==================== design 1
==> config.mk <==
export PLATFORM = sky130hd
export DESIGN_NAME = mrv32_lsu_gen2
export DESIGN_NICKNAME = d
export VERILOG_FILES = /design/src/rtl/mrv32_lsu_gen2.sv
export SDC_FILE = /design/constraint.sdc
export NUM_CORES = 1
export LEC_CHECK = 0
export ABC_CLOCK_PERIOD_IN_PS = 6000
export CORE_MARGIN = 3
export CORE_UTILIZATION = 31
export CTS_CLUSTER_SIZE = 10
export DETAILED_ROUTE_END_ITERATION = 6
export HOLD_SLACK_MARGIN = 0.12
export PLACE_DENSITY_LB_ADDON = 0.3
export SLEW_MARGIN = 20
export SYNTH_ARGS = -nofsm -noshare
export SYNTH_HDL_FRONTEND = slang
export SYNTH_SLANG_ARGS = --single-unit
==> constraint.sdc <==
create_clock -name clk -period 6 [get_ports clk]
set_input_delay 1.8 -clock clk [delete_from_list [all_inputs] [get_ports clk]]
set_output_delay 1.8 -clock clk [all_outputs]
set_load 0.1 [all_outputs]
==> src/rtl/mrv32_lsu_gen2.sv <==
// Load/store unit: checks alignment and address window at acceptance, issues one
// port-B access, waits (bounded) for read data and extends it, then holds until mem_valid drops.
module mrv32_lsu_gen2 #(
  parameter int          MEM_BYTES      = 4096,
  parameter int          ADDR_WIDTH     = $clog2(MEM_BYTES),
  parameter logic [31:0] RAM_BASE       = 32'h0,
  parameter int          TIMEOUT_CYCLES = 16,
  parameter bit          TRAP_EN        = 1'b1
) (
  input  logic                  clk,
  input  logic                  rst_n,
  input  logic                  mem_valid,
  input  logic                  mem_ren,
  input  logic                  mem_wen,
  input  logic [3:0]            mem_wstrb,
  input  logic [2:0]            load_funct3,
  input  logic [31:0]           eff_addr,
  input  logic [31:0]           store_data,
  output logic                  lsu_done,
  output logic [31:0]           load_data,
  output logic                  lsu_fault,
  output logic [1:0]            fault_cause,
  output logic                  b_valid,
  output logic [ADDR_WIDTH-1:0] b_addr,
  output logic [31:0]           b_wdata,
  output logic [3:0]            b_wstrb,
  input  logic [31:0]           b_rdata,
  input  logic                  b_rvalid
);

  typedef enum logic [2:0] {S_IDLE, S_ISSUE, S_WAIT_R, S_DONE, S_HOLD} state_t;

  localparam logic [1:0] SZ_B = 2'd0;
  localparam logic [1:0] SZ_H = 2'd1;
  localparam logic [1:0] SZ_W = 2'd2;
  localparam logic [1:0] CAUSE_NONE = 2'b00;
  localparam logic [1:0] CAUSE_MISAL = 2'b01;
  localparam logic [1:0] CAUSE_UNMAP = 2'b10;
  localparam logic [1:0] CAUSE_TMO = 2'b11;
  localparam logic [7:0] TO_LAST = 8'(TIMEOUT_CYCLES - 1);

  // Selects the addressed lane of a read word and extends it to 32 bits.
  function automatic logic [31:0] lane_extend(input logic [31:0] word, input logic [1:0] lane,
                                              input logic [1:0] size, input logic sext);
    logic [31:0]        shifted;
    logic signed [7:0]  b_s;
    logic signed [15:0] h_s;
    logic signed [31:0] ext;
    shifted = word >> {lane, 3'b000};
    b_s = shifted[7:0];
    h_s = shifted[15:0];
    ext = 32'sd0;
    case (size)
      SZ_B:    ext = sext ? 32'(b_s) : signed'({24'd0, shifted[7:0]});
      SZ_H:    ext = sext ? 32'(h_s) : signed'({16'd0, shifted[15:0]});
      default: ext = signed'(shifted);
    endcase
    return unsigned'(ext);
  endfunction

  state_t                state_q, state_d;
  logic [7:0]            cnt_q, cnt_d;
  logic                  fault_q, fault_d;
  logic [1:0]            cause_q, cause_d;
  logic [31:0]           load_data_q, load_data_d;
  logic [ADDR_WIDTH-1:0] off_q, off_d;
  logic [1:0]            lane_q, lane_d;
  logic [1:0]            size_q, size_d;
  logic                  sext_q, sext_d;
  logic                  store_q, store_d;
  logic [31:0]           wdata_q, wdata_d;
  logic [3:0]            wstrb_q, wstrb_d;

  logic [1:0]  req_size;
  logic [33:0] req_rel;
  logic [33:0] req_nbytes;
  logic [3:0]  req_mask;
  logic [31:0] req_wdata;
  logic        req_misal;
  logic        req_unmap;

  // Request decode: size, window-relative offset and legality, all in 34 bits so nothing wraps.
  always_comb begin
    req_size = SZ_W;
    if (mem_wen) begin
      if (mem_wstrb == 4'b0001)      req_size = SZ_B;
      else if (mem_wstrb == 4'b0011) req_size = SZ_H;
    end else begin
      if (load_funct3[1:0] == 2'b00)      req_size = SZ_B;
      else if (load_funct3[1:0] == 2'b01) req_size = SZ_H;
    end
    case (req_size)
      SZ_B:    begin req_nbytes = 34'd1; req_mask = 4'b0001; req_wdata = {4{store_data[7:0]}};  end
      SZ_H:    begin req_nbytes = 34'd2; req_mask = 4'b0011; req_wdata = {2{store_data[15:0]}}; end
      default: begin req_nbytes = 34'd4; req_mask = 4'b1111; req_wdata = store_data;            end
    endcase
    req_misal = ((req_size == SZ_H) && eff_addr[0]) ||
                ((req_size == SZ_W) && (eff_addr[1:0] != 2'b00));
    req_rel   = {2'b00, eff_addr} - {2'b00, RAM_BASE};
    req_unmap = req_rel[33] || ((req_rel + req_nbytes) > 34'(MEM_BYTES));
  end

  always_comb begin
    state_d     = state_q;
    cnt_d       = cnt_q;
    fault_d     = fault_q;
    cause_d     = cause_q;
    load_data_d = load_data_q;
    off_d       = off_q;
    lane_d      = lane_q;
    size_d      = size_q;
    sext_d      = sext_q;
    store_d     = store_q;
    wdata_d     = wdata_q;
    wstrb_d     = wstrb_q;
    case (state_q)
      S_IDLE: begin
        if (mem_valid) begin
          off_d   = req_rel[ADDR_WIDTH-1:0];
          lane_d  = eff_addr[1:0];
          size_d  = req_size;
          sext_d  = ~load_funct3[2];
          store_d = mem_wen;
          wdata_d = req_wdata;
          wstrb_d = req_mask << eff_addr[1:0];
          fault_d = 1'b0;
          cause_d = CAUSE_NONE;
          if (!mem_wen && !mem_ren) begin
            state_d = S_DONE;
          end else if (req_misal) begin
            state_d     = S_DONE;
            fault_d     = 1'b1;
            cause_d     = CAUSE_MISAL;
            load_data_d = 32'd0;
          end else if (req_unmap) begin
            state_d     = S_DONE;
            fault_d     = 1'b1;
            cause_d     = CAUSE_UNMAP;
            load_data_d = 32'd0;
          end else begin
            state_d = S_ISSUE;
          end
        end
      end
      S_ISSUE: begin
        cnt_d   = 8'd0;
        state_d = store_q ? S_DONE : S_WAIT_R;
      end
      S_WAIT_R: begin
        // Data arriving in the expiry cycle still completes normally.
        if (b_rvalid) begin
          load_data_d = lane_extend(b_rdata, lane_q, size_q, sext_q);
          state_d     = S_DONE;
        end else if (cnt_q == TO_LAST) begin
          fault_d     = 1'b1;
          cause_d     = CAUSE_TMO;
          load_data_d = 32'd0;
          state_d     = S_DONE;
        end else begin
          cnt_d = cnt_q + 8'd1;
        end
      end
      S_DONE:  state_d = S_HOLD;
      S_HOLD:  if (!mem_valid) state_d = S_IDLE;
      default: state_d = S_IDLE;
    endcase
  end

  always_ff @(posedge clk) begin
    if (!rst_n) begin
      state_q     <= S_IDLE;
      cnt_q       <= 8'd0;
      fault_q     <= 1'b0;
      cause_q     <= CAUSE_NONE;
      load_data_q <= 32'd0;
    end else begin
      state_q     <= state_d;
      cnt_q       <= cnt_d;
      fault_q     <= fault_d;
      cause_q     <= cause_d;
      load_data_q <= load_data_d;
    end
  end

  always_ff @(posedge clk) begin
    off_q   <= off_d;
    lane_q  <= lane_d;
    size_q  <= size_d;
    sext_q  <= sext_d;
    store_q <= store_d;
    wdata_q <= wdata_d;
    wstrb_q <= wstrb_d;
  end

  assign lsu_done    = (state_q == S_DONE);
  assign lsu_fault   = TRAP_EN && lsu_done && fault_q;
  assign fault_cause = (TRAP_EN && lsu_done) ? cause_q : CAUSE_NONE;
  assign load_data   = load_data_q;
  assign b_valid     = (state_q == S_ISSUE);
  assign b_addr      = {off_q[ADDR_WIDTH-1:2], 2'b00};
  assign b_wdata     = wdata_q;
  assign b_wstrb     = (b_valid && store_q) ? wstrb_q : 4'b0000;

endmodule

==================== design 2
<file path="src/rtl/dpram_pack_writer.sv">
// Packs a byte stream into INOUT_WIDTH-bit words and writes them to DPRAM port B,
// advancing a byte address that wraps at ADDR_LINE.
module dpram_pack_writer #(
    parameter int ADDR_WIDTH  = 9,
    parameter int ADDR_LINE   = 432,
    parameter int DATA_WIDTH  = 8,
    parameter int INOUT_WIDTH = 128
) (
    input  logic                   clk,
    input  logic                   rst_n,
    input  logic                   start,
    input  logic [ADDR_WIDTH-1:0]  base_addr,
    input  logic [4:0]             size,
    input  logic [ADDR_WIDTH-1:0]  num_words,
    input  logic                   s_valid,
    input  logic [DATA_WIDTH-1:0]  s_data,
    output logic                   s_ready,
    output logic                   we_b,
    output logic [ADDR_WIDTH-1:0]  addr_b,
    output logic [INOUT_WIDTH-1:0] din_b,
    output logic [4:0]             size_b,
    output logic                   busy,
    output logic                   done,
    output logic                   err,
    output logic [1:0]             dbg_state
);

    localparam int                  LANES     = INOUT_WIDTH / DATA_WIDTH;
    localparam logic [ADDR_WIDTH:0] LINE      = (ADDR_WIDTH + 1)'(ADDR_LINE);
    localparam logic [4:0]          FULL_SIZE = 5'(LANES);

    typedef enum logic [1:0] {
        S_IDLE  = 2'd0,
        S_PACK  = 2'd1,
        S_WRITE = 2'd2,
        S_DONE  = 2'd3
    } state_t;

    state_t state_q, state_d;

    logic [INOUT_WIDTH-1:0] pack_q, pack_d;
    logic [4:0]             k_q, k_d;
    logic [ADDR_WIDTH-1:0]  addr_q, addr_d;
    logic [4:0]             size_q, size_d;
    logic [ADDR_WIDTH-1:0]  cnt_q, cnt_d;
    logic                   err_q, err_d;
    logic                   we_b_q, we_b_d;
    logic [ADDR_WIDTH-1:0]  addr_b_q, addr_b_d;
    logic [INOUT_WIDTH-1:0] din_b_q, din_b_d;
    logic [4:0]             size_b_q, size_b_d;

    logic                   handshake;
    logic                   last_byte;
    logic                   fits;
    logic [ADDR_WIDTH:0]    addr_sum;
    logic [ADDR_WIDTH-1:0]  addr_next;
    logic [4:0]             size_clamped;
    logic [INOUT_WIDTH-1:0] word_out;

    // Stream handshake: a byte transfers on a rising edge where s_valid && s_ready;
    // s_valid may be held or dropped freely, s_ready depends only on the state register.
    assign handshake    = s_valid && s_ready;
    assign last_byte    = handshake && (k_q == size_q - 5'd1);
    assign addr_sum     = {1'b0, addr_q} + {{(ADDR_WIDTH - 4){1'b0}}, size_q};
    assign fits         = (addr_sum <= LINE);
    assign addr_next    = (addr_sum < LINE) ? addr_sum[ADDR_WIDTH-1:0]
                                            : ADDR_WIDTH'(addr_sum - LINE);
    assign size_clamped = (size == 5'd0 || size > FULL_SIZE) ? FULL_SIZE : size;

    // Completed word: the byte arriving now lands in lane k, unused upper lanes read as zero.
    always_comb begin
        word_out = '0;
        for (int i = 0; i < LANES; i++) begin
            if (5'(i) == k_q) begin
                word_out[i*DATA_WIDTH +: DATA_WIDTH] = s_data;
            end else if (5'(i) < size_q) begin
                word_out[i*DATA_WIDTH +: DATA_WIDTH] = pack_q[i*DATA_WIDTH +: DATA_WIDTH];
            end
        end
    end

    always_ff @(posedge clk or negedge rst_n) begin
        if (!rst_n) begin
            state_q <= S_IDLE;
        end else begin
            state_q <= state_d;
        end
    end

    always_comb begin
        state_d = state_q;
        unique case (state_q)
            S_IDLE: begin
                if (start) begin
                    state_d = (num_words == '0) ? S_DONE : S_PACK;
                end
            end
            S_PACK: begin
                if (last_byte) begin
                    state_d = S_WRITE;
                end
            end
            S_WRITE: begin
                state_d = (cnt_q == ADDR_WIDTH'(1)) ? S_DONE : S_PACK;
            end
            S_DONE: begin
                state_d = S_IDLE;
            end
            default: begin
                state_d = S_IDLE;
            end
        endcase
    end

    always_comb begin
        s_ready = 1'b0;
        busy    = 1'b0;
        done    = 1'b0;
        unique case (state_q)
            S_PACK: begin
                s_ready = 1'b1;
                busy    = 1'b1;
            end
            S_WRITE: begin
                busy = 1'b1;
            end
            S_DONE: begin
                busy = 1'b1;
                done = 1'b1;
            end
            default: begin
            end
        endcase
    end

    always_comb begin
        pack_d   = pack_q;
        k_d      = k_q;
        addr_d   = addr_q;
        size_d   = size_q;
        cnt_d    = cnt_q;
        err_d    = err_q;
        we_b_d   = 1'b0;
        addr_b_d = addr_b_q;
        din_b_d  = din_b_q;
        size_b_d = size_b_q;
        unique case (state_q)
            S_IDLE: begin
                if (start) begin
                    addr_d = base_addr;
                    size_d = size_clamped;
                    cnt_d  = num_words;
                    err_d  = 1'b0;
                    k_d    = 5'd0;
                end
            end
            S_PACK: begin
                if (handshake) begin
                    for (int i = 0; i < LANES; i++) begin
                        if (5'(i) == k_q) begin
                            pack_d[i*DATA_WIDTH +: DATA_WIDTH] = s_data;
                        end
                    end
                    k_d = k_q + 5'd1;
                end
                // Port-B outputs are registered here so they appear during the WRITE cycle;
                // a word that would cross ADDR_LINE leaves them untouched.
                if (last_byte && fits) begin
                    we_b_d   = 1'b1;
                    addr_b_d = addr_q;
                    size_b_d = size_q;
                    din_b_d  = word_out;
                end
            end
            S_WRITE: begin
                if (!fits) begin
                    err_d = 1'b1;
                end
                addr_d = addr_next;
                k_d    = 5'd0;
                cnt_d  = cnt_q - ADDR_WIDTH'(1);
            end
            default: begin
            end
        endcase
    end

    always_ff @(posedge clk or negedge rst_n) begin
        if (!rst_n) begin
            pack_q   <= '0;
            k_q      <= '0;
            addr_q   <= '0;
            size_q   <= '0;
            cnt_q    <= '0;
            err_q    <= 1'b0;
            we_b_q   <= 1'b0;
            addr_b_q <= '0;
            din_b_q  <= '0;
            size_b_q <= '0;
        end else begin
            pack_q   <= pack_d;
            k_q      <= k_d;
            addr_q   <= addr_d;
            size_q   <= size_d;
            cnt_q    <= cnt_d;
            err_q    <= err_d;
            we_b_q   <= we_b_d;
            addr_b_q <= addr_b_d;
            din_b_q  <= din_b_d;
            size_b_q <= size_b_d;
        end
    end

    assign we_b      = we_b_q;
    assign addr_b    = addr_b_q;
    assign din_b     = din_b_q;
    assign size_b    = size_b_q;
    assign err       = err_q;
    assign dbg_state = state_q;

    a_write_blocks_stream: assert property (@(posedge clk) disable iff (!rst_n) we_b |-> !s_ready);
    a_done_while_busy:     assert property (@(posedge clk) disable iff (!rst_n) done |-> busy);
    a_no_write_on_done:    assert property (@(posedge clk) disable iff (!rst_n) !(we_b && done));

endmodule

</file>
<file path="config.mk">
export PLATFORM = sky130hd
export DESIGN_NAME = dpram_pack_writer
export DESIGN_NICKNAME = d
export VERILOG_FILES = /design/src/rtl/dpram_pack_writer.sv
export SDC_FILE = /design/constraint.sdc
export NUM_CORES = 1
export LEC_CHECK = 0
export ABC_AREA = 1
export CORE_UTILIZATION = 50
export CTS_CLUSTER_SIZE = 20
export DETAILED_ROUTE_END_ITERATION = 8
export PLACE_DENSITY = 0.88
export SLEW_MARGIN = 0
export SYNTH_ARGS = -nofsm -noshare
export SYNTH_HDL_FRONTEND = slang
export SYNTH_SLANG_ARGS = --single-unit
</file>
<file path="constraint.sdc">
create_clock -name clk -period 2.94 [get_ports clk]
set_input_delay 0.294 -clock clk [delete_from_list [all_inputs] [get_ports clk]]
set_output_delay 0.294 -clock clk [all_outputs]
set_load 0.01 [all_outputs]
</file>
==================== design 3
### config.mk
export PLATFORM = sky130hd
export DESIGN_NAME = xor_parity_arbiter
export DESIGN_NICKNAME = d
export VERILOG_FILES = /design/src/rtl/xor_seq_pkg.sv /design/src/rtl/xor3_cell.sv /design/src/rtl/xor_parity_arbiter.sv
export SDC_FILE = /design/constraint.sdc
export NUM_CORES = 1
export LEC_CHECK = 0
export CORE_ASPECT_RATIO = 1.1
export CORE_UTILIZATION = 35
export DETAILED_ROUTE_END_ITERATION = 8
export PLACE_DENSITY = 0.7
export SETUP_SLACK_MARGIN = 0.1
export SLEW_MARGIN = 5
export SYNTH_ARGS = -nofsm -noshare
export SYNTH_HDL_FRONTEND = slang
export SYNTH_SLANG_ARGS = --single-unit
### constraint.sdc
create_clock -name Clk -period 1.19 [get_ports Clk]
set_input_delay 0.119 -clock Clk [delete_from_list [all_inputs] [get_ports Clk]]
set_output_delay 0.119 -clock Clk [all_outputs]
set_load 0.01 [all_outputs]
### src/rtl/xor_seq_pkg.sv
`default_nettype none
// ============================================================================
// Module      : xor_seq_pkg
// Description : Shared types and constants for the xor_parity_arbiter block.
// Revision    : 1.0 - initial release
// ============================================================================
package xor_seq_pkg;

   typedef enum logic [0:0] {
      IDLE = 1'b0,
      RUN  = 1'b1
   } state_t;

   localparam logic REQ0       = 1'b0;
   localparam logic REQ1       = 1'b1;
   // Last-served pointer starts at requester 1, so requester 0 wins the first tie.
   localparam logic LAST_RESET = REQ1;

endpackage
`default_nettype wire

### src/rtl/xor3_cell.sv
`default_nettype none
// ============================================================================
// Module      : xor3_cell
// Description : Single 3-input XOR cell shared by the parity sequencer.
// Revision    : 1.0 - initial release
// ============================================================================
module xor3_cell (
   input  logic A,
   input  logic B,
   input  logic C,
   output logic F
);

   assign F = A ^ B ^ C;

endmodule
`default_nettype wire

### src/rtl/xor_parity_arbiter.sv
`default_nettype none
// ============================================================================
// Module      : xor_parity_arbiter
// Description : Two-requester round-robin front end feeding a 2-bit-per-cycle
//               serial parity engine built around one xor3_cell.
// Revision    : 1.0 - initial release
// ============================================================================
module xor_parity_arbiter
   import xor_seq_pkg::*;
#(
   parameter int WIDTH = 8
) (
   input  logic             Clk,
   input  logic             Reset_n,
   input  logic             Req0,
   input  logic [WIDTH-1:0] Data0,
   input  logic             Odd0,
   input  logic             Req1,
   input  logic [WIDTH-1:0] Data1,
   input  logic             Odd1,
   output logic             Gnt0,
   output logic             Gnt1,
   output logic             Busy,
   output logic             Parity,
   output logic             Owner,
   output logic             Done
);

   localparam int                N          = (WIDTH + 1) / 2;
   localparam int                CNT_W      = $clog2(N + 1);
   localparam logic [CNT_W-1:0]  c_cnt_last = CNT_W'(N - 1);

   state_t           r_state;
   state_t           w_state_next;
   logic [WIDTH-1:0] r_shift;
   logic             r_acc;
   logic [CNT_W-1:0] r_cnt;
   logic             r_last;
   logic             r_owner_lat;
   logic             w_winner;
   logic             w_accept;
   logic             w_run_end;
   logic             w_xor;

   xor3_cell u_xor3 (
      .A (r_acc),
      .B (r_shift[0]),
      .C (r_shift[1]),
      .F (w_xor)
   );

   always_ff @(posedge Clk or negedge Reset_n) begin
      if (!Reset_n) begin
         r_state <= IDLE;
      end else begin
         r_state <= w_state_next;
      end
   end

   // A lone requester always wins; on a tie the one not served last wins.
   always_comb begin
      w_state_next = r_state;
      w_accept     = 1'b0;
      w_run_end    = 1'b0;
      w_winner     = (Req0 && Req1) ? ~r_last : Req1;
      case (r_state)
         IDLE: begin
            if (Req0 || Req1) begin
               w_accept     = 1'b1;
               w_state_next = RUN;
            end
         end
         RUN: begin
            if (r_cnt == c_cnt_last) begin
               w_run_end    = 1'b1;
               w_state_next = IDLE;
            end
         end
         default: w_state_next = IDLE;
      endcase
   end

   always_ff @(posedge Clk or negedge Reset_n) begin
      if (!Reset_n) begin
         Gnt0        <= 1'b0;
         Gnt1        <= 1'b0;
         Busy        <= 1'b0;
         Done        <= 1'b0;
         Parity      <= 1'b0;
         Owner       <= 1'b0;
         r_last      <= LAST_RESET;
         r_owner_lat <= REQ0;
         r_shift     <= '0;
         r_acc       <= 1'b0;
         r_cnt       <= '0;
      end else begin
         Gnt0 <= 1'b0;
         Gnt1 <= 1'b0;
         Done <= 1'b0;
         if (w_accept) begin
            r_shift     <= (w_winner == REQ1) ? Data1 : Data0;
            r_acc       <= (w_winner == REQ1) ? Odd1 : Odd0;
            r_cnt       <= '0;
            r_owner_lat <= w_winner;
            r_last      <= w_winner;
            Gnt0        <= (w_winner == REQ0);
            Gnt1        <= (w_winner == REQ1);
            Busy        <= 1'b1;
         end else if (r_state == RUN) begin
            // Zero fill keeps the padding bit of an odd WIDTH out of the result.
            r_acc   <= w_xor;
            r_shift <= r_shift >> 2;
            r_cnt   <= r_cnt + CNT_W'(1);
            if (w_run_end) begin
               Parity <= w_xor;
               Owner  <= r_owner_lat;
               Done   <= 1'b1;
               Busy   <= 1'b0;
            end
         end
      end
   end

endmodule
`default_nettype wire

==================== design 4
File: src/rtl/calc_pkg.sv
// rtl/calc_pkg.sv - calc_sequencer shared types, constants and helpers
package calc_pkg;

    localparam int CALC_WIDTH = 16;
    localparam int BCD_DIGITS = 10;
    localparam int BCD_W      = 4 * BCD_DIGITS;

    typedef enum logic [2:0] {
        OP_PASS = 3'd0,
        OP_ADD  = 3'd1,
        OP_SUB  = 3'd2,
        OP_MUL  = 3'd3,
        OP_DIV  = 3'd4
    } op_e;

    typedef enum logic [2:0] {
        IDLE  = 3'd0,
        LATCH = 3'd1,
        EXEC  = 3'd2,
        CONV  = 3'd3,
        DONE  = 3'd4
    } state_e;

    // Unlisted codes fall back to PASS so a stray key never hangs the sequencer
    function automatic op_e decode_op(input logic [2:0] code);
        case (code)
            3'd1:    return OP_ADD;
            3'd2:    return OP_SUB;
            3'd3:    return OP_MUL;
            3'd4:    return OP_DIV;
            default: return OP_PASS;
        endcase
    endfunction

    // Double-dabble correction: add 3 to every digit of 5 or more before the shift
    function automatic logic [BCD_W-1:0] bcd_adjust(input logic [BCD_W-1:0] bcd);
        logic [BCD_W-1:0] r;
        r = bcd;
        for (int i = 0; i < BCD_DIGITS; i++) begin
            if (bcd[4*i +: 4] >= 4'd5) begin
                r[4*i +: 4] = bcd[4*i +: 4] + 4'd3;
            end
        end
        return r;
    endfunction

endpackage

File: src/rtl/calc_sync_edge.sv
// rtl/calc_sync_edge.sv - synchroniser chain plus one-clock rising-edge pulse
module calc_sync_edge #(
    parameter int STAGES = 2
) (
    input  logic CLK,
    input  logic RESET,
    input  logic async_in,
    output logic pulse
);

    logic [STAGES-1:0] sync_r;
    logic              last_r;

    // Synchronise the level, then register a pulse on its first high clock
    always_ff @(posedge CLK or negedge RESET) begin
        if (!RESET) begin
            sync_r <= '0;
            last_r <= 1'b0;
            pulse  <= 1'b0;
        end else begin
            sync_r[0] <= async_in;
            for (int i = 1; i < STAGES; i++) begin
                sync_r[i] <= sync_r[i-1];
            end
            last_r <= sync_r[STAGES-1];
            pulse  <= sync_r[STAGES-1] & ~last_r;
        end
    end

endmodule

File: src/rtl/calc_sequencer.sv
// rtl/calc_sequencer.sv - calculator op sequencer; CALC_BCD_EN adds BCD conversion of result
module calc_sequencer
    import calc_pkg::*;
#(
    parameter int WIDTH       = CALC_WIDTH,
    parameter int SYNC_STAGES = 2
) (
    input  logic               CLK,
    input  logic               RESET,
    input  logic               finish,
    input  logic [WIDTH-1:0]   src,
    input  logic [WIDTH-1:0]   dst,
    input  logic [7:0]         alu_op,
    input  logic               ack,
    output logic [2*WIDTH-1:0] result,
    output logic               neg,
    output logic               err,
    output logic               valid,
    output logic               busy
`ifdef CALC_BCD_EN
    ,
    output logic [BCD_W-1:0]   result_bcd
`endif
);

    localparam int CNT_W = (WIDTH > 1) ? $clog2(WIDTH) : 1;

`ifdef CALC_BCD_EN
    localparam int     CONV_W     = $clog2(2 * WIDTH);
    localparam state_e POST_WRITE = CONV;
`else
    localparam state_e POST_WRITE = DONE;
`endif

    state_e             state, state_next;
    logic               fin_pulse;
    logic [WIDTH-1:0]   a_r, b_r;
    op_e                op_r;
    logic [WIDTH-1:0]   hi_r, q_r;
    logic [CNT_W-1:0]   cnt_r;

    logic [WIDTH:0]     mul_sum, div_shift, div_diff, add_sum;
    logic               div_ge, a_lt_b, b_zero;
    logic [WIDTH-1:0]   hi_next, lo_next, sub_mag;
    logic [2*WIDTH-1:0] latch_result;
    logic               unused_op_bits;

`ifdef CALC_BCD_EN
    logic [2*WIDTH-1:0] bin_r;
    logic [CONV_W-1:0]  conv_cnt;
    logic [BCD_W-1:0]   bcd_adj;
    assign bcd_adj = bcd_adjust(result_bcd);
`endif

    assign unused_op_bits = ^alu_op[7:3];

    calc_sync_edge #(
        .STAGES   (SYNC_STAGES)
    ) u_sync (
        .CLK      (CLK),
        .RESET    (RESET),
        .async_in (finish),
        .pulse    (fin_pulse)
    );

    // Per-step arithmetic: one shift-add / restoring-divide step and the single-cycle ops
    always_comb begin
        mul_sum   = {1'b0, hi_r} + (q_r[0] ? {1'b0, a_r} : '0);
        div_shift = {hi_r, q_r[WIDTH-1]};
        div_diff  = div_shift - {1'b0, b_r};
        div_ge    = div_shift >= {1'b0, b_r};
        if (op_r == OP_MUL) begin
            hi_next = mul_sum[WIDTH:1];
            lo_next = {mul_sum[0], q_r[WIDTH-1:1]};
        end else begin
            hi_next = div_ge ? div_diff[WIDTH-1:0] : div_shift[WIDTH-1:0];
            lo_next = {q_r[WIDTH-2:0], div_ge};
        end
        add_sum = {1'b0, a_r} + {1'b0, b_r};
        a_lt_b  = a_r < b_r;
        sub_mag = a_lt_b ? (b_r - a_r) : (a_r - b_r);
        b_zero  = (b_r == '0);
        case (op_r)
            OP_ADD:  latch_result = {{(WIDTH-1){1'b0}}, add_sum};
            OP_SUB:  latch_result = {{WIDTH{1'b0}}, sub_mag};
            OP_MUL:  latch_result = '0;
            OP_DIV:  latch_result = '0;
            default: latch_result = {{WIDTH{1'b0}}, a_r};
        endcase
    end

    // State register
    always_ff @(posedge CLK or negedge RESET) begin
        if (!RESET) begin
            state <= IDLE;
        end else begin
            state <= state_next;
        end
    end

    // Next-state logic; requests outside IDLE are dropped
    always_comb begin
        state_next = state;
        case (state)
            IDLE:  if (fin_pulse) state_next = LATCH;
            LATCH: begin
                case (op_r)
                    OP_MUL:  state_next = EXEC;
                    OP_DIV:  state_next = b_zero ? DONE : EXEC;
                    default: state_next = POST_WRITE;
                endcase
            end
            EXEC:  if (cnt_r == '0) state_next = POST_WRITE;
`ifdef CALC_BCD_EN
            CONV:  if (conv_cnt == '0) state_next = DONE;
`else
            CONV:  state_next = DONE;
`endif
            DONE:  if (ack) state_next = IDLE;
            default: state_next = IDLE;
        endcase
    end

    // Handshake outputs decoded from state
    always_comb begin
        busy  = (state != IDLE);
        valid = (state == DONE);
    end

    // Operand capture, iterative datapath and result registers
    always_ff @(posedge CLK or negedge RESET) begin
        if (!RESET) begin
            a_r        <= '0;
            b_r        <= '0;
            op_r       <= OP_PASS;
            hi_r       <= '0;
            q_r        <= '0;
            cnt_r      <= '0;
            result     <= '0;
            neg        <= 1'b0;
            err        <= 1'b0;
`ifdef CALC_BCD_EN
            bin_r      <= '0;
            conv_cnt   <= '0;
            result_bcd <= '0;
`endif
        end else begin
            case (state)
                IDLE: begin
                    if (fin_pulse) begin
                        a_r    <= src;
                        b_r    <= dst;
                        op_r   <= decode_op(alu_op[2:0]);
                        result <= '0;
                        neg    <= 1'b0;
                        err    <= 1'b0;
`ifdef CALC_BCD_EN
                        result_bcd <= '0;
`endif
                    end
                end
                LATCH: begin
                    if (op_r == OP_MUL || (op_r == OP_DIV && !b_zero)) begin
                        hi_r  <= '0;
                        q_r   <= (op_r == OP_MUL) ? b_r : a_r;
                        cnt_r <= CNT_W'(WIDTH - 1);
                    end else begin
                        result <= latch_result;
                        neg    <= (op_r == OP_SUB) && a_lt_b;
                        err    <= (op_r == OP_DIV);
`ifdef CALC_BCD_EN
                        bin_r    <= latch_result;
                        conv_cnt <= CONV_W'(2 * WIDTH - 1);
`endif
                    end
                end
                EXEC: begin
                    hi_r  <= hi_next;
                    q_r   <= lo_next;
                    cnt_r <= cnt_r - 1'b1;
                    if (cnt_r == '0) begin
                        result <= {hi_next, lo_next};
`ifdef CALC_BCD_EN
                        bin_r    <= {hi_next, lo_next};
                        conv_cnt <= CONV_W'(2 * WIDTH - 1);
`endif
                    end
                end
`ifdef CALC_BCD_EN
                CONV: begin
                    result_bcd <= {bcd_adj[BCD_W-2:0], bin_r[2*WIDTH-1]};
                    bin_r      <= {bin_r[2*WIDTH-2:0], 1'b0};
                    conv_cnt   <= conv_cnt - 1'b1;
                end
`endif
                default: ;
            endcase
        end
    end

endmodule

File: config.mk
export PLATFORM = sky130hd
export DESIGN_NAME = calc_sequencer
export DESIGN_NICKNAME = d
export VERILOG_FILES = /design/src/rtl/calc_pkg.sv /design/src/rtl/calc_sync_edge.sv /design/src/rtl/calc_sequencer.sv
export SDC_FILE = /design/constraint.sdc
export NUM_CORES = 1
export LEC_CHECK = 0
export CORE_MARGIN = 10
export CORE_UTILIZATION = 50
export CTS_CLUSTER_DIAMETER = 40
export DETAILED_ROUTE_END_ITERATION = 10
export PLACE_DENSITY_LB_ADDON = 0.1
export SLEW_MARGIN = 20
export SYNTH_ARGS = -nofsm -noshare
export SYNTH_HDL_FRONTEND = slang
export SYNTH_SLANG_ARGS = --single-unit
File: constraint.sdc
create_clock -name CLK -period 2.75 [get_ports CLK]
set_input_delay 0.6875 -clock CLK [delete_from_list [all_inputs] [get_ports CLK]]
set_output_delay 0.6875 -clock CLK [all_outputs]
set_load 0.01 [all_outputs]
### Metal 3, design 1

Drawn at 2 px/um. Cells faint in the background.
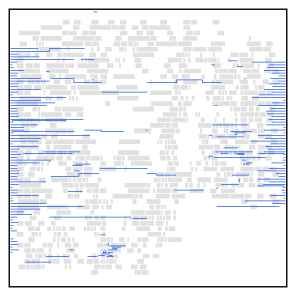
- wire length on this layer: 1690 um
- longest straight run: 40.2 um
- share of all routed wire: 10%
- main direction: horizontal
vias after detailed routing: 5107
detailed-route wire length: 16600 um
global routing met3 resource utilization: 6.89%

==> metrics.log, design 1 <==
[report] implementation figures
INFO  metric synth.top_cells.by_count = sky130_fd_sc_hd__nand2_1, sky130_fd_sc_hd__edfxtp_1, sky130_fd_sc_hd__dfxtp_1
INFO  metric path_common_cell = sky130_fd_sc_hd__nor3_1
INFO  metric critical-path-slowest-cell = sky130_fd_sc_hd__clkdlybuf4s50_1
INFO  metric crit_path_end = load_data[15]$_SDFFE_PN0P_
INFO  metric count_of_input_and_output_buffers = 191
INFO  metric ys_seq_share = 46.0%
INFO  metric slew_violations = 0
INFO  metric enable_flop_cells = 52
INFO  metric initial_core_util = between 30% and 40%
INFO  metric avgSynthCellArea = around 9.6 um^2
INFO  metric rr_worst_depth = 8
INFO  metric worst_setup_hold_path_clk_slew = 70 ps
INFO  metric synth_compound_gate_area_share = between 10% and 20%
INFO  metric drt-pass1-iter-count = 5
INFO  metric number_of_signal_net_inverters_in_the_final_layout = 13
INFO  metric status = finished clean
INFO  metric number_of_maximum_capacitance_constraint_violations = 0
INFO  metric global_route.usage.met1 = between 20% and 30%
INFO  metric fillerInstances = ~1600
INFO  metric antenna_found_initial = 0
INFO  metric timing_worst_slew_pin_value = 1020 ps
INFO  metric detailroute.wirelength.met3 = ~1700 um
INFO  metric synth_dominant_cell_count = sky130_fd_sc_hd__nand2_1
INFO  metric finalClockPeriodUsage = 92.4%
INFO  metric cp_data_arrival_time = roughly 5800 ps
INFO  metric grt_overflow_total = 0
INFO  metric layout_top_cells = sky130_fd_sc_hd__clkdlybuf4s50_1, sky130_fd_sc_hd__nand2_1, sky130_fd_sc_hd__edfxtp_1
INFO  metric insertion_delay_at_the_late_pin_of_the_worst_skew_pair = 350 ps
INFO  metric fa_ha_area_share = 1.53%
INFO  metric post-route-drc-count = 0
INFO  metric core_area = 16800 um^2
INFO  metric cts_setup_buffers = 0
INFO  metric area.share.sequential = a little under a third
==> design 1: metrics by stage <==
stage	setup slack, ps	std cells	hold WS, ps	area [um^2]
after detailed placement	34.7	956	456	7580
after global placement	175	956	444	7580
after floorplan	335	562	464	5400
final	453	972	463	7870
after global routing	52.6	972	495	7870
after CTS	399	972	464	7870
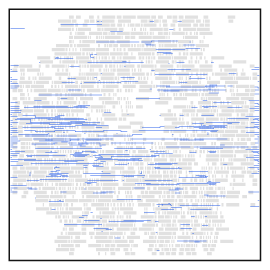
*Metal 3, design 2*
Drawn at 1.5 px/um. Cells faint in the background.
- longest straight run: 52.7 um
- main direction: horizontal
- wire length on this layer: 3190 um
- nets with wire on the layer: 249
- share of all routed wire: 8.1%
global routing met3 resource utilization: 4.04%
vias after detailed routing: 12308
detailed-route wire length: 39400 um

==> metrics.log, design 2 <==
[report] implementation figures
INFO  metric cts-htree-levels = 1
INFO  metric final-hold-violation-count = 0
INFO  metric sequential_cell_total = about 300
INFO  metric cpLargestDelayFamily = simple AND/OR/NAND/NOR gates
INFO  metric cts_resized = 6
INFO  metric cts_hold_buf = 1
INFO  metric most_common_logic_cell_in_the_routed_design = sky130_fd_sc_hd__nand2_1
INFO  metric insertion_delay_at_the_late_pin_of_the_worst_skew_pair = about 560 ps
INFO  metric drt-pass1-iter-count = 9
INFO  metric required = roughly 3400 ps
INFO  metric post-route-drc-count = 8
INFO  metric violated_checks = DRC
INFO  metric status = finished, violations left
INFO  metric synthesis.nets = ~1600
INFO  metric fin_cells = about 2100
INFO  metric number_of_maximum_capacitance_constraint_violations = 0
==> design 2: through the flow <==
stage | hold slack, ps | cell area [um^2]
6_report | 357 | 17400
5_1_grt | 374 | 17400
4_1_cts | 347 | 17000
3_5_place_dp | 396 | 15800
3_3_place_gp | 384 | 15800
2_1_floorplan | -1.59 | 13500
==> design 2: per-layer routing <==
layer  up-vias  track usage (%)  wire [um]
met5         -                0          0
met4         0             10.0       1320
met3        93             4.04       3190
met2       585             44.0      18500
met1      5930             38.2      16300
li1       5700                -          -
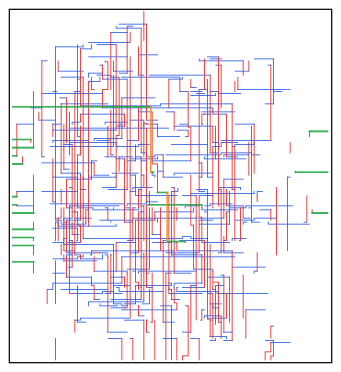
*Wiring by layer, design 3*
Drawn at 6 px/um.
- blue: metal 1 (wire length 1070 um)
- red: metal 2 (wire length 1430 um)
- orange: metal 4 (wire length 19.0 um)
- green: metal 3 (wire length 74.8 um)
vias after detailed routing: 916
Overall Global Routing Usage: 19.1%
average wire length per cell after detail routing: 14.8 um

==> metrics.log, design 3 <==
[report] implementation figures
INFO  metric floorplan.die_area = ~3100 um^2
INFO  metric crit_path_max_fanout = 2
INFO  metric synth.cellmix.simpleShare = a little under a tenth
INFO  metric setup_viol_count_final = 4
INFO  metric setup_ws = -40.8 ps
INFO  metric tritoncts = built
INFO  metric nonClkBufAreaFrac = between 20% and 30%
INFO  metric die_h = ~59 um
INFO  metric drtIter0Drc = 10
INFO  metric violated_checks = setup timing
INFO  metric crit_path_end = Parity$_DFFE_PN0P_
INFO  metric drive_above_1_share = between 40 and 50%
INFO  metric clkCellAreaFrac = approximately 1.6%
INFO  metric start_point_of_the_critical_path = r_cnt[0]$_DFFE_PN0P_
INFO  metric status = finished, violations left
INFO  metric synth_compound_gate_area_share = 25.5%
INFO  metric number_of_global_route_vias_before_repair = 964
INFO  metric crit_chain = ha_4 -> ha_4 -> nand2_4 -> inv_4 -> mux2_2
INFO  metric setup_repair_after_global_routing_missed_its_margin = yes
INFO  metric fin_cells = about 180
INFO  metric place.detailed.instances = approximately 160
INFO  metric slew_headroom = between 80% and 90%
INFO  metric rr_startpoint = r_cnt[0]$_DFFE_PN0P_
INFO  metric path_common_cell = sky130_fd_sc_hd__ha_4
INFO  metric detailed_place_hpwl = ~1800 um
INFO  metric yosys-stat-cells = approximately 90
INFO  metric worst_clock_skew = around 0.50 ps
INFO  metric layout_top_cells = sky130_fd_sc_hd__dfrtp_1, sky130_fd_sc_hd__clkdlybuf4s50_1, sky130_fd_sc_hd__buf_4
INFO  metric post-route-cell-area = 1660 um^2
INFO  metric numCtsBuffers = 3
INFO  metric async_flop_share = 100%
design 3: layer usage:
layer	part of all wire, %	track usage, %	wire length (um)	vias to the layer above
met1	41	23.3	1070	449
li1	-	-	-	444
met5	0	0	0	-
met3	2.9	3.10	74	4
met2	55	33.2	1430	19
met4	0.73	7.14	19	0
design 3: worst max-delay path, delay by kind of cell (launching register included):
kind / cells / cell delay [ps]
fa+ha+maj: 2 / 300
buf+inv: 1 / 50
flops: 1 / 410
mux: 1 / 320
simple gates: 1 / 50
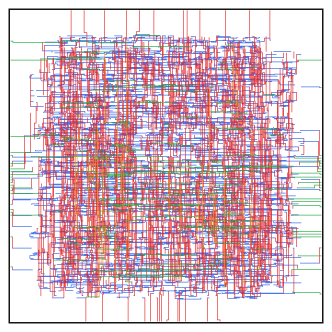
*Wiring by layer, design 4*
Drawn at 2 px/um.
- orange: metal 4 (wire length 1210 um)
- red: metal 2 (wire length 16500 um)
- green: metal 3 (wire length 2480 um)
- blue: metal 1 (wire length 14700 um)
vias after detailed routing: 9940
detailed-route wire length: 34900 um

==> metrics.log, design 4 <==
[report] implementation figures
INFO  metric core_area = 18100 um^2
INFO  metric syn_inst = ~1100
INFO  metric status = finished, violations left
INFO  metric detailed_place_hpwl = between 20000 and 25000 um
INFO  metric antenna-diode-count = 0
INFO  metric synthDistinctLibCells = 74
INFO  metric worstSetupStartpointType = register
INFO  metric insertion_delay_at_the_late_pin_of_the_worst_skew_pair = about 370 ps
INFO  metric placement.cell_area = about 12000 um^2
INFO  metric crit_path_max_incr_delay = ~430 ps
INFO  metric fmax = about 340 MHz
INFO  metric synth.top_cells.by_count = sky130_fd_sc_hd__nand2_1, sky130_fd_sc_hd__o21ai_0, sky130_fd_sc_hd__dfrtp_1
INFO  metric tritoncts = built
INFO  metric crit_path_end = result[7]$_DFFE_PN0P_
INFO  metric layout_utilization = between 70% and 80%
INFO  metric synth.cellmix.xorXnorShare = 3.98%
INFO  metric violated_checks = setup timing
INFO  metric die_h = between 150 and 200 um
INFO  metric fa_ha_area_share = 12.2%
INFO  metric critical-path-slowest-cell = sky130_fd_sc_hd__dfrtp_1
INFO  metric final-hold-violation-count = 0
INFO  metric numCtsBuffers = 9
INFO  metric hold_class = in2async
INFO  metric syn2layout_area_growth = 47.1%
INFO  metric timing_worst_setup_path_type = reg2reg
INFO  metric setup_ws = -176 ps
INFO  metric layout_top_cells = sky130_fd_sc_hd__buf_4, sky130_fd_sc_hd__nand2_1, sky130_fd_sc_hd__dfrtp_1
INFO  metric io_pins = around 80
INFO  metric synthTopLogicFamily = AND-OR/OR-AND gates
INFO  metric ys_seq_share = a little under a third
INFO  metric rr_worst_depth = 14
INFO  metric setup_viol_count_final = 38
INFO  metric most_common_logic_cell_in_the_routed_design = sky130_fd_sc_hd__buf_4
INFO  metric finalNetCount = around 1600
INFO  metric yosysChipArea = 9240 um^2
INFO  metric cp.buffers_inverters = 4
INFO  metric drtIter0Drc = 999
INFO  metric initial_core_util = between 50% and 60%
INFO  metric hold_ws = ~360 ps
INFO  metric worst_setup_hold_path_clk_slew = 80 ps
INFO  metric grt_busiest_layer = met2
-- design 4: final cells by class --
cell class              instances  area [um^2]  share of cell area [%]
well taps                     229          287                    2.11
repair buffers                341         2920                    21.5
flip-flops and latches        112         2810                    20.7
clock inverters                 6          138                    1.01
inverters                      66          253                    1.86
multi-input cells             895         6960                    51.2
clock buffers                  10          229                    1.68
-- design 4: timing repair --
item	in CTS	in global routing
hold buffers	0	0
resized	102	135
pin swaps	61	87
endpoints found under the setup margin	49	49
buffers inserted	26	37
gates cloned	1	1

## Gallery

Power grid.
picture 1
Drawn at 6 px/um. Pins as bars on the die edge. Tap cells in gray.
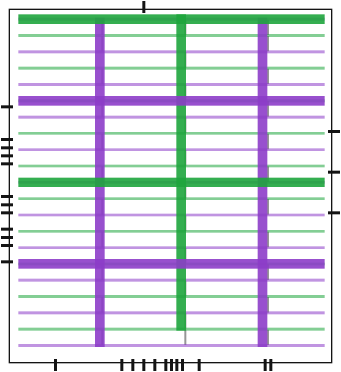
picture 2
Drawn at 2 px/um. Pins as bars on the die edge. Tap cells in gray.
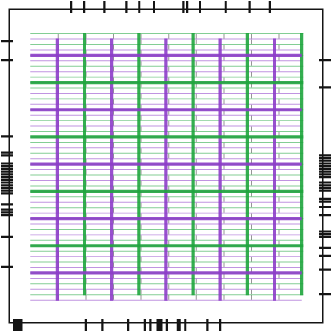
picture 3
Drawn at 3 px/um. Pins as bars on the die edge. Tap cells in gray.
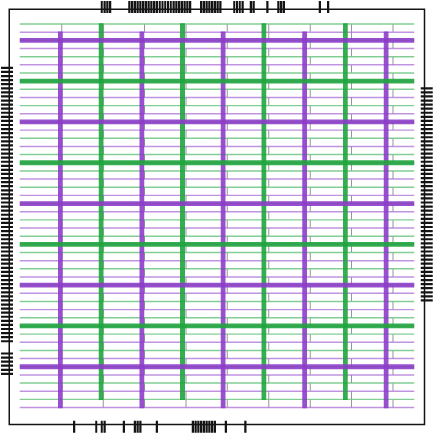
picture 4
Drawn at 2 px/um. Pins as bars on the die edge. Tap cells in gray.
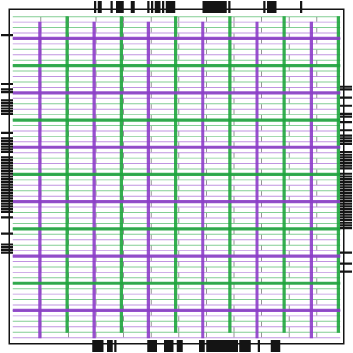
For design 2, see picture 4.
For design 3, see picture 1.
For design 1, see picture 3.
For design 4, see picture 2.
The one with the smallest die is picture 1.
The one with the fewest pins is picture 1.

Key to picture 1:
- green: VDD
- purple: VSS
- met5 straps: 4
- met4 straps: 3
- met1 rails: 21


==================== design 5
### Metal 3, design 5

Drawn at 3 px/um. Cells faint in the background.
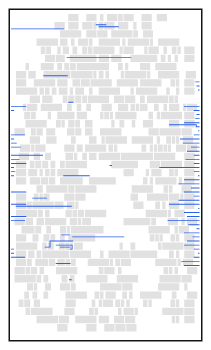

$ cat config.mk
export PLATFORM = sky130hd
export DESIGN_NAME = instruction_fetch_unit
export DESIGN_NICKNAME = d
export VERILOG_FILES = /design/src/rtl/cpu_pkg.sv /design/src/rtl/fetch_pc_reg.sv /design/src/rtl/instruction_fetch_unit.sv
export SDC_FILE = /design/constraint.sdc
export NUM_CORES = 1
export LEC_CHECK = 0
export CAP_MARGIN = 5
export CORE_ASPECT_RATIO = 1.75
export CORE_UTILIZATION = 40
export DETAILED_ROUTE_END_ITERATION = 7
export PLACE_DENSITY = 0.75
export SETUP_SLACK_MARGIN = 0.2
export SLEW_MARGIN = 20
export SYNTH_ARGS = -nofsm -noshare
export SYNTH_HDL_FRONTEND = slang
export SYNTH_SLANG_ARGS = --single-unit
$ cat constraint.sdc
create_clock -name clk -period 2.64 [get_ports clk]
set_input_delay 0.396 -clock clk [delete_from_list [all_inputs] [get_ports clk]]
set_output_delay 0.396 -clock clk [all_outputs]
set_load 0.05 [all_outputs]
$ cat src/rtl/cpu_pkg.sv
// Shared fetch-stage types: default widths, address/instruction words and FSM states.
package cpu_pkg;

  localparam int CPU_ADDR_W = 6;
  localparam int CPU_DATA_W = 32;

  typedef logic [CPU_ADDR_W-1:0] addr_t;
  typedef logic [CPU_DATA_W-1:0] instr_t;

  typedef enum logic [1:0] {
    IDLE   = 2'd0,
    FETCH  = 2'd1,
    HALTED = 2'd2
  } fetch_state_t;

endpackage

$ cat src/rtl/fetch_pc_reg.sv
// Program counter: redirect beats sequential advance; the end address either
// wraps to zero or holds, leaving the halt decision to the FSM.
module fetch_pc_reg #(
  parameter int ADDR_W    = 6,
  parameter int LAST_ADDR = 63,
  parameter int WRAP_EN   = 0
) (
  input  logic              clk,
  input  logic              rst_n,
  input  logic              advance,
  input  logic              redirect,
  input  logic [ADDR_W-1:0] redirect_addr,
  output logic [ADDR_W-1:0] pc
);

  logic [ADDR_W-1:0] pc_r;
  logic [ADDR_W-1:0] pc_next_s;

  // Select the next pc; the increment rolls over modulo 2^ADDR_W.
  always_comb begin
    pc_next_s = pc_r;
    if (redirect) begin
      pc_next_s = redirect_addr;
    end else if (advance) begin
      if (pc_r == ADDR_W'(LAST_ADDR)) begin
        if (WRAP_EN != 0) begin
          pc_next_s = {ADDR_W{1'b0}};
        end else begin
          pc_next_s = pc_r;
        end
      end else begin
        pc_next_s = pc_r + {{(ADDR_W-1){1'b0}}, 1'b1};
      end
    end else begin
      pc_next_s = pc_r;
    end
  end

  // pc register with synchronous active-low reset.
  always_ff @(posedge clk) begin
    if (!rst_n) begin
      pc_r <= {ADDR_W{1'b0}};
    end else begin
      pc_r <= pc_next_s;
    end
  end

  assign pc = pc_r;

endmodule

$ cat src/rtl/instruction_fetch_unit.sv
// Fetch stage: drives imem_addr from pc, captures read data into a single
// valid/ready slot, counts accepted handshakes, and handles halt/wrap/redirect.
module instruction_fetch_unit
  import cpu_pkg::*;
#(
  parameter int ADDR_W    = CPU_ADDR_W,
  parameter int DATA_W    = CPU_DATA_W,
  parameter int LAST_ADDR = 63,
  parameter int WRAP_EN   = 0,
  parameter int CNT_W     = 16
) (
  input  logic              clk,
  input  logic              rst_n,
  input  logic              start,
  input  logic              redirect_valid,
  input  logic [ADDR_W-1:0] redirect_addr,
  output logic [ADDR_W-1:0] imem_addr,
  input  logic [DATA_W-1:0] imem_rdata,
  output logic [DATA_W-1:0] instr,
  output logic [ADDR_W-1:0] instr_pc,
  output logic              instr_valid,
  input  logic              instr_ready,
  output logic              halted,
  output logic [CNT_W-1:0]  fetch_count
);

  fetch_state_t      state_r;
  fetch_state_t      next_state_s;
  logic [ADDR_W-1:0] pc_s;
  logic [DATA_W-1:0] instr_r;
  logic [ADDR_W-1:0] instr_pc_r;
  logic              instr_valid_r;
  logic              halted_r;
  logic [CNT_W-1:0]  fetch_count_r;
  logic              redirect_s;
  logic              capture_s;
  logic              handshake_s;
  logic              at_last_s;

  // Redirect is ignored in IDLE; capture needs a free slot and no redirect.
  assign redirect_s  = redirect_valid && (state_r != IDLE);
  assign handshake_s = instr_valid_r && instr_ready;
  assign capture_s   = (state_r == FETCH) && (!instr_valid_r || instr_ready) && !redirect_s;
  assign at_last_s   = (pc_s == ADDR_W'(LAST_ADDR));

  fetch_pc_reg #(
    .ADDR_W   (ADDR_W),
    .LAST_ADDR(LAST_ADDR),
    .WRAP_EN  (WRAP_EN)
  ) u_pc (
    .clk          (clk),
    .rst_n        (rst_n),
    .advance      (capture_s),
    .redirect     (redirect_s),
    .redirect_addr(redirect_addr),
    .pc           (pc_s)
  );

  // FSM next state: start leaves IDLE, capturing the last address halts
  // unless wrapping, and redirect always resumes fetching.
  always_comb begin
    next_state_s = state_r;
    case (state_r)
      IDLE: begin
        if (start) begin
          next_state_s = FETCH;
        end else begin
          next_state_s = IDLE;
        end
      end
      FETCH: begin
        if (redirect_s) begin
          next_state_s = FETCH;
        end else if (capture_s && at_last_s && (WRAP_EN == 0)) begin
          next_state_s = HALTED;
        end else begin
          next_state_s = FETCH;
        end
      end
      HALTED: begin
        if (redirect_s) begin
          next_state_s = FETCH;
        end else begin
          next_state_s = HALTED;
        end
      end
      default: next_state_s = IDLE;
    endcase
  end

  // State and halted flag registered together so halted mirrors HALTED exactly.
  always_ff @(posedge clk) begin
    if (!rst_n) begin
      state_r  <= IDLE;
      halted_r <= 1'b0;
    end else begin
      state_r  <= next_state_s;
      halted_r <= (next_state_s == HALTED);
    end
  end

  // Instruction slot: redirect flushes, capture loads, acceptance empties.
  always_ff @(posedge clk) begin
    if (!rst_n) begin
      instr_r       <= {DATA_W{1'b0}};
      instr_pc_r    <= {ADDR_W{1'b0}};
      instr_valid_r <= 1'b0;
    end else if (redirect_s) begin
      instr_valid_r <= 1'b0;
    end else if (capture_s) begin
      instr_r       <= imem_rdata;
      instr_pc_r    <= pc_s;
      instr_valid_r <= 1'b1;
    end else if (handshake_s) begin
      instr_valid_r <= 1'b0;
    end else begin
      instr_valid_r <= instr_valid_r;
    end
  end

  // Saturating count of accepted handshakes, including ones during a redirect.
  always_ff @(posedge clk) begin
    if (!rst_n) begin
      fetch_count_r <= {CNT_W{1'b0}};
    end else if (handshake_s && !(&fetch_count_r)) begin
      fetch_count_r <= fetch_count_r + {{(CNT_W-1){1'b0}}, 1'b1};
    end else begin
      fetch_count_r <= fetch_count_r;
    end
  end

  assign imem_addr   = pc_s;
  assign instr       = instr_r;
  assign instr_pc    = instr_pc_r;
  assign instr_valid = instr_valid_r;
  assign halted      = halted_r;
  assign fetch_count = fetch_count_r;

endmodule

==================== design 6
===== config.mk =====
export PLATFORM = sky130hd
export DESIGN_NAME = alu_mw_seq
export DESIGN_NICKNAME = d
export VERILOG_FILES = /design/src/rtl/alu_mw_seq.sv
export SDC_FILE = /design/constraint.sdc
export NUM_CORES = 1
export LEC_CHECK = 0
export ABC_AREA = 1
export CAP_MARGIN = 20
export CORE_UTILIZATION = 54
export CTS_CLUSTER_SIZE = 30
export DETAILED_ROUTE_END_ITERATION = 12
export GPL_ROUTABILITY_DRIVEN = 0
export GPL_TIMING_DRIVEN = 0
export PLACE_DENSITY = 0.86
export SLEW_MARGIN = 20
export SYNTH_ARGS = -nofsm -noshare
export SYNTH_HDL_FRONTEND = slang
export SYNTH_SLANG_ARGS = --single-unit

===== constraint.sdc =====
create_clock -name clk -period 6.4 [get_ports clk]
set_clock_uncertainty 0.15 [all_clocks]
set_input_delay 1.28 -clock clk [delete_from_list [all_inputs] [get_ports clk]]
set_output_delay 1.28 -clock clk [all_outputs]
set_load 0.02 [all_outputs]

===== src/rtl/alu_mw_seq.sv =====
// Multi-word sequencer: feeds the shared 16-bit ALU one word per cycle, LSW first,
// chains carry/borrow and assembles wide result + flags. Optional: ALUC_SAT_EN.
module alu_mw_seq #(
  parameter int WORDS = 2,
  localparam int W = 16*WORDS
) (
  input  logic         clk,
  input  logic         rst_n,
  input  logic         req_valid,
  output logic         req_ready,
  input  logic [2:0]   req_op,
  input  logic [W-1:0] req_a,
  input  logic [W-1:0] req_b,
  input  logic         req_sat,
  output logic         rsp_valid,
  input  logic         rsp_ready,
  output logic [W-1:0] rsp_res,
  output logic [4:0]   rsp_flg,
  output logic [2:0]   alu_opcode,
  output logic [15:0]  alu_arg1,
  output logic [15:0]  alu_arg2,
  output logic [4:0]   alu_in_flg,
  output logic         alu_block_cy_ov,
  input  logic [15:0]  alu_res,
  input  logic [4:0]   alu_out_flg
);

  typedef enum logic [1:0] {IDLE, RUN, DONE} state_t;

  state_t       state, state_nxt;
  logic [2:0]   op_q;
  logic [W-1:0] a_q, b_q, res_q;
  logic [1:0]   k_q;
  logic         cy_q;
  logic         last, arith, cy_nxt, cy_fin, ov_fin;
  logic         am, bm, rm;
  logic [15:0]  a_w, b_w;
  logic [W-1:0] res_full, res_fin;
  logic [3:0]   flg_unused;

  assign arith      = (op_q == 3'b000) || (op_q == 3'b001);
  assign last       = (k_q == 2'(WORDS-1));
  assign a_w        = a_q[16*k_q +: 16];
  assign b_w        = b_q[16*k_q +: 16];
  assign am         = a_w[15];
  assign bm         = b_w[15];
  assign rm         = alu_res[15];
  assign rsp_valid  = (state == DONE);
  // Only the ALU carry of word 0 is meaningful; the rest come back as passthrough.
  assign flg_unused = {alu_out_flg[4], alu_out_flg[2:0]};

`ifdef ALUC_SAT_EN
  logic sat_q;
`else
  logic sat_unused;
  assign sat_unused = req_sat;
`endif

  always_ff @(posedge clk or negedge rst_n) begin
    if (!rst_n) state <= IDLE;
    else        state <= state_nxt;
  end

  always_comb begin
    state_nxt       = state;
    req_ready       = 1'b0;
    alu_opcode      = 3'b110;
    alu_arg1        = '0;
    alu_arg2        = '0;
    alu_in_flg      = '0;
    alu_block_cy_ov = 1'b0;
    case (state)
      IDLE: begin
        req_ready = 1'b1;
        if (req_valid) state_nxt = RUN;
      end
      RUN: begin
        alu_opcode = op_q;
        alu_arg1   = a_w;
        alu_arg2   = b_w;
        if (arith && k_q != 2'd0) begin
          alu_block_cy_ov = 1'b1;
          alu_in_flg      = {1'b0, cy_q, 3'b000};
        end
        if (last) state_nxt = DONE;
      end
      DONE:    if (rsp_ready) state_nxt = IDLE;
      default: state_nxt = IDLE;
    endcase
  end

  always_comb begin
    cy_nxt = alu_out_flg[3];
    if (k_q != 2'd0)
      cy_nxt = (op_q == 3'b001) ? ((~am & bm) | ((~am | bm) & rm))
                                : ((am & bm) | ((am | bm) & ~rm));
    res_full = res_q;
    res_full[16*k_q +: 16] = alu_res;
    cy_fin = arith & cy_nxt;
    case (op_q)
      3'b000:  ov_fin = (a_q[W-1] == b_q[W-1]) && (res_full[W-1] != a_q[W-1]);
      3'b001:  ov_fin = (a_q[W-1] != b_q[W-1]) && (res_full[W-1] != a_q[W-1]);
      default: ov_fin = 1'b0;
    endcase
    res_fin = res_full;
`ifdef ALUC_SAT_EN
    if (arith && sat_q && ov_fin)
      res_fin = a_q[W-1] ? {1'b1, {(W-1){1'b0}}} : {1'b0, {(W-1){1'b1}}};
`endif
  end

  always_ff @(posedge clk or negedge rst_n) begin
    if (!rst_n) begin
      op_q    <= '0;
      a_q     <= '0;
      b_q     <= '0;
      res_q   <= '0;
      k_q     <= '0;
      cy_q    <= 1'b0;
      rsp_res <= '0;
      rsp_flg <= '0;
`ifdef ALUC_SAT_EN
      sat_q   <= 1'b0;
`endif
    end else begin
      case (state)
        IDLE: if (req_valid) begin
          op_q  <= req_op;
          a_q   <= req_a;
          b_q   <= req_b;
          k_q   <= '0;
`ifdef ALUC_SAT_EN
          sat_q <= req_sat;
`endif
        end
        RUN: begin
          res_q <= res_full;
          cy_q  <= cy_nxt;
          k_q   <= k_q + 2'd1;
          if (last) begin
            rsp_res <= res_fin;
            rsp_flg <= {res_fin == '0, cy_fin, res_fin[W-1], ^res_fin, ov_fin};
          end
        end
        default: ;
      endcase
    end
  end

endmodule


### Wiring by layer, design 6

Drawn at 3 px/um.
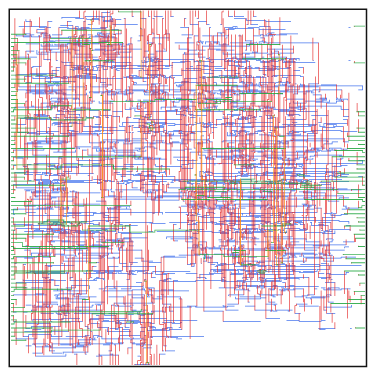
- green: metal 3 (wire length 1630 um)
- red: metal 2 (wire length 9340 um)
- blue: metal 1 (wire length 7830 um)
- orange: metal 4 (wire length 608 um)
detailed-route wire length: 19400 um
Overall Global Routing Usage: 28.6%
average wire length per cell after detail routing: 16.6 um
vias after detailed routing: 6137

==> metrics.log, design 6 <==
[report] implementation figures
INFO  metric synth_top_cell_by_area = sky130_fd_sc_hd__dfrtp_1
INFO  metric crit_path_max_fanout = 11
INFO  metric number_of_maximum_capacitance_constraint_violations = 0
INFO  metric final.setup.tns = 0 ps
INFO  metric log.warning_count = 34
INFO  metric die_h = between 100 and 150 um
INFO  metric status = finished clean
INFO  metric initial_core_util = 55.4%
INFO  metric synthDistinctLibCells = 35
INFO  metric synth.cellmix.xorXnorShare = around 1.1%
INFO  metric tapCellCount = 176
INFO  metric yosys-stat-cells = roughly 790
INFO  metric count_of_input_and_output_buffers = around 160
INFO  metric fillerInstances = a little over 900
INFO  metric met2_wirelength = 9340 um
INFO  metric detailroute.wirelength.met3 = between 1500 and 2000 um
INFO  metric grt_max_degree = 83
INFO  metric cts-htree-levels = 4
INFO  metric yosys-mux-area-fraction = approximately an eighth
INFO  metric setup_repair_after_global_routing_missed_its_margin = no
## design 6: synthesized netlist by cell type, drive strengths merged
cell and count:
nand2 220, dfrtp 140, inv 103, o21ai 73, mux2 62, a21oi 35
buf 33, o22ai 28, nor2 22, ha 19, nand3 18, clkbuf 12
xnor2 5, nand4 4, nor3 4, xor2 4, or2 3, nor4 2
a32o 1, conb 1, o211ai 1, o31ai 1
## design 6: worst reg2reg max path, delay by kind of cell, from the launching register on
family / cells / cell delay [ps]
buf+inv: 6 / 1090
xor+xnor: 1 / 230
flops: 1 / 400
fa+ha+maj: 2 / 720
simple gates: 8 / 760
compound gates: 1 / 150
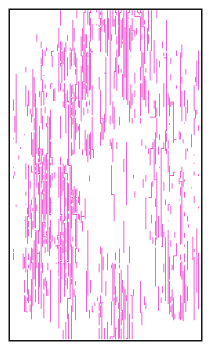
*M2 wires, design 5*
Drawn at 3 px/um.
- share of all routed wire: 53%
- nets with wire on the layer: 402
detailed-route wire length: 6930 um
vias after detailed routing: 2720
met2 usage in global routing: 36.9%

Notes on 'Metal 3' of design 5 above:
- nets with wire on the layer: 73
- share of all routed wire: 5.1%
global routing met3 resource utilization: 4.94%

==> metrics.log, design 5 <==
[report] implementation figures
INFO  metric synth_dominant_cell_count = sky130_fd_sc_hd__nand2_1
INFO  metric yosys.area.top_type_share = 48.1%
INFO  metric drt-pass1-iter-count = 4
INFO  metric antenna_found_initial = 0
INFO  metric cts_setup_buffers = 0
INFO  metric grt_overflow_total = 0
INFO  metric synth.cell_area = approximately 2700 um^2
INFO  metric drtIter0Drc = approximately 130
INFO  metric met1_length = 2770 um
INFO  metric global_route.usage.met1 = about 22%
INFO  metric start_point_of_the_critical_path = fetch_count[10]$_SDFFE_PN0P_
INFO  metric synth_top_cell_by_area = sky130_fd_sc_hd__dfxtp_1
INFO  metric worstSetupStartpointType = register
INFO  metric timing_worst_slew_pin_value = 754 ps
INFO  metric power-per-cell-area = 659 nW/um^2
INFO  metric core_area = about 6500 um^2
INFO  metric syn_inst = 327
INFO  metric cpLargestDelayFamily = buffers and inverters
INFO  metric p_total = approximately 2700 uW
INFO  metric seq_power_share = approximately 38%
INFO  metric crit_path_max_fanout = 8
INFO  metric final-hold-violation-count = 0
INFO  metric dieWidth = ~64 um
INFO  metric finalWorstPathRequiredPeriod = slightly above 2000 ps
INFO  metric required = ~2200 ps
INFO  metric largest_register_ffs = 32
INFO  metric final_antenna_net_count = 0
INFO  metric cts_hold_buf = 0
INFO  metric synthTopLogicFamily = simple AND/OR/NAND/NOR gates
INFO  metric yosys-stat-cells = roughly 330
INFO  metric timing.rr.end = fetch_count[1]$_SDFFE_PN0P_
INFO  metric detailed_place_hpwl = ~5000 um
INFO  metric detailroute.wirelength.met3 = roughly 350 um
INFO  metric status = finished clean
INFO  metric initial_core_util = 41.1%
INFO  metric preCtsSetupSlack = approximately 500 ps
INFO  metric grt_util_all_layers = about a fifth
INFO  metric hold-path-endpoint = instr[21]$_SDFFE_PN0P_
INFO  metric dominantRegCellSynth = sky130_fd_sc_hd__dfxtp_1
INFO  metric synthDistinctLibCells = 41
INFO  metric worst_setup_hold_path_clk_slew = roughly 50 ps
INFO  metric worstHoldPathCells = 2
INFO  metric synthesis.nets = 372
INFO  metric worst_clock_skew = roughly 4.0 ps
INFO  metric number_of_maximum_capacitance_constraint_violations = 0
INFO  metric setup_viol_count_final = 0
INFO  metric rr_worst_depth = 6
INFO  metric drt-wirelength-per-cell = roughly 13 um
==> design 5: cell type report <==
type                            count  area (um^2)  share of cell area [%]
Clock buffer                        9          225                    5.47
Clock inverter                      7          120                    2.92
Inverter                            1         3.75                  0.0912
Multi-Input combinational cell    244         1300                    31.5
Sequential cell                    64         1280                    31.1
Tap cell                           82          103                    2.49
Timing Repair Buffer              110         1090                    26.4
==> design 5: through the flow <==
stage / area (um^2) / cells
after floorplan: 2670 / 327
after global placement: 3770 / 501
after detailed placement: 3770 / 501
after CTS: 4120 / 517
after global routing: 4120 / 517
final: 4120 / 517

==================== design 7
### Metal 3, design 7

Drawn at 3 px/um. Cells faint in the background.
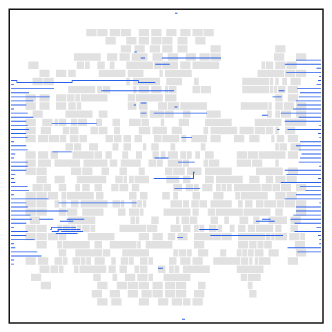

==> src/rtl/wb_stage.sv <==
// Write-back stage: merges pipeline results (ALU / extracted load) and one long-latency result onto the regfile write port.
// Latency: a source accepted in cycle N is presented on regwrite/write1/write_data in cycle N+1 for one cycle.
// Backpressure: pipeline has priority; a blocked long-latency result is forced through after STARVE_MAX cycles, stalling the pipeline.
module wb_stage #(
    parameter int STARVE_MAX = 4,
    parameter int CNT_W      = 3
) (
    input  logic        CLK,
    input  logic        RST_N,
    input  logic        in_valid,
    output logic        in_ready,
    input  logic [4:0]  in_rd,
    input  logic        in_regwrite,
    input  logic        in_memtoreg,
    input  logic [2:0]  in_funct3,
    input  logic [31:0] in_alu_result,
    input  logic [31:0] in_load_data,
    input  logic        ll_valid,
    output logic        ll_ready,
    input  logic [4:0]  ll_rd,
    input  logic [31:0] ll_data,
    output logic        regwrite,
    output logic [4:0]  write1,
    output logic [31:0] write_data,
    output logic        retire
);

    typedef struct packed {
        logic        regwrite;
        logic [4:0]  rd;
        logic [31:0] dat;
        logic        retire;
    } wr_t;

    localparam logic [CNT_W-1:0] CNT_MAX = CNT_W'(STARVE_MAX);

    logic [CNT_W-1:0] cnt;
    logic [CNT_W-1:0] cnt_nxt;
    logic             force_ll;
    logic             in_acc;
    logic             ll_acc;
    logic [1:0]       off;
    logic [7:0]       ld_byte;
    logic [15:0]      ld_half;
    logic [31:0]      ld_val;
    wr_t              wr_nxt;

    assign force_ll = (cnt == CNT_MAX) && ll_valid;

    // Both readies are held low while reset is asserted, independent of the clock.
    always_comb begin
        in_ready = 1'b0;
        ll_ready = 1'b0;
        if (RST_N) begin
            if (force_ll) begin
                ll_ready = 1'b1;
            end else if (in_valid) begin
                in_ready = 1'b1;
            end else begin
                in_ready = 1'b1;
                ll_ready = ll_valid;
            end
        end
    end

    assign in_acc = in_valid && in_ready;
    assign ll_acc = ll_valid && ll_ready;

    assign off     = in_alu_result[1:0];
    assign ld_half = off[1] ? in_load_data[31:16] : in_load_data[15:0];

    always_comb begin
        case (off)
            2'd0:    ld_byte = in_load_data[7:0];
            2'd1:    ld_byte = in_load_data[15:8];
            2'd2:    ld_byte = in_load_data[23:16];
            default: ld_byte = in_load_data[31:24];
        endcase
    end

    always_comb begin
        case (in_funct3)
            3'b000:  ld_val = {{24{ld_byte[7]}}, ld_byte};
            3'b100:  ld_val = {24'd0, ld_byte};
            3'b001:  ld_val = {{16{ld_half[15]}}, ld_half};
            3'b101:  ld_val = {16'd0, ld_half};
            default: ld_val = in_load_data;
        endcase
    end

    // Address and data hold across idle cycles; only the enable and retire pulse drop.
    always_comb begin
        wr_nxt.regwrite = 1'b0;
        wr_nxt.rd       = write1;
        wr_nxt.dat      = write_data;
        wr_nxt.retire   = 1'b0;
        if (in_acc) begin
            wr_nxt.regwrite = in_regwrite && (in_rd != 5'd0);
            wr_nxt.rd       = in_rd;
            wr_nxt.dat      = in_memtoreg ? ld_val : in_alu_result;
            wr_nxt.retire   = 1'b1;
        end else if (ll_acc) begin
            wr_nxt.regwrite = (ll_rd != 5'd0);
            wr_nxt.rd       = ll_rd;
            wr_nxt.dat      = ll_data;
        end
    end

    always_comb begin
        cnt_nxt = '0;
        if (ll_valid && !ll_ready) begin
            cnt_nxt = (cnt == CNT_MAX) ? cnt : cnt + CNT_W'(1);
        end
    end

    always_ff @(posedge CLK or negedge RST_N) begin
        if (!RST_N) begin
            regwrite   <= 1'b0;
            write1     <= 5'd0;
            write_data <= 32'd0;
            retire     <= 1'b0;
            cnt        <= '0;
        end else begin
            regwrite   <= wr_nxt.regwrite;
            write1     <= wr_nxt.rd;
            write_data <= wr_nxt.dat;
            retire     <= wr_nxt.retire;
            cnt        <= cnt_nxt;
        end
    end

endmodule

==> config.mk <==
export PLATFORM = sky130hd
export DESIGN_NAME = wb_stage
export DESIGN_NICKNAME = d
export VERILOG_FILES = /design/src/rtl/wb_stage.sv
export SDC_FILE = /design/constraint.sdc
export NUM_CORES = 1
export LEC_CHECK = 0
export CAP_MARGIN = 30
export CORE_MARGIN = 5
export CORE_UTILIZATION = 32
export CTS_BUF_LIST = sky130_fd_sc_hd__clkbuf_8
export CTS_CLUSTER_SIZE = 20
export DETAILED_ROUTE_END_ITERATION = 12
export PLACE_DENSITY = 0.78
export SLEW_MARGIN = 20
export SYNTH_ARGS = -nofsm -noshare
export SYNTH_HDL_FRONTEND = slang
export SYNTH_SLANG_ARGS = --single-unit
==> constraint.sdc <==
create_clock -name CLK -period 1.8 [get_ports CLK]
set_input_delay 0.18 -clock CLK [delete_from_list [all_inputs] [get_ports CLK]]
set_output_delay 0.18 -clock CLK [all_outputs]
set_load 0.05 [all_outputs]
==================== design 8
File: config.mk
export PLATFORM = sky130hd
export DESIGN_NAME = vec_mul_sequencer
export DESIGN_NICKNAME = d
export VERILOG_FILES = /design/src/rtl/vec_mul_sequencer.sv
export SDC_FILE = /design/constraint.sdc
export NUM_CORES = 1
export LEC_CHECK = 0
export CAP_MARGIN = 20
export CORE_MARGIN = 2
export CORE_UTILIZATION = 60
export CTS_BUF_LIST = sky130_fd_sc_hd__clkbuf_4 sky130_fd_sc_hd__clkbuf_8
export DETAILED_ROUTE_END_ITERATION = 12
export DONT_BUFFER_PORTS = 1
export PLACE_DENSITY = 0.76
export SLEW_MARGIN = 20
export SYNTH_ARGS = -nofsm -noshare
export SYNTH_HDL_FRONTEND = slang
export SYNTH_SLANG_ARGS = --single-unit
File: constraint.sdc
create_clock -name clk -period 8.83 [get_ports clk]
set_clock_uncertainty 0.2 [all_clocks]
set_input_delay 1.3245 -clock clk [delete_from_list [all_inputs] [get_ports clk]]
set_output_delay 1.3245 -clock clk [all_outputs]
set_load 0.005 [all_outputs]
File: src/rtl/vec_mul_sequencer.sv
// Job sequencer for one vector-multiply pass through the 8x8 datapath: optional weight
// tile load, N-vector stream from the unified buffer, results written after the array latency.
module vec_mul_sequencer #(
  parameter int ADDRESSSIZE      = 10,
  parameter int ADDRESSSIZE_fifo = 2,
  parameter int PIPE_LATENCY     = 9,
  parameter int CNT_BW           = 11
) (
  input  logic                        clk,
  input  logic                        rst,
  input  logic                        start,
  input  logic                        skip_wload,
  input  logic [ADDRESSSIZE_fifo-1:0] weight_sel,
  input  logic [ADDRESSSIZE-1:0]      src_base,
  input  logic [ADDRESSSIZE-1:0]      dst_base,
  input  logic [CNT_BW-1:0]           num_vecs,
  output logic [ADDRESSSIZE_fifo-1:0] wfifo_address,
  output logic                        weight_reload,
  output logic [ADDRESSSIZE-1:0]      ub_address,
  output logic                        ub_issue,
  output logic                        res_write_enable,
  output logic [ADDRESSSIZE-1:0]      res_address,
  output logic                        busy,
  output logic                        done
);

  typedef enum logic [2:0] {IDLE, WL_RD, WL_LATCH, STREAM, DRAIN, FIN} state_t;

  localparam logic [ADDRESSSIZE-1:0] AddrOne = ADDRESSSIZE'(1);
  localparam logic [CNT_BW-1:0]      CntOne  = CNT_BW'(1);

  state_t                      state_q, state_d;
  logic [ADDRESSSIZE_fifo-1:0] wfifoAddr_q, wfifoAddr_d;
  logic [ADDRESSSIZE-1:0]      ubAddr_q, ubAddr_d;
  logic [ADDRESSSIZE-1:0]      resAddr_q, resAddr_d;
  logic [ADDRESSSIZE-1:0]      srcBase_q, srcBase_d;
  logic [CNT_BW-1:0]           numVecs_q, numVecs_d;
  logic [CNT_BW-1:0]           issueCnt_q, issueCnt_d;
  logic [PIPE_LATENCY-1:0]     pipe_q, pipe_d;
  logic                        ubIssue;

  always_comb begin
    state_d     = state_q;
    wfifoAddr_d = wfifoAddr_q;
    ubAddr_d    = ubAddr_q;
    resAddr_d   = resAddr_q;
    srcBase_d   = srcBase_q;
    numVecs_d   = numVecs_q;
    issueCnt_d  = issueCnt_q;
    ubIssue     = (state_q == STREAM);

    // Bit j of the shift register marks a vector issued j+1 cycles ago; the top tap is the write.
    pipe_d[0] = ubIssue;
    for (int j = 1; j < PIPE_LATENCY; j++) begin
      pipe_d[j] = pipe_q[j-1];
    end
    if (pipe_q[PIPE_LATENCY-1]) begin
      resAddr_d = resAddr_q + AddrOne;
    end

    case (state_q)
      IDLE: begin
        if (start) begin
          numVecs_d  = num_vecs;
          srcBase_d  = src_base;
          resAddr_d  = dst_base;
          issueCnt_d = '0;
          if (!skip_wload) begin
            wfifoAddr_d = weight_sel;
            state_d     = WL_RD;
          end else if (num_vecs != '0) begin
            ubAddr_d = src_base;
            state_d  = STREAM;
          end else begin
            state_d = FIN;
          end
        end
      end
      WL_RD: state_d = WL_LATCH;
      WL_LATCH: begin
        if (numVecs_q != '0) begin
          ubAddr_d = srcBase_q;
          state_d  = STREAM;
        end else begin
          state_d = FIN;
        end
      end
      STREAM: begin
        issueCnt_d = issueCnt_q + CntOne;
        if (issueCnt_q == numVecs_q - CntOne) begin
          state_d = DRAIN;
        end else begin
          ubAddr_d = ubAddr_q + AddrOne;
        end
      end
      // Leave once nothing remains in flight after this edge, i.e. the final write is this cycle.
      DRAIN: begin
        if (pipe_d == '0) begin
          state_d = FIN;
        end
      end
      FIN: state_d = IDLE;
      default: state_d = IDLE;
    endcase
  end

  always_ff @(posedge clk) begin
    if (rst) begin
      state_q     <= IDLE;
      wfifoAddr_q <= '0;
      ubAddr_q    <= '0;
      resAddr_q   <= '0;
      srcBase_q   <= '0;
      numVecs_q   <= '0;
      issueCnt_q  <= '0;
      pipe_q      <= '0;
    end else begin
      state_q     <= state_d;
      wfifoAddr_q <= wfifoAddr_d;
      ubAddr_q    <= ubAddr_d;
      resAddr_q   <= resAddr_d;
      srcBase_q   <= srcBase_d;
      numVecs_q   <= numVecs_d;
      issueCnt_q  <= issueCnt_d;
      pipe_q      <= pipe_d;
    end
  end

  assign wfifo_address    = wfifoAddr_q;
  assign weight_reload    = (state_q == WL_LATCH);
  assign ub_address       = ubAddr_q;
  assign ub_issue         = ubIssue;
  assign res_write_enable = pipe_q[PIPE_LATENCY-1];
  assign res_address      = resAddr_q;
  assign busy             = (state_q != IDLE);
  assign done             = (state_q == FIN);

endmodule

==================== design 9
<file path="config.mk">
export PLATFORM = sky130hd
export DESIGN_NAME = dma_channel_scheduler
export DESIGN_NICKNAME = d
export VERILOG_FILES = /design/src/rtl/dma_pkg.sv /design/src/rtl/dma_prio_arbiter.sv /design/src/rtl/dma_channel_scheduler.sv
export SDC_FILE = /design/constraint.sdc
export NUM_CORES = 1
export LEC_CHECK = 0
export CAP_MARGIN = 0
export CORE_MARGIN = 2
export CORE_UTILIZATION = 56
export DETAILED_ROUTE_END_ITERATION = 8
export GPL_TIMING_DRIVEN = 0
export PLACE_DENSITY = 0.83
export SYNTH_ARGS = -nofsm -noshare
export SYNTH_HDL_FRONTEND = slang
export SYNTH_SLANG_ARGS = --single-unit
</file>
<file path="constraint.sdc">
create_clock -name clk -period 5.4 [get_ports clk]
set_clock_uncertainty 0.2 [all_clocks]
set_input_delay 1.62 -clock clk [delete_from_list [all_inputs] [get_ports clk]]
set_output_delay 1.62 -clock clk [all_outputs]
set_load 0.1 [all_outputs]
</file>
<file path="src/rtl/dma_pkg.sv">
// Shared types and constants for the DMA channel scheduler.
// The state enum and the channel-index width are used by the top and the arbiter.
package dma_pkg;

  localparam int DMA_NUM_CH = 4;
  localparam int DMA_AW     = 16;
  localparam int CH_W       = 2;

  typedef enum logic [2:0] {
    ST_IDLE,
    ST_REQ,
    ST_LOAD,
    ST_XFER,
    ST_DONE
  } state_t;

  function automatic logic [DMA_NUM_CH-1:0] ch_onehot(input logic [CH_W-1:0] ch);
    return DMA_NUM_CH'(1) << ch;
  endfunction

endpackage

</file>
<file path="src/rtl/dma_prio_arbiter.sv">
// Combinational channel arbiter: fixed priority (ch0 highest) or rotating
// priority starting at ptr. Picks the first eligible channel in priority order.
module dma_prio_arbiter
  import dma_pkg::*;
(
  input  logic [DMA_NUM_CH-1:0] eligible,
  input  logic [CH_W-1:0]       ptr,
  input  logic                  rotate_en,
  output logic [CH_W-1:0]       winner,
  output logic                  valid
);

  logic [CH_W-1:0]       base;
  logic [DMA_NUM_CH-1:0] rot;
  logic [CH_W-1:0]       offset;

  assign base = rotate_en ? ptr : '0;

  // rot[0] is the highest-priority channel for this cycle.
  generate
    for (genvar gi = 0; gi < DMA_NUM_CH; gi++) begin : g_rot
      assign rot[gi] = eligible[base + CH_W'(gi)];
    end
  endgenerate

  always_comb begin
    offset = '0;
    for (int i = DMA_NUM_CH - 1; i >= 0; i--) begin
      if (rot[i]) offset = CH_W'(i);
    end
  end

  assign valid  = |rot;
  assign winner = base + offset;

endmodule

</file>
<file path="src/rtl/dma_channel_scheduler.sv">
// Four-channel DMA scheduler: arbitrates requests, handshakes the bus with
// hrq/hlda, then streams block-mode address beats with registered outputs.
module dma_channel_scheduler
  import dma_pkg::*;
#(
  parameter int NUM_CH = DMA_NUM_CH,
  parameter int AW     = DMA_AW
) (
  input  logic              clk,
  input  logic              rst_n,
  input  logic [NUM_CH-1:0] dreq,
  input  logic [NUM_CH-1:0] ch_mask,
  input  logic              rotate_en,
  input  logic              hlda,
  input  logic [AW-1:0]     base_address_in,
  input  logic [AW-1:0]     base_word_in,
  input  logic [NUM_CH-1:0] tc_clear,
  output logic [CH_W-1:0]   ch_select,
  output logic              hrq,
  output logic [NUM_CH-1:0] dack,
  output logic              xfer_valid,
  output logic [AW-1:0]     addr_out,
  output logic              eop,
  output logic [NUM_CH-1:0] tc_status
);

  state_t            state_reg, state_next;
  logic [CH_W-1:0]   ch_select_reg, ch_select_next;
  logic              hrq_reg, hrq_next;
  logic [NUM_CH-1:0] dack_reg, dack_next;
  logic              xfer_valid_reg, xfer_valid_next;
  logic [AW-1:0]     addr_out_reg, addr_out_next;
  logic              eop_reg, eop_next;
  logic [NUM_CH-1:0] tc_status_reg, tc_status_next;
  logic [CH_W-1:0]   prio_ptr_reg, prio_ptr_next;
  logic [AW-1:0]     cur_addr_reg, cur_addr_next;
  logic [AW-1:0]     cur_cnt_reg, cur_cnt_next;

  logic [NUM_CH-1:0] eligible;
  logic [CH_W-1:0]   arb_winner;
  logic              arb_valid;
  logic              go_done;
  logic              go_abort;

  assign eligible = dreq & ~ch_mask & ~tc_status_reg;

  dma_prio_arbiter u_arbiter (
    .eligible  (eligible),
    .ptr       (prio_ptr_reg),
    .rotate_en (rotate_en),
    .winner    (arb_winner),
    .valid     (arb_valid)
  );

  always_ff @(posedge clk or negedge rst_n) begin
    if (!rst_n) begin
      state_reg      <= ST_IDLE;
      ch_select_reg  <= '0;
      hrq_reg        <= 1'b0;
      dack_reg       <= '0;
      xfer_valid_reg <= 1'b0;
      addr_out_reg   <= '0;
      eop_reg        <= 1'b0;
      tc_status_reg  <= '0;
      prio_ptr_reg   <= '0;
      cur_addr_reg   <= '0;
      cur_cnt_reg    <= '0;
    end else begin
      state_reg      <= state_next;
      ch_select_reg  <= ch_select_next;
      hrq_reg        <= hrq_next;
      dack_reg       <= dack_next;
      xfer_valid_reg <= xfer_valid_next;
      addr_out_reg   <= addr_out_next;
      eop_reg        <= eop_next;
      tc_status_reg  <= tc_status_next;
      prio_ptr_reg   <= prio_ptr_next;
      cur_addr_reg   <= cur_addr_next;
      cur_cnt_reg    <= cur_cnt_next;
    end
  end

  always_comb begin
    state_next      = state_reg;
    ch_select_next  = ch_select_reg;
    hrq_next        = hrq_reg;
    dack_next       = dack_reg;
    xfer_valid_next = xfer_valid_reg;
    addr_out_next   = addr_out_reg;
    eop_next        = 1'b0;
    tc_status_next  = tc_status_reg & ~tc_clear;
    prio_ptr_next   = prio_ptr_reg;
    cur_addr_next   = cur_addr_reg;
    cur_cnt_next    = cur_cnt_reg;
    go_done         = 1'b0;
    go_abort        = 1'b0;

    case (state_reg)
      ST_IDLE: begin
        hrq_next        = 1'b0;
        dack_next       = '0;
        xfer_valid_next = 1'b0;
        if (arb_valid) begin
          ch_select_next = arb_winner;
          hrq_next       = 1'b1;
          state_next     = ST_REQ;
        end
      end
      ST_REQ: begin
        if (hlda) begin
          dack_next  = ch_onehot(ch_select_reg);
          state_next = ST_LOAD;
        end
      end
      ST_LOAD: begin
        if (!hlda) begin
          go_abort = 1'b1;
        end else begin
          cur_addr_next = base_address_in;
          cur_cnt_next  = base_word_in;
          if (base_word_in != '0) begin
            xfer_valid_next = 1'b1;
            addr_out_next   = base_address_in;
            state_next      = ST_XFER;
          end else begin
            go_done = 1'b1;
          end
        end
      end
      ST_XFER: begin
        // cur_addr/cur_cnt describe the beat currently on addr_out.
        if (!hlda) begin
          go_abort = 1'b1;
        end else if (cur_cnt_reg == AW'(1)) begin
          go_done = 1'b1;
        end else begin
          cur_addr_next = cur_addr_reg + AW'(1);
          addr_out_next = cur_addr_reg + AW'(1);
          cur_cnt_next  = cur_cnt_reg - AW'(1);
        end
      end
      ST_DONE: begin
        state_next = ST_IDLE;
      end
      default: begin
        state_next = ST_IDLE;
      end
    endcase

    if (go_abort) begin
      state_next      = ST_IDLE;
      hrq_next        = 1'b0;
      dack_next       = '0;
      xfer_valid_next = 1'b0;
    end

    // Setting the terminal-count bit overrides a simultaneous clear.
    if (go_done) begin
      state_next                    = ST_DONE;
      eop_next                      = 1'b1;
      tc_status_next[ch_select_reg] = 1'b1;
      hrq_next                      = 1'b0;
      dack_next                     = '0;
      xfer_valid_next               = 1'b0;
      prio_ptr_next                 = ch_select_reg + CH_W'(1);
    end
  end

  assign ch_select  = ch_select_reg;
  assign hrq        = hrq_reg;
  assign dack       = dack_reg;
  assign xfer_valid = xfer_valid_reg;
  assign addr_out   = addr_out_reg;
  assign eop        = eop_reg;
  assign tc_status  = tc_status_reg;

endmodule

</file>
### Power grid, design 8

Drawn at 4 px/um. Pins as bars on the die edge. Tap cells in gray.
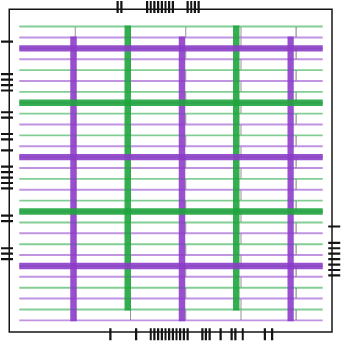
- purple: VSS
- green: VDD
- rows: 27
- signal pins: 64
Die Y: 80.3 um
area of the placeable core: 5570 um^2

==> metrics.log, design 8 <==
[report] implementation figures
INFO  metric numCtsBuffers = 9
INFO  metric syn_inst = approximately 440
INFO  metric grt_busiest_layer = met2
INFO  metric layout.cells.largest_class = combinational gates
INFO  metric worst_setup_hold_path_clk_slew = roughly 70 ps
INFO  metric met1_length = about 3300 um
INFO  metric global_route_wire_length_before_repair = about 13000 um
INFO  metric critical-path-slowest-cell = sky130_fd_sc_hd__dfxtp_1
INFO  metric finalClockPeriodUsage = between 30% and 40%
INFO  metric detailroute.wirelength.met3 = between 500 and 600 um
INFO  metric peakVddDrop = between 150 and 200 uV
INFO  metric holdCritStartpoint = srcBase_q[2]$_SDFFE_PP0P_
INFO  metric status = finished clean
INFO  metric wirelength = 8000 um
INFO  metric combAreaFraction = between 50% and 60%
INFO  metric hold-path-endpoint = srcBase_q[2]$_SDFFE_PP0P_
INFO  metric comb_cells = between 300 and 400
INFO  metric final.setup.tns = 0 ps
INFO  metric top_flop_regs = issueCnt_q (11), numVecs_q (11)
INFO  metric syn2layout_area_growth = 6.34%
INFO  metric post-route-drc-count = 0
INFO  metric cts_resized = 0
INFO  metric layout.non_clock_buffers = 2
INFO  metric crit_path_end = done
INFO  metric hold_class = reg2reg
INFO  metric worstHoldPathCells = 2
INFO  metric crit_path_max_incr_delay = around 870 ps
INFO  metric static-leakage-power = about 0.0014 uW
INFO  metric insertion_delay_at_the_late_pin_of_the_worst_skew_pair = around 340 ps
INFO  metric io_pins = between 60 and 70
INFO  metric antenna_found_initial = 0
INFO  metric slew_violations = 0
INFO  metric synth.cellmix.xorXnorShare = between 6 and 7%
INFO  metric setup_ws = between 5000 and 6000 ps
-- design 8: worst max-delay path, delay by kind of cell, from the launching register on --
kind,cells,cell delay (ps)
buffers and inverters,1,240
flip-flops,1,870
AND/OR/NAND/NOR,1,380
-- design 8: power breakdown --
| group | switching [uW] | leakage [uW] | internal, uW | total (uW) |
|---|---|---|---|---|
| sequential | 76.6 | 0.000538 | 347 | 424 |
| clock | 115 | 0.000113 | 169 | 284 |
| combinational | 173 | 0.000707 | 132 | 304 |
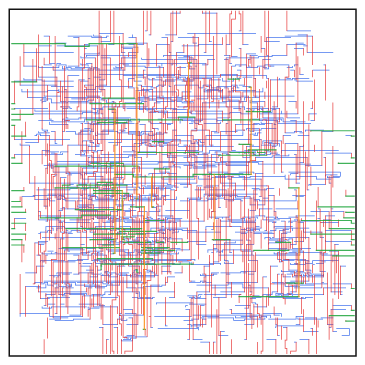
*Wiring by layer, design 9*
Drawn at 4 px/um.
- blue: metal 1 (wire length 4190 um)
- red: metal 2 (wire length 4810 um)
- green: metal 3 (wire length 624 um)
- orange: metal 4 (wire length 204 um)
detailed-route wire length: 9830 um
Overall Global Routing Usage: 27.6%
vias after detailed routing: 3567
average wire length per cell after detail routing: 16.7 um

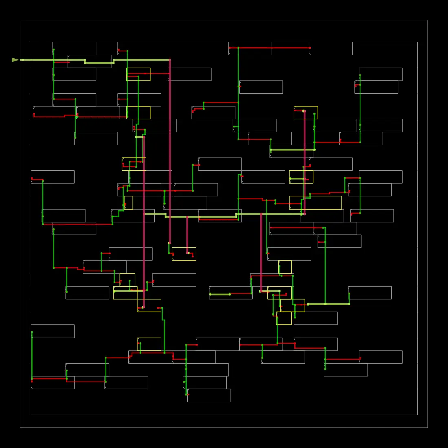
*Clock routing, design 9*
clock sink count: 66
clk pwr: 444 uW
CTS Buf Count: 9
sequential cell count: 66

==> metrics.log, design 9 <==
[report] implementation figures
INFO  metric grt_util_met3 = under 10%
INFO  metric io_pins = 77
INFO  metric detailed_place_hpwl = roughly 7000 um
INFO  metric async_flop_share = 100%
INFO  metric slew_violations = 0
INFO  metric grt_max_degree = between 60 and 70
INFO  metric holdCritStartpoint = cur_cnt_reg[14]$_DFFE_PN0P_
INFO  metric final.setup.tns = 0 ps
INFO  metric crit_path_max_fanout = 3
INFO  metric global_route_wire_length_before_repair = about 16000 um
INFO  metric drive_above_1_share = under 10%
INFO  metric fmax = ~260 MHz
INFO  metric finalClockPeriodUsage = 71.8%
INFO  metric syn2layout_area_growth = 27.8%
INFO  metric cp.buffers_inverters = 1
INFO  metric status = finished clean
INFO  metric drtIter0Drc = 248
INFO  metric timing_worst_slew_pin_value = between 900 and 1000 ps
## design 9: area by class of cell
cell class,count,area [um^2]
multi-input cells,319,1990
flip-flops and latches,66,1650
fillers,483,1610
repair buffers,75,748
clock buffers,11,151
plain buffers,23,97.6
well taps,77,96.3
clock inverters,5,60.1
inverters,13,48.8
## design 9: where the power goes
part           internal (uW)  total [uW]  switching (uW)
Clock                    241         444             203
Combinational            465        1510            1050
Sequential               699         895             196
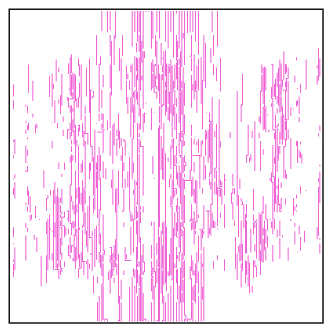
*M2 wires, design 7*
Drawn at 3 px/um.
- longest straight run: 44.0 um
- main direction: vertical
- wire length on this layer: 5400 um
- share of all routed wire: 48%
met2 usage in global routing: 32.5%
vias after detailed routing: 3232
detailed-route wire length: 11200 um

## Picture notes: 'Metal 3' of design 7
- main direction: horizontal
- wire length on this layer: 832 um
- share of all routed wire: 7.4%
global routing met3 resource utilization: 4.84%

==> metrics.log, design 7 <==
[report] implementation figures
INFO  metric timing_worst_slew_pin_value = around 540 ps
INFO  metric dieWidth = roughly 100 um
INFO  metric log.warning_count = 27
INFO  metric top_power_group = combinational logic
INFO  metric top_flop_regs = write_data (32), write1 (5), cnt (3)
INFO  metric setup_viol_count_final = 0
INFO  metric finalNetCount = around 590
INFO  metric core_area = 8680 um^2
INFO  metric clkCellAreaFrac = 1.68%
INFO  metric cts_setup_buffers = 3
INFO  metric required = roughly 1600 ps
INFO  metric status = finished clean
INFO  metric initial_core_util = between 30% and 40%
INFO  metric worst-path-stages = 5
INFO  metric combAreaFraction = 33.9%
INFO  metric worstSetupStartpointType = input pin
INFO  metric die_h = roughly 100 um
INFO  metric synth.cellmix.simpleShare = between 10% and 20%
INFO  metric crit_path_end = in_ready
INFO  metric grt_max_degree = 21
INFO  metric fillerInstances = about 770
INFO  metric seq_power_share = roughly a third
INFO  metric hold_class = in2async
INFO  metric clkbuf_count = 6
INFO  metric tapCellCount = 108
INFO  metric critical-path-slowest-cell = sky130_fd_sc_hd__dlygate4sd3_1
INFO  metric synth_flops = 42
INFO  metric placement_rows = 34
INFO  metric cp_data_arrival_time = between 1500 and 2000 ps
INFO  metric layout.cells.largest_class = non-clock buffers
INFO  metric ys_top_cells_by_area = sky130_fd_sc_hd__dfrtp_1, sky130_fd_sc_hd__a22oi_1, sky130_fd_sc_hd__mux2i_1
INFO  metric crit_path_max_fanout = 20
INFO  metric start_point_of_the_critical_path = RST_N
INFO  metric dominantRegCellSynth = sky130_fd_sc_hd__dfrtp_1
INFO  metric antenna_found_initial = 0
INFO  metric final-hold-violation-count = 0
INFO  metric drive_above_1_share = roughly 17%
INFO  metric rr_startpoint = cnt[0]$_DFFE_PN0P_
INFO  metric synth_dominant_cell_count = sky130_fd_sc_hd__dfrtp_1
INFO  metric placement.cell_area = about 4700 um^2
INFO  metric crit_chain = dlygate4sd3_1 -> buf_2 -> buf_4 -> and2_1 -> buf_4
INFO  metric numCtsBuffers = 5
INFO  metric yosys-mux-area-fraction = 9.19%
[design 7: metal layers]
layer	vias up	share of wire (%)	track usage, %
li1	1513	-	-
met2	154	48	32.5
met4	0	1.8	4.90
met1	1546	43	25.7
met5	-	0	0
met3	19	7.4	4.84
[design 7: per-stage QoR]
stage / hold slack [ps] / TNS (ps) / setup WS, ps
6_report: 431 / 0 / 90.2
5_1_grt: 457 / -2.43 / -2.43
4_1_cts: 400 / 0 / 6.39
3_5_place_dp: 182 / -7350 / -350
3_3_place_gp: 173 / -4920 / -226
2_1_floorplan: -116 / 0 / 213

==================== design 10
### src/rtl/conv_pkg.sv
// Shared types and defaults for the convolver front end.
// Image geometry defaults are also used by the convolver.
package conv_pkg;
  localparam int DATA_W_DEF = 8;
  localparam int IMG_W_DEF = 8;
  localparam int IMG_H_DEF = 8;

  typedef logic [DATA_W_DEF-1:0] pixel_t;

  typedef enum logic {
    FILL,
    STREAM
  } state_t;
endpackage

### src/rtl/conv_line_buffer_if.sv
// Pixel-in / column-out handshake bundle of the line buffer.
// The line buffer takes the slave side.
interface conv_line_buffer_if
  import conv_pkg::*;
#(
  parameter int DATA_W = DATA_W_DEF
);
  logic              in_valid;
  logic              in_ready;
  logic [DATA_W-1:0] in_data;
  logic              col_valid;
  logic              col_ready;
  logic [DATA_W-1:0] col_top;
  logic [DATA_W-1:0] col_mid;
  logic [DATA_W-1:0] col_bot;
  logic              window_valid;
  logic              frame_done;

  modport master (
    output in_valid, in_data, col_ready,
    input  in_ready, col_valid,
    input  col_top, col_mid, col_bot,
    input  window_valid, frame_done
  );

  modport slave (
    input  in_valid, in_data, col_ready,
    output in_ready, col_valid,
    output col_top, col_mid, col_bot,
    output window_valid, frame_done
  );
endinterface

### src/rtl/conv_line_buffer_line_ram.sv
// One image row of pixels: registered write, combinational read.
// Contents are not reset; the fill rows overwrite them before use.
module line_ram #(
  parameter int DATA_W = 8,
  parameter int DEPTH = 8,
  parameter int AW = $clog2(DEPTH)
) (
  input  logic              clk,
  input  logic              we,
  input  logic [AW-1:0]     waddr,
  input  logic [DATA_W-1:0] wdata,
  input  logic [AW-1:0]     raddr,
  output logic [DATA_W-1:0] rdata
);
  logic [DATA_W-1:0] mem [DEPTH];

  always_ff @(posedge clk) begin
    if (we) mem[waddr] <= wdata;
  end

  assign rdata = mem[raddr];
endmodule

### src/rtl/conv_line_buffer.sv
// Raster stream to vertical 3-pixel columns for the 3x3 convolver.
// Two line RAMs hold rows r-2 and r-1; one output register, no skid.
module conv_line_buffer
  import conv_pkg::*;
#(
  parameter int DATA_W = DATA_W_DEF,
  parameter int IMG_W = IMG_W_DEF,
  parameter int IMG_H = IMG_H_DEF,
  parameter int COL_W = $clog2(IMG_W),
  parameter int ROW_W = $clog2(IMG_H)
) (
  input logic clk,
  input logic reset,
  conv_line_buffer_if.slave bus
);
  localparam logic [COL_W-1:0] COL_LAST = COL_W'(IMG_W - 1);
  localparam logic [ROW_W-1:0] ROW_LAST = ROW_W'(IMG_H - 1);

  state_t            state;
  logic [COL_W-1:0]  col;
  logic [ROW_W-1:0]  row;
  logic [COL_W-1:0]  col_c;
  logic              last;
  logic              col_valid;
  logic [DATA_W-1:0] col_top;
  logic [DATA_W-1:0] col_mid;
  logic [DATA_W-1:0] col_bot;
  logic [DATA_W-1:0] l0_q;
  logic [DATA_W-1:0] l1_q;
  logic              accept;
  logic              row_end;
  logic              frame_end;

  assign bus.in_ready = !col_valid || bus.col_ready;
  assign accept = bus.in_valid && bus.in_ready;
  assign row_end = col == COL_LAST;
  assign frame_end = row_end && row == ROW_LAST;

  line_ram #(
    .DATA_W(DATA_W), .DEPTH(IMG_W), .AW(COL_W)
  ) u_line0 (
    .clk, .we(accept), .waddr(col), .wdata(l1_q),
    .raddr(col), .rdata(l0_q)
  );

  line_ram #(
    .DATA_W(DATA_W), .DEPTH(IMG_W), .AW(COL_W)
  ) u_line1 (
    .clk, .we(accept), .waddr(col), .wdata(bus.in_data),
    .raddr(col), .rdata(l1_q)
  );

  always_ff @(posedge clk) begin
    if (!reset) begin
      state     <= FILL;
      col       <= '0;
      row       <= '0;
      col_valid <= 1'b0;
      col_top   <= '0;
      col_mid   <= '0;
      col_bot   <= '0;
      col_c     <= '0;
      last      <= 1'b0;
    end else begin
      if (accept) begin
        if (row_end) begin
          col <= '0;
          row <= (row == ROW_LAST) ? '0 : row + ROW_W'(1);
        end else begin
          col <= col + COL_W'(1);
        end
        unique case (state)
          FILL:
            if (row_end && row == ROW_W'(1)) state <= STREAM;
          STREAM:
            if (frame_end) state <= FILL;
        endcase
      end
      // A column left over from the last pixel drains even in FILL.
      if (accept && state == STREAM) begin
        col_valid <= 1'b1;
        col_top   <= l0_q;
        col_mid   <= l1_q;
        col_bot   <= bus.in_data;
        col_c     <= col;
        last      <= frame_end;
      end else if (col_valid && bus.col_ready) begin
        col_valid <= 1'b0;
      end
    end
  end

  assign bus.col_valid = col_valid;
  assign bus.col_top = col_top;
  assign bus.col_mid = col_mid;
  assign bus.col_bot = col_bot;
  assign bus.window_valid = col_valid && col_c >= COL_W'(2);
  assign bus.frame_done = col_valid && last;
endmodule

### src/flat_wrapper.sv
// flat-port wrapper written by rule: the top's interface ports become plain ports
module conv_line_buffer_flat import conv_pkg::*;
#(
  parameter int DATA_W = DATA_W_DEF,
  parameter int IMG_W = IMG_W_DEF,
  parameter int IMG_H = IMG_H_DEF,
  parameter int COL_W = $clog2(IMG_W),
  parameter int ROW_W = $clog2(IMG_H)
)
  (clk, reset, bus_in_valid, bus_in_data, bus_col_ready, bus_in_ready, bus_col_valid, bus_col_top, bus_col_mid, bus_col_bot, bus_window_valid, bus_frame_done);
  conv_line_buffer_if #(.DATA_W(DATA_W)) bus_i ();
  input logic clk;
  input logic reset;
  input wire logic [$bits(bus_i.in_valid)-1:0] bus_in_valid;
  input wire logic [$bits(bus_i.in_data)-1:0] bus_in_data;
  input wire logic [$bits(bus_i.col_ready)-1:0] bus_col_ready;
  output wire logic [$bits(bus_i.in_ready)-1:0] bus_in_ready;
  output wire logic [$bits(bus_i.col_valid)-1:0] bus_col_valid;
  output wire logic [$bits(bus_i.col_top)-1:0] bus_col_top;
  output wire logic [$bits(bus_i.col_mid)-1:0] bus_col_mid;
  output wire logic [$bits(bus_i.col_bot)-1:0] bus_col_bot;
  output wire logic [$bits(bus_i.window_valid)-1:0] bus_window_valid;
  output wire logic [$bits(bus_i.frame_done)-1:0] bus_frame_done;
  assign bus_i.in_valid = bus_in_valid;
  assign bus_i.in_data = bus_in_data;
  assign bus_i.col_ready = bus_col_ready;
  assign bus_in_ready = bus_i.in_ready;
  assign bus_col_valid = bus_i.col_valid;
  assign bus_col_top = bus_i.col_top;
  assign bus_col_mid = bus_i.col_mid;
  assign bus_col_bot = bus_i.col_bot;
  assign bus_window_valid = bus_i.window_valid;
  assign bus_frame_done = bus_i.frame_done;
  conv_line_buffer #(.DATA_W(DATA_W), .IMG_W(IMG_W), .IMG_H(IMG_H), .COL_W(COL_W), .ROW_W(ROW_W)) u_core (.clk(clk), .reset(reset), .bus(bus_i));
endmodule
### config.mk
export PLATFORM = sky130hd
export DESIGN_NAME = conv_line_buffer_flat
export DESIGN_NICKNAME = d
export VERILOG_FILES = /design/src/rtl/conv_pkg.sv /design/src/rtl/conv_line_buffer_if.sv /design/src/rtl/conv_line_buffer_line_ram.sv /design/src/rtl/conv_line_buffer.sv /design/src/flat_wrapper.sv
export SDC_FILE = /design/constraint.sdc
export NUM_CORES = 1
export LEC_CHECK = 0
export CORE_MARGIN = 2
export CORE_UTILIZATION = 55
export DETAILED_ROUTE_END_ITERATION = 8
export DONT_BUFFER_PORTS = 1
export GPL_TIMING_DRIVEN = 0
export HOLD_SLACK_MARGIN = 0.1
export PLACE_DENSITY = 0.75
export SLEW_MARGIN = 30
export SYNTH_ARGS = -nofsm -noshare
export SYNTH_HDL_FRONTEND = slang
export SYNTH_SLANG_ARGS = --single-unit
### constraint.sdc
create_clock -name clk -period 4.1 [get_ports clk]
set_clock_uncertainty 0.2 [all_clocks]
set_input_delay 0.82 -clock clk [delete_from_list [all_inputs] [get_ports clk]]
set_output_delay 0.82 -clock clk [all_outputs]
set_load 0.03 [all_outputs]
==================== design 11
**src/rtl/block_fetch_pp_pkg.sv**
```systemverilog
// Shared state and plane encodings for the block fetch stage, plus the sample widening helper.
package block_fetch_pp_pkg;

  typedef enum logic [1:0] {
    S_BF_IDLE  = 2'd0,
    S_BF_ISSUE = 2'd1,
    S_BF_DRAIN = 2'd2
  } bf_state_type;

  localparam logic [1:0] PLANE_Y = 2'd0;
  localparam logic [1:0] PLANE_U = 2'd1;
  localparam logic [1:0] PLANE_V = 2'd2;

  function automatic logic [31:0] widen_sample(input logic [15:0] s, input logic sign_ext);
    return sign_ext ? {{16{s[15]}}, s} : {16'h0000, s};
  endfunction

endpackage

```
**src/rtl/bf_addr_gen.sv**
```systemverilog
// Plane/row/col block counters and the SRAM read address for sample index k of the current block.
module bf_addr_gen
  import block_fetch_pp_pkg::*;
#(
  parameter int IMG_W    = 320,
  parameter int IMG_H    = 240,
  parameter int BLK_LOG2 = 3,
  parameter int Y_BASE   = 76800,
  parameter int U_BASE   = 153600,
  parameter int V_BASE   = 192000,
  parameter int ROW_W    = 5,
  parameter int COL_W    = 6
) (
  input  logic                  CLOCK_50_I,
  input  logic                  Resetn,
  input  logic                  advance,
  input  logic                  restart,
  input  logic [2*BLK_LOG2-1:0] sample_idx,
  output logic [1:0]            plane,
  output logic [ROW_W-1:0]      row_blk,
  output logic [COL_W-1:0]      col_blk,
  output logic                  last_block,
  output logic [17:0]           sram_address
);

  localparam int B = 1 << BLK_LOG2;
  localparam logic [ROW_W-1:0] ROW_LAST   = ROW_W'(IMG_H / B - 1);
  localparam logic [COL_W-1:0] COL_LAST_Y = COL_W'(IMG_W / B - 1);
  localparam logic [COL_W-1:0] COL_LAST_C = COL_W'(IMG_W / (2 * B) - 1);

  logic [COL_W-1:0]    col_last;
  logic [17:0]         base;
  logic [17:0]         stride;
  logic [BLK_LOG2-1:0] r;
  logic [BLK_LOG2-1:0] c;

  // row_blk*B + r and col_blk*B + c are plain concatenations since B is a power of two
  always_comb begin
    r        = sample_idx[2*BLK_LOG2-1:BLK_LOG2];
    c        = sample_idx[BLK_LOG2-1:0];
    col_last = (plane == PLANE_Y) ? COL_LAST_Y : COL_LAST_C;
    case (plane)
      PLANE_U: base = 18'(U_BASE);
      PLANE_V: base = 18'(V_BASE);
      default: base = 18'(Y_BASE);
    endcase
    stride       = (plane == PLANE_Y) ? 18'(IMG_W) : 18'(IMG_W / 2);
    sram_address = base + 18'({row_blk, r}) * stride + 18'({col_blk, c});
    last_block   = (plane == PLANE_V) && (row_blk == ROW_LAST) && (col_blk == col_last);
  end

  always_ff @(posedge CLOCK_50_I or negedge Resetn) begin
    if (!Resetn) begin
      plane   <= PLANE_Y;
      row_blk <= '0;
      col_blk <= '0;
    end else if (restart) begin
      plane   <= PLANE_Y;
      row_blk <= '0;
      col_blk <= '0;
    end else if (advance) begin
      if (col_blk != col_last) begin
        col_blk <= col_blk + COL_W'(1);
      end else begin
        col_blk <= '0;
        if (row_blk != ROW_LAST) begin
          row_blk <= row_blk + ROW_W'(1);
        end else begin
          row_blk <= '0;
          plane   <= (plane == PLANE_V) ? PLANE_Y : plane + 2'd1;
        end
      end
    end
  end

endmodule

```
**src/rtl/block_fetch_pp.sv**
```systemverilog
// Fetches one BxB block of 16-bit samples from SRAM (Y, U, V raster order) into a DPRAM half.
// state      | meaning
// S_BF_IDLE  | waiting for BF_start; coordinates show the last fetched block
// S_BF_ISSUE | one SRAM address per cycle, k = 0..B*B-1
// S_BF_DRAIN | waiting for in-flight reads to land, then pulse BF_done
module block_fetch_pp
  import block_fetch_pp_pkg::*;
#(
  parameter int IMG_W    = 320,
  parameter int IMG_H    = 240,
  parameter int BLK_LOG2 = 3,
  parameter int SRAM_LAT = 3,
  parameter int Y_BASE   = 76800,
  parameter int U_BASE   = 153600,
  parameter int V_BASE   = 192000,
  parameter int SIGN_EXT = 1
) (
  input  logic                                       CLOCK_50_I,
  input  logic                                       Resetn,
  input  logic                                       BF_start,
  input  logic                                       BF_bank,
  input  logic                                       BF_frame_restart,
  output logic                                       BF_busy,
  output logic                                       BF_done,
  output logic                                       BF_frame_done,
  output logic [1:0]                                 BF_plane,
  output logic [$clog2(IMG_H/(2**BLK_LOG2))-1:0]     BF_row_blk,
  output logic [$clog2(IMG_W/(2**BLK_LOG2))-1:0]     BF_col_blk,
  output logic [17:0]                                SRAM_address,
  input  logic [15:0]                                SRAM_read_data,
  output logic [31:0]                                BF_write_data,
  output logic [2*BLK_LOG2:0]                        BF_write_address,
  output logic                                       BF_write_enable
);

  localparam int ROW_W = $clog2(IMG_H / (2**BLK_LOG2));
  localparam int COL_W = $clog2(IMG_W / (2**BLK_LOG2));
  localparam logic [2*BLK_LOG2-1:0] K_LAST     = '1;
  localparam logic [SRAM_LAT-1:0]   LAST_STAGE = SRAM_LAT'(1 << (SRAM_LAT - 1));

  bf_state_type          state;
  logic                  bank;
  logic                  frame_flag;
  logic [2*BLK_LOG2-1:0] k;
  logic [SRAM_LAT-1:0]   pipe_v;
  logic [2*BLK_LOG2:0]   pipe_idx [SRAM_LAT];
  logic [1:0]            gen_plane;
  logic [ROW_W-1:0]      gen_row;
  logic [COL_W-1:0]      gen_col;
  logic                  last_block;
  logic                  issuing;
  logic                  advance;
  logic                  restart;
  logic                  drain_ok;

  assign issuing  = (state == S_BF_ISSUE);
  assign advance  = issuing && (k == K_LAST);
  assign restart  = (state == S_BF_IDLE) && BF_frame_restart;
  // only the stage presenting the final write may still be occupied
  assign drain_ok = (pipe_v & ~LAST_STAGE) == '0;

  bf_addr_gen #(
    .IMG_W    (IMG_W),
    .IMG_H    (IMG_H),
    .BLK_LOG2 (BLK_LOG2),
    .Y_BASE   (Y_BASE),
    .U_BASE   (U_BASE),
    .V_BASE   (V_BASE),
    .ROW_W    (ROW_W),
    .COL_W    (COL_W)
  ) u_addr_gen (
    .CLOCK_50_I   (CLOCK_50_I),
    .Resetn       (Resetn),
    .advance      (advance),
    .restart      (restart),
    .sample_idx   (k),
    .plane        (gen_plane),
    .row_blk      (gen_row),
    .col_blk      (gen_col),
    .last_block   (last_block),
    .sram_address (SRAM_address)
  );

  always_ff @(posedge CLOCK_50_I or negedge Resetn) begin
    if (!Resetn) begin
      state         <= S_BF_IDLE;
      bank          <= 1'b0;
      frame_flag    <= 1'b0;
      k             <= '0;
      BF_busy       <= 1'b0;
      BF_done       <= 1'b0;
      BF_frame_done <= 1'b0;
      BF_plane      <= PLANE_Y;
      BF_row_blk    <= '0;
      BF_col_blk    <= '0;
    end else begin
      BF_done       <= 1'b0;
      BF_frame_done <= 1'b0;
      case (state)
        S_BF_IDLE: begin
          if (BF_start) begin
            state      <= S_BF_ISSUE;
            bank       <= BF_bank;
            frame_flag <= 1'b0;
            k          <= '0;
            BF_busy    <= 1'b1;
            BF_plane   <= BF_frame_restart ? PLANE_Y : gen_plane;
            BF_row_blk <= BF_frame_restart ? '0 : gen_row;
            BF_col_blk <= BF_frame_restart ? '0 : gen_col;
          end
        end
        S_BF_ISSUE: begin
          k <= k + (2*BLK_LOG2)'(1);
          if (k == K_LAST) begin
            frame_flag <= last_block;
            state      <= S_BF_DRAIN;
          end
        end
        S_BF_DRAIN: begin
          if (drain_ok) begin
            BF_done       <= 1'b1;
            BF_frame_done <= frame_flag;
            BF_busy       <= 1'b0;
            state         <= S_BF_IDLE;
          end
        end
        default: state <= S_BF_IDLE;
      endcase
    end
  end

  always_ff @(posedge CLOCK_50_I or negedge Resetn) begin
    if (!Resetn) begin
      pipe_v <= '0;
      for (int i = 0; i < SRAM_LAT; i++) pipe_idx[i] <= '0;
    end else begin
      pipe_v[0]   <= issuing;
      pipe_idx[0] <= {bank, k};
      for (int i = 1; i < SRAM_LAT; i++) begin
        pipe_v[i]   <= pipe_v[i-1];
        pipe_idx[i] <= pipe_idx[i-1];
      end
    end
  end

  assign BF_write_enable  = pipe_v[SRAM_LAT-1];
  assign BF_write_address = pipe_idx[SRAM_LAT-1];
  assign BF_write_data    = widen_sample(SRAM_read_data, SIGN_EXT != 0);

endmodule
```
**config.mk**
```make
export PLATFORM = sky130hd
export DESIGN_NAME = block_fetch_pp
export DESIGN_NICKNAME = d
export VERILOG_FILES = /design/src/rtl/block_fetch_pp_pkg.sv /design/src/rtl/bf_addr_gen.sv /design/src/rtl/block_fetch_pp.sv
export SDC_FILE = /design/constraint.sdc
export NUM_CORES = 1
export LEC_CHECK = 0
export CAP_MARGIN = 20
export CELL_PAD_IN_SITES_DETAIL_PLACEMENT = 2
export CELL_PAD_IN_SITES_GLOBAL_PLACEMENT = 2
export CORE_MARGIN = 5
export CORE_UTILIZATION = 28
export DETAILED_ROUTE_END_ITERATION = 16
export PLACE_DENSITY = 0.81
export SETUP_SLACK_MARGIN = 0.4
export SLEW_MARGIN = 40
export SYNTH_ARGS = -nofsm -noshare
export SYNTH_HDL_FRONTEND = slang
export SYNTH_SLANG_ARGS = --single-unit
```
**constraint.sdc**
```tcl
create_clock -name CLOCK_50_I -period 5.39 [get_ports CLOCK_50_I]
set_clock_uncertainty 0.15 [all_clocks]
set_input_delay 1.078 -clock CLOCK_50_I [delete_from_list [all_inputs] [get_ports CLOCK_50_I]]
set_output_delay 1.078 -clock CLOCK_50_I [all_outputs]
set_load 0.02 [all_outputs]
```
==================== design 12
### src/rtl/vfu_result_collector_pkg.sv
// vfu_result_collector_pkg: shared VFU lane-count/width/depth defaults and lane slicing helper
package vfu_result_collector_pkg;
    localparam int VFU_N     = 4;
    localparam int VFU_WIDTH = 16;
    localparam int VFU_DEPTH = 4;

    // Lane i of a packed N*WIDTH bus sits at [i*WIDTH +: WIDTH]
    function automatic int lane_lsb(input int lane, input int width);
        return lane * width;
    endfunction
endpackage

### src/rtl/vfu_result_collector_if.sv
// vfu_result_collector_if: per-lane FP result streams in, aligned result vector out
interface vfu_result_collector_if
    import vfu_result_collector_pkg::*;
#(
    parameter int N     = VFU_N,
    parameter int WIDTH = VFU_WIDTH
) ();
    logic [N-1:0]       lane_tvalid;
    logic [N*WIDTH-1:0] lane_tdata;
    logic [N-1:0]       lane_tready;
    logic               out_valid;
    logic               out_ready;
    logic [N*WIDTH-1:0] out_vec;

    modport master (
        output lane_tvalid, lane_tdata, out_ready,
        input  lane_tready, out_valid, out_vec
    );

    modport slave (
        input  lane_tvalid, lane_tdata, out_ready,
        output lane_tready, out_valid, out_vec
    );
endinterface

### src/rtl/vfu_result_collector_lane_fifo.sv
// vfu_lane_fifo: one lane's result buffer; registered head, no fall-through, flush wins over push/pop
module vfu_lane_fifo
    import vfu_result_collector_pkg::*;
#(
    parameter int  WIDTH = VFU_WIDTH,
    parameter int  DEPTH = VFU_DEPTH,
    localparam int PW    = $clog2(DEPTH),
    localparam int CW    = $clog2(DEPTH + 1)
) (
    input  logic             clk,
    input  logic             rst,
    input  logic             flush,
    input  logic             push,
    input  logic             pop,
    input  logic [WIDTH-1:0] din,
    output logic [WIDTH-1:0] dout,
    output logic [CW-1:0]    count,
    output logic             full,
    output logic             empty
);
    logic [WIDTH-1:0] mem_q [DEPTH];
    logic [PW-1:0]    wr_ptr_q, wr_ptr_d, rd_ptr_q, rd_ptr_d;
    logic [CW-1:0]    count_q, count_d;
    logic             do_push, do_pop;

    assign full  = count_q == CW'(DEPTH);
    assign empty = count_q == '0;
    assign count = count_q;
    assign dout  = mem_q[rd_ptr_q];

    // Qualify requests against registered full/empty; pointers wrap naturally at DEPTH
    always_comb begin
        do_push  = push && !full && !flush;
        do_pop   = pop && !empty && !flush;
        wr_ptr_d = flush ? '0 : wr_ptr_q + PW'(do_push);
        rd_ptr_d = flush ? '0 : rd_ptr_q + PW'(do_pop);
        count_d  = flush ? '0 : count_q + CW'(do_push) - CW'(do_pop);
    end

    // Occupancy state is cleared asynchronously so tready comes back immediately on reset
    always_ff @(posedge clk or posedge rst) begin
        if (rst) begin
            wr_ptr_q <= '0;
            rd_ptr_q <= '0;
            count_q  <= '0;
        end else begin
            wr_ptr_q <= wr_ptr_d;
            rd_ptr_q <= rd_ptr_d;
            count_q  <= count_d;
        end
    end

    // Storage is never reset; stale entries are unreachable once count is zero
    always_ff @(posedge clk) begin
        if (do_push) mem_q[wr_ptr_q] <= din;
    end
endmodule

### src/rtl/vfu_result_collector.sv
// vfu_result_collector: realigns N independently-timed FP lane results into whole vectors
module vfu_result_collector
    import vfu_result_collector_pkg::*;
#(
    parameter int  N     = VFU_N,
    parameter int  WIDTH = VFU_WIDTH,
    parameter int  DEPTH = VFU_DEPTH,
    localparam int CW    = $clog2(DEPTH + 1)
) (
    input  logic                 clk,
    input  logic                 rst,
    input  logic                 flush,
    vfu_result_collector_if.slave bus,
    output logic [CW-1:0]        out_level,
    output logic                 skew_err
);
    logic [N-1:0]  full, empty;
    logic [CW-1:0] cnt [N];
    logic [CW-1:0] level;
    logic          pop;
    logic          skew_q, skew_d;

    assign bus.lane_tready = ~full;
    assign bus.out_valid   = ~|empty;
    assign pop             = bus.out_valid && bus.out_ready;
    assign out_level       = level;
    assign skew_err        = skew_q;

    for (genvar i = 0; i < N; i++) begin : g_lane
        vfu_lane_fifo #(.WIDTH(WIDTH), .DEPTH(DEPTH)) u_fifo (
            .clk   (clk),
            .rst   (rst),
            .flush (flush),
            .push  (bus.lane_tvalid[i] && !full[i]),
            .pop   (pop),
            .din   (bus.lane_tdata[lane_lsb(i, WIDTH) +: WIDTH]),
            .dout  (bus.out_vec[lane_lsb(i, WIDTH) +: WIDTH]),
            .count (cnt[i]),
            .full  (full[i]),
            .empty (empty[i])
        );
    end

    // Complete vectors = shallowest lane; skew is sticky once one lane fills while another is empty
    always_comb begin
        level = cnt[0];
        for (int i = 1; i < N; i++) level = cnt[i] < level ? cnt[i] : level;
        skew_d = flush ? 1'b0 : skew_q | (|full && |empty);
    end

    // Sticky skew flag, cleared by reset or flush
    always_ff @(posedge clk or posedge rst) begin
        if (rst) skew_q <= 1'b0;
        else     skew_q <= skew_d;
    end
endmodule

### src/flat_wrapper.sv
// flat-port wrapper written by rule: the top's interface ports become plain ports
module vfu_result_collector_flat import vfu_result_collector_pkg::*;
#(
    parameter int  N     = VFU_N,
    parameter int  WIDTH = VFU_WIDTH,
    parameter int  DEPTH = VFU_DEPTH,
    localparam int CW    = $clog2(DEPTH + 1)
)
  (clk, rst, flush, out_level, skew_err, bus_lane_tvalid, bus_lane_tdata, bus_out_ready, bus_lane_tready, bus_out_valid, bus_out_vec);
  vfu_result_collector_if #(.N(N), .WIDTH(WIDTH)) bus_i ();
  input  logic clk;
  input  logic rst;
  input  logic flush;
  output logic [CW-1:0] out_level;
  output logic skew_err;
  input wire logic [$bits(bus_i.lane_tvalid)-1:0] bus_lane_tvalid;
  input wire logic [$bits(bus_i.lane_tdata)-1:0] bus_lane_tdata;
  input wire logic [$bits(bus_i.out_ready)-1:0] bus_out_ready;
  output wire logic [$bits(bus_i.lane_tready)-1:0] bus_lane_tready;
  output wire logic [$bits(bus_i.out_valid)-1:0] bus_out_valid;
  output wire logic [$bits(bus_i.out_vec)-1:0] bus_out_vec;
  assign bus_i.lane_tvalid = bus_lane_tvalid;
  assign bus_i.lane_tdata = bus_lane_tdata;
  assign bus_i.out_ready = bus_out_ready;
  assign bus_lane_tready = bus_i.lane_tready;
  assign bus_out_valid = bus_i.out_valid;
  assign bus_out_vec = bus_i.out_vec;
  vfu_result_collector #(.N(N), .WIDTH(WIDTH), .DEPTH(DEPTH)) u_core (.clk(clk), .rst(rst), .flush(flush), .bus(bus_i), .out_level(out_level), .skew_err(skew_err));
endmodule
### config.mk
export PLATFORM = sky130hd
export DESIGN_NAME = vfu_result_collector_flat
export DESIGN_NICKNAME = d
export VERILOG_FILES = /design/src/rtl/vfu_result_collector_pkg.sv /design/src/rtl/vfu_result_collector_if.sv /design/src/rtl/vfu_result_collector_lane_fifo.sv /design/src/rtl/vfu_result_collector.sv /design/src/flat_wrapper.sv
export SDC_FILE = /design/constraint.sdc
export NUM_CORES = 1
export LEC_CHECK = 0
export ABC_AREA = 1
export CAP_MARGIN = 15
export CELL_PAD_IN_SITES_DETAIL_PLACEMENT = 1
export CELL_PAD_IN_SITES_GLOBAL_PLACEMENT = 1
export CORE_MARGIN = 2
export CORE_UTILIZATION = 40
export DETAILED_ROUTE_END_ITERATION = 12
export GPL_TIMING_DRIVEN = 0
export PLACE_DENSITY_LB_ADDON = 0.1
export RECOVER_POWER = 100
export SLEW_MARGIN = 30
export SYNTH_ARGS = -nofsm -noshare
export SYNTH_HDL_FRONTEND = slang
export SYNTH_SLANG_ARGS = --single-unit
export TNS_END_PERCENT = 20
### constraint.sdc
create_clock -name clk -period 3.7 [get_ports clk]
set_input_delay 0.74 -clock clk [delete_from_list [all_inputs] [get_ports clk]]
set_output_delay 0.74 -clock clk [all_outputs]
set_load 0.01 [all_outputs]
==================== design 13
==> config.mk <==
export PLATFORM = sky130hd
export DESIGN_NAME = fetch_unit
export DESIGN_NICKNAME = d
export VERILOG_FILES = /design/src/rtl/fetch_pkg.sv /design/src/rtl/fetch_pc_sel.sv /design/src/rtl/fetch_unit.sv
export SDC_FILE = /design/constraint.sdc
export NUM_CORES = 1
export LEC_CHECK = 0
export CORE_MARGIN = 8
export CORE_UTILIZATION = 44
export CTS_CLUSTER_DIAMETER = 200
export DETAILED_ROUTE_END_ITERATION = 10
export PLACE_DENSITY = 0.8
export SYNTH_ARGS = -nofsm -noshare
export SYNTH_HDL_FRONTEND = slang
export SYNTH_SLANG_ARGS = --single-unit
export TNS_END_PERCENT = 100
==> constraint.sdc <==
create_clock -name clk -period 2.05 [get_ports clk]
set_input_delay 0.3075 -clock clk [delete_from_list [all_inputs] [get_ports clk]]
set_output_delay 0.3075 -clock clk [all_outputs]
set_load 0.1 [all_outputs]
==> src/rtl/fetch_pkg.sv <==
// Shared constants and state encoding for the instruction-fetch stage.
package fetch_pkg;

    localparam int unsigned PC_W_DEF   = 11;
    localparam int unsigned INST_W_DEF = 16;

    localparam logic [3:0]  OP_HALT  = 4'hF;
    localparam logic [15:0] NOP_INST = 16'h0000;

    typedef enum logic [1:0] {
        BOOT = 2'd0,
        RUN  = 2'd1,
        HALT = 2'd2
    } fetch_state_t;

endpackage

==> src/rtl/fetch_pc_sel.sv <==
// Combinational next-PC selection: redirect, hold (stall/halt/non-RUN) or increment.
module pc_sel
    import fetch_pkg::*;
#(
    parameter int unsigned PC_W = PC_W_DEF
) (
    input  logic [PC_W-1:0] pc,
    input  logic            branch_take,
    input  logic [PC_W-1:0] branch_target,
    input  logic            stall,
    input  logic            halt_hit,
    input  fetch_state_t    state,
    output logic [PC_W-1:0] next_pc
);

    always_comb begin
        next_pc = pc;
        if (state == RUN) begin
            if (branch_take)
                next_pc = branch_target;
            else if (!stall && !halt_hit)
                next_pc = pc + PC_W'(1);
        end
    end

endmodule

==> src/rtl/fetch_unit.sv <==
// Instruction-fetch stage: PC, IF/ID instruction register, stall/redirect/halt control.
// Optional FETCH_COUNT_EN adds a saturating issued-word counter on port fetch_count.
module fetch_unit
    import fetch_pkg::*;
#(
    parameter int unsigned     PC_W     = PC_W_DEF,
    parameter int unsigned     INST_W   = INST_W_DEF,
    parameter logic [PC_W-1:0] RESET_PC = '0
) (
    input  logic              clk,
    input  logic              reset,
    input  logic              stall,
    input  logic              branch_take,
    input  logic [PC_W-1:0]   branch_target,
    output logic [PC_W-1:0]   imem_addr,
    input  logic [INST_W-1:0] imem_data,
    output logic [INST_W-1:0] inst_out,
    output logic [PC_W-1:0]   pc_out,
    output logic              inst_valid,
    output logic              halted
`ifdef FETCH_COUNT_EN
    ,
    output logic [15:0]       fetch_count
`endif
);

    fetch_state_t    state_q, state_d;
    logic [PC_W-1:0] pc_q, next_pc;
    logic            halt_hit;
    logic            issue;

    assign imem_addr = pc_q;
    assign halt_hit  = (state_q == RUN) && (imem_data[INST_W-1 -: 4] == OP_HALT);
    // A word is issued only in RUN with neither redirect nor stall pending.
    assign issue     = (state_q == RUN) && !branch_take && !stall;

    pc_sel #(.PC_W(PC_W)) u_pc_sel (
        .pc            (pc_q),
        .branch_take   (branch_take),
        .branch_target (branch_target),
        .stall         (stall),
        .halt_hit      (halt_hit),
        .state         (state_q),
        .next_pc       (next_pc)
    );

    always_comb begin
        state_d = state_q;
        case (state_q)
            BOOT:    state_d = RUN;
            RUN:     if (issue && halt_hit) state_d = HALT;
            HALT:    state_d = HALT;
            default: state_d = BOOT;
        endcase
    end

    always_ff @(posedge clk or negedge reset) begin
        if (!reset)
            state_q <= BOOT;
        else
            state_q <= state_d;
    end

    always_ff @(posedge clk or negedge reset) begin
        if (!reset) begin
            pc_q       <= RESET_PC;
            inst_out   <= '0;
            pc_out     <= '0;
            inst_valid <= 1'b0;
            halted     <= 1'b0;
        end else begin
            pc_q <= next_pc;
            case (state_q)
                RUN: begin
                    if (branch_take) begin
                        inst_out   <= INST_W'(NOP_INST);
                        inst_valid <= 1'b0;
                    end else if (issue) begin
                        inst_out   <= imem_data;
                        pc_out     <= pc_q;
                        inst_valid <= 1'b1;
                        if (halt_hit)
                            halted <= 1'b1;
                    end
                end
                HALT:    inst_valid <= 1'b0;
                default: ;
            endcase
        end
    end

`ifdef FETCH_COUNT_EN
    logic [15:0] count_q;

    always_ff @(posedge clk or negedge reset) begin
        if (!reset)
            count_q <= '0;
        else if (issue && count_q != 16'hFFFF)
            count_q <= count_q + 16'd1;
    end

    assign fetch_count = count_q;
`endif

endmodule


==> notes/layouts.md <==
Pictures saved along the way, in no particular order.

Clock routing.
shot_01.png
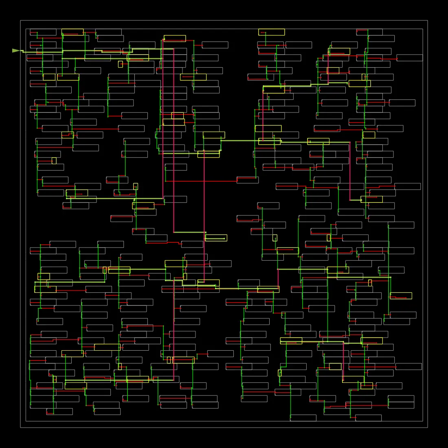
shot_02.png
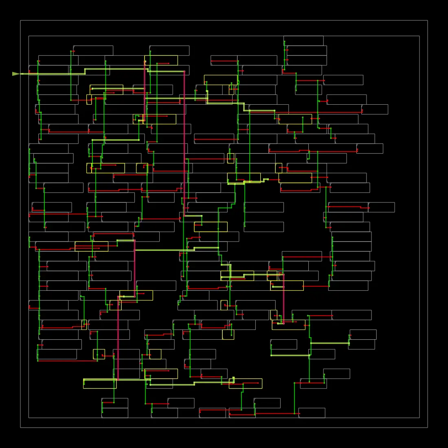
shot_03.png
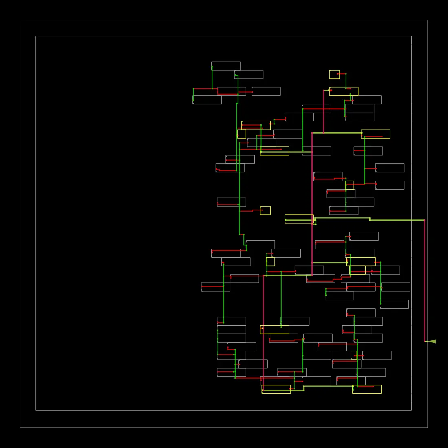
shot_04.png
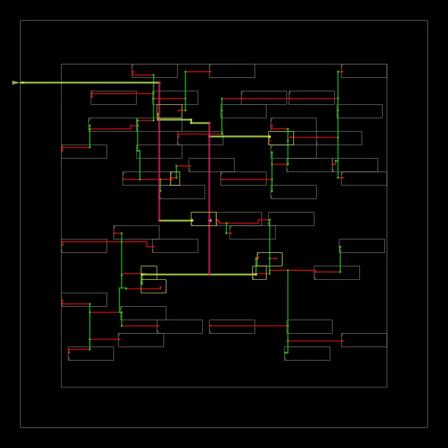
shot_02.png is design 10.
shot_04.png is design 13.
shot_03.png is design 11.
shot_01.png is design 12.
The one with the most clock buffers is shot_01.png.

### Wiring by layer, design 13

Drawn at 4 px/um.
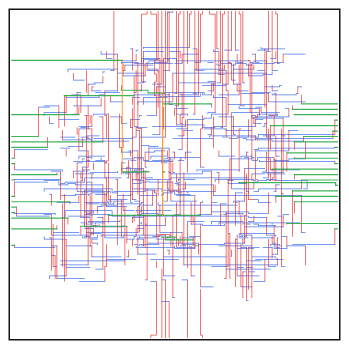
- orange: metal 4 (wire length 58.5 um)
- blue: metal 1 (wire length 2100 um)
- red: metal 2 (wire length 2310 um)
- green: metal 3 (wire length 438 um)
Overall Global Routing Usage: 14.6%
vias after detailed routing: 1555
average wire length per cell after detail routing: 16.9 um
detailed-route wire length: 4910 um

==> metrics.log, design 13 <==
[report] implementation figures
INFO  metric cts.sinks = 42
INFO  metric rr_startpoint = state_q[1]$_DFFE_PN0P_
INFO  metric rr_worst_depth = 5
INFO  metric detailed_place_hpwl = ~3700 um
INFO  metric synth.cell_area = approximately 1900 um^2
INFO  metric gp_routability_congestion = about 0.79
INFO  metric antenna-diode-count = 0
INFO  metric status = finished clean
INFO  metric layout.non_clock_buffers = about 80
INFO  metric area.share.sequential = around two fifths
INFO  metric yosys-stat-cells = 162
INFO  metric final_antenna_net_count = 0
INFO  metric fillerInstances = about 360
INFO  metric grt_max_degree = 37
INFO  metric log.warning_count = 28
INFO  metric slew_headroom = 44.7%
INFO  metric yosys.area.top_type_share = a little over half
INFO  metric tritoncts = built
INFO  metric syn2layout_area_growth = 40.5%
INFO  metric setup_viol_count_final = 0
INFO  metric timing_worst_slew_pin_value = around 830 ps
INFO  metric enable_flop_cells = 0
INFO  metric initial_core_util = between 40% and 50%
INFO  metric dieWidth = between 80 and 90 um
INFO  metric dominantRegCellSynth = sky130_fd_sc_hd__dfrtp_1
INFO  metric detailroute.wirelength.met3 = ~440 um
INFO  metric timing.rr.end = pc_out[10]$_DFFE_PN0P_
[design 13: metal layers]
| metal | global-route usage [%] | vias to the layer above |
|---|---|---|
| li1 | - | 766 |
| met1 | 18.8 | 729 |
| met2 | 22.5 | 54 |
| met3 | 5.30 | 6 |
| met4 | 4.74 | 0 |
| met5 | 0 | - |
[design 13: cell families after synthesis]
family / count (synthesis) / share of synthesized area (%)
AND-OR/OR-AND: 45 / 19.0
adder cells (fa/ha/maj): 4 / 2.59
buffers and inverters: 18 / 5.31
flip-flops: 42 / 54.4
multiplexers: 14 / 8.09
AND/OR/NAND/NOR: 39 / 10.6
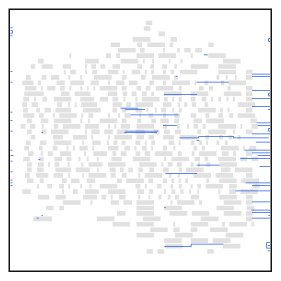
*Metal 3, design 11*
Drawn at 2 px/um. Cells faint in the background.
- share of all routed wire: 3.9%
- wire length on this layer: 440 um
- main direction: horizontal
- longest straight run: 23.5 um
- nets with wire on the layer: 51
global routing met3 resource utilization: 2.46%
detailed-route wire length: 11400 um
vias after detailed routing: 3024

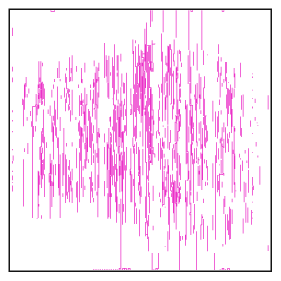
*M2 wires, design 11*
Drawn at 2 px/um.
- wire length on this layer: 6090 um
- nets with wire on the layer: 511
met2 usage in global routing: 26.3%

==> metrics.log, design 11 <==
[report] implementation figures
INFO  metric crit_path_end = SRAM_address[17]
INFO  metric largest_register = pipe_idx
INFO  metric cp.buffers_inverters = 5
INFO  metric syn2layout_area_growth = 36.5%
INFO  metric tritoncts = built
INFO  metric final.setup.tns = -335 ps
INFO  metric count_of_input_and_output_buffers = around 46
INFO  metric synth.cellmix.xorXnorShare = 2.81%
INFO  metric timing_worst_setup_path_type = reg2out
INFO  metric yosysChipArea = about 4100 um^2
INFO  metric detailed_place_hpwl = between 7000 and 8000 um
INFO  metric synthesis.nets = 492
INFO  metric finalNetCount = between 500 and 600
INFO  metric timing.critical_path.to_type = primary output
INFO  metric io_pins = ~95
INFO  metric insertion_delay_at_the_late_pin_of_the_worst_skew_pair = about 330 ps
INFO  metric gp_routability_congestion = 0.736
INFO  metric rr_startpoint = u_addr_gen.plane[1]$_DFFE_PN0P_
INFO  metric worstSetupStartpointType = register
INFO  metric layout.cells.largest_class = combinational gates
INFO  metric required = about 4200 ps
INFO  metric synthTopLogicFamily = adder cells
INFO  metric cts_hold_buf = 0
INFO  metric core_area = about 14000 um^2
INFO  metric cp_data_arrival_time = between 4000 and 5000 ps
INFO  metric largest_buffer_count_on_any_clock_path = 2
INFO  metric violated_checks = setup timing
INFO  metric timing.rr.end = u_addr_gen.plane[0]$_DFFE_PN0P_
INFO  metric fmax = 182 MHz
INFO  metric area.share.sequential = 28.5%
INFO  metric clkbuf_count = 10
INFO  metric synth_compound_gate_area_share = under 10%
INFO  metric async_flop_share = 100%
INFO  metric synth_warnings = 0
INFO  metric comb_cells = 243
INFO  metric status = finished, violations left
INFO  metric comb_area = 2360 um^2
INFO  metric crit_path_max_fanout = 7
INFO  metric synth_flops = about 63
INFO  metric cts-htree-levels = 3
INFO  metric grt_util_all_layers = between 10% and 20%
INFO  metric final-hold-violation-count = 0
INFO  metric layout.non_clock_buffers = 104
INFO  metric regToRegSetupSlack = between 2000 and 3000 ps
INFO  metric start_point_of_the_critical_path = u_addr_gen.plane[1]$_DFFE_PN0P_
INFO  metric number_of_signal_net_inverters_in_the_final_layout = 48
INFO  metric synthDistinctLibCells = between 40 and 50
INFO  metric post-route-drc-count = 0
INFO  metric setup_viol_count_final = 4
INFO  metric setup_ws = -115 ps
INFO  metric detailroute.wirelength.met3 = 440 um
## design 11: per-stage QoR
step / utilization [%] / instance area (um^2) / instances / worst slack, ps
6_report: 38.5 / 5530 / 658 / -115
5_1_grt: 38.5 / 5530 / 658 / -264
4_1_cts: 37.7 / 5420 / 652 / -89.9
3_5_place_dp: 33.5 / 4820 / 624 / -443
3_3_place_gp: 33.5 / 4810 / 624 / -297
2_1_floorplan: - / 4220 / 412 / 278
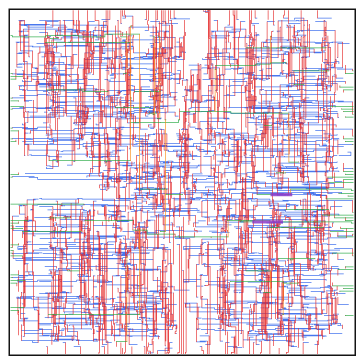
*Wiring by layer, design 12*
Drawn at 2 px/um.
- purple: metal 5 (wire length 23.0 um)
- red: metal 2 (wire length 13900 um)
- green: metal 3 (wire length 1190 um)
- orange: metal 4 (wire length 479 um)
- blue: metal 1 (wire length 12300 um)
average wire length per cell after detail routing: 18.8 um
detailed-route wire length: 27900 um
vias after detailed routing: 7483
Overall Global Routing Usage: 19.2%

==> metrics.log, design 12 <==
[report] implementation figures
INFO  metric status = finished, violations left
INFO  metric violated_checks = setup timing
INFO  metric setup_ws = -251 ps
INFO  metric drt-pass1-iter-count = 4
INFO  metric initial_core_util = between 40% and 50%
INFO  metric ys_seq_share = about three quarters
INFO  metric crit_path_end = out_level[1]
INFO  metric setup_viol_count_final = 3
INFO  metric syn2layout_area_growth = 29.7%
INFO  metric async_flop_share = 10.2%
INFO  metric insertion_delay_at_the_late_pin_of_the_worst_skew_pair = between 500 and 600 ps
INFO  metric timing.critical_path.to_type = primary output
INFO  metric synth_warnings = 0
INFO  metric required = slightly below 3000 ps
INFO  metric fillerInstances = 2832
INFO  metric preCtsSetupSlack = -314 ps
INFO  metric yosysChipArea = about 11000 um^2
INFO  metric cts.sinks = approximately 290
INFO  metric worstSetupStartpointType = register
INFO  metric cp.buffers_inverters = 4
INFO  metric enable_flop_cells = 256
INFO  metric avgViaCountPerCell = a little over 5
INFO  metric synth_compound_gate_area_share = between 10 and 15%
INFO  metric grt_overflow_total = 0
INFO  metric dominantRegCellSynth = sky130_fd_sc_hd__edfxtp_1
design 12: worst register-to-register path: stages, from the launching register on:
cell	delay, ps
sky130_fd_sc_hd__dfrtp_1	520
sky130_fd_sc_hd__nor3_1	100
sky130_fd_sc_hd__inv_1	190
sky130_fd_sc_hd__nand3_1	230
sky130_fd_sc_hd__nor3_1	760
sky130_fd_sc_hd__clkbuf_1	440
sky130_fd_sc_hd__clkbuf_1	330
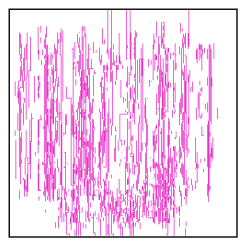
*M2 wires, design 10*
Drawn at 2 px/um.
- nets with wire on the layer: 412
- wire length on this layer: 6740 um
- share of all routed wire: 51%
- main direction: vertical
- longest straight run: 73.4 um
vias after detailed routing: 3784
detailed-route wire length: 13300 um
met2 usage in global routing: 37.7%

==> metrics.log, design 10 <==
[report] implementation figures
INFO  metric met2_wirelength = between 6000 and 7000 um
INFO  metric cp.buffers_inverters = 2
INFO  metric fa_ha_area_share = less than 1%
INFO  metric drive_above_1_share = 19.2%
INFO  metric number_of_global_route_vias_before_repair = approximately 3800
INFO  metric fillerInstances = approximately 800
INFO  metric synth_flops = 166
INFO  metric syn_inst = 423
INFO  metric detailed_place_hpwl = between 9000 and 10000 um
INFO  metric placement_rows = 39
INFO  metric nonClkBufAreaFrac = under 10%
INFO  metric preCtsSetupSlack = approximately 1100 ps
INFO  metric comb_area = ~1800 um^2
INFO  metric finalNetCount = between 400 and 500
INFO  metric global_route.usage.met1 = 27.9%
INFO  metric io_pins = about 40
INFO  metric clkbuf_count = 20
INFO  metric synth.cellmix.simpleShare = 5.67%
INFO  metric top_layer = met4
INFO  metric cts.sinks = about 170
INFO  metric synth.cell_area = about 6500 um^2
INFO  metric status = finished clean
INFO  metric antenna_found_initial = 0
INFO  metric synth_dominant_cell_count = sky130_fd_sc_hd__edfxtp_1
INFO  metric yosys.area.top_type_share = about three fifths
INFO  metric tapCellCount = about 140
INFO  metric cts_resized = 0
INFO  metric drt-pass1-iter-count = 5
INFO  metric comb_cells = 221
INFO  metric number_of_maximum_capacitance_constraint_violations = 0
INFO  metric setup_ws = 1250 ps
INFO  metric largest_buffer_count_on_any_clock_path = 2
INFO  metric dieWidth = between 100 and 150 um
INFO  metric finalWorstPathRequiredPeriod = 2850 ps
INFO  metric detailroute.wirelength.met3 = 804 um
==> design 10: per-stage QoR <==
step	setup TNS, ps	cells
after floorplan	0	423
after global placement	-33060	566
after detailed placement	0	579
after CTS	0	611
after global routing	0	611
final	0	611

==================== design 14
### Power grid, design 14

Drawn at 3 px/um. Pins as bars on the die edge. Tap cells in gray.
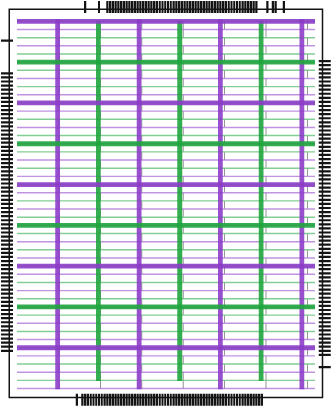

File: config.mk
export PLATFORM = sky130hd
export DESIGN_NAME = fpu_addsub_arbiter_flat
export DESIGN_NICKNAME = d
export VERILOG_FILES = /design/src/rtl/fpu_addsub_arbiter_if.sv /design/src/rtl/fpu_addsub_arbiter.sv /design/src/flat_wrapper.sv
export SDC_FILE = /design/constraint.sdc
export NUM_CORES = 1
export LEC_CHECK = 0
export CORE_ASPECT_RATIO = 1.25
export CORE_MARGIN = 2
export CORE_UTILIZATION = 35
export DETAILED_ROUTE_END_ITERATION = 10
export GPL_TIMING_DRIVEN = 0
export PLACE_DENSITY_LB_ADDON = 0.08
export SLEW_MARGIN = 20
export SYNTH_ARGS = -nofsm -noshare
export SYNTH_HDL_FRONTEND = slang
export SYNTH_SLANG_ARGS = --single-unit
File: constraint.sdc
create_clock -name clk -period 2.4 [get_ports clk]
set_input_delay 0.36 -clock clk [delete_from_list [all_inputs] [get_ports clk]]
set_output_delay 0.36 -clock clk [all_outputs]
set_load 0.01 [all_outputs]
File: src/rtl/fpu_addsub_arbiter_if.sv
// Requester, response and FP add/sub unit signals of the arbiter.
// slave = arbiter side, master = requesters plus unit side.
interface fpu_addsub_arbiter_if #(
  parameter int WIDTH = 32
);
  logic             req0_valid;
  logic [WIDTH-1:0] req0_a;
  logic [WIDTH-1:0] req0_b;
  logic             req0_op;
  logic             req0_ready;
  logic             resp0_valid;
  logic             req1_valid;
  logic [WIDTH-1:0] req1_a;
  logic [WIDTH-1:0] req1_b;
  logic             req1_op;
  logic             req1_ready;
  logic             resp1_valid;
  logic [WIDTH-1:0] resp_result;
  logic             resp_err;
  logic             arb_busy;
  logic             fpu_start;
  logic [WIDTH-1:0] fpu_n1;
  logic [WIDTH-1:0] fpu_n2;
  logic             fpu_sel;
  logic [WIDTH-1:0] fpu_result;
  logic             fpu_done;
  logic             fpu_busy;

  modport slave (
    input  req0_valid, req0_a, req0_b, req0_op,
    input  req1_valid, req1_a, req1_b, req1_op,
    input  fpu_result, fpu_done, fpu_busy,
    output req0_ready, resp0_valid,
    output req1_ready, resp1_valid,
    output resp_result, resp_err, arb_busy,
    output fpu_start, fpu_n1, fpu_n2, fpu_sel
  );

  modport master (
    output req0_valid, req0_a, req0_b, req0_op,
    output req1_valid, req1_a, req1_b, req1_op,
    output fpu_result, fpu_done, fpu_busy,
    input  req0_ready, resp0_valid,
    input  req1_ready, resp1_valid,
    input  resp_result, resp_err, arb_busy,
    input  fpu_start, fpu_n1, fpu_n2, fpu_sel
  );
endinterface

File: src/rtl/fpu_addsub_arbiter.sv
// Round-robin arbiter sharing one multi-cycle FP add/sub unit between two ports.
// Optional watchdog on ISSUE/RELEASE enabled by FPU_ARB_TIMEOUT_EN.
module fpu_addsub_arbiter #(
  parameter int WIDTH      = 32,
  parameter int TIMEOUT    = 64,
  parameter bit PRIO_RESET = 1'b0
) (
  input logic                 clk,
  input logic                 rst_n,
  fpu_addsub_arbiter_if.slave bus
);

  typedef enum logic [1:0] {
    IDLE,
    ISSUE,
    RESP,
    RELEASE
  } state_e;

  state_e           state_q;
  logic             last_q;
  logic             port_q;
  logic             start_q;
  logic             sel_q;
  logic             resp0_q;
  logic             resp1_q;
  logic [WIDTH-1:0] n1_q;
  logic [WIDTH-1:0] n2_q;
  logic [WIDTH-1:0] result_q;

  logic any_req;
  logic gnt1;
  logic accept;
  logic issue_end;
  logic release_end;

  assign any_req = bus.req0_valid | bus.req1_valid;
  // Tie goes to the port that was not served last.
  assign gnt1    = bus.req1_valid & (~bus.req0_valid | ~last_q);
  assign accept  = rst_n & (state_q == IDLE) & any_req;

`ifdef FPU_ARB_TIMEOUT_EN
  localparam int CW = $clog2(TIMEOUT + 1);
  localparam logic [CW-1:0] CNT_MAX = CW'(TIMEOUT - 1);

  logic [CW-1:0] cnt_q;
  logic          err_q;
  logic          expired;

  assign expired     = (cnt_q == CNT_MAX);
  assign issue_end   = bus.fpu_done | expired;
  assign release_end = (~bus.fpu_done & ~bus.fpu_busy) | expired;
  assign bus.resp_err = err_q;
`else
  localparam int timeout_unused = TIMEOUT;

  assign issue_end   = bus.fpu_done;
  assign release_end = ~bus.fpu_done & ~bus.fpu_busy;
  assign bus.resp_err = 1'b0;
`endif

  always_ff @(posedge clk or negedge rst_n) begin
    if (!rst_n) begin
      state_q  <= IDLE;
      last_q   <= PRIO_RESET;
      port_q   <= 1'b0;
      start_q  <= 1'b0;
      sel_q    <= 1'b0;
      resp0_q  <= 1'b0;
      resp1_q  <= 1'b0;
      n1_q     <= '0;
      n2_q     <= '0;
      result_q <= '0;
`ifdef FPU_ARB_TIMEOUT_EN
      cnt_q    <= '0;
      err_q    <= 1'b0;
`endif
    end else begin
      resp0_q <= 1'b0;
      resp1_q <= 1'b0;
      unique case (state_q)
        IDLE: begin
          if (accept) begin
            port_q  <= gnt1;
            last_q  <= gnt1;
            n1_q    <= gnt1 ? bus.req1_a : bus.req0_a;
            n2_q    <= gnt1 ? bus.req1_b : bus.req0_b;
            sel_q   <= gnt1 ? bus.req1_op : bus.req0_op;
            start_q <= 1'b1;
            state_q <= ISSUE;
`ifdef FPU_ARB_TIMEOUT_EN
            cnt_q   <= '0;
`endif
          end
        end
        ISSUE: begin
          if (issue_end) begin
            // An abort reports a zero result.
            result_q <= bus.fpu_done ? bus.fpu_result : '0;
            start_q  <= 1'b0;
            resp0_q  <= ~port_q;
            resp1_q  <= port_q;
            state_q  <= RESP;
`ifdef FPU_ARB_TIMEOUT_EN
            err_q    <= ~bus.fpu_done;
`endif
          end
`ifdef FPU_ARB_TIMEOUT_EN
          else begin
            cnt_q <= cnt_q + CW'(1);
          end
`endif
        end
        RESP: begin
          state_q <= RELEASE;
`ifdef FPU_ARB_TIMEOUT_EN
          cnt_q   <= '0;
`endif
        end
        RELEASE: begin
          if (release_end) begin
            state_q <= IDLE;
          end
`ifdef FPU_ARB_TIMEOUT_EN
          else begin
            cnt_q <= cnt_q + CW'(1);
          end
`endif
        end
      endcase
    end
  end

  assign bus.req0_ready  = accept & ~gnt1;
  assign bus.req1_ready  = accept & gnt1;
  assign bus.resp0_valid = resp0_q;
  assign bus.resp1_valid = resp1_q;
  assign bus.resp_result = result_q;
  assign bus.arb_busy    = (state_q != IDLE);
  assign bus.fpu_start   = start_q;
  assign bus.fpu_n1      = n1_q;
  assign bus.fpu_n2      = n2_q;
  assign bus.fpu_sel     = sel_q;

endmodule

File: src/flat_wrapper.sv
// flat-port wrapper written by rule: the top's interface ports become plain ports
module fpu_addsub_arbiter_flat 
#(
  parameter int WIDTH      = 32,
  parameter int TIMEOUT    = 64,
  parameter bit PRIO_RESET = 1'b0
)
  (clk, rst_n, bus_req0_valid, bus_req0_a, bus_req0_b, bus_req0_op, bus_req1_valid, bus_req1_a, bus_req1_b, bus_req1_op, bus_fpu_result, bus_fpu_done, bus_fpu_busy, bus_req0_ready, bus_resp0_valid, bus_req1_ready, bus_resp1_valid, bus_resp_result, bus_resp_err, bus_arb_busy, bus_fpu_start, bus_fpu_n1, bus_fpu_n2, bus_fpu_sel);
  fpu_addsub_arbiter_if #(.WIDTH(WIDTH)) bus_i ();
  input logic clk;
  input logic rst_n;
  input wire logic [$bits(bus_i.req0_valid)-1:0] bus_req0_valid;
  input wire logic [$bits(bus_i.req0_a)-1:0] bus_req0_a;
  input wire logic [$bits(bus_i.req0_b)-1:0] bus_req0_b;
  input wire logic [$bits(bus_i.req0_op)-1:0] bus_req0_op;
  input wire logic [$bits(bus_i.req1_valid)-1:0] bus_req1_valid;
  input wire logic [$bits(bus_i.req1_a)-1:0] bus_req1_a;
  input wire logic [$bits(bus_i.req1_b)-1:0] bus_req1_b;
  input wire logic [$bits(bus_i.req1_op)-1:0] bus_req1_op;
  input wire logic [$bits(bus_i.fpu_result)-1:0] bus_fpu_result;
  input wire logic [$bits(bus_i.fpu_done)-1:0] bus_fpu_done;
  input wire logic [$bits(bus_i.fpu_busy)-1:0] bus_fpu_busy;
  output wire logic [$bits(bus_i.req0_ready)-1:0] bus_req0_ready;
  output wire logic [$bits(bus_i.resp0_valid)-1:0] bus_resp0_valid;
  output wire logic [$bits(bus_i.req1_ready)-1:0] bus_req1_ready;
  output wire logic [$bits(bus_i.resp1_valid)-1:0] bus_resp1_valid;
  output wire logic [$bits(bus_i.resp_result)-1:0] bus_resp_result;
  output wire logic [$bits(bus_i.resp_err)-1:0] bus_resp_err;
  output wire logic [$bits(bus_i.arb_busy)-1:0] bus_arb_busy;
  output wire logic [$bits(bus_i.fpu_start)-1:0] bus_fpu_start;
  output wire logic [$bits(bus_i.fpu_n1)-1:0] bus_fpu_n1;
  output wire logic [$bits(bus_i.fpu_n2)-1:0] bus_fpu_n2;
  output wire logic [$bits(bus_i.fpu_sel)-1:0] bus_fpu_sel;
  assign bus_i.req0_valid = bus_req0_valid;
  assign bus_i.req0_a = bus_req0_a;
  assign bus_i.req0_b = bus_req0_b;
  assign bus_i.req0_op = bus_req0_op;
  assign bus_i.req1_valid = bus_req1_valid;
  assign bus_i.req1_a = bus_req1_a;
  assign bus_i.req1_b = bus_req1_b;
  assign bus_i.req1_op = bus_req1_op;
  assign bus_i.fpu_result = bus_fpu_result;
  assign bus_i.fpu_done = bus_fpu_done;
  assign bus_i.fpu_busy = bus_fpu_busy;
  assign bus_req0_ready = bus_i.req0_ready;
  assign bus_resp0_valid = bus_i.resp0_valid;
  assign bus_req1_ready = bus_i.req1_ready;
  assign bus_resp1_valid = bus_i.resp1_valid;
  assign bus_resp_result = bus_i.resp_result;
  assign bus_resp_err = bus_i.resp_err;
  assign bus_arb_busy = bus_i.arb_busy;
  assign bus_fpu_start = bus_i.fpu_start;
  assign bus_fpu_n1 = bus_i.fpu_n1;
  assign bus_fpu_n2 = bus_i.fpu_n2;
  assign bus_fpu_sel = bus_i.fpu_sel;
  fpu_addsub_arbiter #(.WIDTH(WIDTH), .TIMEOUT(TIMEOUT), .PRIO_RESET(PRIO_RESET)) u_core (.clk(clk), .rst_n(rst_n), .bus(bus_i));
endmodule
==================== design 15
[src/rtl/cpu_pkg.sv]
// Shared definitions for the 16-bit CPU boot path: instruction width,
// default memory geometry and the instruction loader state encoding.
package cpu_pkg;

   localparam int INSTR_W    = 16;
   localparam int ADDR_W_DEF = 16;
   localparam int DEPTH_DEF  = 256;

   typedef enum logic [2:0] {
      HDR_HI = 3'd0,
      HDR_LO = 3'd1,
      DAT_HI = 3'd2,
      DAT_LO = 3'd3,
      DONE   = 3'd4
   } loader_state_t;

endpackage

[src/rtl/instr_mem_loader_if.sv]
// Byte stream handshake plus instruction memory write port of the loader.
// The slave side is the loader itself; the master side feeds bytes and observes writes.
interface instr_mem_loader_if #(
   parameter int ADDR_W = cpu_pkg::ADDR_W_DEF
);

   logic [7:0]                  in_data;
   logic                        in_valid;
   logic                        in_ready;
   logic                        mem_we;
   logic [ADDR_W-1:0]           mem_addr;
   logic [cpu_pkg::INSTR_W-1:0] mem_wdata;

   modport master (
      output in_data, in_valid,
      input  in_ready, mem_we, mem_addr, mem_wdata
   );

   modport slave (
      input  in_data, in_valid,
      output in_ready, mem_we, mem_addr, mem_wdata
   );

endinterface

[src/rtl/instr_mem_loader.sv]
// Boot-time instruction memory writer: turns a counted big-endian byte stream
// into word writes from BASE_ADDR and keeps the CPU held until the image is in.
module instr_mem_loader
   import cpu_pkg::*;
#(
   parameter int ADDR_W    = ADDR_W_DEF,
   parameter int DEPTH     = DEPTH_DEF,
   parameter int BASE_ADDR = 0
) (
   input  logic                clk,
   input  logic                rst_n,
   instr_mem_loader_if.slave   bus,
   input  logic                reload,
   output logic                cpu_hold,
   output logic                load_done,
   output logic                overflow
);

   loader_state_t        state_q;
   loader_state_t        state_next;
   logic [15:0]          count_q;
   logic [7:0]           hi_q;
   logic [ADDR_W:0]      idx_q;
   logic                 mem_we_q;
   logic [ADDR_W-1:0]    mem_addr_q;
   logic [INSTR_W-1:0]   mem_wdata_q;
   logic                 cpu_hold_q;
   logic                 load_done_q;
   logic                 overflow_q;

   logic                 accept;
   logic [15:0]          header_word;
   logic [31:0]          idx_inc;
   logic                 last_word;
   logic                 in_range;

   // Compare counters in 32 bits so any ADDR_W works against the 16-bit count
   assign accept      = bus.in_valid && bus.in_ready;
   assign header_word = {count_q[15:8], bus.in_data};
   assign idx_inc     = 32'(idx_q) + 32'd1;
   assign last_word   = (idx_inc == 32'(count_q));
   assign in_range    = (32'(idx_q) < 32'(DEPTH));

   always_ff @(posedge clk or negedge rst_n) begin
      if (!rst_n) state_q <= HDR_HI;
      else        state_q <= state_next;
   end

   always_comb begin
      state_next = state_q;
      unique case (state_q)
         HDR_HI: if (accept) state_next = HDR_LO;
         HDR_LO: if (accept) state_next = (header_word == 16'd0) ? DONE : DAT_HI;
         DAT_HI: if (accept) state_next = DAT_LO;
         DAT_LO: if (accept) state_next = last_word ? DONE : DAT_HI;
         DONE:   if (reload) state_next = HDR_HI;
         default: state_next = HDR_HI;
      endcase
   end

   always_comb begin
      bus.in_ready = (state_q != DONE);
   end

   // Word assembly, write issue, and the registered status flags
   always_ff @(posedge clk or negedge rst_n) begin
      if (!rst_n) begin
         count_q     <= '0;
         hi_q        <= '0;
         idx_q       <= '0;
         mem_we_q    <= 1'b0;
         mem_addr_q  <= '0;
         mem_wdata_q <= '0;
         cpu_hold_q  <= 1'b1;
         load_done_q <= 1'b0;
         overflow_q  <= 1'b0;
      end else begin
         mem_we_q    <= 1'b0;
         cpu_hold_q  <= (state_q != DONE) || reload;
         load_done_q <= accept && (((state_q == HDR_LO) && (header_word == 16'd0)) ||
                                   ((state_q == DAT_LO) && last_word));
         if ((state_q == DONE) && reload) begin
            overflow_q <= 1'b0;
            idx_q      <= '0;
            count_q    <= '0;
         end
         if (accept) begin
            unique case (state_q)
               HDR_HI: count_q[15:8] <= bus.in_data;
               HDR_LO: count_q[7:0]  <= bus.in_data;
               DAT_HI: hi_q          <= bus.in_data;
               DAT_LO: begin
                  idx_q <= idx_q + 1'b1;
                  if (in_range) begin
                     mem_we_q    <= 1'b1;
                     mem_addr_q  <= ADDR_W'(BASE_ADDR) + idx_q[ADDR_W-1:0];
                     mem_wdata_q <= {hi_q, bus.in_data};
                  end else begin
                     overflow_q  <= 1'b1;
                  end
               end
               default: ;
            endcase
         end
      end
   end

   assign bus.mem_we    = mem_we_q;
   assign bus.mem_addr  = mem_addr_q;
   assign bus.mem_wdata = mem_wdata_q;
   assign cpu_hold      = cpu_hold_q;
   assign load_done     = load_done_q;
   assign overflow      = overflow_q;

endmodule

[src/flat_wrapper.sv]
// flat-port wrapper written by rule: the top's interface ports become plain ports
module instr_mem_loader_flat import cpu_pkg::*;
#(
   parameter int ADDR_W    = ADDR_W_DEF,
   parameter int DEPTH     = DEPTH_DEF,
   parameter int BASE_ADDR = 0
)
  (clk, rst_n, reload, cpu_hold, load_done, overflow, bus_in_data, bus_in_valid, bus_in_ready, bus_mem_we, bus_mem_addr, bus_mem_wdata);
  instr_mem_loader_if #(.ADDR_W(ADDR_W)) bus_i ();
  input  logic clk;
  input  logic rst_n;
  input  logic reload;
  output logic cpu_hold;
  output logic load_done;
  output logic overflow;
  input wire logic [$bits(bus_i.in_data)-1:0] bus_in_data;
  input wire logic [$bits(bus_i.in_valid)-1:0] bus_in_valid;
  output wire logic [$bits(bus_i.in_ready)-1:0] bus_in_ready;
  output wire logic [$bits(bus_i.mem_we)-1:0] bus_mem_we;
  output wire logic [$bits(bus_i.mem_addr)-1:0] bus_mem_addr;
  output wire logic [$bits(bus_i.mem_wdata)-1:0] bus_mem_wdata;
  assign bus_i.in_data = bus_in_data;
  assign bus_i.in_valid = bus_in_valid;
  assign bus_in_ready = bus_i.in_ready;
  assign bus_mem_we = bus_i.mem_we;
  assign bus_mem_addr = bus_i.mem_addr;
  assign bus_mem_wdata = bus_i.mem_wdata;
  instr_mem_loader #(.ADDR_W(ADDR_W), .DEPTH(DEPTH), .BASE_ADDR(BASE_ADDR)) u_core (.clk(clk), .rst_n(rst_n), .bus(bus_i), .reload(reload), .cpu_hold(cpu_hold), .load_done(load_done), .overflow(overflow));
endmodule
[config.mk]
export PLATFORM = sky130hd
export DESIGN_NAME = instr_mem_loader_flat
export DESIGN_NICKNAME = d
export VERILOG_FILES = /design/src/rtl/cpu_pkg.sv /design/src/rtl/instr_mem_loader_if.sv /design/src/rtl/instr_mem_loader.sv /design/src/flat_wrapper.sv
export SDC_FILE = /design/constraint.sdc
export NUM_CORES = 1
export LEC_CHECK = 0
export CELL_PAD_IN_SITES_DETAIL_PLACEMENT = 0
export CELL_PAD_IN_SITES_GLOBAL_PLACEMENT = 1
export CORE_MARGIN = 4
export CORE_UTILIZATION = 25
export DETAILED_ROUTE_END_ITERATION = 10
export PLACE_DENSITY = 0.58
export SETUP_SLACK_MARGIN = 0.02
export SYNTH_ARGS = -nofsm -noshare
export SYNTH_HDL_FRONTEND = slang
export SYNTH_SLANG_ARGS = --single-unit
[constraint.sdc]
create_clock -name clk -period 2.8 [get_ports clk]
set_input_delay 0.56 -clock clk [delete_from_list [all_inputs] [get_ports clk]]
set_output_delay 0.56 -clock clk [all_outputs]
set_load 0.01 [all_outputs]

==> gallery <==
Clock routing.
(a)
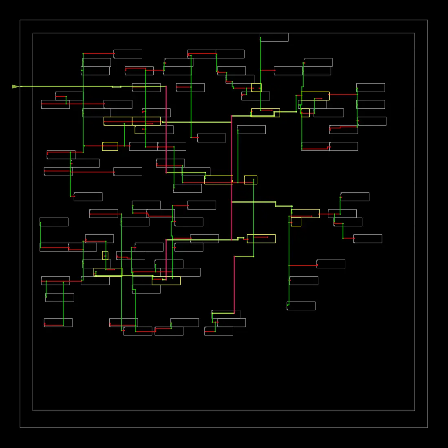
(b)
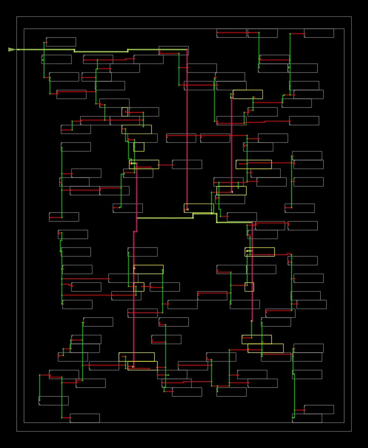
Of these, most sequential cells: (b)
- (a) = design 15
- (b) = design 14

### M2 wires, design 14

Drawn at 2 px/um.
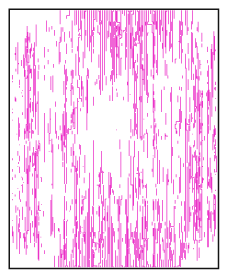
- share of all routed wire: 51%
- main direction: vertical
- wire length on this layer: 7300 um
- nets with wire on the layer: 696
met2 usage in global routing: 38.7%
vias after detailed routing: 3911
detailed-route wire length: 14500 um

## Picture notes: 'Power grid' of design 14
- purple: VSS
- green: VDD
- met5 straps: 9
- rows: 45
- signal pins: 272
- met4 straps: 7
worst-case vdd ir drop: 536 uV
floorplan die width: 104 um
area of the placeable core: 12200 um^2
Die Y: 129 um

==> metrics.log, design 14 <==
[report] implementation figures
INFO  metric status = finished clean
INFO  metric p_comb = approximately 4000 uW
INFO  metric share_of_total_power_consumed_by_net_switching = around 30%
INFO  metric synthDistinctLibCells = 26
INFO  metric finalWorstPathRequiredPeriod = 2180 ps
INFO  metric met1_length = approximately 5500 um
INFO  metric cts.sinks = roughly 100
INFO  metric cts_hold_buf = 3
INFO  metric post-route-cell-area = between 7000 and 8000 um^2
INFO  metric required = approximately 2000 ps
INFO  metric crit_chain = inv_2 -> ha_4 -> and4_2 -> buf_4 -> dlygate4sd2_1
INFO  metric layout_top_cells = sky130_fd_sc_hd__clkdlybuf4s50_1, sky130_fd_sc_hd__dfrtp_1, sky130_fd_sc_hd__and3_1
INFO  metric drt-pass1-iter-count = 4
INFO  metric fmax = 460 MHz
INFO  metric cts_resized = 13
INFO  metric synth_compound_gate_area_share = approximately 16%
INFO  metric syn_inst = between 300 and 400
INFO  metric initial_core_util = a little over a third
INFO  metric io_pins = 272
INFO  metric place.detailed.instances = ~760
INFO  metric timing_worst_slew_pin_value = just over 500 ps
INFO  metric synth.cellmix.xorXnorShare = 0%
INFO  metric slew_headroom = about two thirds
INFO  metric crit_path_max_incr_delay = between 400 and 500 ps
INFO  metric yosysChipArea = 4370 um^2
INFO  metric grt_max_degree = 37
INFO  metric clk_pwr = about 1700 uW
INFO  metric p_total = about 8700 uW
INFO  metric synth.cellmix.simpleShare = between 10% and 20%
INFO  metric seq_power = about 3000 uW
INFO  metric top_power_group = combinational logic
INFO  metric gp_routability_congestion = around 0.80
INFO  metric timing.rr.end = u_core.bus.fpu_n1[24]$_DFFE_PN0P_
INFO  metric cp.buffers_inverters = 3
INFO  metric yosys.area.top_type_share = about 60%
INFO  metric insertion_delay_at_the_late_pin_of_the_worst_skew_pair = 340 ps
INFO  metric setup_viol_count_final = 0
INFO  metric drt-wirelength-per-cell = 18.6 um
INFO  metric finalNetCount = ~780
INFO  metric async_flop_share = 100%
INFO  metric number_of_maximum_capacitance_constraint_violations = 0
INFO  metric start_point_of_the_critical_path = u_core.state_q[0]$_DFFE_PN0P_
INFO  metric static-leakage-power = ~0.0035 uW
INFO  metric hold_class = in2async
INFO  metric cts-htree-levels = 3
INFO  metric yosys-stat-cells = approximately 330
INFO  metric ys_seq_share = between 50% and 60%
INFO  metric final_antenna_net_count = 0
INFO  metric synth.top_cells.by_count = sky130_fd_sc_hd__dfrtp_1, sky130_fd_sc_hd__and3_1, sky130_fd_sc_hd__a221o_1
INFO  metric crit_path_max_fanout = 10
## design 14: cell type report
cell class | instances | area, um^2 | area share (%)
Buffer | 30 | 178 | 2.29
Inverter | 4 | 15.0 | 0.193
Tap cell | 164 | 205 | 2.64
Clock inverter | 7 | 120 | 1.55
Sequential cell | 103 | 2580 | 33.2
Timing Repair Buffer | 275 | 2820 | 36.3
Multi-Input combinational cell | 187 | 1630 | 21.0
Clock buffer | 9 | 225 | 2.90
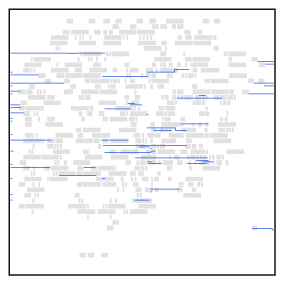
*Metal 3, design 15*
Drawn at 2 px/um. Cells faint in the background.
- longest straight run: 41.4 um
- nets with wire on the layer: 43
- share of all routed wire: 5.2%
vias after detailed routing: 2956
detailed-route wire length: 10300 um
global routing met3 resource utilization: 3.74%

==> metrics.log, design 15 <==
[report] implementation figures
INFO  metric status = finished clean
INFO  metric antenna_found_initial = 0
INFO  metric clkbuf_count = 10
INFO  metric floorplan.die_area = around 17000 um^2
INFO  metric enable_flop_cells = 0
INFO  metric ys_top_cells_by_area = sky130_fd_sc_hd__dfrtp_1, sky130_fd_sc_hd__nand2_1, sky130_fd_sc_hd__a22o_1
INFO  metric most_common_logic_cell_in_the_routed_design = sky130_fd_sc_hd__nand2_1
INFO  metric seq_power_share = 41.7%
INFO  metric crit_path_max_incr_delay = roughly 460 ps
INFO  metric syn_inst = 382
INFO  metric fmax = slightly below 400 MHz
INFO  metric number_of_global_route_vias_before_repair = just over 3000
INFO  metric avgViaCountPerCell = around 4.7
INFO  metric placement.cell_area = approximately 4600 um^2
INFO  metric numCtsBuffers = 9
INFO  metric required = 3030 ps
INFO  metric crit_path_end = u_core.state_q[1]$_DFFE_PN0P_
INFO  metric met1_length = approximately 4900 um
INFO  metric p_total = between 4000 and 5000 uW
INFO  metric synth_compound_gate_area_share = 12.8%
INFO  metric synth_warnings = 0
INFO  metric log.warning_count = 26
INFO  metric grt_busiest_layer = met2
INFO  metric layout_top_cells = sky130_fd_sc_hd__nand2_1, sky130_fd_sc_hd__dfrtp_1, sky130_fd_sc_hd__clkdlybuf4s50_1
INFO  metric final_antenna_net_count = 0
INFO  metric worst_clock_skew = around 12 ps
INFO  metric share_of_total_power_consumed_by_net_switching = between 30% and 40%
INFO  metric layout.cells.largest_class = sequential cells
INFO  metric global_route_wire_length_before_repair = roughly 17000 um
INFO  metric finalNetCount = 448
INFO  metric placement_rows = 45
INFO  metric power-per-cell-area = 919 nW/um^2
INFO  metric nonClkBufAreaFrac = ~12%
INFO  metric global_route.usage.met1 = 16.4%
INFO  metric grt_max_degree = 45
INFO  metric setup_repair_after_global_routing_missed_its_margin = no
## design 15: stage by stage
stage,hold WS [ps],setup WS [ps]
after floorplan,264,369
after global placement,441,246
after detailed placement,453,246
after CTS,248,208
after global routing,277,107
final,226,287
## design 15: sequential cells by signal (all words and copies together) (netlist names), 3 cells and up
signal / count
u_core.state_q: 3
u_core.idx_q: 17
u_core.bus.mem_wdata: 16
u_core.hi_q: 8
u_core.bus.mem_addr: 16
u_core.count_q: 16

==================== design 16
### Wiring by layer, design 16

Drawn at 4 px/um.
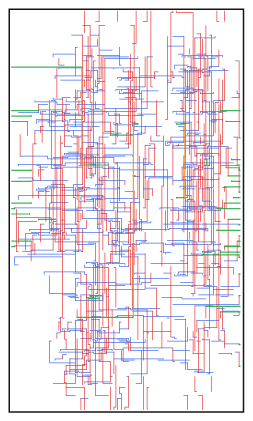

$ cat config.mk
export PLATFORM = sky130hd
export DESIGN_NAME = multicycle_ctrl
export DESIGN_NICKNAME = d
export VERILOG_FILES = /design/src/rtl/multicycle_ctrl.sv
export SDC_FILE = /design/constraint.sdc
export NUM_CORES = 1
export LEC_CHECK = 0
export CAP_MARGIN = 20
export CORE_ASPECT_RATIO = 1.75
export CORE_UTILIZATION = 39
export CTS_BUF_LIST = sky130_fd_sc_hd__clkbuf_16
export DETAILED_ROUTE_END_ITERATION = 7
export HOLD_SLACK_MARGIN = 0.12
export PLACE_DENSITY = 0.72
export RECOVER_POWER = 50
export SLEW_MARGIN = 20
export SYNTH_ARGS = -nofsm -noshare
export SYNTH_HDL_FRONTEND = slang
export SYNTH_SLANG_ARGS = --single-unit
$ cat constraint.sdc
create_clock -name clk_i -period 2.07 [get_ports clk_i]
set_input_delay 0.621 -clock clk_i [delete_from_list [all_inputs] [get_ports clk_i]]
set_output_delay 0.621 -clock clk_i [all_outputs]
set_load 0.01 [all_outputs]
$ cat src/rtl/multicycle_ctrl.sv
// Multi-cycle FETCH/DECODE/EXEC/MEM/WB sequencer for the RV32I subset (R, I-ALU, LW, SW, BEQ).
// Optional memory-ack timeout under `ifdef MC_TIMEOUT_EN; outputs decode from state + latched opcode.
module multicycle_ctrl #(
    parameter int TIMEOUT_CYC = 15,
    parameter int CNT_W       = 32
) (
    input  logic             clk_i,
    input  logic             rst_n_i,
    input  logic [31:0]      instr_i,
    output logic             imem_req_o,
    input  logic             imem_ack_i,
    output logic             dmem_req_o,
    output logic             dmem_we_o,
    input  logic             dmem_ack_i,
    output logic             pc_we_o,
    output logic             ir_we_o,
    output logic             alu_src_o,
    output logic [1:0]       imm_sel_o,
    output logic             branch_o,
    output logic             reg_we_o,
    output logic             mem_to_reg_o,
    output logic [2:0]       state_o,
    output logic             illegal_o,
    output logic             bus_err_o,
    output logic [CNT_W-1:0] retired_o
);

    typedef enum logic [2:0] {
        ST_IDLE   = 3'd0,
        ST_FETCH  = 3'd1,
        ST_DECODE = 3'd2,
        ST_EXEC   = 3'd3,
        ST_MEM    = 3'd4,
        ST_WB     = 3'd5,
        ST_TRAP   = 3'd6
    } state_t;

    localparam logic [6:0] OP_R   = 7'b0110011;
    localparam logic [6:0] OP_I   = 7'b0010011;
    localparam logic [6:0] OP_LW  = 7'b0000011;
    localparam logic [6:0] OP_SW  = 7'b0100011;
    localparam logic [6:0] OP_BEQ = 7'b1100011;
    localparam logic [7:0] TMO_LIM = 8'(TIMEOUT_CYC);

    state_t           state_q, state_d;
    logic [6:0]       opcode_q;
    logic [CNT_W-1:0] retired_q;
    logic             illegal_q;
    logic             tmo;

    logic is_r, is_i, is_lw, is_sw, is_beq, legal;
    assign is_r   = (opcode_q == OP_R);
    assign is_i   = (opcode_q == OP_I);
    assign is_lw  = (opcode_q == OP_LW);
    assign is_sw  = (opcode_q == OP_SW);
    assign is_beq = (opcode_q == OP_BEQ);
    assign legal  = is_r | is_i | is_lw | is_sw | is_beq;

    logic unused_cfg;
    assign unused_cfg = ^{instr_i[31:7], TMO_LIM};

`ifdef MC_TIMEOUT_EN
    logic [7:0] wait_q;
    logic       bus_err_q;
    logic       waiting;
    assign waiting   = ((state_q == ST_FETCH) && !imem_ack_i) ||
                       ((state_q == ST_MEM)   && !dmem_ack_i);
    // An ack on the cycle the count hits the limit still wins, because tmo only matters while waiting.
    assign tmo       = (wait_q == TMO_LIM);
    assign bus_err_o = bus_err_q;
`else
    assign tmo       = 1'b0;
    assign bus_err_o = 1'b0;
`endif

    always_comb begin
        imem_req_o   = 1'b0;
        ir_we_o      = 1'b0;
        dmem_req_o   = 1'b0;
        dmem_we_o    = 1'b0;
        pc_we_o      = 1'b0;
        alu_src_o    = 1'b0;
        imm_sel_o    = 2'd0;
        branch_o     = 1'b0;
        reg_we_o     = 1'b0;
        mem_to_reg_o = 1'b0;
        case (state_q)
            ST_FETCH: begin
                imem_req_o = 1'b1;
                ir_we_o    = imem_ack_i;
            end
            ST_EXEC: begin
                alu_src_o = is_i | is_lw | is_sw;
                if (is_sw)       imm_sel_o = 2'd1;
                else if (is_beq) imm_sel_o = 2'd2;
                else if (is_r)   imm_sel_o = 2'd3;
                else             imm_sel_o = 2'd0;
                branch_o  = is_beq;
                pc_we_o   = is_beq;
            end
            ST_MEM: begin
                dmem_req_o = 1'b1;
                dmem_we_o  = is_sw;
                pc_we_o    = is_sw & dmem_ack_i;
            end
            ST_WB: begin
                reg_we_o     = 1'b1;
                pc_we_o      = 1'b1;
                mem_to_reg_o = is_lw;
            end
            default: ;
        endcase
    end

    always_comb begin
        state_d = state_q;
        case (state_q)
            ST_IDLE:   state_d = ST_FETCH;
            ST_FETCH:  if (imem_ack_i) state_d = ST_DECODE;
                       else if (tmo)   state_d = ST_TRAP;
            ST_DECODE: state_d = legal ? ST_EXEC : ST_TRAP;
            ST_EXEC:   if (is_beq)             state_d = ST_FETCH;
                       else if (is_lw | is_sw) state_d = ST_MEM;
                       else                    state_d = ST_WB;
            ST_MEM:    if (dmem_ack_i) state_d = is_lw ? ST_WB : ST_FETCH;
                       else if (tmo)   state_d = ST_TRAP;
            ST_WB:     state_d = ST_FETCH;
            ST_TRAP:   state_d = ST_TRAP;
            default:   state_d = ST_IDLE;
        endcase
    end

    always_ff @(posedge clk_i or negedge rst_n_i) begin
        if (!rst_n_i) begin
            state_q   <= ST_IDLE;
            opcode_q  <= 7'd0;
            retired_q <= '0;
            illegal_q <= 1'b0;
`ifdef MC_TIMEOUT_EN
            wait_q    <= 8'd0;
            bus_err_q <= 1'b0;
`endif
        end else begin
            state_q <= state_d;
            if (state_q == ST_FETCH && imem_ack_i)
                opcode_q <= instr_i[6:0];
            if (pc_we_o)
                retired_q <= retired_q + CNT_W'(1);
            if (state_q == ST_DECODE && !legal)
                illegal_q <= 1'b1;
`ifdef MC_TIMEOUT_EN
            wait_q <= (waiting && !tmo) ? wait_q + 8'd1 : 8'd0;
            if (waiting && tmo)
                bus_err_q <= 1'b1;
`endif
        end
    end

    assign state_o   = state_q;
    assign illegal_o = illegal_q;
    assign retired_o = retired_q;

endmodule

==================== design 17
File: src/rtl/brightness_oe_scheduler.sv
// Row output-enable scheduler: converts the active bit-plane, global dim
// and timing mode into a blanked, fixed-length OE window per row latch.
package params_pkg;
    localparam int BRIGHTNESS_LEVELS       = 4;
    localparam int BRIGHTNESS_BASE_TIMEOUT = 8;
endpackage

module brightness_oe_scheduler #(
    parameter int BRIGHTNESS_LEVELS       = params_pkg::BRIGHTNESS_LEVELS,
    parameter int BRIGHTNESS_BASE_TIMEOUT = params_pkg::BRIGHTNESS_BASE_TIMEOUT,
    parameter int DIM_WIDTH               = 8,
    parameter int BLANK_CYCLES            = 2,
    parameter int STATE_TIMEOUT_OVERLAP   = 67
) (
    input  logic                         clk_in,
    input  logic                         reset_n,
    input  logic [BRIGHTNESS_LEVELS-1:0] brightness_mask_active,
    input  logic                         row_latch,
    input  logic [DIM_WIDTH-1:0]         global_dim,
    input  logic                         linear_mode,
    output logic                         output_enable,
    output logic                         busy,
    output logic                         done,
    output logic                         exceeded_overlap_time,
    output logic                         mask_error
);

    localparam int TIMEOUT_WIDTH =
        $clog2(BRIGHTNESS_BASE_TIMEOUT + 1) + BRIGHTNESS_LEVELS;
    localparam int TW = TIMEOUT_WIDTH;
    localparam int IW = (BRIGHTNESS_LEVELS > 1) ? $clog2(BRIGHTNESS_LEVELS) : 1;
    localparam int BW = (BLANK_CYCLES > 0) ? $clog2(BLANK_CYCLES + 1) : 1;
    localparam int PW = TW + DIM_WIDTH + 1;

    typedef enum logic [1:0] {
        S_IDLE,
        S_BLANK,
        S_ON
    } state_t;

    state_t          state_q, state_d;
    logic [TW-1:0]   on_time_q, on_time_d;
    logic [TW-1:0]   elapsed_q, elapsed_d;
    logic [BW-1:0]   blank_cnt_q, blank_cnt_d;
    logic            row_latch_q;
    logic            armed_q, armed_d;
    logic            oe_q, oe_d;
    logic            done_q, done_d;
    logic            mask_err_q, mask_err_d;
    logic            latch_edge;

    logic [IW-1:0]   bit_idx;
    logic            one_hot;
    int              base_i;
    logic [TW-1:0]   base_t;
    logic [DIM_WIDTH:0] dim_p1;
    logic [PW-1:0]   prod;
    logic [TW-1:0]   scaled;
    logic [TW-1:0]   calc_time;

    // A rising edge only counts once row_latch has been seen low after reset.
    assign latch_edge = row_latch & ~row_latch_q & armed_q;
    assign armed_d    = armed_q | ~row_latch;

    always_comb begin
        bit_idx = '0;
        for (int i = BRIGHTNESS_LEVELS - 1; i >= 0; i--) begin
            if (brightness_mask_active[i]) bit_idx = IW'(i);
        end
        one_hot = $onehot(brightness_mask_active);
        if (linear_mode) base_i = BRIGHTNESS_BASE_TIMEOUT * (int'(bit_idx) + 1);
        else             base_i = BRIGHTNESS_BASE_TIMEOUT << bit_idx;
        base_t = TW'(base_i);
        dim_p1 = (DIM_WIDTH + 1)'(global_dim) + (DIM_WIDTH + 1)'(1);
        prod   = PW'(base_t) * PW'(dim_p1);
        scaled = TW'(prod >> DIM_WIDTH);
        if (!one_hot)                calc_time = TW'(1);
        else if (global_dim == '0)   calc_time = '0;
        else if (scaled == '0)       calc_time = TW'(1);
        else                         calc_time = scaled;
    end

    always_comb begin
        state_d     = state_q;
        on_time_d   = on_time_q;
        elapsed_d   = '0;
        blank_cnt_d = blank_cnt_q;
        done_d      = 1'b0;
        mask_err_d  = mask_err_q;
        if (latch_edge) begin
            on_time_d  = calc_time;
            mask_err_d = ~one_hot;
            if (BLANK_CYCLES == 0) begin
                if (calc_time == '0) begin
                    state_d = S_IDLE;
                end else begin
                    state_d   = S_ON;
                    elapsed_d = TW'(1);
                end
            end else begin
                state_d     = S_BLANK;
                blank_cnt_d = BW'(BLANK_CYCLES - 1);
            end
        end else begin
            unique case (state_q)
                S_IDLE: ;
                S_BLANK: begin
                    if (blank_cnt_q == '0) begin
                        if (on_time_q == '0) begin
                            state_d = S_IDLE;
                        end else begin
                            state_d   = S_ON;
                            elapsed_d = TW'(1);
                        end
                    end else begin
                        blank_cnt_d = blank_cnt_q - BW'(1);
                    end
                end
                S_ON: begin
                    if (elapsed_q >= on_time_q) begin
                        state_d = S_IDLE;
                        done_d  = 1'b1;
                    end else begin
                        elapsed_d = elapsed_q + TW'(1);
                    end
                end
                default: state_d = S_IDLE;
            endcase
        end
        oe_d = (state_d == S_ON);
    end

    always_ff @(posedge clk_in or negedge reset_n) begin
        if (!reset_n) begin
            state_q     <= S_IDLE;
            on_time_q   <= '0;
            elapsed_q   <= '0;
            blank_cnt_q <= '0;
            row_latch_q <= 1'b0;
            armed_q     <= 1'b0;
            oe_q        <= 1'b0;
            done_q      <= 1'b0;
            mask_err_q  <= 1'b0;
        end else begin
            state_q     <= state_d;
            on_time_q   <= on_time_d;
            elapsed_q   <= elapsed_d;
            blank_cnt_q <= blank_cnt_d;
            row_latch_q <= row_latch;
            armed_q     <= armed_d;
            oe_q        <= oe_d;
            done_q      <= done_d;
            mask_err_q  <= mask_err_d;
        end
    end

    assign output_enable = oe_q;
    assign busy          = (state_q != S_IDLE);
    assign done          = done_q;
    assign mask_error    = mask_err_q;
    assign exceeded_overlap_time = (state_q == S_ON) &&
        (32'(elapsed_q) > 32'(STATE_TIMEOUT_OVERLAP));

endmodule
File: config.mk
export PLATFORM = sky130hd
export DESIGN_NAME = brightness_oe_scheduler
export DESIGN_NICKNAME = d
export VERILOG_FILES = /design/src/rtl/brightness_oe_scheduler.sv
export SDC_FILE = /design/constraint.sdc
export NUM_CORES = 1
export LEC_CHECK = 0
export CORE_MARGIN = 1.5
export CORE_UTILIZATION = 55
export DETAILED_ROUTE_END_ITERATION = 10
export PLACE_DENSITY = 0.75
export SYNTH_ARGS = -nofsm -noshare
export SYNTH_HDL_FRONTEND = slang
export SYNTH_SLANG_ARGS = --single-unit
File: constraint.sdc
create_clock -name clk_in -period 2.82 [get_ports clk_in]
set_input_delay 0.423 -clock clk_in [delete_from_list [all_inputs] [get_ports clk_in]]
set_output_delay 0.423 -clock clk_in [all_outputs]
set_load 0.005 [all_outputs]
### Clock routing, design 16

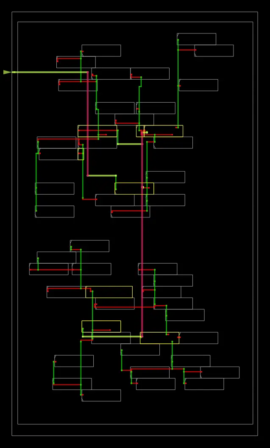
CTS Buf Count: 5
clk pwr: 862 uW
sequential cell count: 43
Setup Skew: 2.47 ps

Notes on 'Wiring by layer' of design 16 above:
- red: metal 2 (wire length 2900 um)
- blue: metal 1 (wire length 2140 um)
- green: metal 3 (wire length 180 um)
- orange: metal 4 (wire length 91.1 um)
Overall Global Routing Usage: 20.0%
average wire length per cell after detail routing: 14.5 um
detailed-route wire length: 5310 um
vias after detailed routing: 1833

==> metrics.log, design 16 <==
[report] implementation figures
INFO  metric status = finished, violations left
INFO  metric violated_checks = setup timing
INFO  metric timing.rr.end = retired_o[19]$_DFFE_PN0P_
INFO  metric holdCritStartpoint = illegal_o$_DFFE_PN0P_
INFO  metric initial_core_util = about two fifths
INFO  metric final_antenna_net_count = 0
INFO  metric switchingPower = roughly 1100 uW
INFO  metric dieWidth = ~58 um
INFO  metric tritoncts = built
INFO  metric fa_ha_area_share = less than 1%
INFO  metric number_of_signal_net_inverters_in_the_final_layout = 3
INFO  metric fin_cells = 366
INFO  metric syn_inst = approximately 200
INFO  metric setup_viol_count_final = 7
INFO  metric yosysChipArea = between 2000 and 2500 um^2
INFO  metric cts-htree-levels = 2
INFO  metric synth_flops = between 40 and 50
INFO  metric largest_register_ffs = 32
INFO  metric grt_max_degree = 25
INFO  metric synth_compound_gate_area_share = between 4 and 5%
INFO  metric async_flop_share = 100%
INFO  metric cp.buffers_inverters = 2
INFO  metric global_route_wire_length_before_repair = around 9000 um
INFO  metric p_total = roughly 3300 uW
INFO  metric worst_setup_hold_path_clk_slew = 60 ps
INFO  metric synth.cellmix.simpleShare = about 25%
INFO  metric comb_cells = 145
INFO  metric finalClockPeriodUsage = 110%
INFO  metric post-route-drc-count = 0
INFO  metric ys_top_cells_by_area = sky130_fd_sc_hd__dfrtp_1, sky130_fd_sc_hd__xor2_1, sky130_fd_sc_hd__mux2_2
INFO  metric rr_startpoint = state_o[1]$_DFFE_PN0P_
INFO  metric power-per-cell-area = 990 nW/um^2
INFO  metric synth_top_cell_by_area = sky130_fd_sc_hd__dfrtp_1
INFO  metric drt-pass1-iter-count = 4
INFO  metric die_h = between 100 and 150 um
INFO  metric avgViaCountPerCell = 5.01
INFO  metric worst-path-stages = 5
INFO  metric required = approximately 1500 ps
INFO  metric setup_ws = -215 ps
INFO  metric cts_resized = between 50 and 60
INFO  metric hold_class = reg2reg
INFO  metric insertion_delay_at_the_late_pin_of_the_worst_skew_pair = between 200 and 300 ps
INFO  metric fillerInstances = 446
INFO  metric slew_headroom = 16.5%
INFO  metric peakVddDrop = around 640 uV
INFO  metric yosys-stat-cells = about 200
INFO  metric detailed_place_hpwl = approximately 3900 um
INFO  metric io_pins = around 84
INFO  metric core_area = 5300 um^2
INFO  metric nonClkBufAreaFrac = between 20 and 25%
INFO  metric number_of_global_route_vias_before_repair = between 1500 and 2000
INFO  metric synthesis.nets = around 240
INFO  metric antenna_found_initial = 0
[design 16: metal layers]
metal	vias up	share of wire, %	track usage [%]
met4	0	1.7	7.33
met3	8	3.4	3.22
met1	881	40	23.6
met2	54	55	35.7
met5	-	0	0
li1	890	-	-
[design 16: power groups by stage]
stage / sequential [uW] / clock [uW] / combinational (uW)
global placement: 1130 / 0 / 1150
floorplan: 1160 / 0 / 581
finish: 1120 / 862 / 1300
detailed placement: 1140 / 0 / 1170
CTS: 1120 / 878 / 1290
global route: 1150 / 912 / 1420
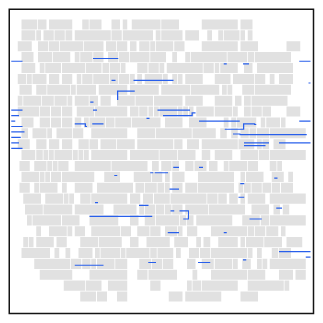
*Metal 3, design 17*
Drawn at 4 px/um. Cells faint in the background.
- main direction: horizontal
- nets with wire on the layer: 38
- longest straight run: 16.6 um
- wire length on this layer: 187 um
- share of all routed wire: 2.6%
detailed-route wire length: 7280 um
vias after detailed routing: 2581
global routing met3 resource utilization: 1.46%

==> metrics.log, design 17 <==
[report] implementation figures
INFO  metric setup_ws = -1830 ps
INFO  metric hold_class = in2async
INFO  metric grt_max_degree = 26
INFO  metric antenna-diode-count = 0
INFO  metric crit_chain = buf_6 -> buf_4 -> o21ai_2 -> inv_1 -> ha_4 -> mux2i_4 -> nor2_1 -> ha_1 -> inv_2 -> fa_1 -> inv_2 -> fa_1 -> ha_1 -> and4bb_1 -> nand3b_1 -> fa_2 -> nand2b_4 -> a21oi_4 -> buf_6 -> a211o_1 -> a21oi_2 -> xnor2_2 -> o41ai_2
INFO  metric fa_ha_area_share = between 30% and 40%
INFO  metric number_of_maximum_capacitance_constraint_violations = 0
INFO  metric drive_above_1_share = 35.6%
INFO  metric gp_routability_congestion = between 0.8 and 0.9
INFO  metric setup_viol_count_final = 8
INFO  metric layout.cells.largest_class = combinational gates
INFO  metric cts.sinks = 25
INFO  metric comb_area = 2480 um^2
INFO  metric cts_root_buf = sky130_fd_sc_hd__clkbuf_8
INFO  metric top_power_group = combinational logic
INFO  metric numCtsBuffers = 3
INFO  metric power_frac_comb = ~56%
INFO  metric async_flop_share = 100%
INFO  metric status = finished, violations left
INFO  metric violated_checks = setup timing
INFO  metric worst_setup_hold_path_clk_slew = approximately 90 ps
INFO  metric cpLargestDelayFamily = adder cells
INFO  metric area.share.sequential = 15.3%
INFO  metric drt-wirelength-per-cell = roughly 16 um
INFO  metric rr_worst_depth = 8
INFO  metric drtIter0Drc = 121
INFO  metric seq_power = between 400 and 500 uW
INFO  metric crit_path_max_incr_delay = roughly 510 ps
INFO  metric antenna_found_initial = 0
INFO  metric fmax = between 200 and 250 MHz
INFO  metric tritoncts = built
INFO  metric final-hold-violation-count = 0
-- design 17: layer usage --
| layer | global-route usage, % | vias up | part of all wire [%] |
|---|---|---|---|
| li1 | - | 1243 | - |
| met1 | 28.0 | 1241 | 37 |
| met2 | 50.3 | 67 | 56 |
| met3 | 1.46 | 30 | 2.6 |
| met4 | 13.3 | 0 | 4.0 |
| met5 | 0 | - | 0 |
-- design 17: repair_timing --
| action | CTS | global route |
|---|---|---|
| pin swaps | 48 | 30 |
| resized | 56 | 26 |
| buffers inserted | 11 | 4 |
| setup endpoints to repair | 8 | 8 |
| endpoints found under the hold margin | 0 | 0 |

==================== design 18
==> config.mk <==
export PLATFORM = sky130hd
export DESIGN_NAME = sram_arbiter
export DESIGN_NICKNAME = d
export VERILOG_FILES = /design/src/rtl/sarb_pkg.sv /design/src/rtl/sarb_rr2.sv /design/src/rtl/sram_arbiter.sv
export SDC_FILE = /design/constraint.sdc
export NUM_CORES = 1
export LEC_CHECK = 0
export ABC_CLOCK_PERIOD_IN_PS = 1950
export CELL_PAD_IN_SITES_DETAIL_PLACEMENT = 0
export CELL_PAD_IN_SITES_GLOBAL_PLACEMENT = 1
export CORE_MARGIN = 3
export CORE_UTILIZATION = 29
export CTS_CLUSTER_SIZE = 16
export DETAILED_ROUTE_END_ITERATION = 10
export PLACE_DENSITY_LB_ADDON = 0.3
export SETUP_SLACK_MARGIN = 0.4
export SYNTH_ARGS = -nofsm -noshare
export SYNTH_HDL_FRONTEND = slang
export SYNTH_HIERARCHICAL = 1
export SYNTH_SLANG_ARGS = --single-unit
==> constraint.sdc <==
create_clock -name sarb_clk_i -period 1.95 [get_ports sarb_clk_i]
set_input_delay 0.195 -clock sarb_clk_i [delete_from_list [all_inputs] [get_ports sarb_clk_i]]
set_output_delay 0.195 -clock sarb_clk_i [all_outputs]
set_load 0.01 [all_outputs]
==> src/rtl/sarb_pkg.sv <==
// ============================================================================
// sarb_pkg : shared types and strobe constants for the SRAM arbiter
// Rev 1.0
// ============================================================================
`default_nettype none

package sarb_pkg;

   typedef enum logic [1:0] {
      IDLE   = 2'd0,
      ACCESS = 2'd1,
      DONE   = 2'd2
   } state_t;

   typedef enum logic {
      PORT_I = 1'b0,
      PORT_D = 1'b1
   } port_t;

   localparam logic STROBE_OFF = 1'b1;
   localparam logic STROBE_ON  = 1'b0;

   // Active-low byte-lane strobes from active-high byte enables.
   function automatic logic [1:0] lane_strobes(input logic [1:0] be);
      return ~be;
   endfunction

endpackage

`default_nettype wire

==> src/rtl/sarb_rr2.sv <==
// ============================================================================
// sarb_rr2 : two-way round-robin picker; bit0 = fetch, bit1 = data
// Rev 1.0
// ============================================================================
`default_nettype none

module sarb_rr2 (
   input  logic [1:0] req,
   input  logic       last,
   output logic [1:0] grant
);

   // On a tie, the port that did not win last time takes the grant.
   always_comb begin
      grant = 2'b00;
      case (req)
         2'b01:   grant = 2'b01;
         2'b10:   grant = 2'b10;
         2'b11:   grant = last ? 2'b01 : 2'b10;
         default: grant = 2'b00;
      endcase
   end

endmodule

`default_nettype wire

==> src/rtl/sram_arbiter.sv <==
// ============================================================================
// sram_arbiter : shares one async SRAM between fetch (I) and data (D) ports
// Rev 1.0
// ============================================================================
`default_nettype none

module sram_arbiter
   import sarb_pkg::*;
#(
   parameter int ADDR_W     = 18,
   parameter int DATA_W     = 16,
   parameter int ACC_CYCLES = 2
) (
   input  logic              sarb_clk_i,
   input  logic              sarb_rstn_i,
   input  logic              sarb_iReq_i,
   input  logic [ADDR_W-1:0] sarb_iAddr_i,
   output logic              sarb_iAck_o,
   output logic [DATA_W-1:0] sarb_iData_o,
   input  logic              sarb_dReq_i,
   input  logic              sarb_dWr_i,
   input  logic [1:0]        sarb_dBe_i,
   input  logic [ADDR_W-1:0] sarb_dAddr_i,
   input  logic [DATA_W-1:0] sarb_dWdata_i,
   output logic              sarb_dAck_o,
   output logic [DATA_W-1:0] sarb_dRdata_o,
   output logic [ADDR_W-1:0] sarb_sramAddr_o,
   output logic [DATA_W-1:0] sarb_sramDq_o,
   output logic              sarb_sramDqOe_o,
   input  logic [DATA_W-1:0] sarb_sramDq_i,
   output logic              sarb_sramCeN_o,
   output logic              sarb_sramWeN_o,
   output logic              sarb_sramOeN_o,
   output logic              sarb_sramUbN_o,
   output logic              sarb_sramLbN_o
);

   localparam int CNT_W = (ACC_CYCLES > 1) ? $clog2(ACC_CYCLES) : 1;

   state_t           state;
   port_t            cur_port;
   port_t            rr_last;
   logic             cur_wr;
   logic [CNT_W-1:0] cnt;
   logic [1:0]       grant;
   logic [1:0]       be_n;

   sarb_rr2 u_rr2 (
      .req   ({sarb_dReq_i, sarb_iReq_i}),
      .last  (rr_last == PORT_D),
      .grant (grant)
   );

   assign be_n = lane_strobes(sarb_dBe_i);

   always_ff @(posedge sarb_clk_i) begin
      if (!sarb_rstn_i) begin
         state           <= IDLE;
         cur_port        <= PORT_I;
         rr_last         <= PORT_D;
         cur_wr          <= 1'b0;
         cnt             <= '0;
         sarb_iAck_o     <= 1'b0;
         sarb_dAck_o     <= 1'b0;
         sarb_iData_o    <= '0;
         sarb_dRdata_o   <= '0;
         sarb_sramAddr_o <= '0;
         sarb_sramDq_o   <= '0;
         sarb_sramDqOe_o <= 1'b0;
         sarb_sramCeN_o  <= STROBE_OFF;
         sarb_sramWeN_o  <= STROBE_OFF;
         sarb_sramOeN_o  <= STROBE_OFF;
         sarb_sramUbN_o  <= STROBE_OFF;
         sarb_sramLbN_o  <= STROBE_OFF;
      end else begin
         sarb_iAck_o <= 1'b0;
         sarb_dAck_o <= 1'b0;
         case (state)
            IDLE: begin
               if (grant != 2'b00) begin
                  cnt            <= CNT_W'(ACC_CYCLES - 1);
                  state          <= ACCESS;
                  sarb_sramCeN_o <= STROBE_ON;
                  if (grant[0]) begin
                     cur_port        <= PORT_I;
                     rr_last         <= PORT_I;
                     cur_wr          <= 1'b0;
                     sarb_sramAddr_o <= sarb_iAddr_i;
                     sarb_sramWeN_o  <= STROBE_OFF;
                     sarb_sramOeN_o  <= STROBE_ON;
                     sarb_sramUbN_o  <= STROBE_ON;
                     sarb_sramLbN_o  <= STROBE_ON;
                     sarb_sramDqOe_o <= 1'b0;
                  end else begin
                     cur_port        <= PORT_D;
                     rr_last         <= PORT_D;
                     cur_wr          <= sarb_dWr_i;
                     sarb_sramAddr_o <= sarb_dAddr_i;
                     sarb_sramDq_o   <= sarb_dWdata_i;
                     if (sarb_dWr_i) begin
                        sarb_sramWeN_o  <= STROBE_ON;
                        sarb_sramOeN_o  <= STROBE_OFF;
                        sarb_sramUbN_o  <= be_n[1];
                        sarb_sramLbN_o  <= be_n[0];
                        sarb_sramDqOe_o <= 1'b1;
                     end else begin
                        sarb_sramWeN_o  <= STROBE_OFF;
                        sarb_sramOeN_o  <= STROBE_ON;
                        sarb_sramUbN_o  <= STROBE_ON;
                        sarb_sramLbN_o  <= STROBE_ON;
                        sarb_sramDqOe_o <= 1'b0;
                     end
                  end
               end
            end
            ACCESS: begin
               if (cnt == '0) begin
                  // Releasing every strobe together gives the turnaround gap in DONE.
                  state           <= DONE;
                  sarb_sramCeN_o  <= STROBE_OFF;
                  sarb_sramWeN_o  <= STROBE_OFF;
                  sarb_sramOeN_o  <= STROBE_OFF;
                  sarb_sramUbN_o  <= STROBE_OFF;
                  sarb_sramLbN_o  <= STROBE_OFF;
                  sarb_sramDqOe_o <= 1'b0;
                  if (cur_port == PORT_I) begin
                     sarb_iAck_o  <= 1'b1;
                     sarb_iData_o <= sarb_sramDq_i;
                  end else begin
                     sarb_dAck_o <= 1'b1;
                     if (!cur_wr) begin
                        sarb_dRdata_o <= sarb_sramDq_i;
                     end
                  end
               end else begin
                  cnt <= cnt - 1'b1;
               end
            end
            DONE: begin
               state <= IDLE;
            end
            default: begin
               state <= IDLE;
            end
         endcase
      end
   end

endmodule

`default_nettype wire

==================== design 19
## src/rtl/dmem_arb_defs.sv

```systemverilog
// Shared definitions for the data-memory port arbiter: owner-state encoding,
// default starvation bound and the starvation counter width helper.
package dmem_arb_defs;

  // Which requester owned the memory port in the previous cycle
  typedef enum logic {
    OWN_PIPE = 1'b0,
    OWN_HOST = 1'b1
  } owner_e;

  // Default number of consecutive denied host cycles before a forced grant
  localparam int unsigned DEF_STARVE_MAX = 8;

  // Counter width able to hold 0..max_val; at least one bit so max_val = 0 still elaborates
  function automatic int unsigned ctr_width(input int unsigned max_val);
    return (max_val > 0) ? $clog2(max_val + 1) : 1;
  endfunction

endpackage

```

## src/rtl/dmem_arb_starve_ctr.sv

```systemverilog
// Saturating host-starvation counter. Counts consecutive denied host cycles,
// saturates at STARVE_MAX and flags at_max once the bound is reached.
// STARVE_MAX = 0 makes at_max permanently true (host strict priority).
module dmem_arb_starve_ctr
  import dmem_arb_defs::*;
#(
  parameter int unsigned STARVE_MAX = DEF_STARVE_MAX,
  localparam int unsigned CNT_W = ctr_width(STARVE_MAX)
) (
  input  logic clock,
  input  logic reset,
  input  logic inc,
  input  logic clr,
  output logic at_max
);

  logic [CNT_W-1:0] count;

  generate
    if (STARVE_MAX == 0) begin : g_strict
      assign at_max = 1'b1;
    end else begin : g_bounded
      localparam logic [CNT_W-1:0] MAX_C = CNT_W'(STARVE_MAX);
      assign at_max = (count >= MAX_C);
    end
  endgenerate

  // Clear wins over increment; increment stops at the bound
  always_ff @(posedge clock) begin
    // NOTE: sequential state uses non-blocking assignments so every register
    // samples pre-edge values regardless of process ordering.
    if (!reset) begin
      count <= '0;
    end else if (clr) begin
      count <= '0;
    end else if (inc && !at_max) begin
      count <= count + 1'b1;
    end
  end

endmodule

```

## src/rtl/dmem_port_arbiter.sv

```systemverilog
// Data-memory port arbiter between the pipeline MEM stage and a host/debug
// requester. Pipeline has priority; host starvation is bounded by a saturating
// counter, and a forced host grant stalls the pipeline for one cycle.
// Optional statistics counters are enabled by defining DMEM_ARB_STATS_EN.
module dmem_port_arbiter
  import dmem_arb_defs::*;
#(
  parameter int unsigned ADDR_W     = 64,
  parameter int unsigned DATA_W     = 64,
  parameter int unsigned STARVE_MAX = DEF_STARVE_MAX
) (
  input  logic              clock,
  input  logic              reset,
  input  logic              pipe_rd,
  input  logic              pipe_wr,
  input  logic [ADDR_W-1:0] pipe_addr,
  input  logic [DATA_W-1:0] pipe_wdata,
  output logic [DATA_W-1:0] pipe_rdata,
  output logic              pipe_stall,
  input  logic              host_req,
  input  logic              host_we,
  input  logic [ADDR_W-1:0] host_addr,
  input  logic [DATA_W-1:0] host_wdata,
  output logic              host_gnt,
  output logic              host_rvalid,
  output logic [DATA_W-1:0] host_rdata,
  output logic [ADDR_W-1:0] mem_addr,
  output logic [DATA_W-1:0] mem_wdata,
  output logic              mem_read,
  output logic              mem_write,
  input  logic [DATA_W-1:0] mem_rdata
`ifdef DMEM_ARB_STATS_EN
  ,
  output logic [31:0]       stat_host_grants,
  output logic [31:0]       stat_stall_cycles
`endif
);

  logic   pipe_act;
  logic   at_max;
  owner_e owner_q;
  owner_e owner_d;
  logic   host_rd_q;

  assign pipe_act = pipe_rd | pipe_wr;

  // Grant depends only on current requests and registered starvation state
  assign host_gnt   = reset & host_req & (~pipe_act | at_max);
  assign pipe_stall = pipe_act & host_gnt;

  // Read data always comes straight from memory; it is meaningless while stalled
  assign pipe_rdata = mem_rdata;

  dmem_arb_starve_ctr #(
    .STARVE_MAX (STARVE_MAX)
  ) u_starve_ctr (
    .clock  (clock),
    .reset  (reset),
    .inc    (host_req & ~host_gnt),
    .clr    (host_gnt | ~host_req),
    .at_max (at_max)
  );

  // Memory port mux: host when granted, otherwise pipeline; silent in reset
  always_comb begin
    // NOTE: every output gets a default before any branch so no path leaves
    // it unassigned, which would otherwise infer a latch.
    mem_addr  = pipe_addr;
    mem_wdata = pipe_wdata;
    mem_read  = pipe_rd & reset;
    mem_write = pipe_wr & reset;
    if (host_gnt) begin
      mem_addr  = host_addr;
      mem_wdata = host_wdata;
      mem_read  = ~host_we;
      mem_write = host_we;
    end
  end

  // Owner state register
  always_ff @(posedge clock) begin
    if (!reset) begin
      owner_q <= OWN_PIPE;
    end else begin
      owner_q <= owner_d;
    end
  end

  // Owner next state: a host grant lasts one cycle and is re-arbitrated each cycle
  always_comb begin
    owner_d = OWN_PIPE;
    unique case (owner_q)
      OWN_PIPE: owner_d = host_gnt ? OWN_HOST : OWN_PIPE;
      OWN_HOST: owner_d = host_gnt ? OWN_HOST : OWN_PIPE;
      default:  owner_d = OWN_PIPE;
    endcase
  end

  // Capture host read data at the grant-cycle edge; hold it until the next host read
  always_ff @(posedge clock) begin
    if (!reset) begin
      host_rd_q  <= 1'b0;
      host_rdata <= '0;
    end else begin
      host_rd_q <= host_gnt & ~host_we;
      if (host_gnt && !host_we) begin
        host_rdata <= mem_rdata;
      end
    end
  end

  // Gated by reset so a read granted just before reset never reports valid data
  assign host_rvalid = reset & (owner_q == OWN_HOST) & host_rd_q;

`ifdef DMEM_ARB_STATS_EN
  // Free-running grant and stall counters, wrapping at 2^32
  always_ff @(posedge clock) begin
    if (!reset) begin
      stat_host_grants  <= '0;
      stat_stall_cycles <= '0;
    end else begin
      if (host_gnt) begin
        stat_host_grants <= stat_host_grants + 32'd1;
      end
      if (pipe_stall) begin
        stat_stall_cycles <= stat_stall_cycles + 32'd1;
      end
    end
  end
`endif

endmodule

```

## config.mk

```make
export PLATFORM = sky130hd
export DESIGN_NAME = dmem_port_arbiter
export DESIGN_NICKNAME = d
export VERILOG_FILES = /design/src/rtl/dmem_arb_defs.sv /design/src/rtl/dmem_arb_starve_ctr.sv /design/src/rtl/dmem_port_arbiter.sv
export SDC_FILE = /design/constraint.sdc
export NUM_CORES = 1
export LEC_CHECK = 0
export CORE_AREA = 2 2 226 228
export CTS_CLUSTER_DIAMETER = 30
export DETAILED_ROUTE_END_ITERATION = 8
export DIE_AREA = 0 0 228 230
export DONT_BUFFER_PORTS = 1
export HOLD_SLACK_MARGIN = 0.02
export SYNTH_ARGS = -nofsm -noshare
export SYNTH_HDL_FRONTEND = slang
export SYNTH_HIERARCHICAL = 1
export SYNTH_SLANG_ARGS = --single-unit
```

## constraint.sdc

```tcl
create_clock -name clock -period 2.2 [get_ports clock]
set_input_delay 0.22 -clock clock [delete_from_list [all_inputs] [get_ports clock]]
set_output_delay 0.22 -clock clock [all_outputs]
set_load 0.05 [all_outputs]
```

==================== design 20
===== config.mk =====
export PLATFORM = sky130hd
export DESIGN_NAME = uart_fifo_mmio
export DESIGN_NICKNAME = d
export VERILOG_FILES = /design/src/rtl/uart_pkg.sv /design/src/rtl/sync_fifo.sv /design/src/rtl/uart_rx.sv /design/src/rtl/uart_tx.sv /design/src/rtl/uart_fifo_mmio.sv
export SDC_FILE = /design/constraint.sdc
export NUM_CORES = 1
export LEC_CHECK = 0
export CORE_UTILIZATION = 55
export DETAILED_ROUTE_END_ITERATION = 16
export PLACE_DENSITY = 0.81
export SYNTH_ARGS = -nofsm -noshare
export SYNTH_HDL_FRONTEND = slang
export SYNTH_SLANG_ARGS = --single-unit

===== constraint.sdc =====
create_clock -name i_clk -period 8.4 [get_ports i_clk]
set_clock_uncertainty 0.2 [all_clocks]
set_input_delay 0.84 -clock i_clk [delete_from_list [all_inputs] [get_ports i_clk]]
set_output_delay 0.84 -clock i_clk [all_outputs]
set_load 0.1 [all_outputs]

===== src/rtl/uart_pkg.sv =====
// Shared definitions for the buffered MMIO UART.
//   - register addresses (DATA/STATUS/CTRL/LEVEL)
//   - STATUS and CTRL bit positions
//   - TX feeder state encoding
package uart_pkg;
  localparam logic [1:0] ADDR_DATA   = 2'd0;
  localparam logic [1:0] ADDR_STATUS = 2'd1;
  localparam logic [1:0] ADDR_CTRL   = 2'd2;
  localparam logic [1:0] ADDR_LEVEL  = 2'd3;

  localparam int ST_TX_BUSY  = 0;
  localparam int ST_RX_AVAIL = 1;
  localparam int ST_TX_FULL  = 2;
  localparam int ST_RX_FULL  = 3;
  localparam int ST_TX_OVF   = 4;
  localparam int ST_RX_OVF   = 5;

  localparam int CT_RX_IE    = 0;
  localparam int CT_TXE_IE   = 1;
  localparam int CT_OVF_IE   = 2;
  localparam int CT_LOOPBACK = 3;
  localparam int CT_TX_FLUSH = 4;
  localparam int CT_RX_FLUSH = 5;

  typedef enum logic [1:0] {IDLE, LAUNCH, WAIT_BUSY, WAIT_DONE} feed_state_t;
endpackage


===== src/rtl/sync_fifo.sv =====
// Synchronous FIFO with show-ahead head.
//   i_push/i_data : enqueue (ignored when full unless a pop happens the same cycle)
//   i_pop         : dequeue (ignored when empty)
//   i_flush       : empty the FIFO; wins over a same-cycle push/pop
//   o_head        : current head entry, valid when !o_empty
//   o_full/o_empty/o_count : occupancy
// DEPTH must be a power of 2 so the pointers wrap naturally.
module sync_fifo #(
  parameter int WIDTH = 8,
  parameter int DEPTH = 16
) (
  input  logic                   i_clk,
  input  logic                   i_rst,
  input  logic                   i_push,
  input  logic                   i_pop,
  input  logic                   i_flush,
  input  logic [WIDTH-1:0]       i_data,
  output logic [WIDTH-1:0]       o_head,
  output logic                   o_full,
  output logic                   o_empty,
  output logic [$clog2(DEPTH):0] o_count
);
  localparam int AW = $clog2(DEPTH);
  localparam int CW = AW + 1;

  logic [WIDTH-1:0] mem [DEPTH];
  logic [AW-1:0]    wr_ptr, rd_ptr;
  logic             do_push, do_pop;

  assign o_empty = (o_count == '0);
  assign o_full  = (o_count == CW'(DEPTH));
  assign do_pop  = i_pop & ~o_empty;
  // A pop frees a slot in the same cycle, so push+pop on a full FIFO is legal.
  assign do_push = i_push & (~o_full | do_pop);
  assign o_head  = mem[rd_ptr];

  always_ff @(posedge i_clk) begin
    if (i_rst | i_flush) begin
      wr_ptr  <= '0;
      rd_ptr  <= '0;
      o_count <= '0;
    end else begin
      if (do_push) wr_ptr <= wr_ptr + 1'b1;
      if (do_pop)  rd_ptr <= rd_ptr + 1'b1;
      o_count <= o_count + CW'(do_push) - CW'(do_pop);
    end
  end

  always_ff @(posedge i_clk)
    if (do_push & ~i_flush) mem[wr_ptr] <= i_data;
endmodule


===== src/rtl/uart_rx.sv =====
// 8N1 deserializer with 2-flop input synchronizer and mid-bit sampling.
//   i_rx         : serial line
//   o_data       : received byte
//   o_data_valid : one-cycle pulse per frame with a good stop bit
module uart_rx #(
  parameter int CLK_FREQ  = 100_000_000,
  parameter int BAUD_RATE = 115200
) (
  input  logic       i_clk,
  input  logic       i_rst,
  input  logic       i_rx,
  output logic [7:0] o_data,
  output logic       o_data_valid
);
  localparam int CPB = CLK_FREQ / BAUD_RATE;
  localparam int CW  = $clog2(CPB + 1);

  typedef enum logic [1:0] {RX_IDLE, RX_START, RX_DATA, RX_STOP} rx_state_t;

  rx_state_t     st;
  logic [CW-1:0] cnt;
  logic [2:0]    idx;
  logic [7:0]    sh;
  logic [1:0]    sync;
  logic          rx_s;

  assign rx_s = sync[1];

  always_ff @(posedge i_clk) begin
    if (i_rst) begin
      st           <= RX_IDLE;
      cnt          <= '0;
      idx          <= '0;
      sh           <= '0;
      sync         <= 2'b11;
      o_data       <= '0;
      o_data_valid <= 1'b0;
    end else begin
      sync         <= {sync[0], i_rx};
      o_data_valid <= 1'b0;
      case (st)
        RX_IDLE: begin
          cnt <= '0;
          if (!rx_s) st <= RX_START;
        end
        // Re-check the start bit at its midpoint to reject glitches.
        RX_START:
          if (cnt == CW'(CPB / 2 - 1)) begin
            cnt <= '0;
            idx <= '0;
            st  <= rx_s ? RX_IDLE : RX_DATA;
          end else cnt <= cnt + 1'b1;
        RX_DATA:
          if (cnt == CW'(CPB - 1)) begin
            cnt <= '0;
            sh  <= {rx_s, sh[7:1]};
            idx <= idx + 1'b1;
            if (idx == 3'd7) st <= RX_STOP;
          end else cnt <= cnt + 1'b1;
        RX_STOP:
          if (cnt == CW'(CPB - 1)) begin
            st           <= RX_IDLE;
            o_data       <= sh;
            o_data_valid <= rx_s;
          end else cnt <= cnt + 1'b1;
        default: st <= RX_IDLE;
      endcase
    end
  end
endmodule


===== src/rtl/uart_tx.sv =====
// 8N1 serializer.
//   i_tx_start/i_data : launch a frame when idle
//   o_tx              : serial line, idles high
//   o_busy            : high from the edge after start until the stop bit ends
module uart_tx #(
  parameter int CLK_FREQ  = 100_000_000,
  parameter int BAUD_RATE = 115200
) (
  input  logic       i_clk,
  input  logic       i_rst,
  input  logic       i_tx_start,
  input  logic [7:0] i_data,
  output logic       o_tx,
  output logic       o_busy
);
  localparam int CPB = CLK_FREQ / BAUD_RATE;
  localparam int CW  = $clog2(CPB + 1);

  logic [CW-1:0] cnt;
  logic [3:0]    idx;
  logic [9:0]    sh;

  always_ff @(posedge i_clk) begin
    if (i_rst) begin
      o_busy <= 1'b0;
      o_tx   <= 1'b1;
      cnt    <= '0;
      idx    <= '0;
      sh     <= '1;
    end else if (!o_busy) begin
      if (i_tx_start) begin
        o_busy <= 1'b1;
        sh     <= {1'b1, i_data, 1'b0};
        o_tx   <= 1'b0;
        cnt    <= '0;
        idx    <= '0;
      end
    end else if (cnt == CW'(CPB - 1)) begin
      cnt <= '0;
      if (idx == 4'd9) begin
        o_busy <= 1'b0;
        o_tx   <= 1'b1;
      end else begin
        idx  <= idx + 1'b1;
        sh   <= {1'b1, sh[9:1]};
        o_tx <= sh[1];
      end
    end else begin
      cnt <= cnt + 1'b1;
    end
  end
endmodule


===== src/rtl/uart_fifo_mmio.sv =====
// Buffered, interrupt-capable UART on the MMIO bus.
//   i_sel/i_we/i_re/i_addr/i_wdata/o_rdata/o_rdy : zero-wait-state register port
//     0 DATA   : write pushes TX, read pops RX
//     1 STATUS : flags, W1C for TX_OVF/RX_OVF
//     2 CTRL   : RX_IE, TXE_IE, OVF_IE, LOOPBACK, self-clearing TX/RX flush
//     3 LEVEL  : {tx_count, rx_count}
//   i_rx_in / o_tx_out : serial lines
//   o_irq_req          : registered level interrupt
// Optional feature macro: UART_LOOPBACK_EN (CTRL.LOOPBACK routes TX into RX).
module uart_fifo_mmio
  import uart_pkg::*;
#(
  parameter int CLK_FREQ  = 100_000_000,
  parameter int BAUD_RATE = 115200,
  parameter int TX_DEPTH  = 16,
  parameter int RX_DEPTH  = 16
) (
  input  logic        i_clk,
  input  logic        i_rst,
  input  logic        i_sel,
  input  logic        i_we,
  input  logic        i_re,
  input  logic [1:0]  i_addr,
  input  logic [15:0] i_wdata,
  output logic [15:0] o_rdata,
  output logic        o_rdy,
  input  logic        i_rx_in,
  output logic        o_tx_out,
  output logic        o_irq_req
);
  logic wr, rd, wr_data, wr_status, wr_ctrl, rd_data;
  logic [3:0] ctrl;
  logic tx_ovf, rx_ovf, tx_ovf_set, rx_ovf_set;
  logic tx_full, tx_empty, rx_full, rx_empty;
  logic tx_pop, tx_flush, rx_flush;
  logic [7:0] tx_head, rx_head, rx_byte, tx_data;
  logic [$clog2(TX_DEPTH):0] tx_count;
  logic [$clog2(RX_DEPTH):0] rx_count;
  logic rx_valid, tx_start, tx_busy, tx_ser, rx_line;
  logic tx_busy_st, irq_cond;
  feed_state_t fstate;
  logic unused_wdata;

  assign unused_wdata = ^i_wdata[15:6];

  assign o_rdy     = i_sel;
  assign wr        = i_sel & i_we;
  assign rd        = i_sel & i_re;
  assign wr_data   = wr & (i_addr == ADDR_DATA);
  assign wr_status = wr & (i_addr == ADDR_STATUS);
  assign wr_ctrl   = wr & (i_addr == ADDR_CTRL);
  assign rd_data   = rd & (i_addr == ADDR_DATA);
  assign tx_flush  = wr_ctrl & i_wdata[CT_TX_FLUSH];
  assign rx_flush  = wr_ctrl & i_wdata[CT_RX_FLUSH];

`ifdef UART_LOOPBACK_EN
  localparam logic [3:0] CTRL_WMASK = 4'hF;
  assign rx_line  = ctrl[CT_LOOPBACK] ? tx_ser : i_rx_in;
  assign o_tx_out = ctrl[CT_LOOPBACK] ? 1'b1 : tx_ser;
`else
  localparam logic [3:0] CTRL_WMASK = 4'h7;
  assign rx_line  = i_rx_in;
  assign o_tx_out = tx_ser;
`endif

  sync_fifo #(.WIDTH(8), .DEPTH(TX_DEPTH)) u_tx_fifo (
    .i_clk(i_clk), .i_rst(i_rst), .i_push(wr_data), .i_pop(tx_pop), .i_flush(tx_flush),
    .i_data(i_wdata[7:0]), .o_head(tx_head), .o_full(tx_full), .o_empty(tx_empty),
    .o_count(tx_count)
  );

  sync_fifo #(.WIDTH(8), .DEPTH(RX_DEPTH)) u_rx_fifo (
    .i_clk(i_clk), .i_rst(i_rst), .i_push(rx_valid), .i_pop(rd_data), .i_flush(rx_flush),
    .i_data(rx_byte), .o_head(rx_head), .o_full(rx_full), .o_empty(rx_empty),
    .o_count(rx_count)
  );

  uart_tx #(.CLK_FREQ(CLK_FREQ), .BAUD_RATE(BAUD_RATE)) u_tx (
    .i_clk(i_clk), .i_rst(i_rst), .i_tx_start(tx_start), .i_data(tx_data),
    .o_tx(tx_ser), .o_busy(tx_busy)
  );

  uart_rx #(.CLK_FREQ(CLK_FREQ), .BAUD_RATE(BAUD_RATE)) u_rx (
    .i_clk(i_clk), .i_rst(i_rst), .i_rx(rx_line), .o_data(rx_byte), .o_data_valid(rx_valid)
  );

  // Feeder pops the FIFO head in LAUNCH; a flush landing on the IDLE->LAUNCH
  // edge leaves LAUNCH with an empty FIFO, so it backs off without starting.
  assign tx_pop = (fstate == LAUNCH);

  always_ff @(posedge i_clk) begin
    if (i_rst) begin
      fstate   <= IDLE;
      tx_start <= 1'b0;
      tx_data  <= '0;
    end else begin
      tx_start <= 1'b0;
      case (fstate)
        IDLE:      if (!tx_empty) fstate <= LAUNCH;
        LAUNCH: begin
          if (!tx_empty) begin
            tx_data  <= tx_head;
            tx_start <= 1'b1;
            fstate   <= WAIT_BUSY;
          end else fstate <= IDLE;
        end
        WAIT_BUSY: if (tx_busy)  fstate <= WAIT_DONE;
        WAIT_DONE: if (!tx_busy) fstate <= IDLE;
        default:   fstate <= IDLE;
      endcase
    end
  end

  // A same-cycle pop makes room, so only a true drop counts as overflow.
  assign tx_ovf_set = wr_data  & tx_full & ~tx_pop;
  assign rx_ovf_set = rx_valid & rx_full & ~rd_data;
  assign tx_busy_st = ~tx_empty | (fstate != IDLE);
  assign irq_cond   = (ctrl[CT_RX_IE]  & ~rx_empty)
                    | (ctrl[CT_TXE_IE] & tx_empty & (fstate == IDLE))
                    | (ctrl[CT_OVF_IE] & (tx_ovf | rx_ovf));

  always_ff @(posedge i_clk) begin
    if (i_rst) begin
      ctrl      <= '0;
      tx_ovf    <= 1'b0;
      rx_ovf    <= 1'b0;
      o_irq_req <= 1'b0;
    end else begin
      if (wr_ctrl) ctrl <= i_wdata[3:0] & CTRL_WMASK;
      // Set has priority over the W1C clear.
      tx_ovf    <= (tx_ovf & ~(wr_status & i_wdata[ST_TX_OVF])) | tx_ovf_set;
      rx_ovf    <= (rx_ovf & ~(wr_status & i_wdata[ST_RX_OVF])) | rx_ovf_set;
      o_irq_req <= irq_cond;
    end
  end

  always_comb begin
    o_rdata = '0;
    if (rd) begin
      case (i_addr)
        ADDR_DATA:   if (!rx_empty) o_rdata = {8'h00, rx_head};
        ADDR_STATUS: begin
          o_rdata[ST_TX_BUSY]  = tx_busy_st;
          o_rdata[ST_RX_AVAIL] = ~rx_empty;
          o_rdata[ST_TX_FULL]  = tx_full;
          o_rdata[ST_RX_FULL]  = rx_full;
          o_rdata[ST_TX_OVF]   = tx_ovf;
          o_rdata[ST_RX_OVF]   = rx_ovf;
        end
        ADDR_CTRL:   o_rdata[3:0] = ctrl;
        default:     o_rdata = {8'(tx_count), 8'(rx_count)};
      endcase
    end
  end
endmodule


==================== design 21
<file path="config.mk">
export PLATFORM = sky130hd
export DESIGN_NAME = elevator_call_scheduler
export DESIGN_NICKNAME = d
export VERILOG_FILES = /design/src/rtl/elevator_call_scheduler.sv
export SDC_FILE = /design/constraint.sdc
export NUM_CORES = 1
export LEC_CHECK = 0
export CAP_MARGIN = 20
export CORE_UTILIZATION = 33
export CTS_BUF_LIST = sky130_fd_sc_hd__clkbuf_16
export DETAILED_ROUTE_END_ITERATION = 7
export HOLD_SLACK_MARGIN = 0.1
export PLACE_DENSITY = 0.53
export REMOVE_ABC_BUFFERS = 1
export SYNTH_ARGS = -nofsm -noshare
export SYNTH_HDL_FRONTEND = slang
export SYNTH_SLANG_ARGS = --single-unit
</file>
<file path="constraint.sdc">
create_clock -name clk -period 3.5 [get_ports clk]
set_input_delay 0.875 -clock clk [delete_from_list [all_inputs] [get_ports clk]]
set_output_delay 0.875 -clock clk [all_outputs]
set_load 0.05 [all_outputs]
</file>
<file path="src/rtl/elevator_call_scheduler.sv">
// Single-car collective (SCAN) elevator call scheduler.
// Latches floor calls, moves one floor per MOVE_TICKS cycles, holds the door
// open for DOOR_TICKS cycles, and keeps travelling in the current direction
// while calls remain ahead of the car.
module elevator_call_scheduler #(
    parameter int unsigned NUM_FLOORS = 10,
    parameter int unsigned MOVE_TICKS = 100000,
    parameter int unsigned DOOR_TICKS = 200000
) (
    input  logic                  clk,
    input  logic                  rst,
    input  logic [NUM_FLOORS-1:0] call_req,
    output logic [NUM_FLOORS-1:0] pending,
    output logic [3:0]            current_floor,
    output logic                  dir_up,
    output logic                  moving,
    output logic                  door_open,
    output logic                  idle
);

    localparam int unsigned MW = (MOVE_TICKS > 1) ? $clog2(MOVE_TICKS) : 1;
    localparam int unsigned DW = (DOOR_TICKS > 1) ? $clog2(DOOR_TICKS) : 1;

    typedef enum logic [1:0] {
        IDLE,
        MOVE_UP,
        MOVE_DOWN,
        DOOR_OPEN
    } state_t;

    state_t                  state;
    logic [MW-1:0]           move_cnt;
    logic [DW-1:0]           door_cnt;

    logic [NUM_FLOORS-1:0]   cur_bit;
    logic [NUM_FLOORS-1:0]   arr_bit;
    logic [NUM_FLOORS-1:0]   set_mask;
    logic [NUM_FLOORS-1:0]   clr_mask;
    logic [NUM_FLOORS-1:0]   pending_nxt;
    logic [3:0]              arr_floor;
    logic                    above;
    logic                    below;
    logic                    here;
    logic                    arr_hit;
    logic                    arr_continue;
    logic                    move_tc;
    logic                    door_tc;
    logic                    door_recall;

    function automatic logic has_above(input logic [NUM_FLOORS-1:0] p,
                                       input logic [3:0] f);
        logic r;
        r = 1'b0;
        for (int unsigned i = 0; i < NUM_FLOORS; i++) begin
            if (p[i] && (i > 32'(f))) r = 1'b1;
        end
        return r;
    endfunction

    function automatic logic has_below(input logic [NUM_FLOORS-1:0] p,
                                       input logic [3:0] f);
        logic r;
        r = 1'b0;
        for (int unsigned i = 0; i < NUM_FLOORS; i++) begin
            if (p[i] && (i < 32'(f))) r = 1'b1;
        end
        return r;
    endfunction

    assign moving    = (state == MOVE_UP) || (state == MOVE_DOWN);
    assign door_open = (state == DOOR_OPEN);
    assign idle      = (state == IDLE);

    // Decision terms and the next pending set, all derived from registered state.
    always_comb begin
        cur_bit      = NUM_FLOORS'(1) << current_floor;
        arr_floor    = (state == MOVE_DOWN) ? (current_floor - 4'd1)
                                            : (current_floor + 4'd1);
        arr_bit      = NUM_FLOORS'(1) << arr_floor;
        above        = has_above(pending, current_floor);
        below        = has_below(pending, current_floor);
        here         = |(pending & cur_bit);
        arr_hit      = |(pending & arr_bit);
        arr_continue = (state == MOVE_DOWN) ? has_below(pending, arr_floor)
                                            : has_above(pending, arr_floor);
        move_tc      = (move_cnt == MW'(MOVE_TICKS - 1));
        door_tc      = (door_cnt == DW'(DOOR_TICKS - 1));
        door_recall  = |(call_req & cur_bit);

        // A call for the floor whose door is open only re-arms the door timer.
        set_mask = call_req;
        if (state == DOOR_OPEN) set_mask = call_req & ~cur_bit;

        clr_mask = '0;
        if (state == IDLE && here) begin
            clr_mask = cur_bit;
        end else if (moving && move_tc && arr_hit) begin
            clr_mask = arr_bit;
        end

        pending_nxt = (pending | set_mask) & ~clr_mask;
    end

    // Car state machine, position, direction, timers and call latch.
    always_ff @(posedge clk) begin
        if (rst) begin
            state         <= IDLE;
            pending       <= '0;
            current_floor <= '0;
            dir_up        <= 1'b1;
            move_cnt      <= '0;
            door_cnt      <= '0;
        end else begin
            pending <= pending_nxt;
            case (state)
                IDLE: begin
                    if (here) begin
                        state    <= DOOR_OPEN;
                        door_cnt <= '0;
                    end else if (above && (dir_up || !below)) begin
                        state    <= MOVE_UP;
                        dir_up   <= 1'b1;
                        move_cnt <= '0;
                    end else if (below) begin
                        state    <= MOVE_DOWN;
                        dir_up   <= 1'b0;
                        move_cnt <= '0;
                    end
                end
                MOVE_UP, MOVE_DOWN: begin
                    if (move_tc) begin
                        move_cnt      <= '0;
                        current_floor <= arr_floor;
                        // Arrival is judged against the floor just reached.
                        if (arr_hit) begin
                            state    <= DOOR_OPEN;
                            door_cnt <= '0;
                        end else if (!arr_continue) begin
                            state <= IDLE;
                        end
                    end else begin
                        move_cnt <= move_cnt + 1'b1;
                    end
                end
                DOOR_OPEN: begin
                    if (door_recall) begin
                        door_cnt <= '0;
                    end else if (door_tc) begin
                        door_cnt <= '0;
                        state    <= IDLE;
                    end else begin
                        door_cnt <= door_cnt + 1'b1;
                    end
                end
                default: state <= IDLE;
            endcase
        end
    end

endmodule

</file>
### Clock routing, design 21

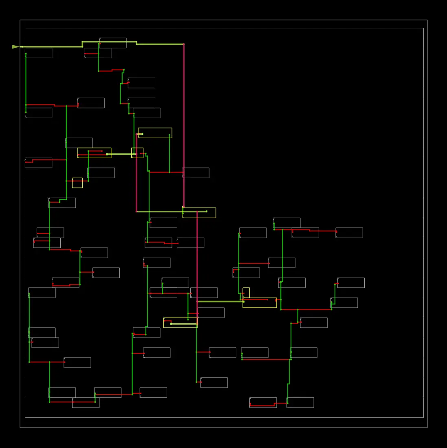
clk pwr: 506 uW
sequential cell count: 52

==> metrics.log, design 21 <==
[report] implementation figures
INFO  metric detailed_place_hpwl = roughly 8500 um
INFO  metric count_of_input_and_output_buffers = 29
INFO  metric p_int = between 1000 and 1500 uW
INFO  metric final.setup.tns = 0 ps
INFO  metric worst_clock_skew = around 9 ps
INFO  metric yosys.area.top_type_share = roughly a quarter
INFO  metric antenna_found_initial = 0
INFO  metric path_common_cell = sky130_fd_sc_hd__buf_4
INFO  metric global_route.usage.met1 = between 20 and 30%
INFO  metric required = about 3700 ps
INFO  metric cts_root_buf = sky130_fd_sc_hd__clkbuf_16
INFO  metric enable_flop_cells = 0
INFO  metric global_route_wire_length_before_repair = approximately 20000 um
INFO  metric synth_top_cell_by_area = sky130_fd_sc_hd__dfxtp_1
INFO  metric met2_wirelength = 5390 um
INFO  metric finalWorstPathRequiredPeriod = around 3300 ps
INFO  metric top_flop_regs = door_cnt (18), move_cnt (17), pending (10)
INFO  metric seq_power = between 600 and 700 uW
INFO  metric cts_resized = 0
INFO  metric p_comb = roughly 740 uW
INFO  metric timing_worst_slew_pin_value = 936 ps
INFO  metric rr_worst_depth = 12
INFO  metric holdCritStartpoint = door_cnt[1]$_SDFFE_PP0P_
INFO  metric timing.rr.end = state[0]$_SDFFE_PP0P_
INFO  metric synth_warnings = 0
INFO  metric power.clock.fraction = about a quarter
INFO  metric finalClockPeriodUsage = roughly 95%
INFO  metric status = finished clean
-- design 21: cells by family after synthesis --
kind of cell             count (synthesis)
AND/OR/NAND/NOR                        200
AND-OR/OR-AND                          167
buffers and inverters                   55
flip-flops                              52
XOR/XNOR                                20
adder cells (fa/ha/maj)                 13
multiplexers                             6
-- design 21: metrics by stage --
step                power [uW]  util [%]  cell area, um^2  std cells
detailed placement        1400      38.5             4430        675
CTS                       1920      39.7             4580        683
floorplan                 1140         -             3750        477
global route              2010      39.9             4590        683
global placement          1400      38.5             4430        675
finish                    1900      39.9             4590        683
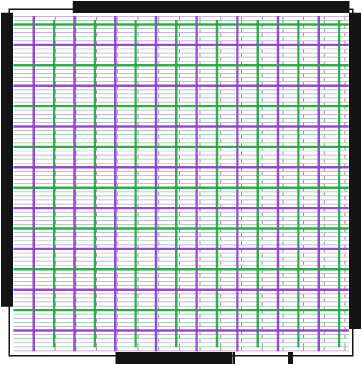
*Power grid, design 19*
Drawn at 1.5 px/um. Pins as bars on the die edge. Tap cells in gray.
- purple: VSS
- green: VDD
- met5 straps: 16
- tap cells: 672
- rows: 82
- met4 straps: 16
floorplan die width: 228 um
worst-case vdd ir drop: 298 uV
Die Y: 230 um
area of the placeable core: 49900 um^2

==> metrics.log, design 19 <==
[report] implementation figures
INFO  metric slew_violations = 0
INFO  metric number_of_global_route_vias_before_repair = 4269
INFO  metric initial_core_util = 9.64%
INFO  metric seq_power_share = 32.9%
INFO  metric yosys.area.top_type_share = just under 30%
INFO  metric largest_register_ffs = between 60 and 70
INFO  metric nonClkBufAreaFrac = approximately 28%
INFO  metric switchingPower = roughly 1500 uW
INFO  metric worst_clock_skew = approximately 4.3 ps
INFO  metric clkCellAreaFrac = 4.13%
INFO  metric grt_util_all_layers = 9.95%
INFO  metric cts.sinks = 70
INFO  metric hold-path-endpoint = host_rdata[7]$_SDFFE_PN0P_
INFO  metric comb_cells = between 200 and 300
INFO  metric fin_cells = between 1000 and 1500
INFO  metric cts_hold_buf = ~85
INFO  metric synth.top_cells.by_count = sky130_fd_sc_hd__mux2_2, sky130_fd_sc_hd__buf_4, sky130_fd_sc_hd__dfxtp_1
INFO  metric synthTopLogicFamily = multiplexers
INFO  metric p_int = ~2800 uW
INFO  metric p_comb = ~1300 uW
INFO  metric antenna-diode-count = 15
INFO  metric fmax = between 400 and 500 MHz
INFO  metric post-route-drc-count = 0
INFO  metric status = finished clean
[design 19: per-stage QoR]
step	hold slack [ps]	power [uW]
2_1_floorplan	352	2580
3_3_place_gp	355	2550
3_5_place_dp	362	2560
4_1_cts	21.2	4320
5_1_grt	30.4	4450
6_report	49.9	4280
[design 19: routing by layer]
| layer | vias to the layer above | GRT usage [%] | part of all wire [%] |
|---|---|---|---|
| li1 | 1829 | - | - |
| met1 | 1883 | 8.69 | 30 |
| met2 | 362 | 16.1 | 46 |
| met3 | 131 | 8.66 | 18 |
| met4 | 62 | 4.62 | 4.4 |
| met5 | - | 0 | 1.4 |
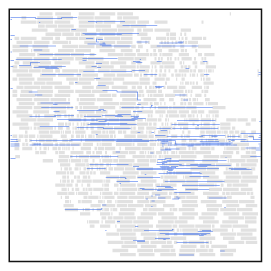
*Metal 3, design 20*
Drawn at 1.5 px/um. Cells faint in the background.
- main direction: horizontal
- wire length on this layer: 2530 um
- share of all routed wire: 8.4%
- nets with wire on the layer: 143
detailed-route wire length: 30100 um
global routing met3 resource utilization: 4.09%
vias after detailed routing: 8749

==> metrics.log, design 20 <==
[report] implementation figures
INFO  metric power.clock.fraction = 38.7%
INFO  metric critical-path-slowest-cell = sky130_fd_sc_hd__clkdlybuf4s50_1
INFO  metric synth_compound_gate_area_share = 4.92%
INFO  metric setup_repair_after_global_routing_missed_its_margin = no
INFO  metric final_antenna_net_count = 0
INFO  metric synthDistinctLibCells = approximately 70
INFO  metric violated_checks = DRC
INFO  metric yosysChipArea = 15000 um^2
INFO  metric drive_above_1_share = between 10% and 20%
INFO  metric avgViaCountPerCell = between 6 and 7
INFO  metric crit_path_max_fanout = 19
INFO  metric layout.area.seq = a little under 10000 um^2
INFO  metric drtIter0Drc = ~950
INFO  metric setup_ws = approximately 3100 ps
INFO  metric enable_flop_cells = roughly 260
INFO  metric path_common_cell = sky130_fd_sc_hd__clkdlybuf4s50_1
INFO  metric placement_rows = approximately 60
INFO  metric fa_ha_area_share = under 10%
INFO  metric detailroute.wirelength.met3 = between 2000 and 3000 um
INFO  metric p_total = just under 4000 uW
INFO  metric synth.top_cells.by_count = sky130_fd_sc_hd__edfxtp_1, sky130_fd_sc_hd__dfxtp_1, sky130_fd_sc_hd__nor2_1
INFO  metric top_layer = met4
INFO  metric fmax = 188 MHz
INFO  metric status = finished, violations left
INFO  metric syn2layout_area_growth = 11.2%
INFO  metric avgSynthCellArea = approximately 15 um^2
INFO  metric post-route-drc-count = 1
INFO  metric timing_worst_slew_pin_value = roughly 1200 ps
INFO  metric yosys.area.top_type_share = about half
INFO  metric tapCellCount = 341
INFO  metric layout.cells.largest_class = sequential cells
INFO  metric seq_power = between 1500 and 2000 uW
INFO  metric slew_headroom = 21.2%
INFO  metric synth_flops = about 360
INFO  metric detailed_place_hpwl = 18700 um
INFO  metric clkCellAreaFrac = approximately 6.7%
INFO  metric yosys-mux-area-fraction = about an eighth
INFO  metric grt_util_met2 = 35.6%
INFO  metric antenna-diode-count = 0
-- design 20: worst paths after layout --
check                                  start                               to  slack (ps)  cells past startpoint
min                  u_rx.sync[0]$_SDFF_PP1_          u_rx.sync[1]$_SDFF_PP1_         210                      1
max                                i_addr[1]                       o_rdata[2]        3080                      7
max reg2reg  u_tx_fifo.o_count[3]$_SDFF_PP0_  u_tx_fifo.o_count[4]$_SDFF_PP0_        4490                     13
min reg2reg          u_rx.sync[0]$_SDFF_PP1_          u_rx.sync[1]$_SDFF_PP1_         210                      1
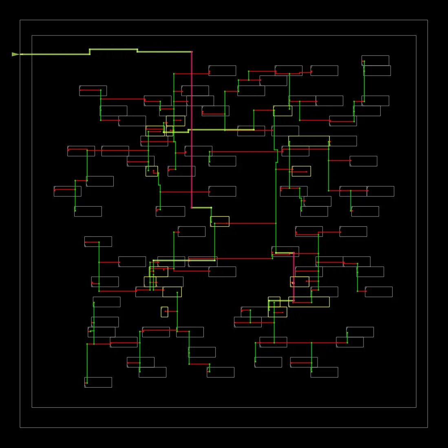
*Clock routing, design 18*
insertion delay at the late pin of the worst-skew pair: 350 ps
Setup Skew: 10.3 ps
sequential cell count: 80

==> metrics.log, design 18 <==
[report] implementation figures
INFO  metric met2_wirelength = ~3800 um
INFO  metric grt_overflow_total = 0
INFO  metric worstHoldPathCells = 3
INFO  metric async_flop_share = 0%
INFO  metric syn_inst = 332
INFO  metric rr_worst_depth = 5
INFO  metric fillerInstances = slightly above 1000
INFO  metric regToRegSetupSlack = approximately 480 ps
INFO  metric cp.buffers_inverters = 2
INFO  metric syn2layout_area_growth = 58.6%
INFO  metric grt_util_all_layers = roughly 14%
INFO  metric drt-wirelength-per-cell = approximately 14 um
INFO  metric met1_length = 3790 um
INFO  metric status = finished clean
INFO  metric drt-pass1-iter-count = 4
INFO  metric cts_setup_buffers = 0
INFO  metric post-route-cell-area = 5000 um^2
INFO  metric tritoncts = built
INFO  metric gp_routability_congestion = 0.734
INFO  metric log.warning_count = 27
[design 18: state kept, by name, summed over array words and instances (netlist names), 2 cells and up]
name             flops
sarb_sramDq_o       16
sarb_iData_o        16
sarb_sramAddr_o     18
state                2
sarb_dRdata_o       16
[design 18: report_power, final]
part | leakage, uW | internal (uW) | switching [uW]
combinational | 0.00119 | 524 | 420
clock | 0.000113 | 723 | 615
sequential | 0.000655 | 1770 | 81.0
[design 18: kinds of logic after synthesis]
kind of cell    share of synthesized area, %
compound gates                          17.3
buf+inv                                 6.23
flops                                   50.8
mux                                     10.8
simple gates                            14.9


==> screenshots <==
M2 wires.
image #1
Drawn at 2 px/um.
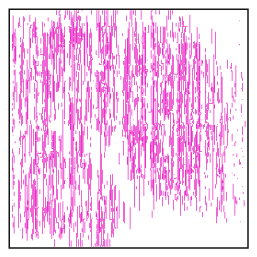
image #2
Drawn at 2 px/um.
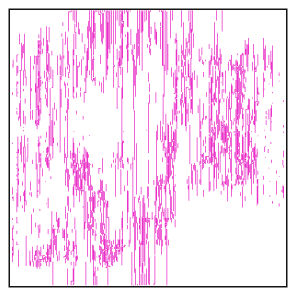
image #3
Drawn at 3 px/um.
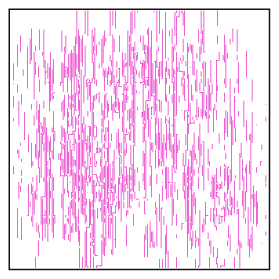
image #4
Drawn at 4 px/um.
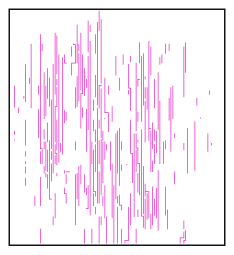
image #5
Drawn at 4 px/um.
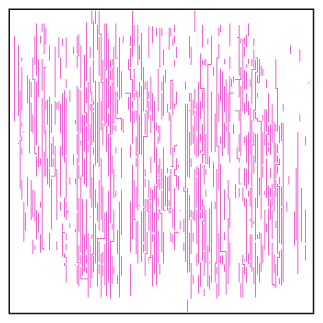
image #6
Drawn at 1 px/um.
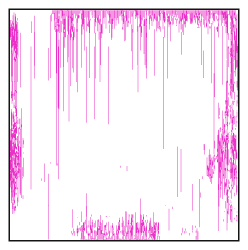
- design 6 = image #1
- design 19 = image #6
- design 3 = image #4
- design 9 = image #3
- design 17 = image #5
- design 1 = image #2


==> screenshots <==
M2 wires.
panel A
Drawn at 1.5 px/um.
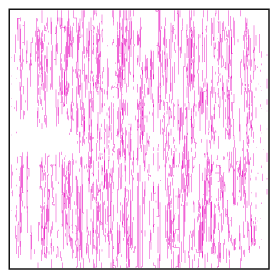
panel B
Drawn at 1.5 px/um.
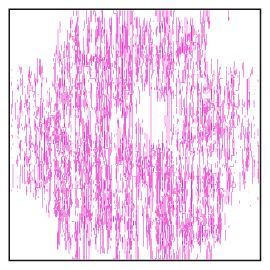
panel C
Drawn at 2 px/um.
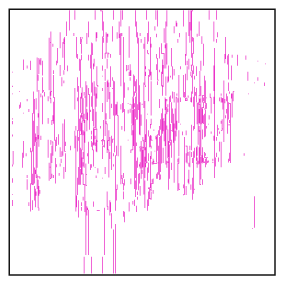
panel D
Drawn at 2 px/um.
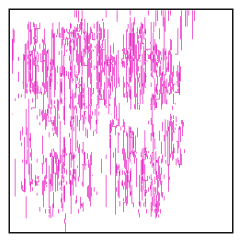
panel E
Drawn at 3 px/um.
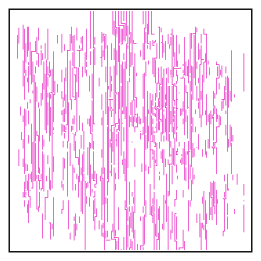
panel F
Drawn at 4 px/um.
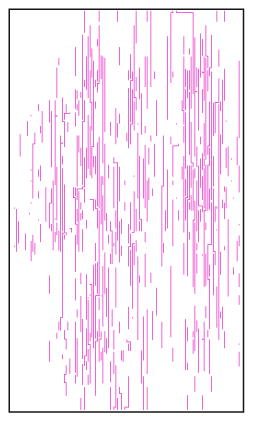
Panel D is design 21.
Panel B is design 2.
Panel E is design 8.
Panel C is design 15.
Panel A is design 12.
Panel F is design 16.

Key to panel F:
- share of all routed wire: 55%
- longest straight run: 58.8 um
- nets with wire on the layer: 267
- main direction: vertical

Power is estimated from default activity; no workload was simulated.
